######## design 1 ########
==> design_1/clk_routes.png <==
The bar under the picture is 20 um long.
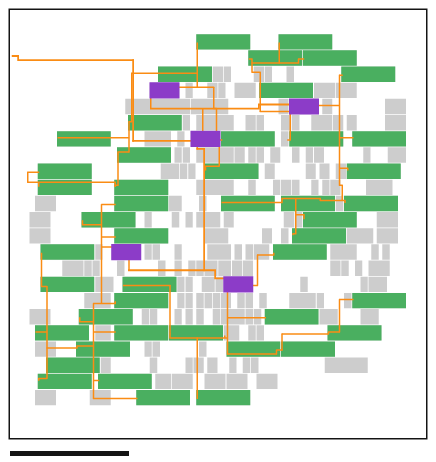

**config.mk**
```make
export PLATFORM = sky130hd
export DESIGN_NAME = key_cmd_queue
export DESIGN_NICKNAME = d
export VERILOG_FILES = /design/src/rtl/key_cmd_pkg.sv /design/src/rtl/cmd_fifo.sv /design/src/rtl/key_cmd_queue.sv
export SDC_FILE = /design/constraint.sdc
export NUM_CORES = 1
export LEC_CHECK = 0
export ABC_AREA = 1
export CORE_AREA = 3 3 67 69
export CTS_CLUSTER_SIZE = 24
export DETAILED_ROUTE_END_ITERATION = 12
export DIE_AREA = 0 0 70 72
export HOLD_SLACK_MARGIN = 0.12
export PLACE_DENSITY = 0.73
export SLEW_MARGIN = 20
export SYNTH_ARGS = -nofsm -noshare
export SYNTH_HDL_FRONTEND = slang
export SYNTH_SLANG_ARGS = --single-unit
```
**constraint.sdc**
```tcl
create_clock -name clk -period 2 [get_ports clk]
set_input_delay 0.2 -clock clk [delete_from_list [all_inputs] [get_ports clk]]
set_output_delay 0.2 -clock clk [all_outputs]
set_load 0.02 [all_outputs]
```
**src/rtl/key_cmd_pkg.sv**
```systemverilog
// Shared command codes and key bit positions for the key command queue.
package key_cmd_pkg;

   localparam int unsigned NUM_CMD = 5;

   localparam logic [2:0] CMD_UP      = 3'd0;
   localparam logic [2:0] CMD_DOWN    = 3'd1;
   localparam logic [2:0] CMD_LEFT    = 3'd2;
   localparam logic [2:0] CMD_RIGHT   = 3'd3;
   localparam logic [2:0] CMD_RESTART = 3'd4;

   localparam int unsigned KEY_UP_BIT      = 0;
   localparam int unsigned KEY_DOWN_BIT    = 1;
   localparam int unsigned KEY_LEFT_BIT    = 2;
   localparam int unsigned KEY_RIGHT_BIT   = 3;
   localparam int unsigned KEY_RESTART_BIT = 4;

endpackage

```
**src/rtl/cmd_fifo.sv**
```systemverilog
// Synchronous FIFO whose head is a register loaded one cycle after the entry lands (no bypass).
module cmd_fifo #(
   parameter int unsigned DEPTH = 4,
   parameter int unsigned WIDTH = 3
) (
   input  logic             clk,
   input  logic             rst,
   input  logic             push,
   input  logic [WIDTH-1:0] push_data,
   input  logic             pop,
   output logic             full,
   output logic             empty,
   output logic             valid,
   output logic [WIDTH-1:0] head
);

   localparam int unsigned AW = $clog2(DEPTH);
   localparam int unsigned CW = AW + 1;

   logic [WIDTH-1:0] mem_q [DEPTH];
   logic [AW-1:0]    wr_ptr_q, wr_ptr_d, rd_ptr_q, rd_ptr_d;
   logic [CW-1:0]    count_q, count_d;
   logic             valid_q, valid_d;
   logic [WIDTH-1:0] head_q, head_d;
   logic             do_push, do_pop;

   assign full  = (count_q == CW'(DEPTH));
   assign empty = (count_q == '0);
   assign valid = valid_q;
   assign head  = head_q;

   always_comb begin
      do_pop   = pop & valid_q;
      do_push  = push & (~full | do_pop);
      wr_ptr_d = wr_ptr_q + AW'(do_push);
      rd_ptr_d = rd_ptr_q + AW'(do_pop);
      count_d  = count_q + CW'(do_push) - CW'(do_pop);
      // Entries pushed this cycle are not yet counted, so a fresh push shows up a cycle later.
      valid_d  = (count_q - CW'(do_pop)) != '0;
      head_d   = valid_d ? mem_q[rd_ptr_d] : '0;
   end

   always_ff @(posedge clk or negedge rst) begin
      if (!rst) begin
         wr_ptr_q <= '0;
         rd_ptr_q <= '0;
         count_q  <= '0;
         valid_q  <= 1'b0;
         head_q   <= '0;
         for (int unsigned i = 0; i < DEPTH; i++) begin
            mem_q[i] <= '0;
         end
      end else begin
         wr_ptr_q <= wr_ptr_d;
         rd_ptr_q <= rd_ptr_d;
         count_q  <= count_d;
         valid_q  <= valid_d;
         head_q   <= head_d;
         if (do_push) begin
            mem_q[wr_ptr_q] <= push_data;
         end
      end
   end

endmodule

```
**src/rtl/key_cmd_queue.sv**
```systemverilog
// Turns debounced key presses into queued command codes for the game engine.
// Define KEY_CMD_REPEAT_EN to add auto-repeat on held arrow keys.
module key_cmd_queue
   import key_cmd_pkg::*;
#(
   parameter int unsigned KEY_W         = 18,
   parameter int unsigned DEPTH         = 4,
   parameter logic [23:0] REPEAT_DELAY  = 24'd5_000_000,
   parameter logic [23:0] REPEAT_PERIOD = 24'd2_500_000
) (
   input  logic             clk,
   input  logic             rst,
   input  logic [KEY_W-1:0] key_in,
   input  logic             cmd_ready,
   output logic             cmd_valid,
   output logic [2:0]       cmd_code,
   output logic [4:0]       pending,
   output logic             drop
);

   logic [NUM_CMD-1:0] s1_q, s2_q, prev_q, pending_q, pending_d;
   logic [1:0]         warm_q, warm_d;
   logic               drop_q, drop_d;
   logic [NUM_CMD-1:0] edges, gnt, rep;
   logic               warm, can_push, push, pop, fifo_full, unused_fifo_empty;
   logic [2:0]         push_code;
   logic               unused_keys;

   assign unused_keys = ^key_in[KEY_W-1:NUM_CMD];
   assign warm        = (warm_q == 2'd3);
   assign pop         = cmd_valid & cmd_ready;
   assign can_push    = ~fifo_full | pop;
   assign pending     = pending_q;
   assign drop        = drop_q;

`ifdef KEY_CMD_REPEAT_EN
   logic [23:0] hold_q, hold_d;
   logic        held_one, changed;

   always_comb begin
      held_one = $onehot(s2_q[3:0]);
      changed  = (s2_q != prev_q);
      rep      = '0;
      hold_d   = '0;
      if (held_one) begin
         if (changed) begin
            hold_d = 24'd1;
         end else if (hold_q == REPEAT_DELAY) begin
            // Rewind so the next hit lands exactly one period later.
            rep    = {1'b0, s2_q[3:0]};
            hold_d = REPEAT_DELAY - REPEAT_PERIOD + 24'd1;
         end else begin
            hold_d = hold_q + 24'd1;
         end
      end
   end

   always_ff @(posedge clk or negedge rst) begin
      if (!rst) begin
         hold_q <= '0;
      end else begin
         hold_q <= hold_d;
      end
   end
`else
   logic unused_repeat_cfg;
   assign unused_repeat_cfg = ^{REPEAT_DELAY, REPEAT_PERIOD};
   assign rep = '0;
`endif

   always_comb begin
      warm_d = warm ? warm_q : warm_q + 2'd1;
      edges  = warm ? ((s2_q & ~prev_q) | rep) : '0;

      gnt       = '0;
      push      = 1'b0;
      push_code = CMD_UP;
      if (can_push) begin
         for (int unsigned i = 0; i < NUM_CMD; i++) begin
            if (pending_q[i] && !push) begin
               gnt[i]    = 1'b1;
               push      = 1'b1;
               push_code = 3'(i);
            end
         end
      end

      // A new edge wins over its own grant, so it is never lost.
      pending_d = edges | (pending_q & ~gnt);
      drop_d    = drop_q | (|(edges & pending_q & ~gnt));
   end

   always_ff @(posedge clk or negedge rst) begin
      if (!rst) begin
         s1_q      <= '0;
         s2_q      <= '0;
         prev_q    <= '0;
         pending_q <= '0;
         warm_q    <= '0;
         drop_q    <= 1'b0;
      end else begin
         s1_q      <= key_in[NUM_CMD-1:0];
         s2_q      <= s1_q;
         prev_q    <= s2_q;
         pending_q <= pending_d;
         warm_q    <= warm_d;
         drop_q    <= drop_d;
      end
   end

   cmd_fifo #(
      .DEPTH(DEPTH),
      .WIDTH(3)
   ) u_fifo (
      .clk      (clk),
      .rst      (rst),
      .push     (push),
      .push_data(push_code),
      .pop      (pop),
      .full     (fifo_full),
      .empty    (unused_fifo_empty),
      .valid    (cmd_valid),
      .head     (cmd_code)
   );

endmodule

```
######## design 2 ########
==> src/rtl/mem_port_arbiter.sv <==
// Round-robin arbiter sharing one memory port between instruction fetch and load/store.
// One access per 3 cycles minimum; the loser's request is held until the port returns to IDLE.
module mem_port_arbiter #(
    parameter int ADDR_W   = 32,
    parameter int DATA_W   = 32,
    parameter int MAX_WAIT = 15
) (
    input  logic                clk,
    input  logic                rst_n,

    input  logic                if_req,
    input  logic [ADDR_W-1:0]   if_addr,
    output logic                if_gnt,
    output logic [DATA_W-1:0]   if_rdata,
    output logic                if_done,
    output logic                if_err,

    input  logic                d_req,
    input  logic                d_we,
    input  logic [DATA_W/8-1:0] d_be,
    input  logic [ADDR_W-1:0]   d_addr,
    input  logic [DATA_W-1:0]   d_wdata,
    output logic                d_gnt,
    output logic [DATA_W-1:0]   d_rdata,
    output logic                d_done,
    output logic                d_err,

    output logic                mem_en,
    output logic                mem_we,
    output logic [DATA_W/8-1:0] mem_be,
    output logic [ADDR_W-1:0]   mem_addr,
    output logic [DATA_W-1:0]   mem_wdata,
    input  logic [DATA_W-1:0]   mem_rdata,
    input  logic                mem_ready
);

    localparam int CNT_W = $clog2(MAX_WAIT + 1);
    localparam logic [CNT_W-1:0] CNT_LAST = CNT_W'(MAX_WAIT - 1);

    typedef enum logic [1:0] {
        IDLE = 2'd0,
        BUSY = 2'd1,
        RESP = 2'd2
    } state_t;

    state_t            state;
    logic              last_d;   // 1 when the data side won the previous grant
    logic              owner_d;  // 1 when the data side owns the current transaction
    logic [CNT_W-1:0]  wait_cnt;
    logic              pick_d;
    logic [DATA_W-1:0] resp_data;

    // On a tie the side not granted last wins.
    assign pick_d    = d_req && (!if_req || !last_d);
    assign resp_data = (mem_ready && !mem_we) ? mem_rdata : '0;

    always_ff @(posedge clk or negedge rst_n) begin
        if (!rst_n) begin
            state     <= IDLE;
            last_d    <= 1'b0;
            owner_d   <= 1'b0;
            wait_cnt  <= '0;
            if_gnt    <= 1'b0;
            if_rdata  <= '0;
            if_done   <= 1'b0;
            if_err    <= 1'b0;
            d_gnt     <= 1'b0;
            d_rdata   <= '0;
            d_done    <= 1'b0;
            d_err     <= 1'b0;
            mem_en    <= 1'b0;
            mem_we    <= 1'b0;
            mem_be    <= '0;
            mem_addr  <= '0;
            mem_wdata <= '0;
        end else begin
            if_done <= 1'b0;
            if_err  <= 1'b0;
            d_done  <= 1'b0;
            d_err   <= 1'b0;
            case (state)
                IDLE: begin
                    if (if_req || d_req) begin
                        state    <= BUSY;
                        mem_en   <= 1'b1;
                        wait_cnt <= '0;
                        owner_d  <= pick_d;
                        last_d   <= pick_d;
                        if_gnt   <= !pick_d;
                        d_gnt    <= pick_d;
                        if (pick_d) begin
                            mem_addr  <= d_addr;
                            mem_we    <= d_we;
                            mem_be    <= d_be;
                            mem_wdata <= d_wdata;
                        end else begin
                            mem_addr  <= if_addr;
                            mem_we    <= 1'b0;
                            mem_be    <= '1;
                            mem_wdata <= '0;
                        end
                    end
                end
                BUSY: begin
                    // A ready arriving on the expiry edge still counts as success.
                    if (mem_ready || wait_cnt == CNT_LAST) begin
                        state  <= RESP;
                        mem_en <= 1'b0;
                        mem_we <= 1'b0;
                        if (owner_d) begin
                            d_rdata <= resp_data;
                            d_done  <= mem_ready;
                            d_err   <= !mem_ready;
                        end else begin
                            if_rdata <= resp_data;
                            if_done  <= mem_ready;
                            if_err   <= !mem_ready;
                        end
                    end else begin
                        wait_cnt <= wait_cnt + CNT_W'(1);
                    end
                end
                RESP: begin
                    state  <= IDLE;
                    if_gnt <= 1'b0;
                    d_gnt  <= 1'b0;
                end
                default: begin
                    state <= IDLE;
                end
            endcase
        end
    end

endmodule

==> config.mk <==
export PLATFORM = sky130hd
export DESIGN_NAME = mem_port_arbiter
export DESIGN_NICKNAME = d
export VERILOG_FILES = /design/src/rtl/mem_port_arbiter.sv
export SDC_FILE = /design/constraint.sdc
export NUM_CORES = 1
export LEC_CHECK = 0
export CELL_PAD_IN_SITES_DETAIL_PLACEMENT = 1
export CELL_PAD_IN_SITES_GLOBAL_PLACEMENT = 2
export CORE_MARGIN = 2
export CORE_UTILIZATION = 27
export CTS_BUF_LIST = sky130_fd_sc_hd__clkbuf_4 sky130_fd_sc_hd__clkbuf_8 sky130_fd_sc_hd__clkbuf_16
export DETAILED_ROUTE_END_ITERATION = 8
export PLACE_DENSITY = 0.86
export SLEW_MARGIN = 20
export SYNTH_ARGS = -nofsm -noshare
export SYNTH_HDL_FRONTEND = slang
export SYNTH_SLANG_ARGS = --single-unit
==> constraint.sdc <==
create_clock -name clk -period 2.7 [get_ports clk]
set_input_delay 0.27 -clock clk [delete_from_list [all_inputs] [get_ports clk]]
set_output_delay 0.27 -clock clk [all_outputs]
set_load 0.01 [all_outputs]
######## design 3 ########
`src/rtl/op12_arbiter.sv`:
```
// op12_arbiter: round-robin sharing of one combinational 12-bit datapath
// between two requesters.
//
// Ports:
//   clk, rst                    clock, synchronous active-high reset
//   reqN_valid/ready/a/b/op     requester N handshake, operands and result selector
//                               (reqN_ready is combinational: IDLE and granted)
//   dp_a, dp_b                  registered operands to the shared datapath
//   dp_c, dp_d, dp_e            datapath results (sampled only into registers)
//   rsp_valid/ready/data/id/err response channel, tagged with requester id
//   busy                        high whenever the block is not idle
module op12_arbiter #(
  parameter int unsigned WIDTH         = 12,
  parameter int unsigned SETTLE_CYCLES = 1
) (
  input  logic             clk,
  input  logic             rst,
  input  logic             req0_valid,
  output logic             req0_ready,
  input  logic [WIDTH-1:0] req0_a,
  input  logic [WIDTH-1:0] req0_b,
  input  logic [1:0]       req0_op,
  input  logic             req1_valid,
  output logic             req1_ready,
  input  logic [WIDTH-1:0] req1_a,
  input  logic [WIDTH-1:0] req1_b,
  input  logic [1:0]       req1_op,
  output logic [WIDTH-1:0] dp_a,
  output logic [WIDTH-1:0] dp_b,
  input  logic [WIDTH-1:0] dp_c,
  input  logic [WIDTH-1:0] dp_d,
  input  logic [WIDTH-1:0] dp_e,
  output logic             rsp_valid,
  input  logic             rsp_ready,
  output logic [WIDTH-1:0] rsp_data,
  output logic             rsp_id,
  output logic             rsp_err,
  output logic             busy
);

  localparam int unsigned CNT_W = 4;

  typedef enum logic [1:0] {
    ST_IDLE,
    ST_WAIT,
    ST_RESP
  } state_e;

  state_e             state_q, state_d;
  logic [WIDTH-1:0]   dp_a_q, dp_a_d;
  logic [WIDTH-1:0]   dp_b_q, dp_b_d;
  logic [1:0]         op_q, op_d;
  logic               id_q, id_d;
  logic               last_grant_q, last_grant_d;
  logic [CNT_W-1:0]   cnt_q, cnt_d;
  logic               rsp_valid_q, rsp_valid_d;
  logic [WIDTH-1:0]   rsp_data_q, rsp_data_d;
  logic               rsp_id_q, rsp_id_d;
  logic               rsp_err_q, rsp_err_d;
  logic               busy_q, busy_d;
  logic               gnt0, gnt1;

  // Round-robin grant: on contention the requester not served last wins.
  always_comb begin
    gnt0 = 1'b0;
    gnt1 = 1'b0;
    if (state_q == ST_IDLE) begin
      if (req0_valid && req1_valid) begin
        gnt0 = last_grant_q;
        gnt1 = ~last_grant_q;
      end else begin
        gnt0 = req0_valid;
        gnt1 = req1_valid;
      end
    end
  end

  assign req0_ready = gnt0;
  assign req1_ready = gnt1;

  // Next-state and registered-output logic.
  always_comb begin
    state_d      = state_q;
    dp_a_d       = dp_a_q;
    dp_b_d       = dp_b_q;
    op_d         = op_q;
    id_d         = id_q;
    last_grant_d = last_grant_q;
    cnt_d        = cnt_q;
    rsp_valid_d  = rsp_valid_q;
    rsp_data_d   = rsp_data_q;
    rsp_id_d     = rsp_id_q;
    rsp_err_d    = rsp_err_q;

    unique case (state_q)
      ST_IDLE: begin
        if (gnt0 || gnt1) begin
          id_d         = gnt1;
          last_grant_d = gnt1;
          dp_a_d       = gnt1 ? req1_a  : req0_a;
          dp_b_d       = gnt1 ? req1_b  : req0_b;
          op_d         = gnt1 ? req1_op : req0_op;
          cnt_d        = CNT_W'(SETTLE_CYCLES);
          state_d      = ST_WAIT;
        end
      end
      ST_WAIT: begin
        cnt_d = cnt_q - CNT_W'(1);
        // Last settle cycle: datapath outputs are stable, capture the result.
        if (cnt_q == CNT_W'(1)) begin
          rsp_err_d = 1'b0;
          unique case (op_q)
            2'd0:    rsp_data_d = dp_c;
            2'd1:    rsp_data_d = dp_d;
            2'd2:    rsp_data_d = dp_e;
            default: begin
              rsp_data_d = '0;
              rsp_err_d  = 1'b1;
            end
          endcase
          rsp_id_d    = id_q;
          rsp_valid_d = 1'b1;
          state_d     = ST_RESP;
        end
      end
      ST_RESP: begin
        if (rsp_ready) begin
          rsp_valid_d = 1'b0;
          state_d     = ST_IDLE;
        end
      end
      default: state_d = ST_IDLE;
    endcase

    busy_d = (state_d != ST_IDLE);
  end

  // State registers with synchronous reset.
  always_ff @(posedge clk) begin
    if (rst) begin
      state_q      <= ST_IDLE;
      dp_a_q       <= '0;
      dp_b_q       <= '0;
      op_q         <= 2'd0;
      id_q         <= 1'b0;
      last_grant_q <= 1'b1;
      cnt_q        <= '0;
      rsp_valid_q  <= 1'b0;
      rsp_data_q   <= '0;
      rsp_id_q     <= 1'b0;
      rsp_err_q    <= 1'b0;
      busy_q       <= 1'b0;
    end else begin
      state_q      <= state_d;
      dp_a_q       <= dp_a_d;
      dp_b_q       <= dp_b_d;
      op_q         <= op_d;
      id_q         <= id_d;
      last_grant_q <= last_grant_d;
      cnt_q        <= cnt_d;
      rsp_valid_q  <= rsp_valid_d;
      rsp_data_q   <= rsp_data_d;
      rsp_id_q     <= rsp_id_d;
      rsp_err_q    <= rsp_err_d;
      busy_q       <= busy_d;
    end
  end

  assign dp_a      = dp_a_q;
  assign dp_b      = dp_b_q;
  assign rsp_valid = rsp_valid_q;
  assign rsp_data  = rsp_data_q;
  assign rsp_id    = rsp_id_q;
  assign rsp_err   = rsp_err_q;
  assign busy      = busy_q;

endmodule

```
`config.mk`:
```
export PLATFORM = sky130hd
export DESIGN_NAME = op12_arbiter
export DESIGN_NICKNAME = d
export VERILOG_FILES = /design/src/rtl/op12_arbiter.sv
export SDC_FILE = /design/constraint.sdc
export NUM_CORES = 1
export LEC_CHECK = 0
export ABC_CLOCK_PERIOD_IN_PS = 4270
export CORE_ASPECT_RATIO = 2
export CORE_MARGIN = 1.5
export CORE_UTILIZATION = 40
export DETAILED_ROUTE_END_ITERATION = 10
export PLACE_DENSITY = 0.91
export SLEW_MARGIN = 30
export SYNTH_ARGS = -nofsm -noshare
export SYNTH_HDL_FRONTEND = slang
export SYNTH_SLANG_ARGS = --single-unit
```
`constraint.sdc`:
```
create_clock -name clk -period 4.27 [get_ports clk]
set_input_delay 0.6405 -clock clk [delete_from_list [all_inputs] [get_ports clk]]
set_output_delay 0.6405 -clock clk [all_outputs]
set_load 0.01 [all_outputs]
```
######## design 4 ########
--- src/rtl/fetch_sequencer.sv ---
`default_nettype none
// +--------------------------------------------------------------------------+
// | fetch_sequencer: owns the PC, fetches 16-bit instructions and issues     |
// | them to the BittyPro execute unit. Optional macro: FETCH_SEQ_TIMEOUT_EN. |
// | Revision: 1.0                                                            |
// +--------------------------------------------------------------------------+
module fetch_sequencer #(
  parameter int                ADDR_W   = 8,
  parameter logic [ADDR_W-1:0] RESET_PC = '0,
  parameter logic [15:0]       HALT_OP  = 16'hFFFF,
  parameter int                TIMEOUT  = 15
) (
  input  logic              clk,
  input  logic              reset,
  input  logic              run,
  output logic              mem_req,
  output logic [ADDR_W-1:0] mem_addr,
  input  logic              mem_valid,
  input  logic [15:0]       mem_data,
  output logic [15:0]       inst,
  output logic              exec_start,
  input  logic              exec_done,
  input  logic              pc_load,
  input  logic [ADDR_W-1:0] pc_load_val,
  output logic [ADDR_W-1:0] pc,
  output logic              halted,
  output logic              error
);

  localparam logic [2:0] S_IDLE  = 3'd0;
  localparam logic [2:0] S_FETCH = 3'd1;
  localparam logic [2:0] S_ISSUE = 3'd2;
  localparam logic [2:0] S_EXEC  = 3'd3;
  localparam logic [2:0] S_HALT  = 3'd4;

  logic [2:0]        state_q, state_d;
  logic [ADDR_W-1:0] pc_q, pc_d;
  logic [15:0]       inst_q, inst_d;
  logic              error_q, error_d;
  logic              timed_out;

`ifdef FETCH_SEQ_TIMEOUT_EN
  localparam int CNT_W = $clog2(TIMEOUT + 1);

  logic [CNT_W-1:0] cnt_q, cnt_d;

  // ISSUE always precedes EXEC, so clearing there clears on EXEC entry
  always_comb begin
    cnt_d = cnt_q;
    if (state_q == S_ISSUE) begin
      cnt_d = '0;
    end else if ((state_q == S_EXEC) && !exec_done) begin
      cnt_d = cnt_q + CNT_W'(1);
    end
  end

  always_ff @(posedge clk or posedge reset) begin
    if (reset) begin
      cnt_q <= '0;
    end else begin
      cnt_q <= cnt_d;
    end
  end

  assign timed_out = (state_q == S_EXEC) && !exec_done && (cnt_q == CNT_W'(TIMEOUT - 1));
`else
  logic unused_timeout;
  assign unused_timeout = (TIMEOUT != 0);
  assign timed_out      = 1'b0;
`endif

  always_comb begin
    state_d = state_q;
    pc_d    = pc_q;
    inst_d  = inst_q;
    error_d = error_q;
    case (state_q)
      S_IDLE: begin
        if (run) state_d = S_FETCH;
      end
      S_FETCH: begin
        if (mem_valid) begin
          inst_d  = mem_data;
          state_d = (mem_data == HALT_OP) ? S_HALT : S_ISSUE;
        end
      end
      S_ISSUE: begin
        state_d = S_EXEC;
      end
      S_EXEC: begin
        // A done in the timeout cycle wins over the timeout
        if (exec_done) begin
          pc_d    = pc_load ? pc_load_val : pc_q + ADDR_W'(1);
          state_d = run ? S_FETCH : S_IDLE;
        end else if (timed_out) begin
          error_d = 1'b1;
          pc_d    = pc_q + ADDR_W'(1);
          state_d = run ? S_FETCH : S_IDLE;
        end
      end
      S_HALT: begin
        state_d = S_HALT;
      end
      default: begin
        state_d = S_IDLE;
      end
    endcase
  end

  always_ff @(posedge clk or posedge reset) begin
    if (reset) begin
      state_q <= S_IDLE;
      pc_q    <= RESET_PC;
      inst_q  <= '0;
      error_q <= 1'b0;
    end else begin
      state_q <= state_d;
      pc_q    <= pc_d;
      inst_q  <= inst_d;
      error_q <= error_d;
    end
  end

  assign mem_req    = (state_q == S_FETCH);
  assign mem_addr   = pc_q;
  assign inst       = inst_q;
  assign exec_start = (state_q == S_ISSUE);
  assign pc         = pc_q;
  assign halted     = (state_q == S_HALT);
  assign error      = error_q;

endmodule
`default_nettype wire

--- config.mk ---
export PLATFORM = sky130hd
export DESIGN_NAME = fetch_sequencer
export DESIGN_NICKNAME = d
export VERILOG_FILES = /design/src/rtl/fetch_sequencer.sv
export SDC_FILE = /design/constraint.sdc
export NUM_CORES = 1
export LEC_CHECK = 0
export CAP_MARGIN = 20
export CELL_PAD_IN_SITES_DETAIL_PLACEMENT = 0
export CELL_PAD_IN_SITES_GLOBAL_PLACEMENT = 1
export CORE_MARGIN = 2
export CORE_UTILIZATION = 30
export DETAILED_ROUTE_END_ITERATION = 10
export PLACE_DENSITY_LB_ADDON = 0.1
export REMOVE_ABC_BUFFERS = 1
export SLEW_MARGIN = 10
export SYNTH_ARGS = -nofsm -noshare
export SYNTH_HDL_FRONTEND = slang
export SYNTH_SLANG_ARGS = --single-unit
--- constraint.sdc ---
create_clock -name clk -period 1.8 [get_ports clk]
set_input_delay 0.27 -clock clk [delete_from_list [all_inputs] [get_ports clk]]
set_output_delay 0.27 -clock clk [all_outputs]
set_load 0.02 [all_outputs]
==> design_3/logic_types.png <==
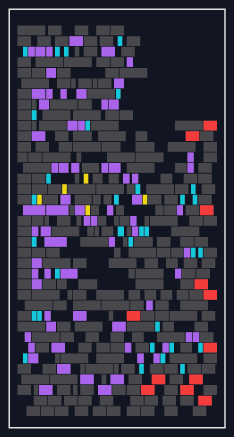
family	colour	cells	most used
NAND gates	cyan	32	nand2_1
inverters	yellow	5	inv_1
multiplexers	red	12	mux2i_1
inverting AOI/OAI gates	purple	69	a21oi_1

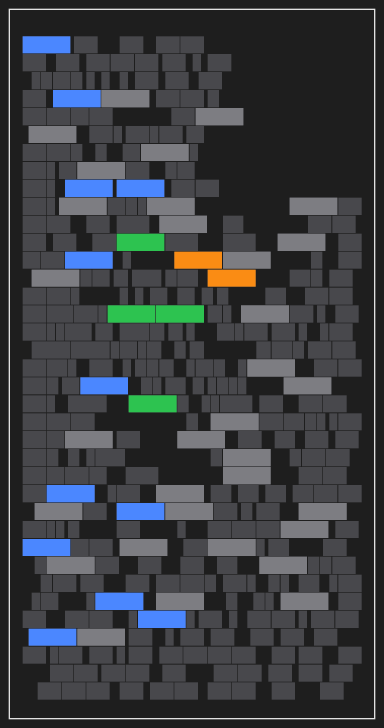
(design_3/flops_by_reg.png)
Other sequential cells in the stronger grey, the rest of the logic in the fainter grey.
netlist name	colour	flops
`cnt_q`	green	4
`state_q`	orange	2
`dp_a`	blue	12
not coloured	32

==> impl_metrics.yaml, design 3 <==
# synthesis and place-and-route metrics
sta:
  worst_slew_pin_slew_ps: 848
  slew_viol_final: 0
  worst_hold_slack_ps: 472
  max_clock_freq_mhz: 329
  setup_ws_ps: 1230
finish:
  dominant_cells: "non-clock buffers"
  final_common_cell: "clkdlybuf4s50_1"
  buffers: 137
  comb_area_share_pct: 29.3
  nets: 458
logic_synthesis:
  ys_sh_adder_pct: 1.15
  ys_cells: 237
  ys_sh_simple_pct: 13.6
  ys_ff: 50
  postSynthSeqShare_pct: 46.0
  syn_inst: 237
  ys_sh_mux_pct: 5.52
  ys_sh_aoi_pct: 27.7
  synth-async-reset-ratio_pct: 0
  yosysTopAreaCellShare_pct: 46.0
cts:
  cts_hold_buf: 0
  cts_resized: 0
  clkSlewWorstSetupHoldPaths_ps: 90
  insertion_delay_ps: 300
  ctsRootBufferMaster: "clkbuf_8"
  ctsHtreeMaxLevel: 2
placement:
  io_buffers: 134
  routabilityCongestion: 0.748
  pre_cts_slack_ps: 1230
  dpl_cell_area_um2: 3510
grt:
  grt_max_degree: 30
  grtUsageTotal_pct: 23.0
  use_met3_pct: 5.28
route:
  wirelength_um: 6670
  met1Wirelength_um: 2380
  dr.max_layer_used: "met4"
  first_pass_iters: 6
  ant_nets: 0
  drc: 0
worst_setup_path:
  crit_required_ps: 3630
  worstSetupPathType: "in -> out"
  reg2reg_depth: 6
  r2r-start: "cnt_q[1]"
power_and_ir_drop:
  p_leak_nw: 1.31
run:
  maxCapViolCount: 0
floorplan:
  taps: 58
  core_area_um2: 5180
  rows: 37
status:
  status: "finished, final reports clean"
min_path:
  hp-start: "id_q"
design 3: power by group through the flow:
| stage | clock network (mW) | registers, mW | logic, mW |
|---|---|---|---|
| after floorplan | 0 | 0.563 | 0.175 |
| after global placement | 0 | 0.560 | 0.355 |
| after detailed placement | 0 | 0.563 | 0.365 |
| after CTS | 0.276 | 0.552 | 0.367 |
| after global routing | 0.292 | 0.559 | 0.397 |
| final | 0.270 | 0.552 | 0.364 |
design 3: critical path, delay by kind of cell:
kind / cells / cell delay [ps]
buf+inv: 2 / 1190
simple gates: 1 / 440
compound gates: 1 / 130
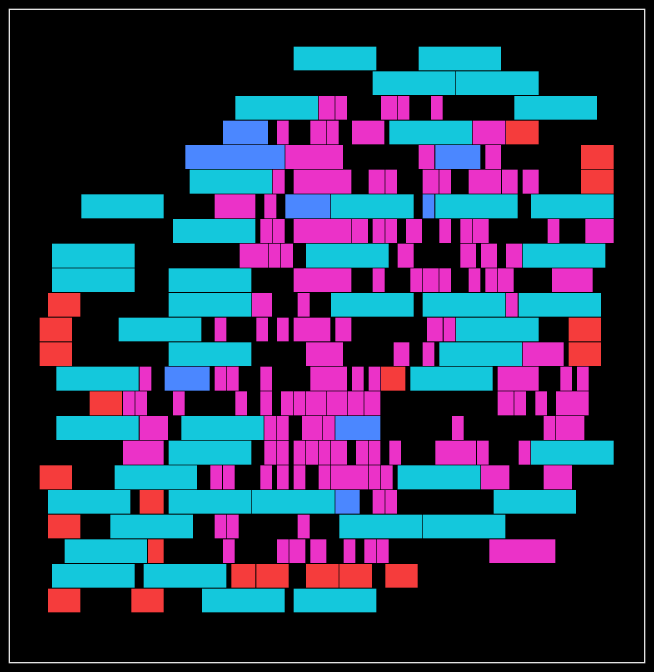
(design_1/placement_by_type.png)
class	colour	cells	share of their area
other buffers and delay cells	red	21	8.9%
combinational and other logic	magenta	136	34%
flops	cyan	46	52%
clock drivers and dummy loads	blue	8	5.0%
num rows: 23
Post-Layout Inst Area: 2280 um^2
Seq area share: 50.4%
Final Util: 57.5%

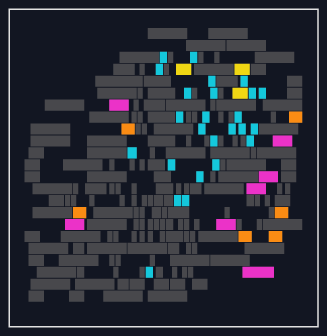
(design_1/logic_types.png)
family	colour	cells	most used
inverting AOI/OAI gates	cyan	25	o21ai_1
XOR/XNOR gates	orange	6	xnor2_1
adder and majority cells	magenta	7	ha_1
multiplexers	yellow	3	mux2i_1
most frequent logic cell in the layout: dfrtp_1
Post-Layout Cell Count: 261
multi-input combinational area share: 30.0%

About design_1/clk_routes.png:
[clock drivers] purple | count: 5
[clock wires] orange | length: 530 um
[flip-flops] green | count: 46
flops lie	spread over the die
routed clock nets	6

==> impl_metrics.yaml, design 1 <==
# synthesis and place-and-route metrics
worst_setup_path:
  path_buffers: 3
  endpoint: "u_fifo.count_q[1]"
  cp.arrival_ps: 2080
  critPathCaptureType: "flip-flop"
  r2r-end: "u_fifo.count_q[1]"
  r2r-start: "pending[0]"
route:
  drt_iter0_drc: 61
  ant_nets: 0
  first_pass_iters: 4
logic_synthesis:
  common_cells: "dfrtp_1 (46), nand2_1 (43), inv_1 (19), nor2_1 (16), o21ai_1 (14)"
  ys.flop_type: "dfrtp_1"
finish:
  largest_reg_flops: 12
  top_register: "u_fifo.mem_q"
  nonClkBufAreaFrac_pct: 8.65
power_and_ir_drop:
  comb_power_mw: 1.23
  power.total_mw: 3.28
cts:
  ctsRootBufferMaster: "clkbuf_8"
  cts_hold_buf: 1
grt:
  grtUsageTotal_pct: 14.2
floorplan:
  die_h_um: 72
sta:
  rsz0062_at_grt: "no"
status:
  status: "finished, final reports clean"
design 1: cell usage in the layout (no fill, tap or decap):
master and count:
a21oi_1 3, buf_2 1, buf_4 3, bufinv_16 1, clkbuf_1 1, clkbuf_8 5, clkdlybuf4s50_1 16, clkinvlp_4 1
dfrtp_1 46, dlygate4sd3_1 1, fa_1 1, ha_1 6, inv_1 19, inv_2 2, mux2i_1 3, nand2_1 43
nand2_4 2, nand3_1 2, nand3_2 1, nand3_4 4, nand4_1 1, nor2_1 16, nor2_2 2, nor2_4 2
nor3_1 1, o21ai_0 7, o21ai_1 14, o22ai_1 1, xnor2_1 5, xor2_1 1
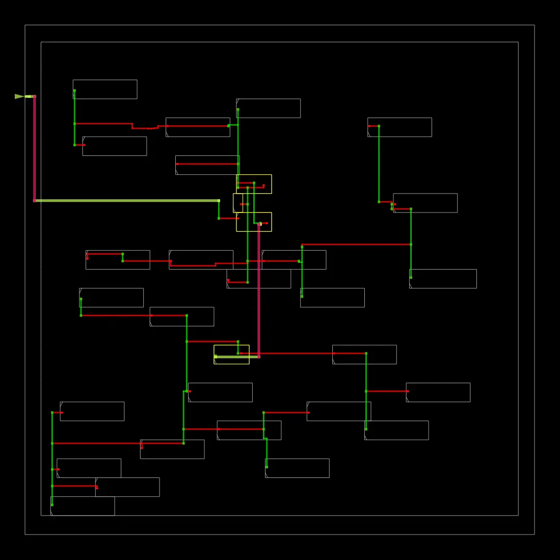
(design_4/clocks.png)
TritonCTS sink count: 27
CTS Buf Count: 3
clk pwr: 356 uW
Clock Skew: 3.45 ps

==> impl_metrics.yaml, design 4 <==
# synthesis and place-and-route metrics
route:
  wirelength_um: 3470
  wl_per_cell_um: 14.2
  first_pass_iters: 4
  dr_wl_met2_um: 1690
  num_vias: 1170
  drt_iter0_drc: 33
  met3_wirelength_um: 141
  dr.max_layer_used: "met4"
power_and_ir_drop:
  power_leader: "combinational logic"
  switchingPower_mw: 1.34
  comb_power_share_pct: 56.5
  comb_power_mw: 1.92
  power_frac_clock_pct: 10.5
  p_seq_share_pct: 33.0
worst_setup_path:
  endpoint: "pc[2]"
  r2r-start: "mem_addr[1]"
  r2r-end: "mem_addr[6]"
  worst-path-max-fanout: 9
  cp.depth: 1
  crit_start: "mem_addr[2]"
  path_cells: "clkdlybuf4s50_1"
floorplan:
  die_x_um: 73.2
  pin_count: 66
  rows: 25
  taps: 54
  die_h_um: 73.2
sta:
  rsz0062_at_grt: "no"
  setup_ws_ps: 109
  fin_crit_sh_pct: 94.0
  slew_viol_final: 0
status:
  status: "finished, final reports clean"
cts:
  clkSlewWorstSetupHoldPaths_ps: 100
  insertion_delay_ps: 280
  cts_buffer_depth: 2
  ctsHtreeMaxLevel: 1
logic_synthesis:
  ys_warn_count: 0
  ys_sh_adder_pct: 0.872
  synth.avg_cell_area_um2: 11.1
  area_leaders: "dfrtp_1 (47%), mux2_2 (13%), buf_4 (5.8%), mux2i_1 (2.8%), nand4_1 (2.6%)"
  ys_sh_simple_pct: 17.2
  synth-async-reset-ratio_pct: 100
  synth_top_cell_by_area: "dfrtp_1"
run:
  maxCapViolCount: 0
  warning_count: 25
finish:
  design.seq.count: 27
  mi_logic_area_um2: 634
  buffers: 72
  comb_area_share_pct: 29.4
  clock_buffers: 4
  final_cells: 244
  regArea_um2: 677
  drive_gt1_share_pct: 17.4
  nets: 222
  seq-cell-share_pct: 31.4
placement:
  pre_cts_slack_ps: 73.2
  io_buffers: 64
  dp_hpwl_um: 2620
  dp_cells: 240
grt:
  grtUsageTotal_pct: 13.6
  grt_pass1_wl_um: 5660
==> design 4: cells in the final DEF, fill, tap and decap left out, types with 4 or more instances in the layout <==
cell / count
clkdlybuf4s50_1: 61
dfrtp_1: 26
mux2_2: 17
o21ai_0: 7
buf_4: 7
nand4_1: 6
inv_1: 6
nand2_1: 5
nor2_1: 5
mux2i_1: 4
==> design 4: state kept, by name, indices dropped and copies added (netlist names) <==
| register | cells |
|---|---|
| inst | 16 |
| state_q | 3 |
| mem_addr | 8 |
==> design 4: timing repair <==
item	CTS	global route
hold buffers	0	0
resized	5	0
endpoints found under the setup margin	3	0
setup buffers	0	0
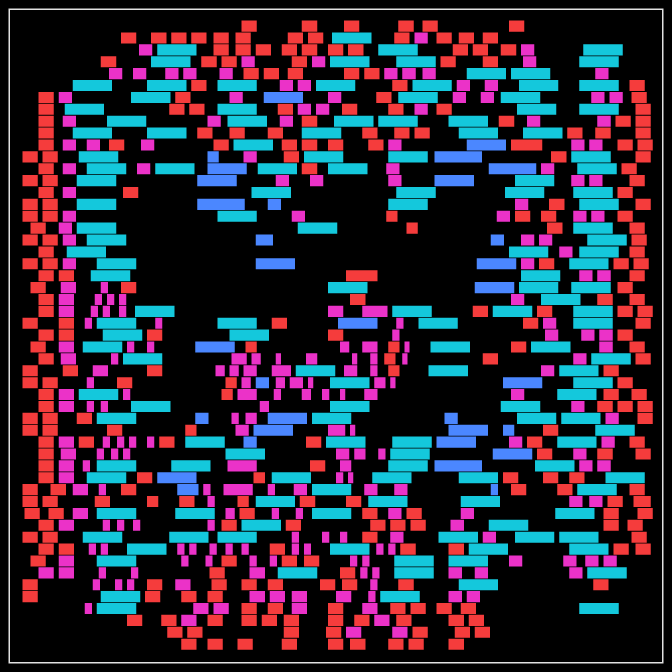
(design_2/placement_by_type.png)
class	colour	cells	share of their area
combinational and other logic	magenta	244	21%
flops	cyan	147	40%
other buffers and delay cells	red	292	32%
clock drivers and dummy loads	blue	32	7.1%

==> impl_metrics.yaml, design 2 <==
# synthesis and place-and-route metrics
sta:
  fin_crit_sh_pct: 71.2
  setup_violations: 0
  rsz0062_at_grt: "no"
  slew_viol_final: 0
  setup_ws_ps: 777
  relSlewSlack_pct: 52.4
  skew_ps: 10.3
  post-route-min-period_ps: 1920
  worst_hold_slack_ps: 444
  worst_slew_pin_slew_ps: 714
power_and_ir_drop:
  ir_drop_mv: 0.378
  power.total_mw: 11.0
  p_leak_nw: 4.02
  power_density_nw_per_um2: 1160
worst_setup_path:
  crit_start: "state[0]"
  worst-path-max-fanout: 41
  r2r-start: "state[0]"
  path_buffers: 1
  start_kind: "flip-flop"
  cpLargestDelayFamily: "simple AND/OR/NAND/NOR gates"
  crit_required_ps: 3000
  cp_slowest_stage_delay_ps: 430
  cp.arrival_ps: 2220
cts:
  ctsHtreeMaxLevel: 4
  cts_buffers: 17
  cts_sinks: 147
  cts_tree: "done"
  cts_resized: 0
  clkSlewWorstSetupHoldPaths_ps: 60
  cts_setup_buffers: 0
logic_synthesis:
  syn_inst: 426
  synth_area_um2: 5690
  most_common_cell: "dfrtp_1"
  synth.avg_cell_area_um2: 13.4
  ys_warn_count: 0
  syn-num-nets: 566
  postSynthSeqShare_pct: 64.6
finish:
  final_common_cell: "clkdlybuf4s50_1"
  fin_area_um2: 9450
  nNonClkInverters: 5
  antenna_cells: 1
  design.seq.count: 147
  mi_logic_area_um2: 1850
  area_growth_pct: 66.0
status:
  status: "finished, final reports clean"
route:
  num_vias: 4742
  met3_wirelength_um: 1340
  met1Wirelength_um: 7410
  ant_nets: 0
  drc: 0
  dr.max_layer_used: "met5"
  vias_per_cell: 4.79
  wirelength_um: 18500
floorplan:
  core_area_um2: 20900
  die_x_um: 149
  rows: 53
  pin_count: 278
  taps: 275
  dieArea_um2: 22300
  die_h_um: 149
min_path:
  hp-class: "in -> async"
run:
  maxCapViolCount: 0
  warning_count: 27
grt:
  use_met3_pct: 5.23
  grt_pass1_vias: 5331
  grtUsageMet2_pct: 29.4
[design 2: kinds of logic after synthesis]
kind of cell	Yosys count	synth area share (%)
AND-OR/OR-AND	178	22.9
adder cells (fa/ha/maj)	2	0.439
buffers and inverters	40	3.30
flip-flops	147	64.6
multiplexers	33	5.80
AND/OR/NAND/NOR	26	2.95
[design 2: flip-flops by register name, summed over array words and instances (netlist names), 2 cells and up]
register,flops
mem_be,4
if_rdata,32
d_rdata,32
mem_wdata,32
state,2
wait_cnt,4
mem_addr,32
[design 2: where the power goes]
group          internal (mW)  switching [mW]
sequential              3.21           0.629
clock                   1.60           0.968
combinational           2.63            1.96

==> notes/layouts.md <==
Pictures saved along the way, in no particular order.

Clock wires, drivers and flops.
image #1
The bar under the picture is 20 um long.
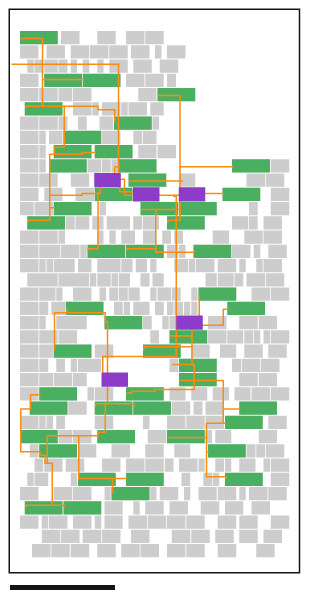
image #2
The bar under the picture is 50 um long.
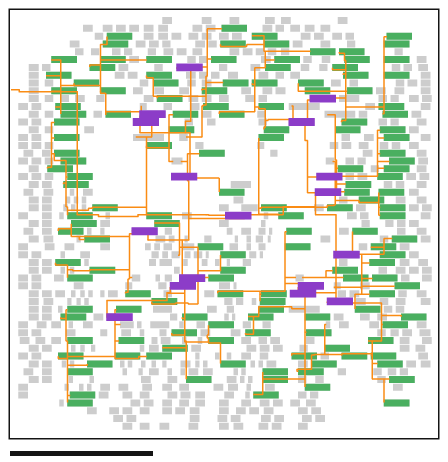
image #3
The bar under the picture is 20 um long.
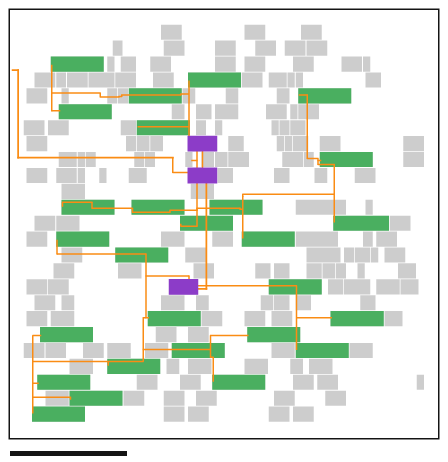
| from | picture |
|---|---|
| design 4 | image #3 |
| design 2 | image #2 |
| design 3 | image #1 |
- largest die: image #2
- most sequential cells: image #2

Key to image #3:
[flip-flops] green | count: 27
[clock wires] orange | length: 394 um
[clock drivers] purple | count: 3
flops lie	spread over the die


######## design 5 ########
==> design_5/clocks.png <==
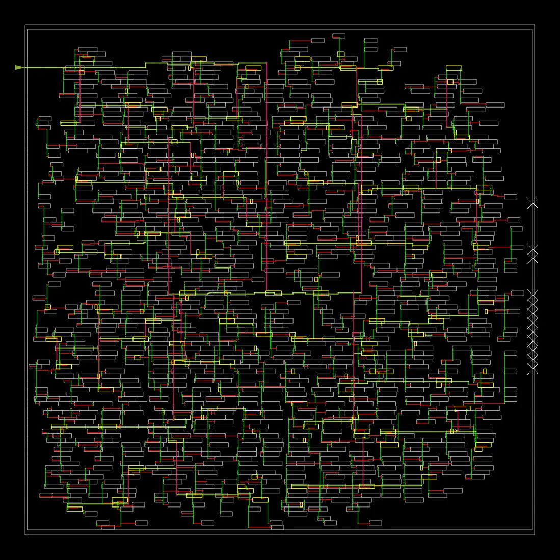

==> src/rtl/l1_cache_pkg.sv <==
// l1_cache_pkg: shared types and constants for the L1 data cache controller.
//   l1_state_t    : controller FSM state encoding
//   LINES_DEFAULT : default number of one-word lines
//   idx_width()   : index field width for a given line count
//   tag_width()   : tag field width for a given line count (word address is 30 bits)
package l1_cache_pkg;

   localparam int unsigned LINES_DEFAULT = 16;

   typedef enum logic [1:0] {IDLE, FILL, WTHRU, RESP} l1_state_t;

   function automatic int unsigned idx_width(input int unsigned lines);
      return $clog2(lines);
   endfunction

   function automatic int unsigned tag_width(input int unsigned lines);
      return 30 - $clog2(lines);
   endfunction

endpackage

==> src/rtl/l1_tag_ram.sv <==
// l1_tag_ram: valid/tag/data array for a direct-mapped, one-word-per-line cache.
// Combinational read port, single synchronous write port. Only valid bits are reset.
//   clk      in  : clock
//   rst      in  : synchronous active-high reset, clears all valid bits
//   rd_idx   in  : read index
//   rd_valid out : valid bit of line rd_idx
//   rd_tag   out : stored tag of line rd_idx
//   rd_data  out : stored data of line rd_idx
//   wr_en    in  : write strobe (sets valid, writes tag and data)
//   wr_idx   in  : write index
//   wr_tag   in  : tag to store
//   wr_data  in  : data to store
module l1_tag_ram
   import l1_cache_pkg::*;
#(
   parameter int unsigned LINES = LINES_DEFAULT,
   parameter int unsigned IDX_W = idx_width(LINES),
   parameter int unsigned TAG_W = tag_width(LINES)
) (
   input  logic             clk,
   input  logic             rst,
   input  logic [IDX_W-1:0] rd_idx,
   output logic             rd_valid,
   output logic [TAG_W-1:0] rd_tag,
   output logic [31:0]      rd_data,
   input  logic             wr_en,
   input  logic [IDX_W-1:0] wr_idx,
   input  logic [TAG_W-1:0] wr_tag,
   input  logic [31:0]      wr_data
);

   logic [LINES-1:0] valid;
   logic [TAG_W-1:0] tags [LINES];
   logic [31:0]      data [LINES];

   always_ff @(posedge clk) begin
      if (rst) begin
         valid <= '0;
      end else if (wr_en) begin
         valid[wr_idx] <= 1'b1;
      end
   end

   always_ff @(posedge clk) begin
      if (wr_en) begin
         tags[wr_idx] <= wr_tag;
         data[wr_idx] <= wr_data;
      end
   end

   assign rd_valid = valid[rd_idx];
   assign rd_tag   = tags[rd_idx];
   assign rd_data  = data[rd_idx];

endmodule

==> src/rtl/l1_cache_ctrl.sv <==
// l1_cache_ctrl: direct-mapped, write-through, no-write-allocate L1 data cache controller.
// Responds to the CPU load/store port (req/ready) and issues word transactions to L2 (req/ack).
// Optional feature macro: L1_CACHE_STATS_EN adds hit_cnt/miss_cnt read counters.
//   clk        in  : clock
//   ci_rst     in  : synchronous active-high reset (invalidates the whole cache)
//   cpu_req    in  : CPU request valid, held stable until cpu_ready
//   cpu_we     in  : 1 = store, 0 = load
//   cpu_addr   in  : byte address, bits [1:0] ignored
//   cpu_wdata  in  : store data
//   cpu_rdata  out : load data, valid with cpu_ready (0 for stores)
//   cpu_ready  out : one-cycle completion pulse
//   mem_req    out : L2 request, held until mem_ack
//   mem_we     out : L2 write enable
//   mem_addr   out : word-aligned L2 address
//   mem_wdata  out : L2 write data
//   mem_ack    in  : L2 completion
//   mem_rdata  in  : L2 read data, valid with mem_ack
//   hit_cnt    out : read hits accepted (L1_CACHE_STATS_EN only)
//   miss_cnt   out : read misses accepted (L1_CACHE_STATS_EN only)
module l1_cache_ctrl
   import l1_cache_pkg::*;
#(
   parameter int unsigned LINES = LINES_DEFAULT
) (
   input  logic        clk,
   input  logic        ci_rst,
   input  logic        cpu_req,
   input  logic        cpu_we,
   input  logic [31:0] cpu_addr,
   input  logic [31:0] cpu_wdata,
   output logic [31:0] cpu_rdata,
   output logic        cpu_ready,
   output logic        mem_req,
   output logic        mem_we,
   output logic [31:0] mem_addr,
   output logic [31:0] mem_wdata,
   input  logic        mem_ack,
   input  logic [31:0] mem_rdata
`ifdef L1_CACHE_STATS_EN
   ,
   output logic [31:0] hit_cnt,
   output logic [31:0] miss_cnt
`endif
);

   localparam int unsigned IDX_W = idx_width(LINES);
   localparam int unsigned TAG_W = tag_width(LINES);

   l1_state_t        state;
   logic [IDX_W-1:0] cur_idx;
   logic [TAG_W-1:0] cur_tag;
   logic             rd_valid;
   logic [TAG_W-1:0] rd_tag;
   logic [31:0]      rd_data;
   logic             hit;
   logic             wr_en;
   logic [31:0]      wr_data;
   logic [1:0]       unused_byte_bits;

   assign unused_byte_bits = cpu_addr[1:0];

   // In IDLE look up the incoming request; while busy use the latched address so the
   // line update does not depend on the CPU keeping its request stable.
   always_comb begin
      if (state == IDLE) begin
         cur_idx = cpu_addr[IDX_W+1:2];
         cur_tag = cpu_addr[31:IDX_W+2];
      end else begin
         cur_idx = mem_addr[IDX_W+1:2];
         cur_tag = mem_addr[31:IDX_W+2];
      end
   end

   assign hit = rd_valid && (rd_tag == cur_tag);

   // Fills always allocate; stores only refresh a line that already holds the address.
   assign wr_en   = !ci_rst && mem_ack && ((state == FILL) || ((state == WTHRU) && hit));
   assign wr_data = (state == FILL) ? mem_rdata : mem_wdata;

   l1_tag_ram #(
      .LINES (LINES),
      .IDX_W (IDX_W),
      .TAG_W (TAG_W)
   ) u_tag_ram (
      .clk      (clk),
      .rst      (ci_rst),
      .rd_idx   (cur_idx),
      .rd_valid (rd_valid),
      .rd_tag   (rd_tag),
      .rd_data  (rd_data),
      .wr_en    (wr_en),
      .wr_idx   (cur_idx),
      .wr_tag   (cur_tag),
      .wr_data  (wr_data)
   );

   always_ff @(posedge clk) begin
      if (ci_rst) begin
         state     <= IDLE;
         cpu_ready <= 1'b0;
         cpu_rdata <= '0;
         mem_req   <= 1'b0;
         mem_we    <= 1'b0;
         mem_addr  <= '0;
         mem_wdata <= '0;
`ifdef L1_CACHE_STATS_EN
         hit_cnt   <= '0;
         miss_cnt  <= '0;
`endif
      end else begin
         cpu_ready <= 1'b0;
         unique case (state)
            IDLE: begin
               if (cpu_req) begin
                  if (cpu_we) begin
                     state     <= WTHRU;
                     mem_req   <= 1'b1;
                     mem_we    <= 1'b1;
                     mem_addr  <= {cpu_addr[31:2], 2'b00};
                     mem_wdata <= cpu_wdata;
                  end else if (hit) begin
                     state     <= RESP;
                     cpu_ready <= 1'b1;
                     cpu_rdata <= rd_data;
`ifdef L1_CACHE_STATS_EN
                     hit_cnt   <= hit_cnt + 32'd1;
`endif
                  end else begin
                     state     <= FILL;
                     mem_req   <= 1'b1;
                     mem_we    <= 1'b0;
                     mem_addr  <= {cpu_addr[31:2], 2'b00};
`ifdef L1_CACHE_STATS_EN
                     miss_cnt  <= miss_cnt + 32'd1;
`endif
                  end
               end
            end
            FILL: begin
               if (mem_ack) begin
                  state     <= RESP;
                  mem_req   <= 1'b0;
                  cpu_ready <= 1'b1;
                  cpu_rdata <= mem_rdata;
               end
            end
            WTHRU: begin
               if (mem_ack) begin
                  state     <= RESP;
                  mem_req   <= 1'b0;
                  mem_we    <= 1'b0;
                  cpu_ready <= 1'b1;
                  cpu_rdata <= '0;
               end
            end
            RESP: begin
               state <= IDLE;
            end
            default: begin
               state <= IDLE;
            end
         endcase
      end
   end

endmodule
==> config.mk <==
export PLATFORM = sky130hd
export DESIGN_NAME = l1_cache_ctrl
export DESIGN_NICKNAME = d
export VERILOG_FILES = /design/src/rtl/l1_cache_pkg.sv /design/src/rtl/l1_tag_ram.sv /design/src/rtl/l1_cache_ctrl.sv
export SDC_FILE = /design/constraint.sdc
export NUM_CORES = 1
export LEC_CHECK = 0
export CAP_MARGIN = 40
export CORE_UTILIZATION = 47
export CTS_CLUSTER_DIAMETER = 60
export CTS_CLUSTER_SIZE = 16
export DETAILED_ROUTE_END_ITERATION = 8
export SETUP_SLACK_MARGIN = 0.15
export SYNTH_ARGS = -nofsm -noshare
export SYNTH_HDL_FRONTEND = slang
export SYNTH_SLANG_ARGS = --single-unit
==> constraint.sdc <==
create_clock -name clk -period 13.79 [get_ports clk]
set_input_delay 2.0685 -clock clk [delete_from_list [all_inputs] [get_ports clk]]
set_output_delay 2.0685 -clock clk [all_outputs]
set_load 0.03 [all_outputs]
######## design 6 ########
[src/rtl/foc_current_frontend.sv]
// ============================================================================
// foc_current_frontend : ADC offset calibration, Q-format scaling, A/B/C frame
// assembly and ready-gated launch to the FOC core. Option macro: CURR_TRIP_EN
// Rev 1.0
// ============================================================================
`default_nettype none

module foc_current_frontend #(
  parameter int D_WIDTH    = 19,
  parameter int Q_BITS     = 15,
  parameter int ADC_BITS   = 12,
  parameter int CAL_LOG2   = 4,
  parameter int TRIP_LIMIT = 29491
) (
  input  logic                       clk,
  input  logic                       rstb,
  input  logic                       adc_valid,
  input  logic [1:0]                 adc_ch,
  input  logic [ADC_BITS-1:0]        adc_data,
  input  logic                       top_ready,
  output logic signed [D_WIDTH-1:0]  currA_out,
  output logic signed [D_WIDTH-1:0]  currB_out,
  output logic signed [D_WIDTH-1:0]  currC_out,
  output logic                       curr_valid,
  output logic                       cal_done,
  output logic [7:0]                 overrun_cnt,
  output logic                       trip
);

  localparam int ACC_W = ADC_BITS + CAL_LOG2;
  localparam int SHIFT = Q_BITS - (ADC_BITS - 1);
  localparam logic signed [ADC_BITS:0] D_MAX = (ADC_BITS+1)'(2**(ADC_BITS-1) - 1);
  localparam logic signed [ADC_BITS:0] D_MIN = (ADC_BITS+1)'(-(2**(ADC_BITS-1)));

  typedef enum logic {ST_CAL = 1'b0, ST_RUN = 1'b1} state_t;

  state_t                      state_q, state_d;
  logic [ACC_W-1:0]            acc_q  [3];
  logic [ACC_W-1:0]            acc_d  [3];
  logic [CAL_LOG2:0]           cnt_q  [3];
  logic [CAL_LOG2:0]           cnt_d  [3];
  logic signed [D_WIDTH-1:0]   coll_q [3];
  logic signed [D_WIDTH-1:0]   coll_d [3];
  logic signed [D_WIDTH-1:0]   pend_q [3];
  logic signed [D_WIDTH-1:0]   pend_d [3];
  logic signed [D_WIDTH-1:0]   out_q  [3];
  logic signed [D_WIDTH-1:0]   out_d  [3];
  logic [2:0]                  flag_q, flag_d;
  logic                        pending_q, pending_d;
  logic                        valid_q, valid_d;
  logic [7:0]                  ovr_q, ovr_d;

  logic [2:0]                  w_sel;
  logic [2:0]                  w_cal_full;
  logic [ADC_BITS-1:0]         w_off;
  logic signed [ADC_BITS:0]    w_d;
  logic signed [ADC_BITS-1:0]  w_clamp;
  logic signed [D_WIDTH-1:0]   w_ext;
  logic signed [D_WIDTH-1:0]   w_conv;
  logic                        w_launch;
  logic                        w_tripped;

  // Channel decode and offset lookup; offsets are the frozen accumulator means.
  always_comb begin
    w_sel = 3'b000;
    w_off = '0;
    case (adc_ch)
      2'd0: begin w_sel = {2'b00, adc_valid}; w_off = acc_q[0][ACC_W-1:CAL_LOG2]; end
      2'd1: begin w_sel = {1'b0, adc_valid, 1'b0}; w_off = acc_q[1][ACC_W-1:CAL_LOG2]; end
      2'd2: begin w_sel = {adc_valid, 2'b00}; w_off = acc_q[2][ACC_W-1:CAL_LOG2]; end
      default: begin w_sel = 3'b000; w_off = '0; end
    endcase
    for (int i = 0; i < 3; i++) w_cal_full[i] = cnt_q[i][CAL_LOG2];
  end

  assign w_d = $signed({1'b0, adc_data}) - $signed({1'b0, w_off});

  always_comb begin
    if (w_d > D_MAX)      w_clamp = D_MAX[ADC_BITS-1:0];
    else if (w_d < D_MIN) w_clamp = D_MIN[ADC_BITS-1:0];
    else                  w_clamp = w_d[ADC_BITS-1:0];
    w_ext  = {{(D_WIDTH-ADC_BITS){w_clamp[ADC_BITS-1]}}, w_clamp};
    w_conv = w_ext <<< SHIFT;
  end

`ifdef CURR_TRIP_EN
  localparam logic signed [D_WIDTH-1:0] TRIP_HI = D_WIDTH'(TRIP_LIMIT);
  localparam logic signed [D_WIDTH-1:0] TRIP_LO = D_WIDTH'(-TRIP_LIMIT);
  logic trip_q;
  logic w_over;
  assign w_over = (state_q == ST_RUN) && (|w_sel) && ((w_conv > TRIP_HI) || (w_conv < TRIP_LO));
  always_ff @(posedge clk or negedge rstb) begin
    if (!rstb) trip_q <= 1'b0;
    else       trip_q <= trip_q | w_over;
  end
  assign w_tripped = trip_q;
`else
  assign w_tripped = 1'b0;
`endif

  always_comb begin
    state_d   = state_q;
    acc_d     = acc_q;
    cnt_d     = cnt_q;
    coll_d    = coll_q;
    pend_d    = pend_q;
    out_d     = out_q;
    flag_d    = flag_q;
    pending_d = pending_q;
    valid_d   = 1'b0;
    ovr_d     = ovr_q;
    w_launch  = 1'b0;
    case (state_q)
      ST_CAL: begin
        if (&w_cal_full) begin
          state_d = ST_RUN;
        end else begin
          for (int i = 0; i < 3; i++) begin
            if (w_sel[i] && !w_cal_full[i]) begin
              acc_d[i] = acc_q[i] + ACC_W'(adc_data);
              cnt_d[i] = cnt_q[i] + 1'b1;
            end
          end
        end
      end
      ST_RUN: begin
        // Blocking after a pulse keeps a re-filled pending frame off the next cycle.
        w_launch = pending_q && top_ready && !valid_q && !w_tripped;
        if (w_launch) begin
          out_d     = pend_q;
          valid_d   = 1'b1;
          pending_d = 1'b0;
        end
        for (int i = 0; i < 3; i++) begin
          if (w_sel[i]) begin
            coll_d[i] = w_conv;
            flag_d[i] = 1'b1;
          end
        end
        if (&flag_d) begin
          pend_d    = coll_d;
          pending_d = 1'b1;
          flag_d    = 3'b000;
          if (pending_q && !w_launch && (ovr_q != 8'hFF)) ovr_d = ovr_q + 8'd1;
        end
        if (w_tripped) pending_d = 1'b0;
      end
      default: state_d = ST_CAL;
    endcase
  end

  always_ff @(posedge clk or negedge rstb) begin
    if (!rstb) begin
      state_q   <= ST_CAL;
      flag_q    <= 3'b000;
      pending_q <= 1'b0;
      valid_q   <= 1'b0;
      ovr_q     <= 8'd0;
      for (int i = 0; i < 3; i++) begin
        acc_q[i]  <= '0;
        cnt_q[i]  <= '0;
        coll_q[i] <= '0;
        pend_q[i] <= '0;
        out_q[i]  <= '0;
      end
    end else begin
      state_q   <= state_d;
      flag_q    <= flag_d;
      pending_q <= pending_d;
      valid_q   <= valid_d;
      ovr_q     <= ovr_d;
      acc_q     <= acc_d;
      cnt_q     <= cnt_d;
      coll_q    <= coll_d;
      pend_q    <= pend_d;
      out_q     <= out_d;
    end
  end

  assign currA_out   = out_q[0];
  assign currB_out   = out_q[1];
  assign currC_out   = out_q[2];
  assign curr_valid  = valid_q;
  assign cal_done    = (state_q == ST_RUN);
  assign overrun_cnt = ovr_q;
  assign trip        = w_tripped;

endmodule

`default_nettype wire
[config.mk]
export PLATFORM = sky130hd
export DESIGN_NAME = foc_current_frontend
export DESIGN_NICKNAME = d
export VERILOG_FILES = /design/src/rtl/foc_current_frontend.sv
export SDC_FILE = /design/constraint.sdc
export NUM_CORES = 1
export LEC_CHECK = 0
export CORE_MARGIN = 5
export CORE_UTILIZATION = 55
export DETAILED_ROUTE_END_ITERATION = 16
export GPL_ROUTABILITY_DRIVEN = 0
export PLACE_DENSITY = 0.84
export SLEW_MARGIN = 25
export SYNTH_ARGS = -nofsm -noshare
export SYNTH_HDL_FRONTEND = slang
export SYNTH_SLANG_ARGS = --single-unit
export TNS_END_PERCENT = 1
[constraint.sdc]
create_clock -name clk -period 8.4 [get_ports clk]
set_input_delay 1.68 -clock clk [delete_from_list [all_inputs] [get_ports clk]]
set_output_delay 1.68 -clock clk [all_outputs]
set_load 0.02 [all_outputs]
######## design 7 ########
<file path="src/rtl/maxpool_pkg.sv">
// Shared definitions for the sequential max-pool block: FSM encoding and
// default configuration widths.
package maxpool_pkg;

  typedef enum logic [1:0] {
    ST_IDLE  = 2'd0,
    ST_ACCUM = 2'd1,
    ST_HOLD  = 2'd2
  } state_t;

  localparam int N_DEF  = 32;
  localparam int WW_DEF = 4;
  localparam int NW_DEF = 8;

endpackage

</file>
<file path="src/rtl/maxpool_dp.sv">
// Max-pool datapath: a single result register that either loads the input
// or keeps the signed running maximum of itself and the input.
module maxpool_dp #(
  parameter int N = 32
) (
  input  logic                clk,
  input  logic                max_clr,
  input  logic                max_en,
  input  logic                max_pool,
  input  logic signed [N-1:0] I,
  output logic signed [N-1:0] O
);

  logic signed [N-1:0] acc_q;
  logic signed [N-1:0] acc_d;

  function automatic logic signed [N-1:0] smax(input logic signed [N-1:0] a,
                                               input logic signed [N-1:0] b);
    return (a > b) ? a : b;
  endfunction

  always_comb begin
    acc_d = acc_q;
    if (max_en) begin
      acc_d = max_pool ? smax(acc_q, I) : I;
    end
  end

  // Clear has priority so a reset always empties the result register.
  always_ff @(posedge clk) begin
    if (max_clr) begin
      acc_q <= '0;
    end else begin
      acc_q <= acc_d;
    end
  end

  assign O = acc_q;

endmodule

</file>
<file path="src/rtl/maxpool_seq.sv">
// Sequential max-pool controller: accepts cfg_win elements per window,
// emits the signed maximum of each window, cfg_nwin windows per frame.
module maxpool_seq
  import maxpool_pkg::*;
#(
  parameter int N  = N_DEF,
  parameter int WW = WW_DEF,
  parameter int NW = NW_DEF
) (
  input  logic                clk,
  input  logic                rst_n,
  input  logic                start,
  input  logic [WW-1:0]       cfg_win,
  input  logic [NW-1:0]       cfg_nwin,
  input  logic                in_valid,
  output logic                in_ready,
  input  logic signed [N-1:0] in_data,
  output logic                out_valid,
  input  logic                out_ready,
  output logic signed [N-1:0] out_data,
  output logic                busy,
  output logic                done
);

  state_t        state_q, state_d;
  logic [WW-1:0] win_q, win_d;
  logic [WW-1:0] ecnt_q, ecnt_d;
  logic [NW-1:0] nwin_q, nwin_d;
  logic [NW-1:0] wcnt_q, wcnt_d;
  logic          clr_q;

  logic          en;
  logic          pool;
  logic          last_elem;
  logic          last_win;
  logic          out_hs;

  function automatic logic [WW-1:0] fix_win(input logic [WW-1:0] v);
    return (v == '0) ? WW'(1) : v;
  endfunction

  function automatic logic [NW-1:0] fix_nwin(input logic [NW-1:0] v);
    return (v == '0) ? NW'(1) : v;
  endfunction

  assign in_ready  = (state_q == ST_ACCUM);
  assign out_valid = (state_q == ST_HOLD);
  assign busy      = (state_q != ST_IDLE);
  assign en        = in_valid & in_ready;
  assign pool      = (ecnt_q != '0);
  assign last_elem = (ecnt_q == win_q - WW'(1));
  assign last_win  = (wcnt_q == nwin_q - NW'(1));
  assign out_hs    = out_valid & out_ready;
  assign done      = out_hs & last_win;

  always_comb begin
    state_d = state_q;
    win_d   = win_q;
    nwin_d  = nwin_q;
    ecnt_d  = ecnt_q;
    wcnt_d  = wcnt_q;
    unique case (state_q)
      ST_IDLE: begin
        if (start) begin
          win_d   = fix_win(cfg_win);
          nwin_d  = fix_nwin(cfg_nwin);
          ecnt_d  = '0;
          wcnt_d  = '0;
          state_d = ST_ACCUM;
        end
      end
      ST_ACCUM: begin
        if (en) begin
          if (last_elem) begin
            ecnt_d  = '0;
            state_d = ST_HOLD;
          end else begin
            ecnt_d = ecnt_q + WW'(1);
          end
        end
      end
      ST_HOLD: begin
        if (out_hs) begin
          if (last_win) begin
            wcnt_d  = '0;
            ecnt_d  = '0;
            state_d = ST_IDLE;
          end else begin
            wcnt_d  = wcnt_q + NW'(1);
            state_d = ST_ACCUM;
          end
        end
      end
      default: begin
        state_d = ST_IDLE;
      end
    endcase
  end

  always_ff @(posedge clk) begin
    if (!rst_n) begin
      state_q <= ST_IDLE;
      win_q   <= WW'(1);
      nwin_q  <= NW'(1);
      ecnt_q  <= '0;
      wcnt_q  <= '0;
    end else begin
      state_q <= state_d;
      win_q   <= win_d;
      nwin_q  <= nwin_d;
      ecnt_q  <= ecnt_d;
      wcnt_q  <= wcnt_d;
    end
  end

  // Datapath clear lags reset by one edge; the result register is not reset directly.
  always_ff @(posedge clk) begin
    clr_q <= ~rst_n;
  end

  maxpool_dp #(
    .N(N)
  ) u_dp (
    .clk     (clk),
    .max_clr (clr_q),
    .max_en  (en),
    .max_pool(pool),
    .I       (in_data),
    .O       (out_data)
  );

endmodule
</file>
<file path="config.mk">
export PLATFORM = sky130hd
export DESIGN_NAME = maxpool_seq
export DESIGN_NICKNAME = d
export VERILOG_FILES = /design/src/rtl/maxpool_pkg.sv /design/src/rtl/maxpool_dp.sv /design/src/rtl/maxpool_seq.sv
export SDC_FILE = /design/constraint.sdc
export NUM_CORES = 1
export LEC_CHECK = 0
export CAP_MARGIN = 40
export CORE_MARGIN = 4
export CORE_UTILIZATION = 40
export CTS_CLUSTER_SIZE = 30
export DETAILED_ROUTE_END_ITERATION = 6
export GPL_TIMING_DRIVEN = 0
export HOLD_SLACK_MARGIN = 0.1
export PLACE_DENSITY = 0.66
export RECOVER_POWER = 50
export SLEW_MARGIN = 20
export SYNTH_ARGS = -nofsm -noshare
export SYNTH_HDL_FRONTEND = slang
export SYNTH_SLANG_ARGS = --single-unit
</file>
<file path="constraint.sdc">
create_clock -name clk -period 6.4 [get_ports clk]
set_input_delay 1.92 -clock clk [delete_from_list [all_inputs] [get_ports clk]]
set_output_delay 1.92 -clock clk [all_outputs]
set_load 0.02 [all_outputs]
</file>
######## design 8 ########
## src/rtl/tick_period_meter.sv

```systemverilog
// tick_period_meter
//   Receive-side checker for a divided-clock tick stream. It counts clk cycles between
//   rising edges of tick_in and reports each measured period. It declares lock after
//   LOCK_N consecutive periods that fall within EXPECTED +/- TOL, and it flags loss of
//   tick after TIMEOUT cycles with no edge.
//
// Ports
//   clk          in   1      system clock, all logic on posedge
//   reset        in   1      synchronous, active-low reset
//   tick_in      in   1      tick/pulse stream, synchronous to clk
//   period       out  CNT_W  last measured period in clk cycles, held between updates
//   period_valid out  1      one-cycle pulse when period was updated
//   in_tol       out  1      last period was within EXPECTED +/- TOL
//   locked       out  1      LOCK_N consecutive in-tolerance periods seen
//   timeout      out  1      sticky loss-of-tick flag, cleared by the next edge

module tick_period_meter #(
    parameter int CNT_W    = 8,
    parameter int EXPECTED = 5,
    parameter int TOL      = 0,
    parameter int LOCK_N   = 4,
    parameter int TIMEOUT  = 255
) (
    input  logic             clk,
    input  logic             reset,
    input  logic             tick_in,
    output logic [CNT_W-1:0] period,
    output logic             period_valid,
    output logic             in_tol,
    output logic             locked,
    output logic             timeout
);

    typedef enum logic [1:0] {
        IDLE   = 2'd0,
        MEAS   = 2'd1,
        LOCKED = 2'd2
    } state_t;

    localparam logic [CNT_W-1:0] TIMEOUT_C = CNT_W'(TIMEOUT);
    localparam logic [CNT_W:0]   EXP_C     = (CNT_W+1)'(EXPECTED);
    localparam logic [CNT_W:0]   TOL_C     = (CNT_W+1)'(TOL);
    localparam logic [3:0]       LOCK_C    = 4'(LOCK_N);

    state_t           state_q, state_d;
    logic             tick_q, tick_d;
    logic [CNT_W-1:0] cnt_q, cnt_d;
    logic [3:0]       match_q, match_d;
    logic [CNT_W-1:0] period_q, period_d;
    logic             valid_q, valid_d;
    logic             in_tol_q, in_tol_d;
    logic             locked_q, locked_d;
    logic             timeout_q, timeout_d;

    logic             tick_rise;
    logic [CNT_W:0]   cnt_ext;
    logic [CNT_W:0]   abs_diff;
    logic             cnt_in_tol;
    logic [3:0]       match_inc;

    assign tick_rise = tick_in & ~tick_q;

    // The distance from EXPECTED is taken one bit wider than the counter so that
    // neither direction of the subtraction can wrap.
    assign cnt_ext    = {1'b0, cnt_q};
    assign abs_diff   = (cnt_ext >= EXP_C) ? (cnt_ext - EXP_C) : (EXP_C - cnt_ext);
    assign cnt_in_tol = (abs_diff <= TOL_C);
    assign match_inc  = match_q + 4'd1;

    always_comb begin
        tick_d    = tick_in;
        state_d   = state_q;
        match_d   = match_q;
        period_d  = period_q;
        valid_d   = 1'b0;
        in_tol_d  = in_tol_q;
        locked_d  = locked_q;
        timeout_d = timeout_q;

        // Counter restarts at 1 on an edge so that at the next edge it holds the
        // number of cycles between the two. It saturates rather than wrapping.
        if (tick_rise) begin
            cnt_d = CNT_W'(1);
        end else if (cnt_q == TIMEOUT_C) begin
            cnt_d = cnt_q;
        end else begin
            cnt_d = cnt_q + 1'b1;
        end

        case (state_q)
            IDLE: begin
                // First edge after reset or timeout only establishes a reference.
                if (tick_rise) begin
                    state_d   = MEAS;
                    timeout_d = 1'b0;
                end
            end
            MEAS, LOCKED: begin
                // An edge takes priority over a timeout on the same cycle.
                if (tick_rise) begin
                    period_d = cnt_q;
                    valid_d  = 1'b1;
                    in_tol_d = cnt_in_tol;
                    if (cnt_in_tol) begin
                        if (state_q == MEAS) begin
                            match_d = match_inc;
                            if (match_inc == LOCK_C) begin
                                state_d  = LOCKED;
                                locked_d = 1'b1;
                            end
                        end
                    end else begin
                        match_d  = 4'd0;
                        locked_d = 1'b0;
                        state_d  = MEAS;
                    end
                end else if (cnt_q == TIMEOUT_C) begin
                    timeout_d = 1'b1;
                    locked_d  = 1'b0;
                    match_d   = 4'd0;
                    state_d   = IDLE;
                end
            end
            default: begin
                state_d = IDLE;
            end
        endcase
    end

    always_ff @(posedge clk) begin
        if (!reset) begin
            state_q   <= IDLE;
            tick_q    <= 1'b0;
            cnt_q     <= '0;
            match_q   <= 4'd0;
            period_q  <= '0;
            valid_q   <= 1'b0;
            in_tol_q  <= 1'b0;
            locked_q  <= 1'b0;
            timeout_q <= 1'b0;
        end else begin
            state_q   <= state_d;
            tick_q    <= tick_d;
            cnt_q     <= cnt_d;
            match_q   <= match_d;
            period_q  <= period_d;
            valid_q   <= valid_d;
            in_tol_q  <= in_tol_d;
            locked_q  <= locked_d;
            timeout_q <= timeout_d;
        end
    end

    assign period       = period_q;
    assign period_valid = valid_q;
    assign in_tol       = in_tol_q;
    assign locked       = locked_q;
    assign timeout      = timeout_q;

endmodule

```

## config.mk

```make
export PLATFORM = sky130hd
export DESIGN_NAME = tick_period_meter
export DESIGN_NICKNAME = d
export VERILOG_FILES = /design/src/rtl/tick_period_meter.sv
export SDC_FILE = /design/constraint.sdc
export NUM_CORES = 1
export LEC_CHECK = 0
export CAP_MARGIN = 20
export CORE_ASPECT_RATIO = 1.25
export CORE_UTILIZATION = 50
export CTS_CLUSTER_DIAMETER = 120
export DETAILED_ROUTE_END_ITERATION = 10
export GPL_TIMING_DRIVEN = 0
export PLACE_DENSITY = 0.71
export SLEW_MARGIN = 20
export SYNTH_ARGS = -nofsm -noshare
export SYNTH_HDL_FRONTEND = slang
export SYNTH_SLANG_ARGS = --single-unit
```

## constraint.sdc

```tcl
create_clock -name clk -period 6.2 [get_ports clk]
set_clock_uncertainty 0.2 [all_clocks]
set_input_delay 0.62 -clock clk [delete_from_list [all_inputs] [get_ports clk]]
set_output_delay 0.62 -clock clk [all_outputs]
set_load 0.01 [all_outputs]
```

==> design_8/clk_routes.png <==
The bar under the picture is 20 um long.
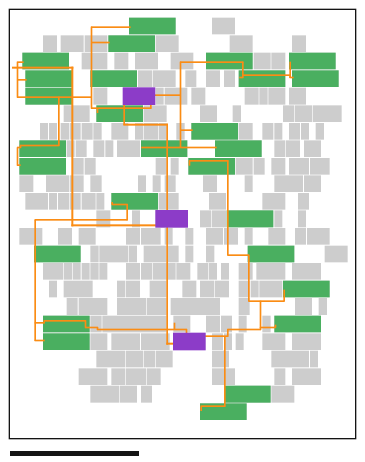
[clock drivers] purple | count: 3
[flip-flops] green | count: 27
[clock wires] orange | length: 365 um
routed clock nets	4
flops lie	spread over the die
Clock power frac: 31.1%
Late-Pin Clk Latency: 280 ps
clk pwr: 106 uW

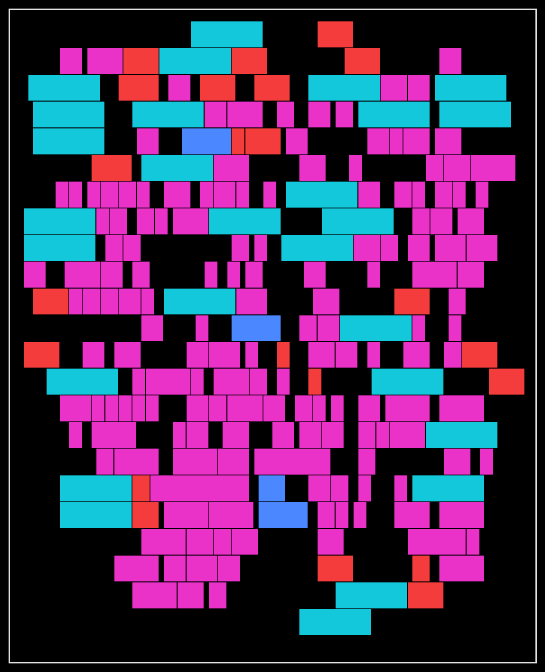
(design_8/placement_by_type.png)
class	colour	cells	share of their area
clock drivers and dummy loads	blue	4	2.6%
other buffers and delay cells	red	22	10%
combinational and other logic	magenta	160	58%
flops	cyan	27	29%

==> impl_metrics.yaml, design 8 <==
# synthesis and place-and-route metrics
logic_synthesis:
  common_cells: "dfxtp_1 (27), nand2_1 (19), nor2_1 (18), nor2b_1 (14), ha_1 (13)"
  ys_sh_adder_pct: 9.80
  xor_area_share_pct: 1.06
  yosysTopAreaCellShare_pct: 32.6
  area_leaders: "dfxtp_1 (33%), ha_1 (9.8%), nor2b_1 (5.3%), nand2_1 (4.3%), mux2i_1 (4.2%)"
  edf_count: 0
  syn-num-nets: 211
grt:
  grtUsageMet2_pct: 42.3
  top_usage_layer: "met2"
cts:
  cts_tree: "done"
  cts_buffer_depth: 2
  cts_setup_buffers: 0
  clkSlewWorstSetupHoldPaths_ps: 100
  ctsRootBufferMaster: "clkbuf_8"
  cts_hold_buf: 0
  ctsHtreeMaxLevel: 1
min_path:
  hold_depth: 2
  hp-class: "reg -> reg"
power_and_ir_drop:
  switchingPower_uw: 96.2
  p_leak_nw: 0.765
  pg_seq_uw: 182
sta:
  fin_tns_setup_ps: 0
  worst_slew_pin_slew_ps: 488
  relSlewSlack_pct: 67.3
  slew_viol_final: 0
finish:
  fin_area_um2: 1890
route:
  dr.max_layer_used: "met4"
  drt_iter0_drc: 30
  vias_per_cell: 5.78
  dr_wl_met2_um: 1900
worst_setup_path:
  worst-path-max-fanout: 7
  endpoint: "state_q[0]"
  cp.depth: 8
status:
  status: "finished, final reports clean"
## design 8: through the flow
step	total power [mW]	instances	utilization, %
global placement	0.237	246	57.8
CTS	0.343	250	59.3
floorplan	0.224	195	-
finish	0.341	250	59.3
detailed placement	0.239	246	57.8
global route	0.356	250	59.3
## design 8: final cells by class
cell class	count	area, um^2
plain buffers	8	51.3
flip-flops and latches	27	541
multi-input cells	153	1040
well taps	37	46.3
clock buffers	3	41.3
clock inverters	1	7.51
inverters	7	26.3
fillers	286	1300
repair buffers	14	140
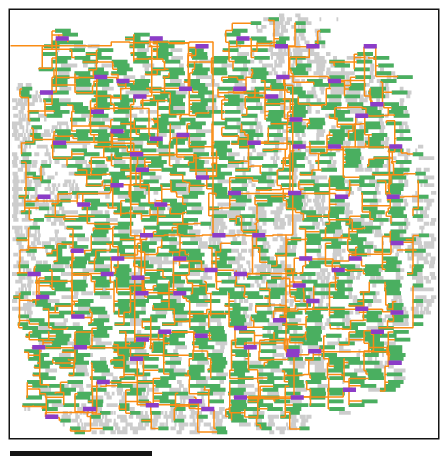
(design_5/clk_routes.png)
The bar under the picture is 100 um long.
[clock drivers] purple | count: 85
[clock wires] orange | length: 11,600 um
[flip-flops] green | count: 1,043
routed clock nets	86
Clock Skew: 19.7 ps
Late-Pin Clk Latency: 650 ps
Clock power frac: 26.0%
clk pwr: 2.40 mW

## Picture notes: design_5/clocks.png
CLK BUF: 126
Flops: 1,043

==> impl_metrics.yaml, design 5 <==
# synthesis and place-and-route metrics
worst_setup_path:
  cp_slowest_stage_delay_ps: 760
  worstSetupPathType: "in -> reg"
  path_buffers: 5
  cpLargestDelayFamily: "simple AND/OR/NAND/NOR gates"
logic_synthesis:
  ys.flop_type: "edfxtp_1"
  synth_top_cell_by_area: "edfxtp_1"
  ys_sh_mux_pct: 11.2
  ys_ff: 1043
  area_leaders: "edfxtp_1 (66%), mux4_2 (8.6%), dfxtp_1 (5.5%), a21o_1 (4.4%), mux2_2 (1.4%)"
  ys_types: 70
grt:
  grt_max_degree: 69
  gr-usage-met1_pct: 34.1
  antenna_found_initial: 1
  grt_pass1_wl_um: 165000
  use_met3_pct: 3.39
  grtUsageMet2_pct: 41.0
power_and_ir_drop:
  switchingPower_mw: 3.09
  power_leader: "sequential cells"
  pg_seq_mw: 3.88
  comb_power_share_pct: 32.1
cts:
  cts_sinks: 1043
  cts_buffers: 85
  ctsRootBufferMaster: "clkbuf_16"
  clkSlewWorstSetupHoldPaths_ps: 70
  cts_hold_buf: 0
  cts_tree: "done"
floorplan:
  die_x_um: 302
  pin_count: 200
run:
  warning_count: 33
placement:
  io_buffers: 195
  routabilityCongestion: 0.776
  pre_cts_slack_ps: 5340
finish:
  seq-cell-share_pct: 62.2
  fin_area_um2: 48500
  mi_logic_area_um2: 11300
  comb_cells: 1211
route:
  drt_iter0_drc: 2318
  wirelength_um: 112000
  vias_per_cell: 6.25
  met1Wirelength_um: 46800
  first_pass_iters: 9
  drc: 12
status:
  violations: "DRC"
  status: "finished, violations left"
sta:
  rsz0062_at_grt: "no"
  max_clock_freq_mhz: 129
  worst_slew_pin_slew_ps: 900
==> design 5: worst paths after layout <==
check	start	end	slack, ps	cells after the start
max	cpu_addr[3]	u_tag_ram.data[3][11]	6020	15
min	u_tag_ram.valid[1]	u_tag_ram.valid[1]	470	1
max reg2reg	state[0]	u_tag_ram.data[3][11]	6730	15
min reg2reg	u_tag_ram.valid[1]	u_tag_ram.valid[1]	470	1
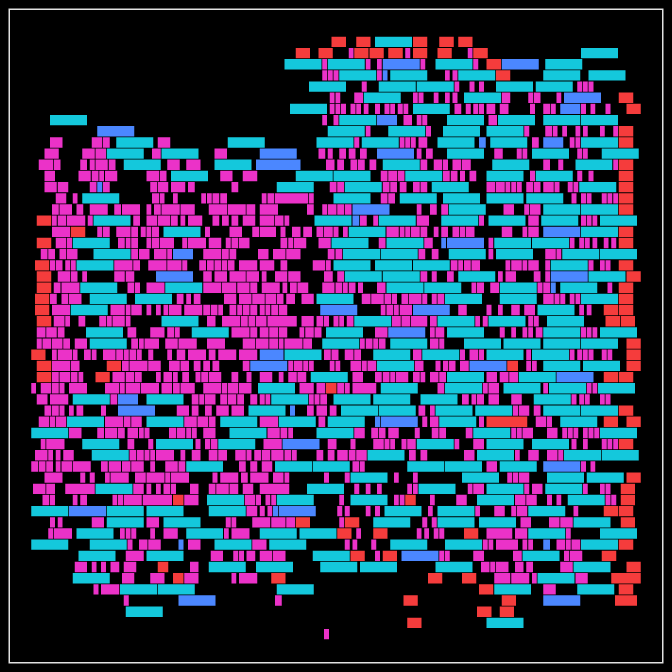
(design_6/placement_by_type.png)
class	colour	cells	share of their area
other buffers and delay cells	red	92	6.8%
clock drivers and dummy loads	blue	44	5.9%
combinational and other logic	magenta	990	42%
flops	cyan	248	45%
num rows: 54
Seq area share: 44.1%
Post-Layout Inst Area: 14,100 um^2

==> impl_metrics.yaml, design 6 <==
# synthesis and place-and-route metrics
status:
  status: "finished, final reports clean"
power_and_ir_drop:
  comb_power_share_pct: 32.0
  power.total_mw: 3.75
  pg_clk_mw: 1.10
grt:
  grtUsageMet2_pct: 38.9
logic_synthesis:
  syn-num-nets: 1371
  area_leaders: "dfrtp_1 (51%), nand2_1 (10%), ha_1 (5.5%), o21ai_1 (3.6%), a21oi_1 (3.0%)"
  ys_warn_count: 0
route:
  dr_wl_met2_um: 14300
  drc: 0
  drt_iter0_drc: 855
cts:
  cts_tree: "done"
  clkSlewWorstSetupHoldPaths_ps: 60
  insertion_delay_ps: 530
  cts_sinks: 248
  cts_buffer_depth: 3
worst_setup_path:
  start_kind: "input pin"
  cpMaxStageDelayCell: "clkdlybuf4s50_1"
  cpLargestDelayFamily: "AND-OR/OR-AND gates"
  crit_start: "adc_ch[0]"
sta:
  fin_tns_setup_ps: 0
  setup_ws_ps: 2660
  max_clock_freq_mhz: 174
finish:
  area_growth_pct: 15.6
min_path:
  hold_depth: 2
==> design 6: state kept, by name, summed over array words and instances, names as in the netlist, 3 cells and up <==
register     cells
currB_out       19
acc_q           48
overrun_cnt      8
flag_q           3
cnt_q           15
pend_q          57
currC_out       19
currA_out       19
coll_q          57
==> design 6: placed cells by master (no fill, tap or decap), drive strengths merged, types with 35 or more instances in the layout <==
cell | synthesis | final
clkdlybuf4s50 | 0 | 83
ha | 53 | 53
o21ai | 123 | 123
dfrtp | 248 | 248
clkbuf | 51 | 39
nand2 | 338 | 338
a21oi | 83 | 83
xnor2 | 35 | 35
nor2 | 56 | 56
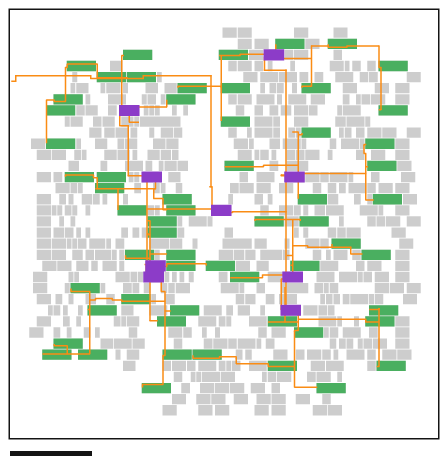
(design_7/clk_routes.png)
The bar under the picture is 20 um long.
[clock drivers] purple | count: 9
[flip-flops] green | count: 59
[clock wires] orange | length: 852 um
routed clock nets	10
Late-Pin Clk Latency: 330 ps
clk pwr: 288 uW
Clock Skew: 11.2 ps
Clock power frac: 30.8%

==> impl_metrics.yaml, design 7 <==
# synthesis and place-and-route metrics
worst_setup_path:
  path_cells: "dlygate4sd3_1, and3_1, clkdlybuf4s50_1"
  crit_required_ps: 4480
  endpoint: "done"
min_path:
  hold_depth: 2
  holdPathEnd: "win_q[1]"
  hp-class: "reg -> reg"
grt:
  gr-usage-met1_pct: 20.1
  overflow: 0
  grt_max_degree: 11
  grt_pass1_wl_um: 15200
logic_synthesis:
  ys_sh_adder_pct: 12.3
  synth-async-reset-ratio_pct: 0
  area_leaders: "dfxtp_1 (31%), ha_1 (12%), nand2b_1 (11%), mux2i_1 (9.3%), inv_1 (4.4%)"
  ys_sh_mux_pct: 9.64
  ys_types: 43
  logic_family: "simple AND/OR/NAND/NOR gates"
route:
  dr_wl_met2_um: 4160
  num_vias: 3273
  drt_iter0_drc: 60
status:
  status: "finished, final reports clean"
power_and_ir_drop:
  comb_power_uw: 239
  p_leak_nw: 2.13
  p_sw_share_pct: 30.1
sta:
  setup_violations: 0
finish:
  regArea_um2: 1180
  nets: 619
  nonClkBufAreaFrac_pct: 19.0
  comb_area_share_pct: 47.3
cts:
  clkSlewWorstSetupHoldPaths_ps: 70
floorplan:
  rows: 35
placement:
  dp_hpwl_um: 6940
[design 7: cell usage after synthesis, drive strengths merged, types with 3 or more instances]
library cell and count:
o211ai 3, o21ai 9, clkbuf 12, nor3b 3
nor3 5, dfxtp 59, ha 37, mux2i 35
xor2 14, buf 3, xnor2 10, nand3 8
a21oi 28, nand3b 3, inv 44, nand2b 65
nand4 13, nor2 21, nand2 37
[design 7: through the flow]
stage          instances  hold slack [ps]
2_1_floorplan        438              448
3_3_place_gp         633              465
3_5_place_dp         633              477
4_1_cts              648              487
5_1_grt              648              517
6_report             648              482

## Gallery

The clock network.
panel A
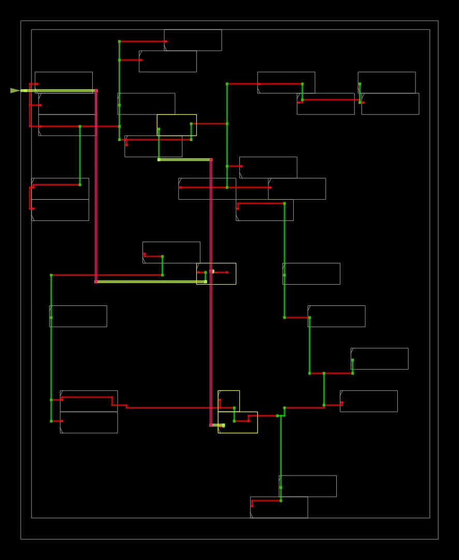
panel B
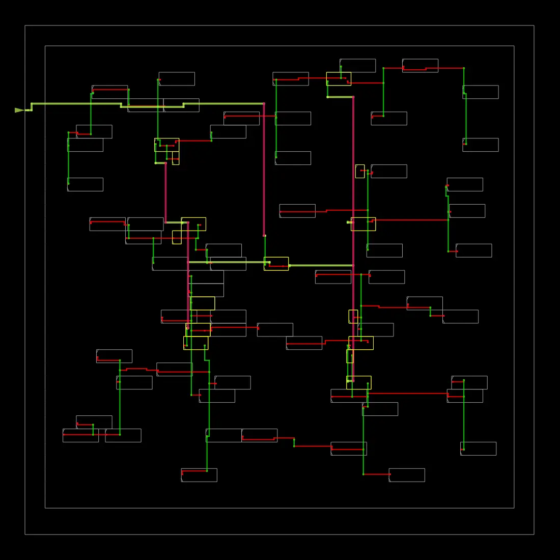
panel C
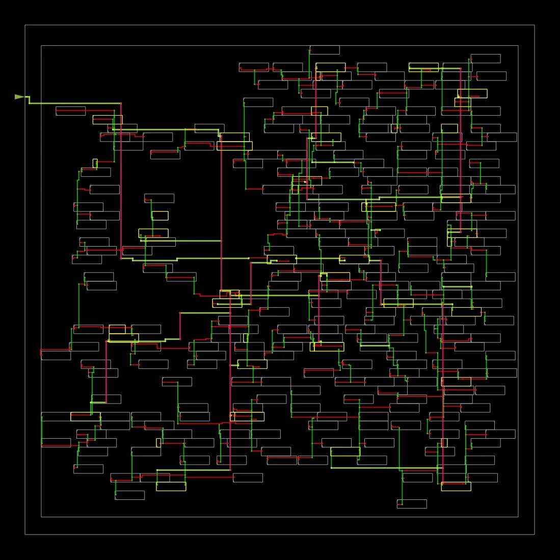
Of these, fewest clock buffers: panel A
Of these, fewest sequential cells: panel A
design 6 -> panel C
design 7 -> panel B
design 8 -> panel A


######## design 9 ########
==> design_9/placement_by_type.png <==
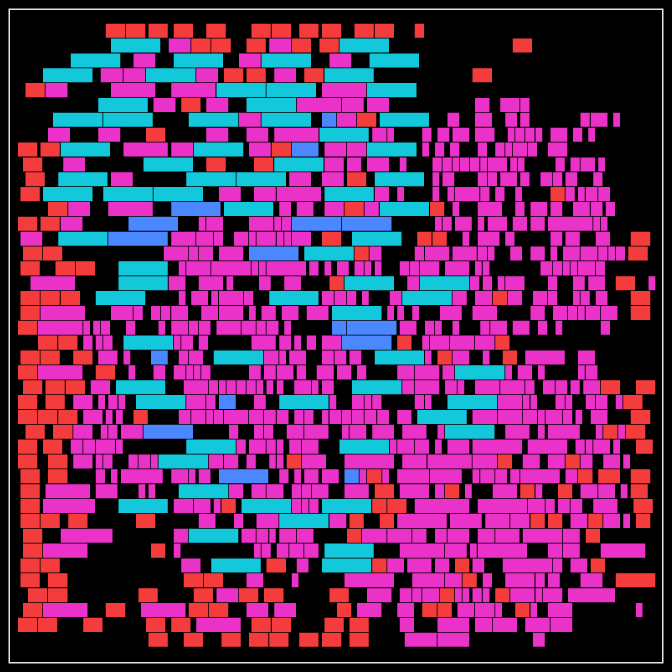

`src/rtl/hex_text_pkg.sv`:
```
// hex_text_pkg: FSM encoding, character cell height and the 8x8 hex font shared by the text engine.
package hex_text_pkg;
  typedef enum logic [2:0] {IDLE, FETCH, DIGIT, WRITE, ADVANCE} state_e;

  localparam int CELL_H = 10;

  // Glyph rows 0..7 land on cell lines 1..8; bit 7 is the leftmost pixel.
  localparam logic [7:0] GLYPH_TAB [16][8] = '{
    '{8'h3C, 8'h66, 8'h6E, 8'h76, 8'h66, 8'h66, 8'h3C, 8'h00},
    '{8'h18, 8'h38, 8'h18, 8'h18, 8'h18, 8'h18, 8'h7E, 8'h00},
    '{8'h3C, 8'h66, 8'h06, 8'h0C, 8'h30, 8'h60, 8'h7E, 8'h00},
    '{8'h3C, 8'h66, 8'h06, 8'h1C, 8'h06, 8'h66, 8'h3C, 8'h00},
    '{8'h0C, 8'h1C, 8'h3C, 8'h6C, 8'h7E, 8'h0C, 8'h0C, 8'h00},
    '{8'h7E, 8'h60, 8'h7C, 8'h06, 8'h06, 8'h66, 8'h3C, 8'h00},
    '{8'h3C, 8'h60, 8'h7C, 8'h66, 8'h66, 8'h66, 8'h3C, 8'h00},
    '{8'h7E, 8'h06, 8'h0C, 8'h18, 8'h30, 8'h30, 8'h30, 8'h00},
    '{8'h3C, 8'h66, 8'h66, 8'h3C, 8'h66, 8'h66, 8'h3C, 8'h00},
    '{8'h3C, 8'h66, 8'h66, 8'h3E, 8'h06, 8'h0C, 8'h38, 8'h00},
    '{8'h18, 8'h3C, 8'h66, 8'h66, 8'h7E, 8'h66, 8'h66, 8'h00},
    '{8'h7C, 8'h66, 8'h66, 8'h7C, 8'h66, 8'h66, 8'h7C, 8'h00},
    '{8'h3C, 8'h66, 8'h60, 8'h60, 8'h60, 8'h66, 8'h3C, 8'h00},
    '{8'h78, 8'h6C, 8'h66, 8'h66, 8'h66, 8'h6C, 8'h78, 8'h00},
    '{8'h7E, 8'h60, 8'h60, 8'h7C, 8'h60, 8'h60, 8'h7E, 8'h00},
    '{8'h7E, 8'h60, 8'h60, 8'h7C, 8'h60, 8'h60, 8'h60, 8'h00}
  };
endpackage

```
`src/rtl/hex_glyph_rom.sv`:
```
// hex_glyph_rom: combinational lookup of one 8-pixel glyph row for a hex digit.
module hex_glyph_rom
  import hex_text_pkg::*;
(
  input  logic [3:0] digit,
  input  logic [2:0] line,
  output logic [7:0] row
);
  assign row = GLYPH_TAB[digit][line];
endmodule

```
`src/rtl/hex_text_engine.sv`:
```
// hex_text_engine: fetches words per (row, field) and renders them as hex text cells into a frame buffer.
// Build option HEX_LZ_BLANK_EN renders leading zero digits of a field as blank cells.
module hex_text_engine
  import hex_text_pkg::*;
#(
  parameter int NUM_ROWS    = 32,
  parameter int NUM_FIELDS  = 6,
  parameter int DATA_W      = 32,
  parameter int SCREEN_COLS = 80,
  parameter int ADDR_W      = 16,
  localparam int ROW_W = (NUM_ROWS > 1) ? $clog2(NUM_ROWS) : 1,
  localparam int FLD_W = (NUM_FIELDS > 1) ? $clog2(NUM_FIELDS) : 1
)(
  input  logic                    clock25,
  input  logic                    rst_n,
  input  logic                    start,
  input  logic [NUM_FIELDS*7-1:0] field_col,
  input  logic [NUM_FIELDS*4-1:0] field_digits,
  output logic                    src_req,
  input  logic                    src_ack,
  output logic [ROW_W-1:0]        src_row,
  output logic [FLD_W-1:0]        src_field,
  input  logic [DATA_W-1:0]       src_data,
  output logic                    fb_we,
  input  logic                    fb_ready,
  output logic [ADDR_W-1:0]       fb_addr,
  output logic [7:0]              fb_data,
  output logic                    busy,
  output logic                    done
);
  localparam int MAX_DIG = DATA_W / 4;
  localparam int DIG_W   = $clog2(MAX_DIG + 1);
  localparam int RW1     = ROW_W + 1;

  state_e             state_q, state_d;
  logic [RW1-1:0]     row_q, row_d, nxt_row;   // one extra bit so row == NUM_ROWS marks pass end
  logic [FLD_W-1:0]   fld_q, fld_d, nxt_fld;
  logic [DIG_W-1:0]   dig_q, dig_d, ndig_q, ndig_d, cur_cnt;
  logic [3:0]         line_q, line_d, nib_q, nib_d, cnt_raw, nib_c;
  logic [DATA_W-1:0]  word_q, word_d;
  logic [31:0]        col_q, col_d, col_c, nsel;
  logic               blank_q, blank_d, lz_q, lz_d, lead_c, done_q, done_d;
  logic [7:0]         glyph;

  hex_glyph_rom u_rom (.digit(nib_q), .line(3'(line_q - 4'd1)), .row(glyph));

  always_comb begin
    state_d = state_q; row_d = row_q; fld_d = fld_q; dig_d = dig_q; ndig_d = ndig_q;
    line_d = line_q; word_d = word_q; nib_d = nib_q; blank_d = blank_q; lz_d = lz_q;
    col_d = col_q; done_d = 1'b0;
    cnt_raw = field_digits[fld_q*4 +: 4];
    cur_cnt = (32'(cnt_raw) > MAX_DIG) ? DIG_W'(MAX_DIG) : DIG_W'(cnt_raw);
    if (fld_q == FLD_W'(NUM_FIELDS - 1)) begin
      nxt_fld = '0;
      nxt_row = row_q + RW1'(1);
    end else begin
      nxt_fld = fld_q + FLD_W'(1);
      nxt_row = row_q;
    end
    col_c  = 32'(field_col[fld_q*7 +: 7]) + 32'(dig_q);
    nsel   = 32'(ndig_q) - 32'(dig_q) - 32'd1;
    nib_c  = word_q[nsel*4 +: 4];
    lead_c = lz_q && (nib_c == 4'd0) && (dig_q != ndig_q - DIG_W'(1));
    unique case (state_q)
      IDLE: if (start) begin
        // pointer already sits at (0,0) here, so field 0 can be fetched without an extra cycle
        if (cur_cnt != '0) begin
          state_d = FETCH; ndig_d = cur_cnt; dig_d = '0; lz_d = 1'b1;
        end else begin
          state_d = ADVANCE; row_d = nxt_row; fld_d = nxt_fld;
        end
      end
      ADVANCE: begin
        if (row_q == RW1'(NUM_ROWS)) begin
          state_d = IDLE; row_d = '0; fld_d = '0; done_d = 1'b1;
        end else if (cur_cnt == '0) begin
          row_d = nxt_row; fld_d = nxt_fld;
        end else begin
          state_d = FETCH; ndig_d = cur_cnt; dig_d = '0; lz_d = 1'b1;
        end
      end
      FETCH: if (src_ack) begin
        word_d = src_data; state_d = DIGIT;
      end
      DIGIT: begin
        if (col_c >= 32'(SCREEN_COLS)) begin
          state_d = ADVANCE; row_d = nxt_row; fld_d = nxt_fld;
        end else begin
          state_d = WRITE; nib_d = nib_c; line_d = '0; col_d = col_c; lz_d = lead_c;
`ifdef HEX_LZ_BLANK_EN
          blank_d = lead_c;
`else
          blank_d = 1'b0;
`endif
        end
      end
      WRITE: if (fb_ready) begin
        if (line_q == 4'(CELL_H - 1)) begin
          if (dig_q == ndig_q - DIG_W'(1)) begin
            state_d = ADVANCE; row_d = nxt_row; fld_d = nxt_fld;
          end else begin
            state_d = DIGIT; dig_d = dig_q + DIG_W'(1);
          end
        end else begin
          line_d = line_q + 4'd1;
        end
      end
      default: state_d = IDLE;
    endcase
  end

  always_ff @(posedge clock25 or negedge rst_n) begin
    if (!rst_n) begin
      state_q <= IDLE; row_q <= '0; fld_q <= '0; dig_q <= '0; ndig_q <= '0;
      line_q <= '0; word_q <= '0; nib_q <= '0; blank_q <= 1'b0; lz_q <= 1'b0;
      col_q <= '0; done_q <= 1'b0;
    end else begin
      state_q <= state_d; row_q <= row_d; fld_q <= fld_d; dig_q <= dig_d; ndig_q <= ndig_d;
      line_q <= line_d; word_q <= word_d; nib_q <= nib_d; blank_q <= blank_d; lz_q <= lz_d;
      col_q <= col_d; done_q <= done_d;
    end
  end

  assign src_req   = (state_q == FETCH);
  assign src_row   = row_q[ROW_W-1:0];
  assign src_field = fld_q;
  assign fb_we     = (state_q == WRITE);
  assign busy      = (state_q != IDLE);
  assign done      = done_q;
  assign fb_addr   = fb_we ? ADDR_W'((32'(row_q) * 32'(CELL_H) + 32'(line_q)) * 32'(SCREEN_COLS) + col_q)
                           : '0;

  // top and bottom cell lines are spacing; blanked digits keep their writes but carry no pixels
  always_comb begin
    fb_data = 8'h00;
    if (fb_we && line_q != 4'd0 && line_q != 4'(CELL_H - 1) && !blank_q) fb_data = glyph;
  end
endmodule

```
`config.mk`:
```
export PLATFORM = sky130hd
export DESIGN_NAME = hex_text_engine
export DESIGN_NICKNAME = d
export VERILOG_FILES = /design/src/rtl/hex_text_pkg.sv /design/src/rtl/hex_glyph_rom.sv /design/src/rtl/hex_text_engine.sv
export SDC_FILE = /design/constraint.sdc
export NUM_CORES = 1
export LEC_CHECK = 0
export ABC_CLOCK_PERIOD_IN_PS = 5000
export CAP_MARGIN = 10
export CORE_UTILIZATION = 48
export CTS_CLUSTER_SIZE = 28
export DETAILED_ROUTE_END_ITERATION = 10
export PLACE_DENSITY = 0.79
export SYNTH_ARGS = -nofsm -noshare
export SYNTH_HDL_FRONTEND = slang
export SYNTH_SLANG_ARGS = --single-unit
```
`constraint.sdc`:
```
create_clock -name clock25 -period 5 [get_ports clock25]
set_input_delay 1 -clock clock25 [delete_from_list [all_inputs] [get_ports clock25]]
set_output_delay 1 -clock clock25 [all_outputs]
set_load 0.03 [all_outputs]
```
######## design 10 ########
[src/rtl/mcu_debug_ctrl.sv]
// ---------------------------------------------------------------------------
// mcu_debug_ctrl : debug command sequencer between command decoder and MCU,
//                  with breakpoints, multi-step, handshake timeout. Rev 1.0
// ---------------------------------------------------------------------------
`timescale 1ns/1ps
`default_nettype none

module mcu_debug_ctrl #(
  parameter int ADDR_W = 32,
  parameter int NUM_BP = 8,
  parameter int STEP_W = 8,
  parameter int TMO_W  = 16
) (
  input  logic              clk,
  input  logic              reset_n,
  input  logic              cmd_valid,
  output logic              cmd_ready,
  input  logic [3:0]        cmd_fn,
  input  logic [ADDR_W-1:0] cmd_addr,
  input  logic [31:0]       cmd_data,
  input  logic [ADDR_W-1:0] pc,
  input  logic              mcu_busy,
  input  logic [31:0]       mcu_rdata,
  output logic              mcu_pause,
  output logic              mcu_resume,
  output logic              mcu_reset,
  output logic              mem_rd,
  output logic              mem_wr,
  output logic              rf_rd,
  output logic              rf_wr,
  output logic [ADDR_W-1:0] mcu_addr,
  output logic [31:0]       mcu_wdata,
  output logic              rsp_valid,
  input  logic              rsp_ready,
  output logic              rsp_err,
  output logic              rsp_evt,
  output logic [31:0]       rsp_data,
  output logic              paused,
  output logic              bp_hit
);

  localparam int IDX_W = (NUM_BP > 1) ? $clog2(NUM_BP) : 1;

  localparam logic [3:0] FN_NONE   = 4'h0;
  localparam logic [3:0] FN_PAUSE  = 4'h1;
  localparam logic [3:0] FN_RESUME = 4'h2;
  localparam logic [3:0] FN_STEP   = 4'h3;
  localparam logic [3:0] FN_RESET  = 4'h4;
  localparam logic [3:0] FN_STATUS = 4'h5;
  localparam logic [3:0] FN_BP_ADD = 4'h6;
  localparam logic [3:0] FN_BP_RM  = 4'h7;
  localparam logic [3:0] FN_MEM_RD = 4'h8;
  localparam logic [3:0] FN_MEM_WR = 4'h9;
  localparam logic [3:0] FN_REG_RD = 4'hA;
  localparam logic [3:0] FN_REG_WR = 4'hB;
  localparam logic [3:0] FN_BP_CLR = 4'hC;

  typedef enum logic [1:0] {S_IDLE, S_REQ, S_ACK} state_t;
  typedef enum logic [2:0] {OP_PAUSE, OP_RESUME, OP_RESET, OP_MRD, OP_MWR, OP_RRD, OP_RWR} op_t;

  state_t state, state_nxt;
  op_t    op;

  logic [ADDR_W-1:0] bp_addr [NUM_BP];
  logic [NUM_BP-1:0] bp_valid;
  logic [NUM_BP-1:0] cmd_match, pc_match;
  logic              free_found;
  logic [IDX_W-1:0]  free_idx;
  logic [3:0]        valid_count;

  logic              hit_pending, hit_now;
  logic [ADDR_W-1:0] hit_pc, skip_pc;
  logic              skip_valid;
  logic [31:0]       hit_pc_ext;
  logic              step_active, evt_active;
  logic [STEP_W-1:0] step_cnt;
  logic [TMO_W-1:0]  tmo_cnt;
  logic              tmo_exp, accept, svc, hs_done, tmo_abort;
  logic              fin, fin_err, fin_evt;
  logic [31:0]       fin_data, status_word;

  always_comb begin
    cmd_match   = '0;
    pc_match    = '0;
    free_found  = 1'b0;
    free_idx    = '0;
    valid_count = '0;
    for (int i = NUM_BP - 1; i >= 0; i--) begin
      cmd_match[i] = bp_valid[i] && (bp_addr[i] == cmd_addr);
      pc_match[i]  = bp_valid[i] && (bp_addr[i] == pc);
      valid_count  = valid_count + 4'(bp_valid[i]);
      if (!bp_valid[i]) begin
        free_found = 1'b1;
        free_idx   = IDX_W'(i);
      end
    end
  end

  // The pc a RESUME started from is exempt until the MCU has moved off it.
  assign hit_now = !paused && !step_active && (|pc_match) && !(skip_valid && (pc == skip_pc));
  assign tmo_exp = (tmo_cnt == {TMO_W{1'b1}});
  assign status_word = {16'b0, 4'b0, valid_count, 6'b0, hit_pending, paused};

  always_comb begin
    hit_pc_ext = '0;
    hit_pc_ext[ADDR_W-1:0] = hit_pc;
  end

  always_ff @(posedge clk or negedge reset_n) begin
    if (!reset_n) state <= S_IDLE;
    else          state <= state_nxt;
  end

  always_comb begin
    state_nxt  = state;
    cmd_ready  = 1'b0;
    accept     = 1'b0;
    svc        = 1'b0;
    hs_done    = 1'b0;
    tmo_abort  = 1'b0;
    fin        = 1'b0;
    fin_err    = 1'b0;
    fin_evt    = 1'b0;
    fin_data   = '0;
    mcu_pause  = 1'b0;
    mcu_resume = 1'b0;
    mcu_reset  = 1'b0;
    mem_rd     = 1'b0;
    mem_wr     = 1'b0;
    rf_rd      = 1'b0;
    rf_wr      = 1'b0;
    case (state)
      S_IDLE: begin
        cmd_ready = !rsp_valid && !hit_pending && !hit_now;
        accept    = cmd_valid && cmd_ready;
        svc       = !rsp_valid && hit_pending;
        if (svc) begin
          if (paused) begin
            fin      = 1'b1;
            fin_evt  = 1'b1;
            fin_data = hit_pc_ext;
          end else begin
            state_nxt = S_REQ;
          end
        end else if (accept) begin
          case (cmd_fn)
            FN_NONE: ;
            FN_PAUSE:  if (paused) fin = 1'b1; else state_nxt = S_REQ;
            FN_RESUME: if (!paused) fin = 1'b1; else state_nxt = S_REQ;
            FN_STEP, FN_MEM_RD, FN_MEM_WR, FN_REG_RD, FN_REG_WR: begin
              if (!paused) begin
                fin     = 1'b1;
                fin_err = 1'b1;
              end else begin
                state_nxt = S_REQ;
              end
            end
            FN_RESET:  state_nxt = S_REQ;
            FN_STATUS: begin
              fin      = 1'b1;
              fin_data = status_word;
            end
            FN_BP_ADD: begin
              fin     = 1'b1;
              fin_err = !(|cmd_match) && !free_found;
            end
            FN_BP_RM: begin
              fin     = 1'b1;
              fin_err = !(|cmd_match);
            end
            FN_BP_CLR: fin = 1'b1;
            default: begin
              fin     = 1'b1;
              fin_err = 1'b1;
            end
          endcase
        end
      end
      S_REQ: begin
        mcu_pause  = (op == OP_PAUSE);
        mcu_resume = (op == OP_RESUME);
        mcu_reset  = (op == OP_RESET);
        mem_rd     = (op == OP_MRD);
        mem_wr     = (op == OP_MWR);
        rf_rd      = (op == OP_RRD);
        rf_wr      = (op == OP_RWR);
        if (mcu_busy)     state_nxt = S_ACK;
        else if (tmo_exp) tmo_abort = 1'b1;
      end
      S_ACK: begin
        if (!mcu_busy)    hs_done   = 1'b1;
        else if (tmo_exp) tmo_abort = 1'b1;
        if (hs_done) begin
          if (step_active && ((op == OP_RESUME) || (step_cnt != STEP_W'(1)))) begin
            state_nxt = S_REQ;
          end else begin
            state_nxt = S_IDLE;
            fin       = 1'b1;
            fin_evt   = evt_active;
            if ((op == OP_MRD) || (op == OP_RRD)) fin_data = mcu_rdata;
            else if (evt_active)                  fin_data = hit_pc_ext;
          end
        end
      end
      default: state_nxt = S_IDLE;
    endcase
    if (tmo_abort) begin
      state_nxt = S_IDLE;
      fin       = 1'b1;
      fin_err   = 1'b1;
      fin_evt   = evt_active;
    end
  end

  always_ff @(posedge clk or negedge reset_n) begin
    if (!reset_n) begin
      paused      <= 1'b0;
      rsp_valid   <= 1'b0;
      rsp_err     <= 1'b0;
      rsp_evt     <= 1'b0;
      rsp_data    <= '0;
      bp_hit      <= 1'b0;
      bp_valid    <= '0;
      for (int i = 0; i < NUM_BP; i++) bp_addr[i] <= '0;
      hit_pending <= 1'b0;
      hit_pc      <= '0;
      skip_pc     <= '0;
      skip_valid  <= 1'b0;
      op          <= OP_PAUSE;
      step_active <= 1'b0;
      evt_active  <= 1'b0;
      step_cnt    <= '0;
      tmo_cnt     <= '0;
      mcu_addr    <= '0;
      mcu_wdata   <= '0;
    end else begin
      bp_hit <= 1'b0;
      if (rsp_valid && rsp_ready) rsp_valid <= 1'b0;
      if (skip_valid && (pc != skip_pc)) skip_valid <= 1'b0;
      if (hit_now && !hit_pending) begin
        hit_pending <= 1'b1;
        hit_pc      <= pc;
      end
      if ((state_nxt == S_REQ) && (state != S_REQ)) tmo_cnt <= '0;
      else if (state != S_IDLE)                      tmo_cnt <= tmo_cnt + 1'b1;
      if (fin) begin
        rsp_valid <= 1'b1;
        rsp_err   <= fin_err;
        rsp_evt   <= fin_evt;
        rsp_data  <= fin_data;
      end

      if (svc) begin
        bp_hit <= 1'b1;
        if (paused) hit_pending <= 1'b0;
        else begin
          op         <= OP_PAUSE;
          evt_active <= 1'b1;
        end
      end else if (accept) begin
        mcu_addr  <= cmd_addr;
        mcu_wdata <= cmd_data;
        case (cmd_fn)
          FN_PAUSE:  op <= OP_PAUSE;
          FN_RESUME: begin
            op <= OP_RESUME;
            if (paused) begin
              skip_pc    <= pc;
              skip_valid <= 1'b1;
            end
          end
          FN_STEP: begin
            op          <= OP_RESUME;
            step_active <= paused;
            step_cnt    <= (cmd_data[STEP_W-1:0] == '0) ? STEP_W'(1) : cmd_data[STEP_W-1:0];
          end
          FN_RESET:  op <= OP_RESET;
          FN_MEM_RD: op <= OP_MRD;
          FN_MEM_WR: op <= OP_MWR;
          FN_REG_RD: op <= OP_RRD;
          FN_REG_WR: op <= OP_RWR;
          FN_BP_ADD: begin
            if (!(|cmd_match) && free_found) begin
              bp_valid[free_idx] <= 1'b1;
              bp_addr[free_idx]  <= cmd_addr;
            end
          end
          FN_BP_RM:  bp_valid <= bp_valid & ~cmd_match;
          FN_BP_CLR: bp_valid <= '0;
          default: ;
        endcase
      end

      if (tmo_abort) begin
        step_active <= 1'b0;
        evt_active  <= 1'b0;
        if (evt_active) hit_pending <= 1'b0;
      end else if (hs_done) begin
        case (op)
          OP_PAUSE: begin
            paused <= 1'b1;
            if (step_active) begin
              if (step_cnt == STEP_W'(1)) step_active <= 1'b0;
              else begin
                step_cnt <= step_cnt - 1'b1;
                op       <= OP_RESUME;
              end
            end
            if (evt_active) begin
              evt_active  <= 1'b0;
              hit_pending <= 1'b0;
            end
          end
          OP_RESUME: begin
            paused <= 1'b0;
            if (step_active) op <= OP_PAUSE;
          end
          OP_RESET: paused <= 1'b0;
          default: ;
        endcase
      end
    end
  end

endmodule

`default_nettype wire

[config.mk]
export PLATFORM = sky130hd
export DESIGN_NAME = mcu_debug_ctrl
export DESIGN_NICKNAME = d
export VERILOG_FILES = /design/src/rtl/mcu_debug_ctrl.sv
export SDC_FILE = /design/constraint.sdc
export NUM_CORES = 1
export LEC_CHECK = 0
export ABC_AREA = 1
export CORE_ASPECT_RATIO = 1.2
export CORE_MARGIN = 2
export CORE_UTILIZATION = 35
export CTS_CLUSTER_DIAMETER = 40
export DETAILED_ROUTE_END_ITERATION = 8
export SETUP_SLACK_MARGIN = 0.1
export SLEW_MARGIN = 20
export SYNTH_ARGS = -nofsm -noshare
export SYNTH_HDL_FRONTEND = slang
export SYNTH_SLANG_ARGS = --single-unit
[constraint.sdc]
create_clock -name clk -period 8.5 [get_ports clk]
set_clock_uncertainty 0.05 [all_clocks]
set_input_delay 1.275 -clock clk [delete_from_list [all_inputs] [get_ports clk]]
set_output_delay 1.275 -clock clk [all_outputs]
set_load 0.01 [all_outputs]
######## design 11 ########
$ cat config.mk
export PLATFORM = sky130hd
export DESIGN_NAME = nanov_periph
export DESIGN_NICKNAME = d
export VERILOG_FILES = /design/src/rtl/nanov_periph.sv
export SDC_FILE = /design/constraint.sdc
export NUM_CORES = 1
export LEC_CHECK = 0
export CAP_MARGIN = 30
export CORE_UTILIZATION = 45
export CTS_CLUSTER_SIZE = 20
export DETAILED_ROUTE_END_ITERATION = 10
export PLACE_DENSITY = 0.73
export SYNTH_ARGS = -nofsm -noshare
export SYNTH_HDL_FRONTEND = slang
export SYNTH_SLANG_ARGS = --single-unit
$ cat constraint.sdc
create_clock -name clk -period 1.8 [get_ports clk]
set_clock_uncertainty 0.1 [all_clocks]
set_input_delay 0.36 -clock clk [delete_from_list [all_inputs] [get_ports clk]]
set_output_delay 0.36 -clock clk [all_outputs]
set_load 0.03 [all_outputs]
$ cat src/rtl/nanov_periph.sv
// Memory-mapped peripheral block for a tiny CPU: GPIO output/input registers,
// plus UART TX/RX byte FIFOs with status and sticky overflow flags.
module nanov_periph #(
    parameter int unsigned GPIO_OUT_W = 32,
    parameter int unsigned GPIO_IN_W  = 3,
    parameter int unsigned TX_DEPTH   = 4,
    parameter int unsigned RX_DEPTH   = 4,
    parameter logic [31:0] BASE_ADDR  = 32'h1000_0000
) (
    input  logic                  clk,
    input  logic                  rst,
    input  logic                  is_addr,
    input  logic                  is_data,
    input  logic [31:0]           data_out,
    output logic [31:0]           data_in,
    output logic [GPIO_OUT_W-1:0] gpio_out,
    input  logic [GPIO_IN_W-1:0]  gpio_in,
    output logic                  tx_start,
    output logic [7:0]            tx_data,
    input  logic                  tx_busy,
    input  logic                  rx_valid,
    input  logic [7:0]            rx_data
);

    localparam int unsigned TXA = $clog2(TX_DEPTH);
    localparam int unsigned RXA = $clog2(RX_DEPTH);
    localparam logic [TXA:0] TX_ONE = 1;
    localparam logic [RXA:0] RX_ONE = 1;

    localparam logic [31:0] ADDR_GPIO   = BASE_ADDR;
    localparam logic [31:0] ADDR_TX     = BASE_ADDR + 32'h0000_1000;
    localparam logic [31:0] ADDR_STATUS = BASE_ADDR + 32'h0000_1004;
    localparam logic [31:0] ADDR_RX     = BASE_ADDR + 32'h0000_1008;

    logic sel_gpio, sel_tx, sel_status, sel_rx;
    logic [31:0] wdata;
    logic [GPIO_IN_W-1:0] gpio_meta, gpio_sync;

    logic [7:0] tx_mem [TX_DEPTH];
    logic [7:0] rx_mem [RX_DEPTH];
    logic [TXA:0] tx_wptr, tx_rptr;
    logic [RXA:0] rx_wptr, rx_rptr;
    logic tx_ovf, rx_ovf;

    logic tx_empty, tx_full, tx_wr, tx_push, tx_pop;
    logic rx_empty, rx_full, rx_pop, rx_push;
    logic st_wr;
    logic [31:0] status;

    // The CPU delivers write data MSB-first on the bus
    always_comb begin
        wdata = '0;
        for (int i = 0; i < 32; i++) begin
            wdata[i] = data_out[31-i];
        end
    end

    always_comb begin
        tx_empty = (tx_wptr == tx_rptr);
        tx_full  = (tx_wptr[TXA] != tx_rptr[TXA]) &&
                   (tx_wptr[TXA-1:0] == tx_rptr[TXA-1:0]);
        rx_empty = (rx_wptr == rx_rptr);
        rx_full  = (rx_wptr[RXA] != rx_rptr[RXA]) &&
                   (rx_wptr[RXA-1:0] == rx_rptr[RXA-1:0]);
        tx_wr    = is_data && sel_tx;
        tx_push  = tx_wr && !tx_full;
        tx_pop   = !tx_empty && !tx_busy && !tx_start;
        rx_pop   = is_data && sel_rx && !rx_empty;
        rx_push  = rx_valid && (!rx_full || rx_pop);
        st_wr    = is_data && sel_status;
        status   = {26'd0, tx_busy, rx_ovf, tx_ovf, !rx_empty, tx_empty, tx_full};
    end

    // Read mux follows the selection latched by the last address strobe
    always_comb begin
        data_in = '0;
        if (sel_gpio) begin
            data_in = 32'(gpio_sync);
        end else if (sel_status) begin
            data_in = status;
        end else if (sel_rx && !rx_empty) begin
            data_in = 32'(rx_mem[rx_rptr[RXA-1:0]]);
        end
    end

    always_ff @(posedge clk) begin
        if (rst) begin
            sel_gpio   <= 1'b0;
            sel_tx     <= 1'b0;
            sel_status <= 1'b0;
            sel_rx     <= 1'b0;
            gpio_out   <= '0;
            gpio_meta  <= '0;
            gpio_sync  <= '0;
            tx_wptr    <= '0;
            tx_rptr    <= '0;
            rx_wptr    <= '0;
            rx_rptr    <= '0;
            tx_ovf     <= 1'b0;
            rx_ovf     <= 1'b0;
            tx_start   <= 1'b0;
            tx_data    <= '0;
        end else begin
            if (is_addr) begin
                sel_gpio   <= (data_out == ADDR_GPIO);
                sel_tx     <= (data_out == ADDR_TX);
                sel_status <= (data_out == ADDR_STATUS);
                sel_rx     <= (data_out == ADDR_RX);
            end
            if (is_data && sel_gpio) begin
                gpio_out <= wdata[GPIO_OUT_W-1:0];
            end
            gpio_meta <= gpio_in;
            gpio_sync <= gpio_meta;

            // Start is registered; its own previous value paces back-to-back bytes
            tx_start <= tx_pop;
            if (tx_pop) begin
                tx_data <= tx_mem[tx_rptr[TXA-1:0]];
                tx_rptr <= tx_rptr + TX_ONE;
            end
            if (tx_push) begin
                tx_wptr <= tx_wptr + TX_ONE;
            end
            if (rx_pop) begin
                rx_rptr <= rx_rptr + RX_ONE;
            end
            if (rx_push) begin
                rx_wptr <= rx_wptr + RX_ONE;
            end

            // Overflow set events take priority over software clears
            if (tx_wr && tx_full) begin
                tx_ovf <= 1'b1;
            end else if (st_wr && wdata[3]) begin
                tx_ovf <= 1'b0;
            end
            if (rx_valid && !rx_push) begin
                rx_ovf <= 1'b1;
            end else if (st_wr && wdata[4]) begin
                rx_ovf <= 1'b0;
            end
        end
    end

    always_ff @(posedge clk) begin
        if (tx_push) begin
            tx_mem[tx_wptr[TXA-1:0]] <= wdata[7:0];
        end
        if (rx_push) begin
            rx_mem[rx_wptr[RXA-1:0]] <= rx_data;
        end
    end

endmodule

######## design 12 ########
### src/rtl/alu_multicycle.sv
// alu_multicycle: multi-cycle ALU with persistent Z/C/N/V flags and an iterative shift-add multiplier
//   clk, rst                       clock, async active-high reset
//   in_valid / in_ready            operand handshake (opcode, a, b)
//   out_valid                      one-cycle pulse when result/flags update
//   result, result_hi              registered low/high result (high half nonzero only for mul)
//   flag_z, flag_c, flag_n, flag_v registered flags
module alu_multicycle #(
    parameter int WIDTH = 8
) (
    input  logic             clk,
    input  logic             rst,
    input  logic             in_valid,
    output logic             in_ready,
    input  logic [3:0]       opcode,
    input  logic [WIDTH-1:0] a,
    input  logic [WIDTH-1:0] b,
    output logic             out_valid,
    output logic [WIDTH-1:0] result,
    output logic [WIDTH-1:0] result_hi,
    output logic             flag_z,
    output logic             flag_c,
    output logic             flag_n,
    output logic             flag_v
);
    localparam int CW = $clog2(WIDTH);
    typedef enum logic {IDLE, MUL} state_t;
    state_t state;
    logic [CW-1:0] cnt;
    logic [2*WIDTH-1:0] acc, mcand, acc_n;
    logic [WIDTH-1:0] mplier, res;
    logic [WIDTH:0] sum, dif;
    logic cin, c_n, v_n;
    assign in_ready = (state == IDLE) && !rst;
    always_comb begin
        cin = (opcode == 4'd8 || opcode == 4'd9) ? flag_c : 1'b0;
        sum = {1'b0, a} + {1'b0, b} + (WIDTH+1)'(cin);
        dif = {1'b0, a} - {1'b0, b} - (WIDTH+1)'(cin);
        acc_n = acc + (mplier[0] ? mcand : '0);
        res = '0;
        c_n = flag_c;
        v_n = 1'b0;
        case (opcode)
            4'd0, 4'd8: begin
                res = sum[WIDTH-1:0];
                c_n = sum[WIDTH];
                v_n = (a[WIDTH-1] == b[WIDTH-1]) && (sum[WIDTH-1] != a[WIDTH-1]);
            end
            // bit WIDTH of the widened difference is the borrow
            4'd1, 4'd9, 4'd14: begin
                res = dif[WIDTH-1:0];
                c_n = dif[WIDTH];
                v_n = (a[WIDTH-1] != b[WIDTH-1]) && (dif[WIDTH-1] != a[WIDTH-1]);
            end
            4'd2: res = a & b;
            4'd3: res = a | b;
            4'd4: res = a ^ b;
            4'd5: res = ~a;
            4'd6: begin res = {a[WIDTH-2:0], 1'b0}; c_n = a[WIDTH-1]; end
            4'd7: begin res = {1'b0, a[WIDTH-1:1]}; c_n = a[0]; end
            4'd10: begin res = {a[WIDTH-1], a[WIDTH-1:1]}; c_n = a[0]; end
            4'd11: begin res = {a[WIDTH-2:0], a[WIDTH-1]}; c_n = a[WIDTH-1]; end
            4'd12: begin res = {a[0], a[WIDTH-1:1]}; c_n = a[0]; end
            4'd15: res = b;
            default: res = '0;
        endcase
    end
    always_ff @(posedge clk or posedge rst) begin
        if (rst) begin
            state <= IDLE;
            cnt <= '0;
            acc <= '0;
            mcand <= '0;
            mplier <= '0;
            result <= '0;
            result_hi <= '0;
            {flag_z, flag_c, flag_n, flag_v} <= '0;
            out_valid <= 1'b0;
        end else begin
            out_valid <= 1'b0;
            if (state == IDLE) begin
                if (in_valid) begin
                    if (opcode == 4'd13) begin
                        mcand <= {{WIDTH{1'b0}}, a};
                        mplier <= b;
                        acc <= '0;
                        cnt <= '0;
                        state <= MUL;
                    end else begin
                        out_valid <= 1'b1;
                        flag_z <= res == '0;
                        flag_n <= res[WIDTH-1];
                        flag_c <= c_n;
                        flag_v <= v_n;
                        // cmp only touches flags
                        if (opcode != 4'd14) begin
                            result <= res;
                            result_hi <= '0;
                        end
                    end
                end
            end else begin
                acc <= acc_n;
                mcand <= mcand << 1;
                mplier <= mplier >> 1;
                cnt <= cnt + 1'b1;
                if (cnt == CW'(WIDTH-1)) begin
                    result <= acc_n[WIDTH-1:0];
                    result_hi <= acc_n[2*WIDTH-1:WIDTH];
                    flag_c <= |acc_n[2*WIDTH-1:WIDTH];
                    flag_z <= acc_n == '0;
                    flag_n <= acc_n[2*WIDTH-1];
                    flag_v <= 1'b0;
                    out_valid <= 1'b1;
                    state <= IDLE;
                end
            end
        end
    end
endmodule

### config.mk
export PLATFORM = sky130hd
export DESIGN_NAME = alu_multicycle
export DESIGN_NICKNAME = d
export VERILOG_FILES = /design/src/rtl/alu_multicycle.sv
export SDC_FILE = /design/constraint.sdc
export NUM_CORES = 1
export LEC_CHECK = 0
export ABC_AREA = 1
export CAP_MARGIN = 15
export CELL_PAD_IN_SITES_DETAIL_PLACEMENT = 1
export CELL_PAD_IN_SITES_GLOBAL_PLACEMENT = 2
export CORE_AREA = 2 2 188 98
export CTS_CLUSTER_SIZE = 40
export DETAILED_ROUTE_END_ITERATION = 16
export DIE_AREA = 0 0 190 100
export PLACE_DENSITY = 0.91
export SETUP_SLACK_MARGIN = 0.15
export SLEW_MARGIN = 20
export SYNTH_ARGS = -nofsm -noshare
export SYNTH_HDL_FRONTEND = slang
export SYNTH_SLANG_ARGS = --single-unit
### constraint.sdc
create_clock -name clk -period 3.1 [get_ports clk]
set_input_delay 0.93 -clock clk [delete_from_list [all_inputs] [get_ports clk]]
set_output_delay 0.93 -clock clk [all_outputs]
set_load 0.005 [all_outputs]
==> design_10/clocks.png <==
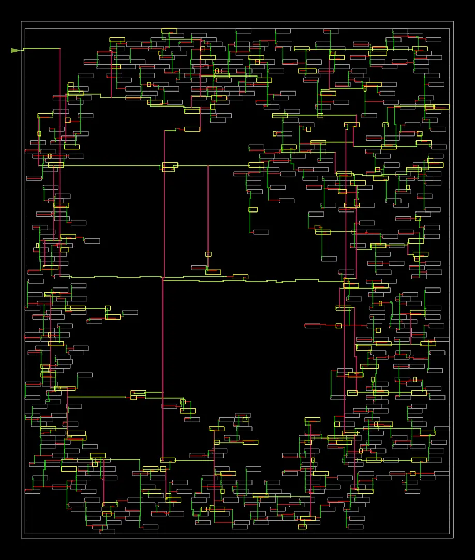
TritonCTS sink count: 462
CTS Buf Count: 83

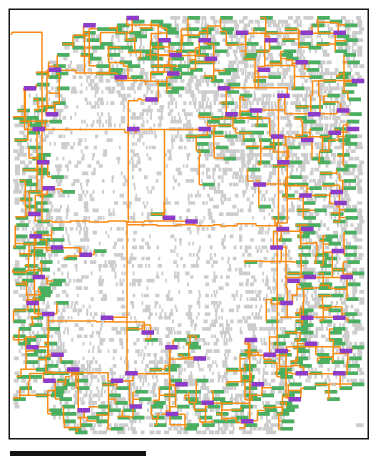
(design_10/clk_routes.png)
The bar under the picture is 100 um long.
[clock wires] orange | length: 7,670 um
[flip-flops] green | count: 462
[clock drivers] purple | count: 83
routed clock nets	84
flops lie	spread over the die

==> impl_metrics.yaml, design 10 <==
# synthesis and place-and-route metrics
min_path:
  hp-class: "reg -> reg"
  hold_depth: 2
cts:
  ctsHtreeMaxLevel: 3
  clkSlewWorstSetupHoldPaths_ps: 40
  cts_resized: 0
  ctsRootBufferMaster: "clkbuf_16"
  cts_buffer_depth: 3
  cts_hold_buf: 0
sta:
  fin_crit_sh_pct: 77.6
  relSlewSlack_pct: 20.4
  hold_violations: 0
  post-route-min-period_ps: 6600
  fin_tns_setup_ps: 0
  worst_hold_slack_ps: 422
  slew_viol_final: 0
floorplan:
  initial_core_util_pct: 35.5
  die_h_um: 315
  core_area_um2: 79300
  dieArea_um2: 82700
logic_synthesis:
  edf_count: 0
  postSynthSeqShare_pct: 41.1
  syn-num-nets: 4099
  yosysTopAreaCellShare_pct: 41.1
  area_leaders: "dfrtp_1 (41%), nand2_1 (17%), o21ai_0 (7.7%), inv_1 (5.1%), xnor2_1 (4.9%)"
  ys_sh_aoi_pct: 11.9
  xor_area_share_pct: 7.53
  ys_types: 55
  ys_ff: 462
  common_cells: "nand2_1 (1,265), dfrtp_1 (462), o21ai_0 (434), inv_1 (385), nor2_1 (275)"
  ys_warn_count: 0
  ys_cells: 3948
  synth-async-reset-ratio_pct: 100
  syn_inst: 3948
  most_common_cell: "nand2_1"
  ys.flop_type: "dfrtp_1"
finish:
  top_register: "bp_addr"
  fin_area_um2: 34400
  nets: 4271
  final_cells: 5225
  largest_reg_flops: 256
  area_growth_pct: 22.1
worst_setup_path:
  crit_start: "pc[26]"
  cpMaxStageDelayCell: "clkdlybuf4s50_1"
  cpLargestDelayFamily: "buffers and inverters"
  endpoint: "cmd_ready"
  cp.arrival_ps: 5270
  r2r-end: "bp_addr[231]"
  crit_required_ps: 7170
  worstSetupPathType: "in -> out"
  r2r_slack_ps: 3700
  cp_slowest_stage_delay_ps: 1150
  start_kind: "input pin"
run:
  maxCapViolCount: 0
placement:
  pre_cts_slack_ps: 1520
  dpl_cell_area_um2: 31500
  dp_hpwl_um: 119000
grt:
  use_met3_pct: 6.08
  grt_pass1_vias: 28200
  overflow: 0
  grtUsageTotal_pct: 37.0
status:
  status: "finished, final reports clean"
route:
  met3_wirelength_um: 11000
  first_pass_iters: 6
  wirelength_um: 154000
  vias_per_cell: 5.56
  num_vias: 29000
power_and_ir_drop:
  power.total_mw: 9.24
  ir_drop_mv: 0.160
==> design 10: where the power goes <==
part | internal, mW | total (mW) | switching, mW
registers | 2.63 | 3.16 | 0.531
clock network | 2.09 | 3.36 | 1.27
logic | 1.04 | 2.72 | 1.68
==> design 10: final cells by class <==
cell class              instances  area [um^2]
flip-flops and latches        462        11600
well taps                    1035         1290
multi-input cells            2872        14300
fillers                      8310        45000
repair buffers                298         2910
inverters                     403         1510
clock inverters                49          513
diodes                          4         10.0
clock buffers                 102         2290
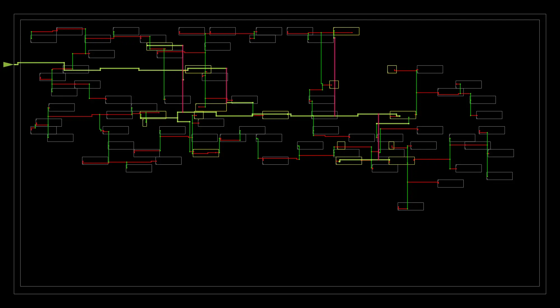
(design_12/clocks.png)
Late-Pin Clk Latency: 340 ps
Flops: 65

==> impl_metrics.yaml, design 12 <==
# synthesis and place-and-route metrics
logic_synthesis:
  syn-num-nets: 941
  ys_sh_adder_pct: 12.3
  common_cells: "nand2_1 (321), inv_1 (132), nand3_1 (72), nor2_1 (68), dfrtp_1 (65)"
  ys_chip_area_um2: 5590
  edf_count: 0
grt:
  grt_pass1_vias: 6378
  grt_max_degree: 66
finish:
  clkCellAreaFrac_pct: 3.91
  nNonClkInverters: 137
  seq-cell-share_pct: 21.4
  nonClkBufAreaFrac_pct: 16.3
power_and_ir_drop:
  power_leader: "combinational logic"
  comb_power_mw: 2.28
sta:
  relSlewSlack_pct: 44.5
  rsz0062_at_grt: "yes"
  fin_crit_sh_pct: 95.2
worst_setup_path:
  crit_required_ps: 3310
cts:
  cts_resized: 37
route:
  drc: 0
status:
  status: "finished, final reports clean"
## design 12: worst paths after layout
| path | startpoint | to | slack (ps) | depth (start not counted) |
|---|---|---|---|---|
| worst min-delay path | result_hi[1] | result_hi[1] | 480 | 2 |
| worst max-delay path | opcode[2] | result[2] | 150 | 15 |
| worst max register to register | flag_c | result[2] | 240 | 13 |
| max in group asynchronous | rst | acc[6] | 1780 | 3 |
| worst min register to register | result_hi[1] | result_hi[1] | 480 | 2 |
| min in group asynchronous | rst | cnt[1] | 1000 | 3 |
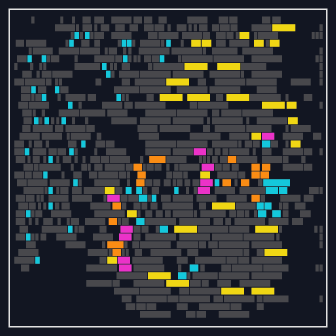
(design_11/logic_types.png)
family	colour	cells	most used
XOR/XNOR gates	orange	16	xnor2_1
inverting AOI/OAI gates	cyan	50	a21oi_1
multiplexers	yellow	29	mux4_2
adder and majority cells	magenta	10	ha_1

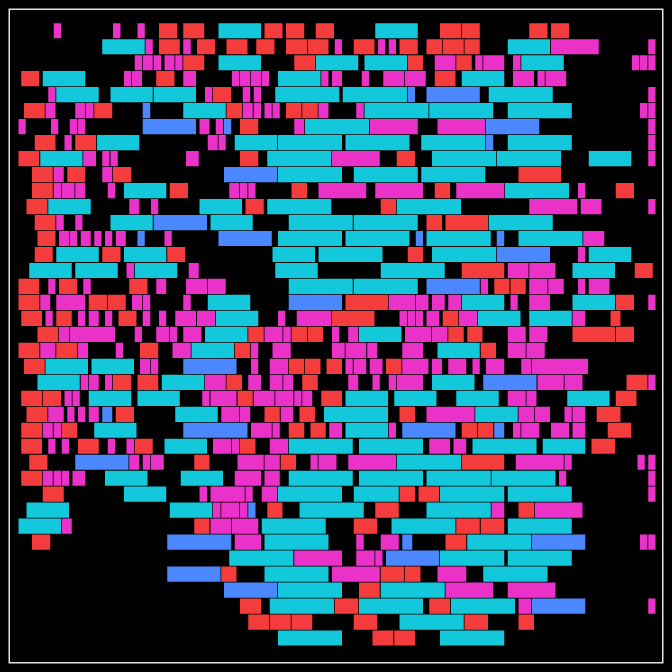
(design_11/placement_by_type.png)
class	colour	cells	share of their area
combinational and other logic	magenta	286	27%
other buffers and delay cells	red	155	20%
clock drivers and dummy loads	blue	31	7.7%
flops	cyan	131	45%
Post-Layout Inst Area: 7420 um^2
Seq area share: 44.0%

==> impl_metrics.yaml, design 11 <==
# synthesis and place-and-route metrics
status:
  status: "finished, violations left"
  violations: "DRC, setup timing"
logic_synthesis:
  postSynthSeqShare_pct: 61.1
  common_cells: "nand2_1 (73), dfxtp_1 (67), edfxtp_1 (64), a21oi_1 (36), buf_4 (25)"
  ys_sh_aoi_pct: 6.81
  ys_sh_simple_pct: 11.8
  ys_sh_adder_pct: 2.34
  ys.flop_type: "dfxtp_1"
finish:
  mi_logic_area_um2: 1920
  dominant_cells: "registers"
  nNonClkInverters: 12
  regArea_um2: 3260
  drive_gt1_share_pct: 22.6
  nets: 650
  clkCellAreaFrac_pct: 7.48
cts:
  ctsRootBufferMaster: "clkbuf_16"
  cts_buffers: 17
  cts_setup_buffers: 1
floorplan:
  pin_count: 122
  dieArea_um2: 12300
route:
  drc: 18
  drt_iter0_drc: 212
  wirelength_um: 11500
  vias_per_cell: 5.04
sta:
  setup_violations: 8
  setup_ws_ps: -405
  worst_hold_slack_ps: 349
worst_setup_path:
  worst-path-max-fanout: 3
  critPathCaptureType: "primary output"
  r2r-end: "rx_mem[0][3]"
  path_buffers: 4
  worstSetupPathType: "reg -> out"
  cpLargestDelayFamily: "multiplexers"
  r2r-start: "rx_rptr[1]"
  r2r_slack_ps: 130
  path_cells: "buf_6, buf_6, mux4_2, inv_2, o21ai_2, buf_6"
min_path:
  hp-start: "gpio_out[9]"
placement:
  dp_hpwl_um: 8130
  routabilityCongestion: 0.809
power_and_ir_drop:
  p_seq_share_pct: 46.8
  power_leader: "clock"
  pg_seq_mw: 3.19
  pg_clk_mw: 3.23
  power_density_nw_per_um2: 918
grt:
  grt_max_degree: 64
  grt_pass1_wl_um: 18700
run:
  maxCapViolCount: 0
==> design 11: metrics by stage <==
stage                     TNS (ps)  utilization [%]  power (mW)
after CTS                    -3300             63.6        6.87
after global placement      -18150             58.9        3.62
final                        -2960             64.5        6.81
after detailed placement    -17600             58.9        3.63
after global routing         -3460             64.5        7.04
after floorplan              -1160                -        3.46
==> design 11: layer usage <==
layer,vias up,part of all wire (%),GRT usage (%)
met4,0,1.7,8.58
met2,125,49,32.0
met1,1814,42,24.5
li1,1808,-,-
met5,-,0,0
met3,16,7.2,7.16
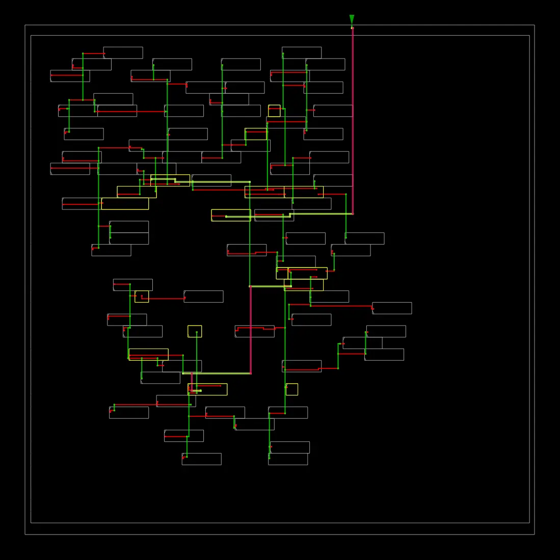
(design_9/clocks.png)
CLK BUF: 10
Clock Skew: 6.54 ps

Notes on design_9/placement_by_type.png above:
class	colour	cells	share of their area
other buffers and delay cells	red	176	19%
combinational and other logic	magenta	610	57%
clock drivers and dummy loads	blue	16	3.6%
flops	cyan	69	20%

==> impl_metrics.yaml, design 9 <==
# synthesis and place-and-route metrics
worst_setup_path:
  path_common_cell: "ha_4"
  start_kind: "flip-flop"
  cpLargestDelayFamily: "adder cells"
  endpoint: "fb_addr[15]"
  critPathCaptureType: "primary output"
finish:
  drive_gt1_share_pct: 19.4
  top_regs: "word_q (32), col_q (8), row_q (6)"
  clkCellAreaFrac_pct: 3.49
  final_core_util_pct: 66.4
  seq-cell-share_pct: 19.5
  antenna_cells: 0
  nNonClkInverters: 38
  dominant_cells: "combinational gates"
route:
  num_vias: 6032
  first_pass_iters: 6
floorplan:
  dieArea_um2: 14300
  die_h_um: 119
  initial_core_util_pct: 49.6
  die_x_um: 119
logic_synthesis:
  syn_inst: 728
  ys.flop_type: "dfrtp_1"
  ys_sh_aoi_pct: 19.6
  ys_sh_adder_pct: 11.5
  synth_area_um2: 6620
  most_common_cell: "dfrtp_1"
  logic_family: "AND-OR/OR-AND gates"
grt:
  grt_max_degree: 37
  antenna_found_initial: 0
  gr-usage-met1_pct: 31.1
sta:
  setup_violations: 2
  worst_hold_slack_ps: 475
  relSlewSlack_pct: 38.8
  setup_ws_ps: -221
  fin_tns_setup_ps: -341
  slew_viol_final: 0
  post-route-min-period_ps: 5220
cts:
  cts_setup_buffers: 4
  clkSlewWorstSetupHoldPaths_ps: 60
power_and_ir_drop:
  power_frac_clock_pct: 13.6
  p_int_mw: 2.66
  p_sw_share_pct: 45.1
status:
  violations: "setup timing"
  status: "finished, violations left"
placement:
  routabilityCongestion: 0.886
  io_buffers: 136
  dp_hpwl_um: 12600
  dpl_cell_area_um2: 8240
  dp_cells: 1024
run:
  maxCapViolCount: 0
==> design 9: how the worst min path moves through the flow <==
stage / depth (start not counted) / start / slack, ps / to
3_3_place_gp: 2 / col_q[1] / 460 / col_q[1]
3_5_place_dp: 2 / col_q[2] / 470 / col_q[2]
2_1_floorplan: 2 / col_q[1] / 440 / col_q[1]
6_report: 2 / col_q[2] / 480 / col_q[2]
5_1_grt: 2 / col_q[2] / 500 / col_q[2]
4_1_cts: 2 / col_q[2] / 480 / col_q[2]


## Gallery

Selected gate families.
(a)
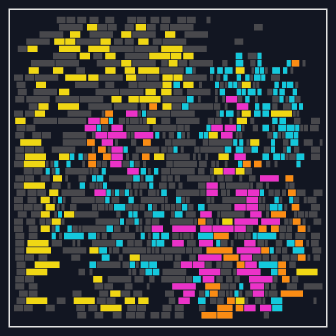
(b)
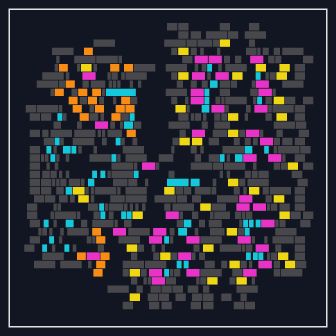
(c)
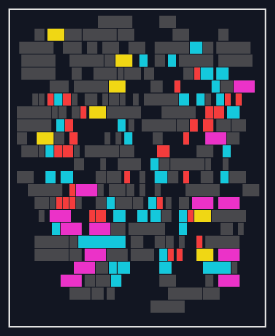
(d)
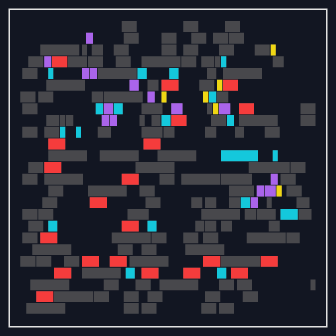
(e)
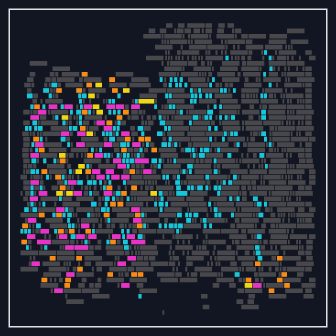
(f)
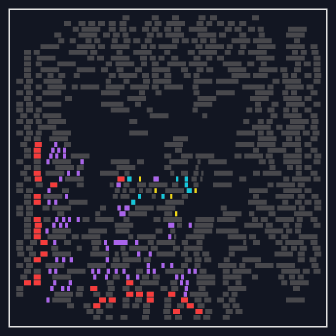
- most cells: (e)
| from | picture |
|---|---|
| design 8 | (c) |
| design 9 | (a) |
| design 2 | (f) |
| design 7 | (b) |
| design 6 | (e) |
| design 4 | (d) |


## Gallery

Cell classes on the final placement.
picture 1
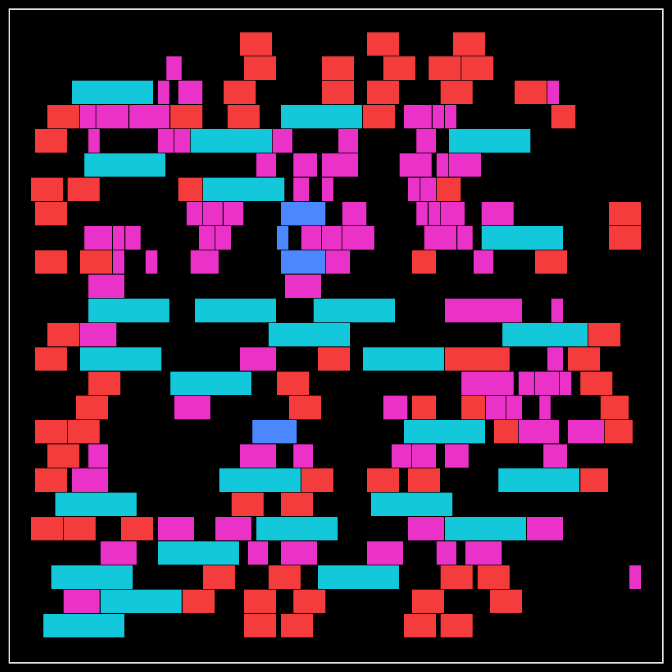
picture 2
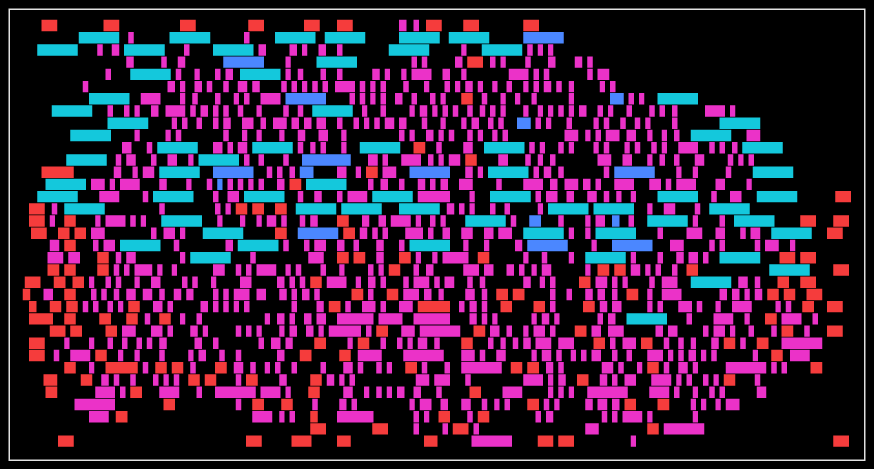
picture 3
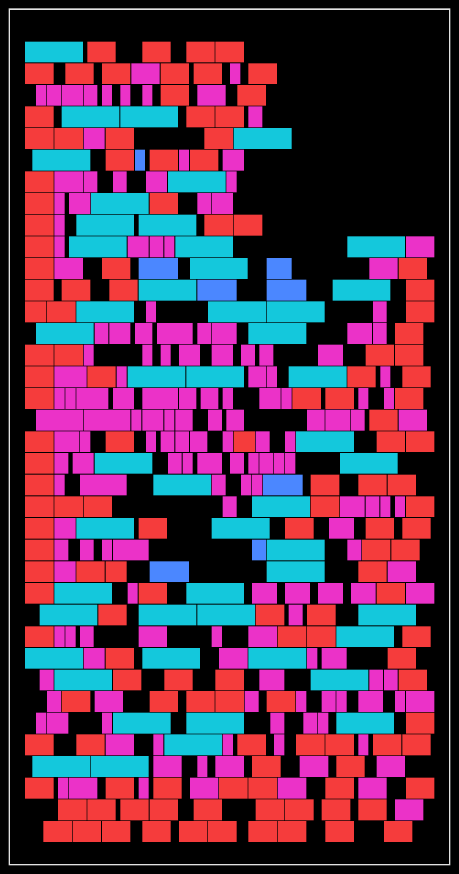
picture 4
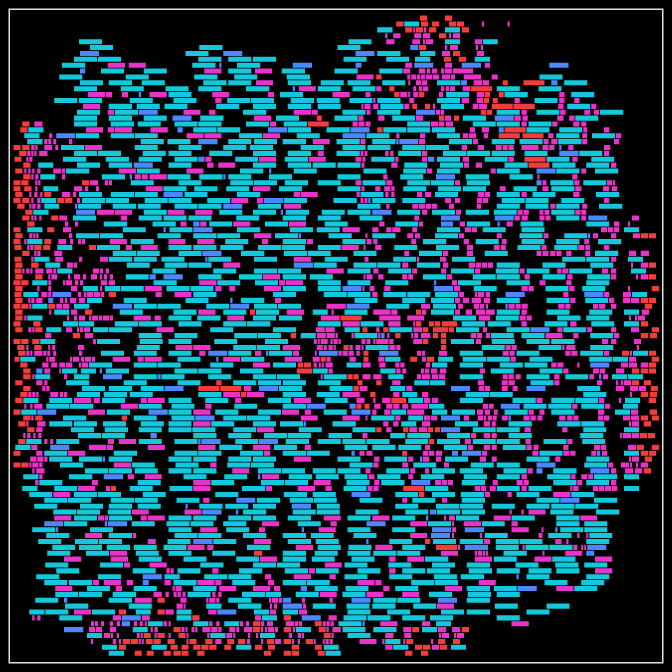
picture 5
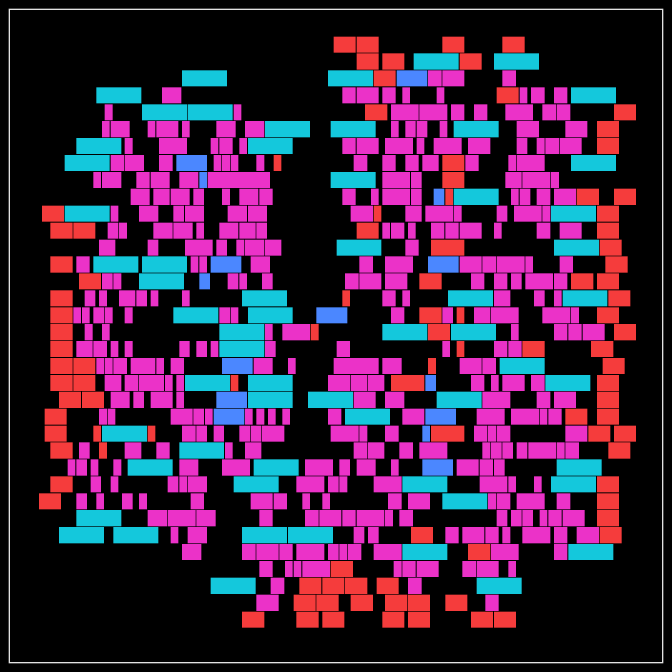
picture 6
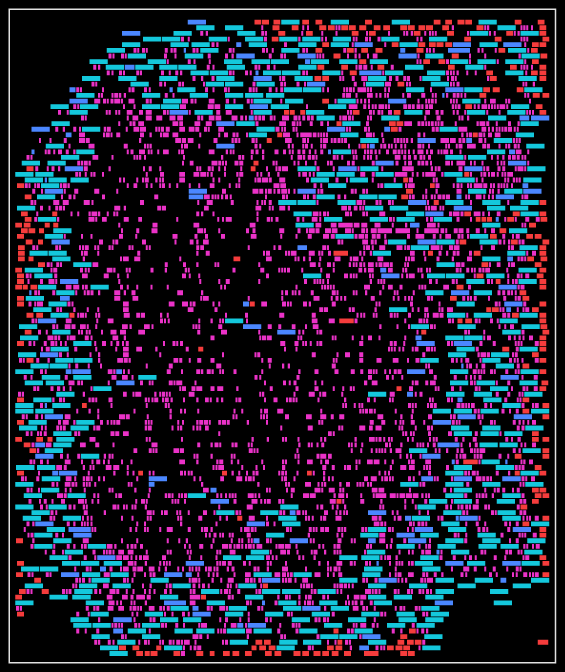
Picture 5 comes from design 7.
Picture 3 comes from design 3.
Picture 6 comes from design 10.
Picture 4 comes from design 5.
Picture 2 comes from design 12.
Picture 1 comes from design 4.
- highest utilization: picture 3
- fewest sequential cells: picture 1

Power and IR drop assume default switching activity.
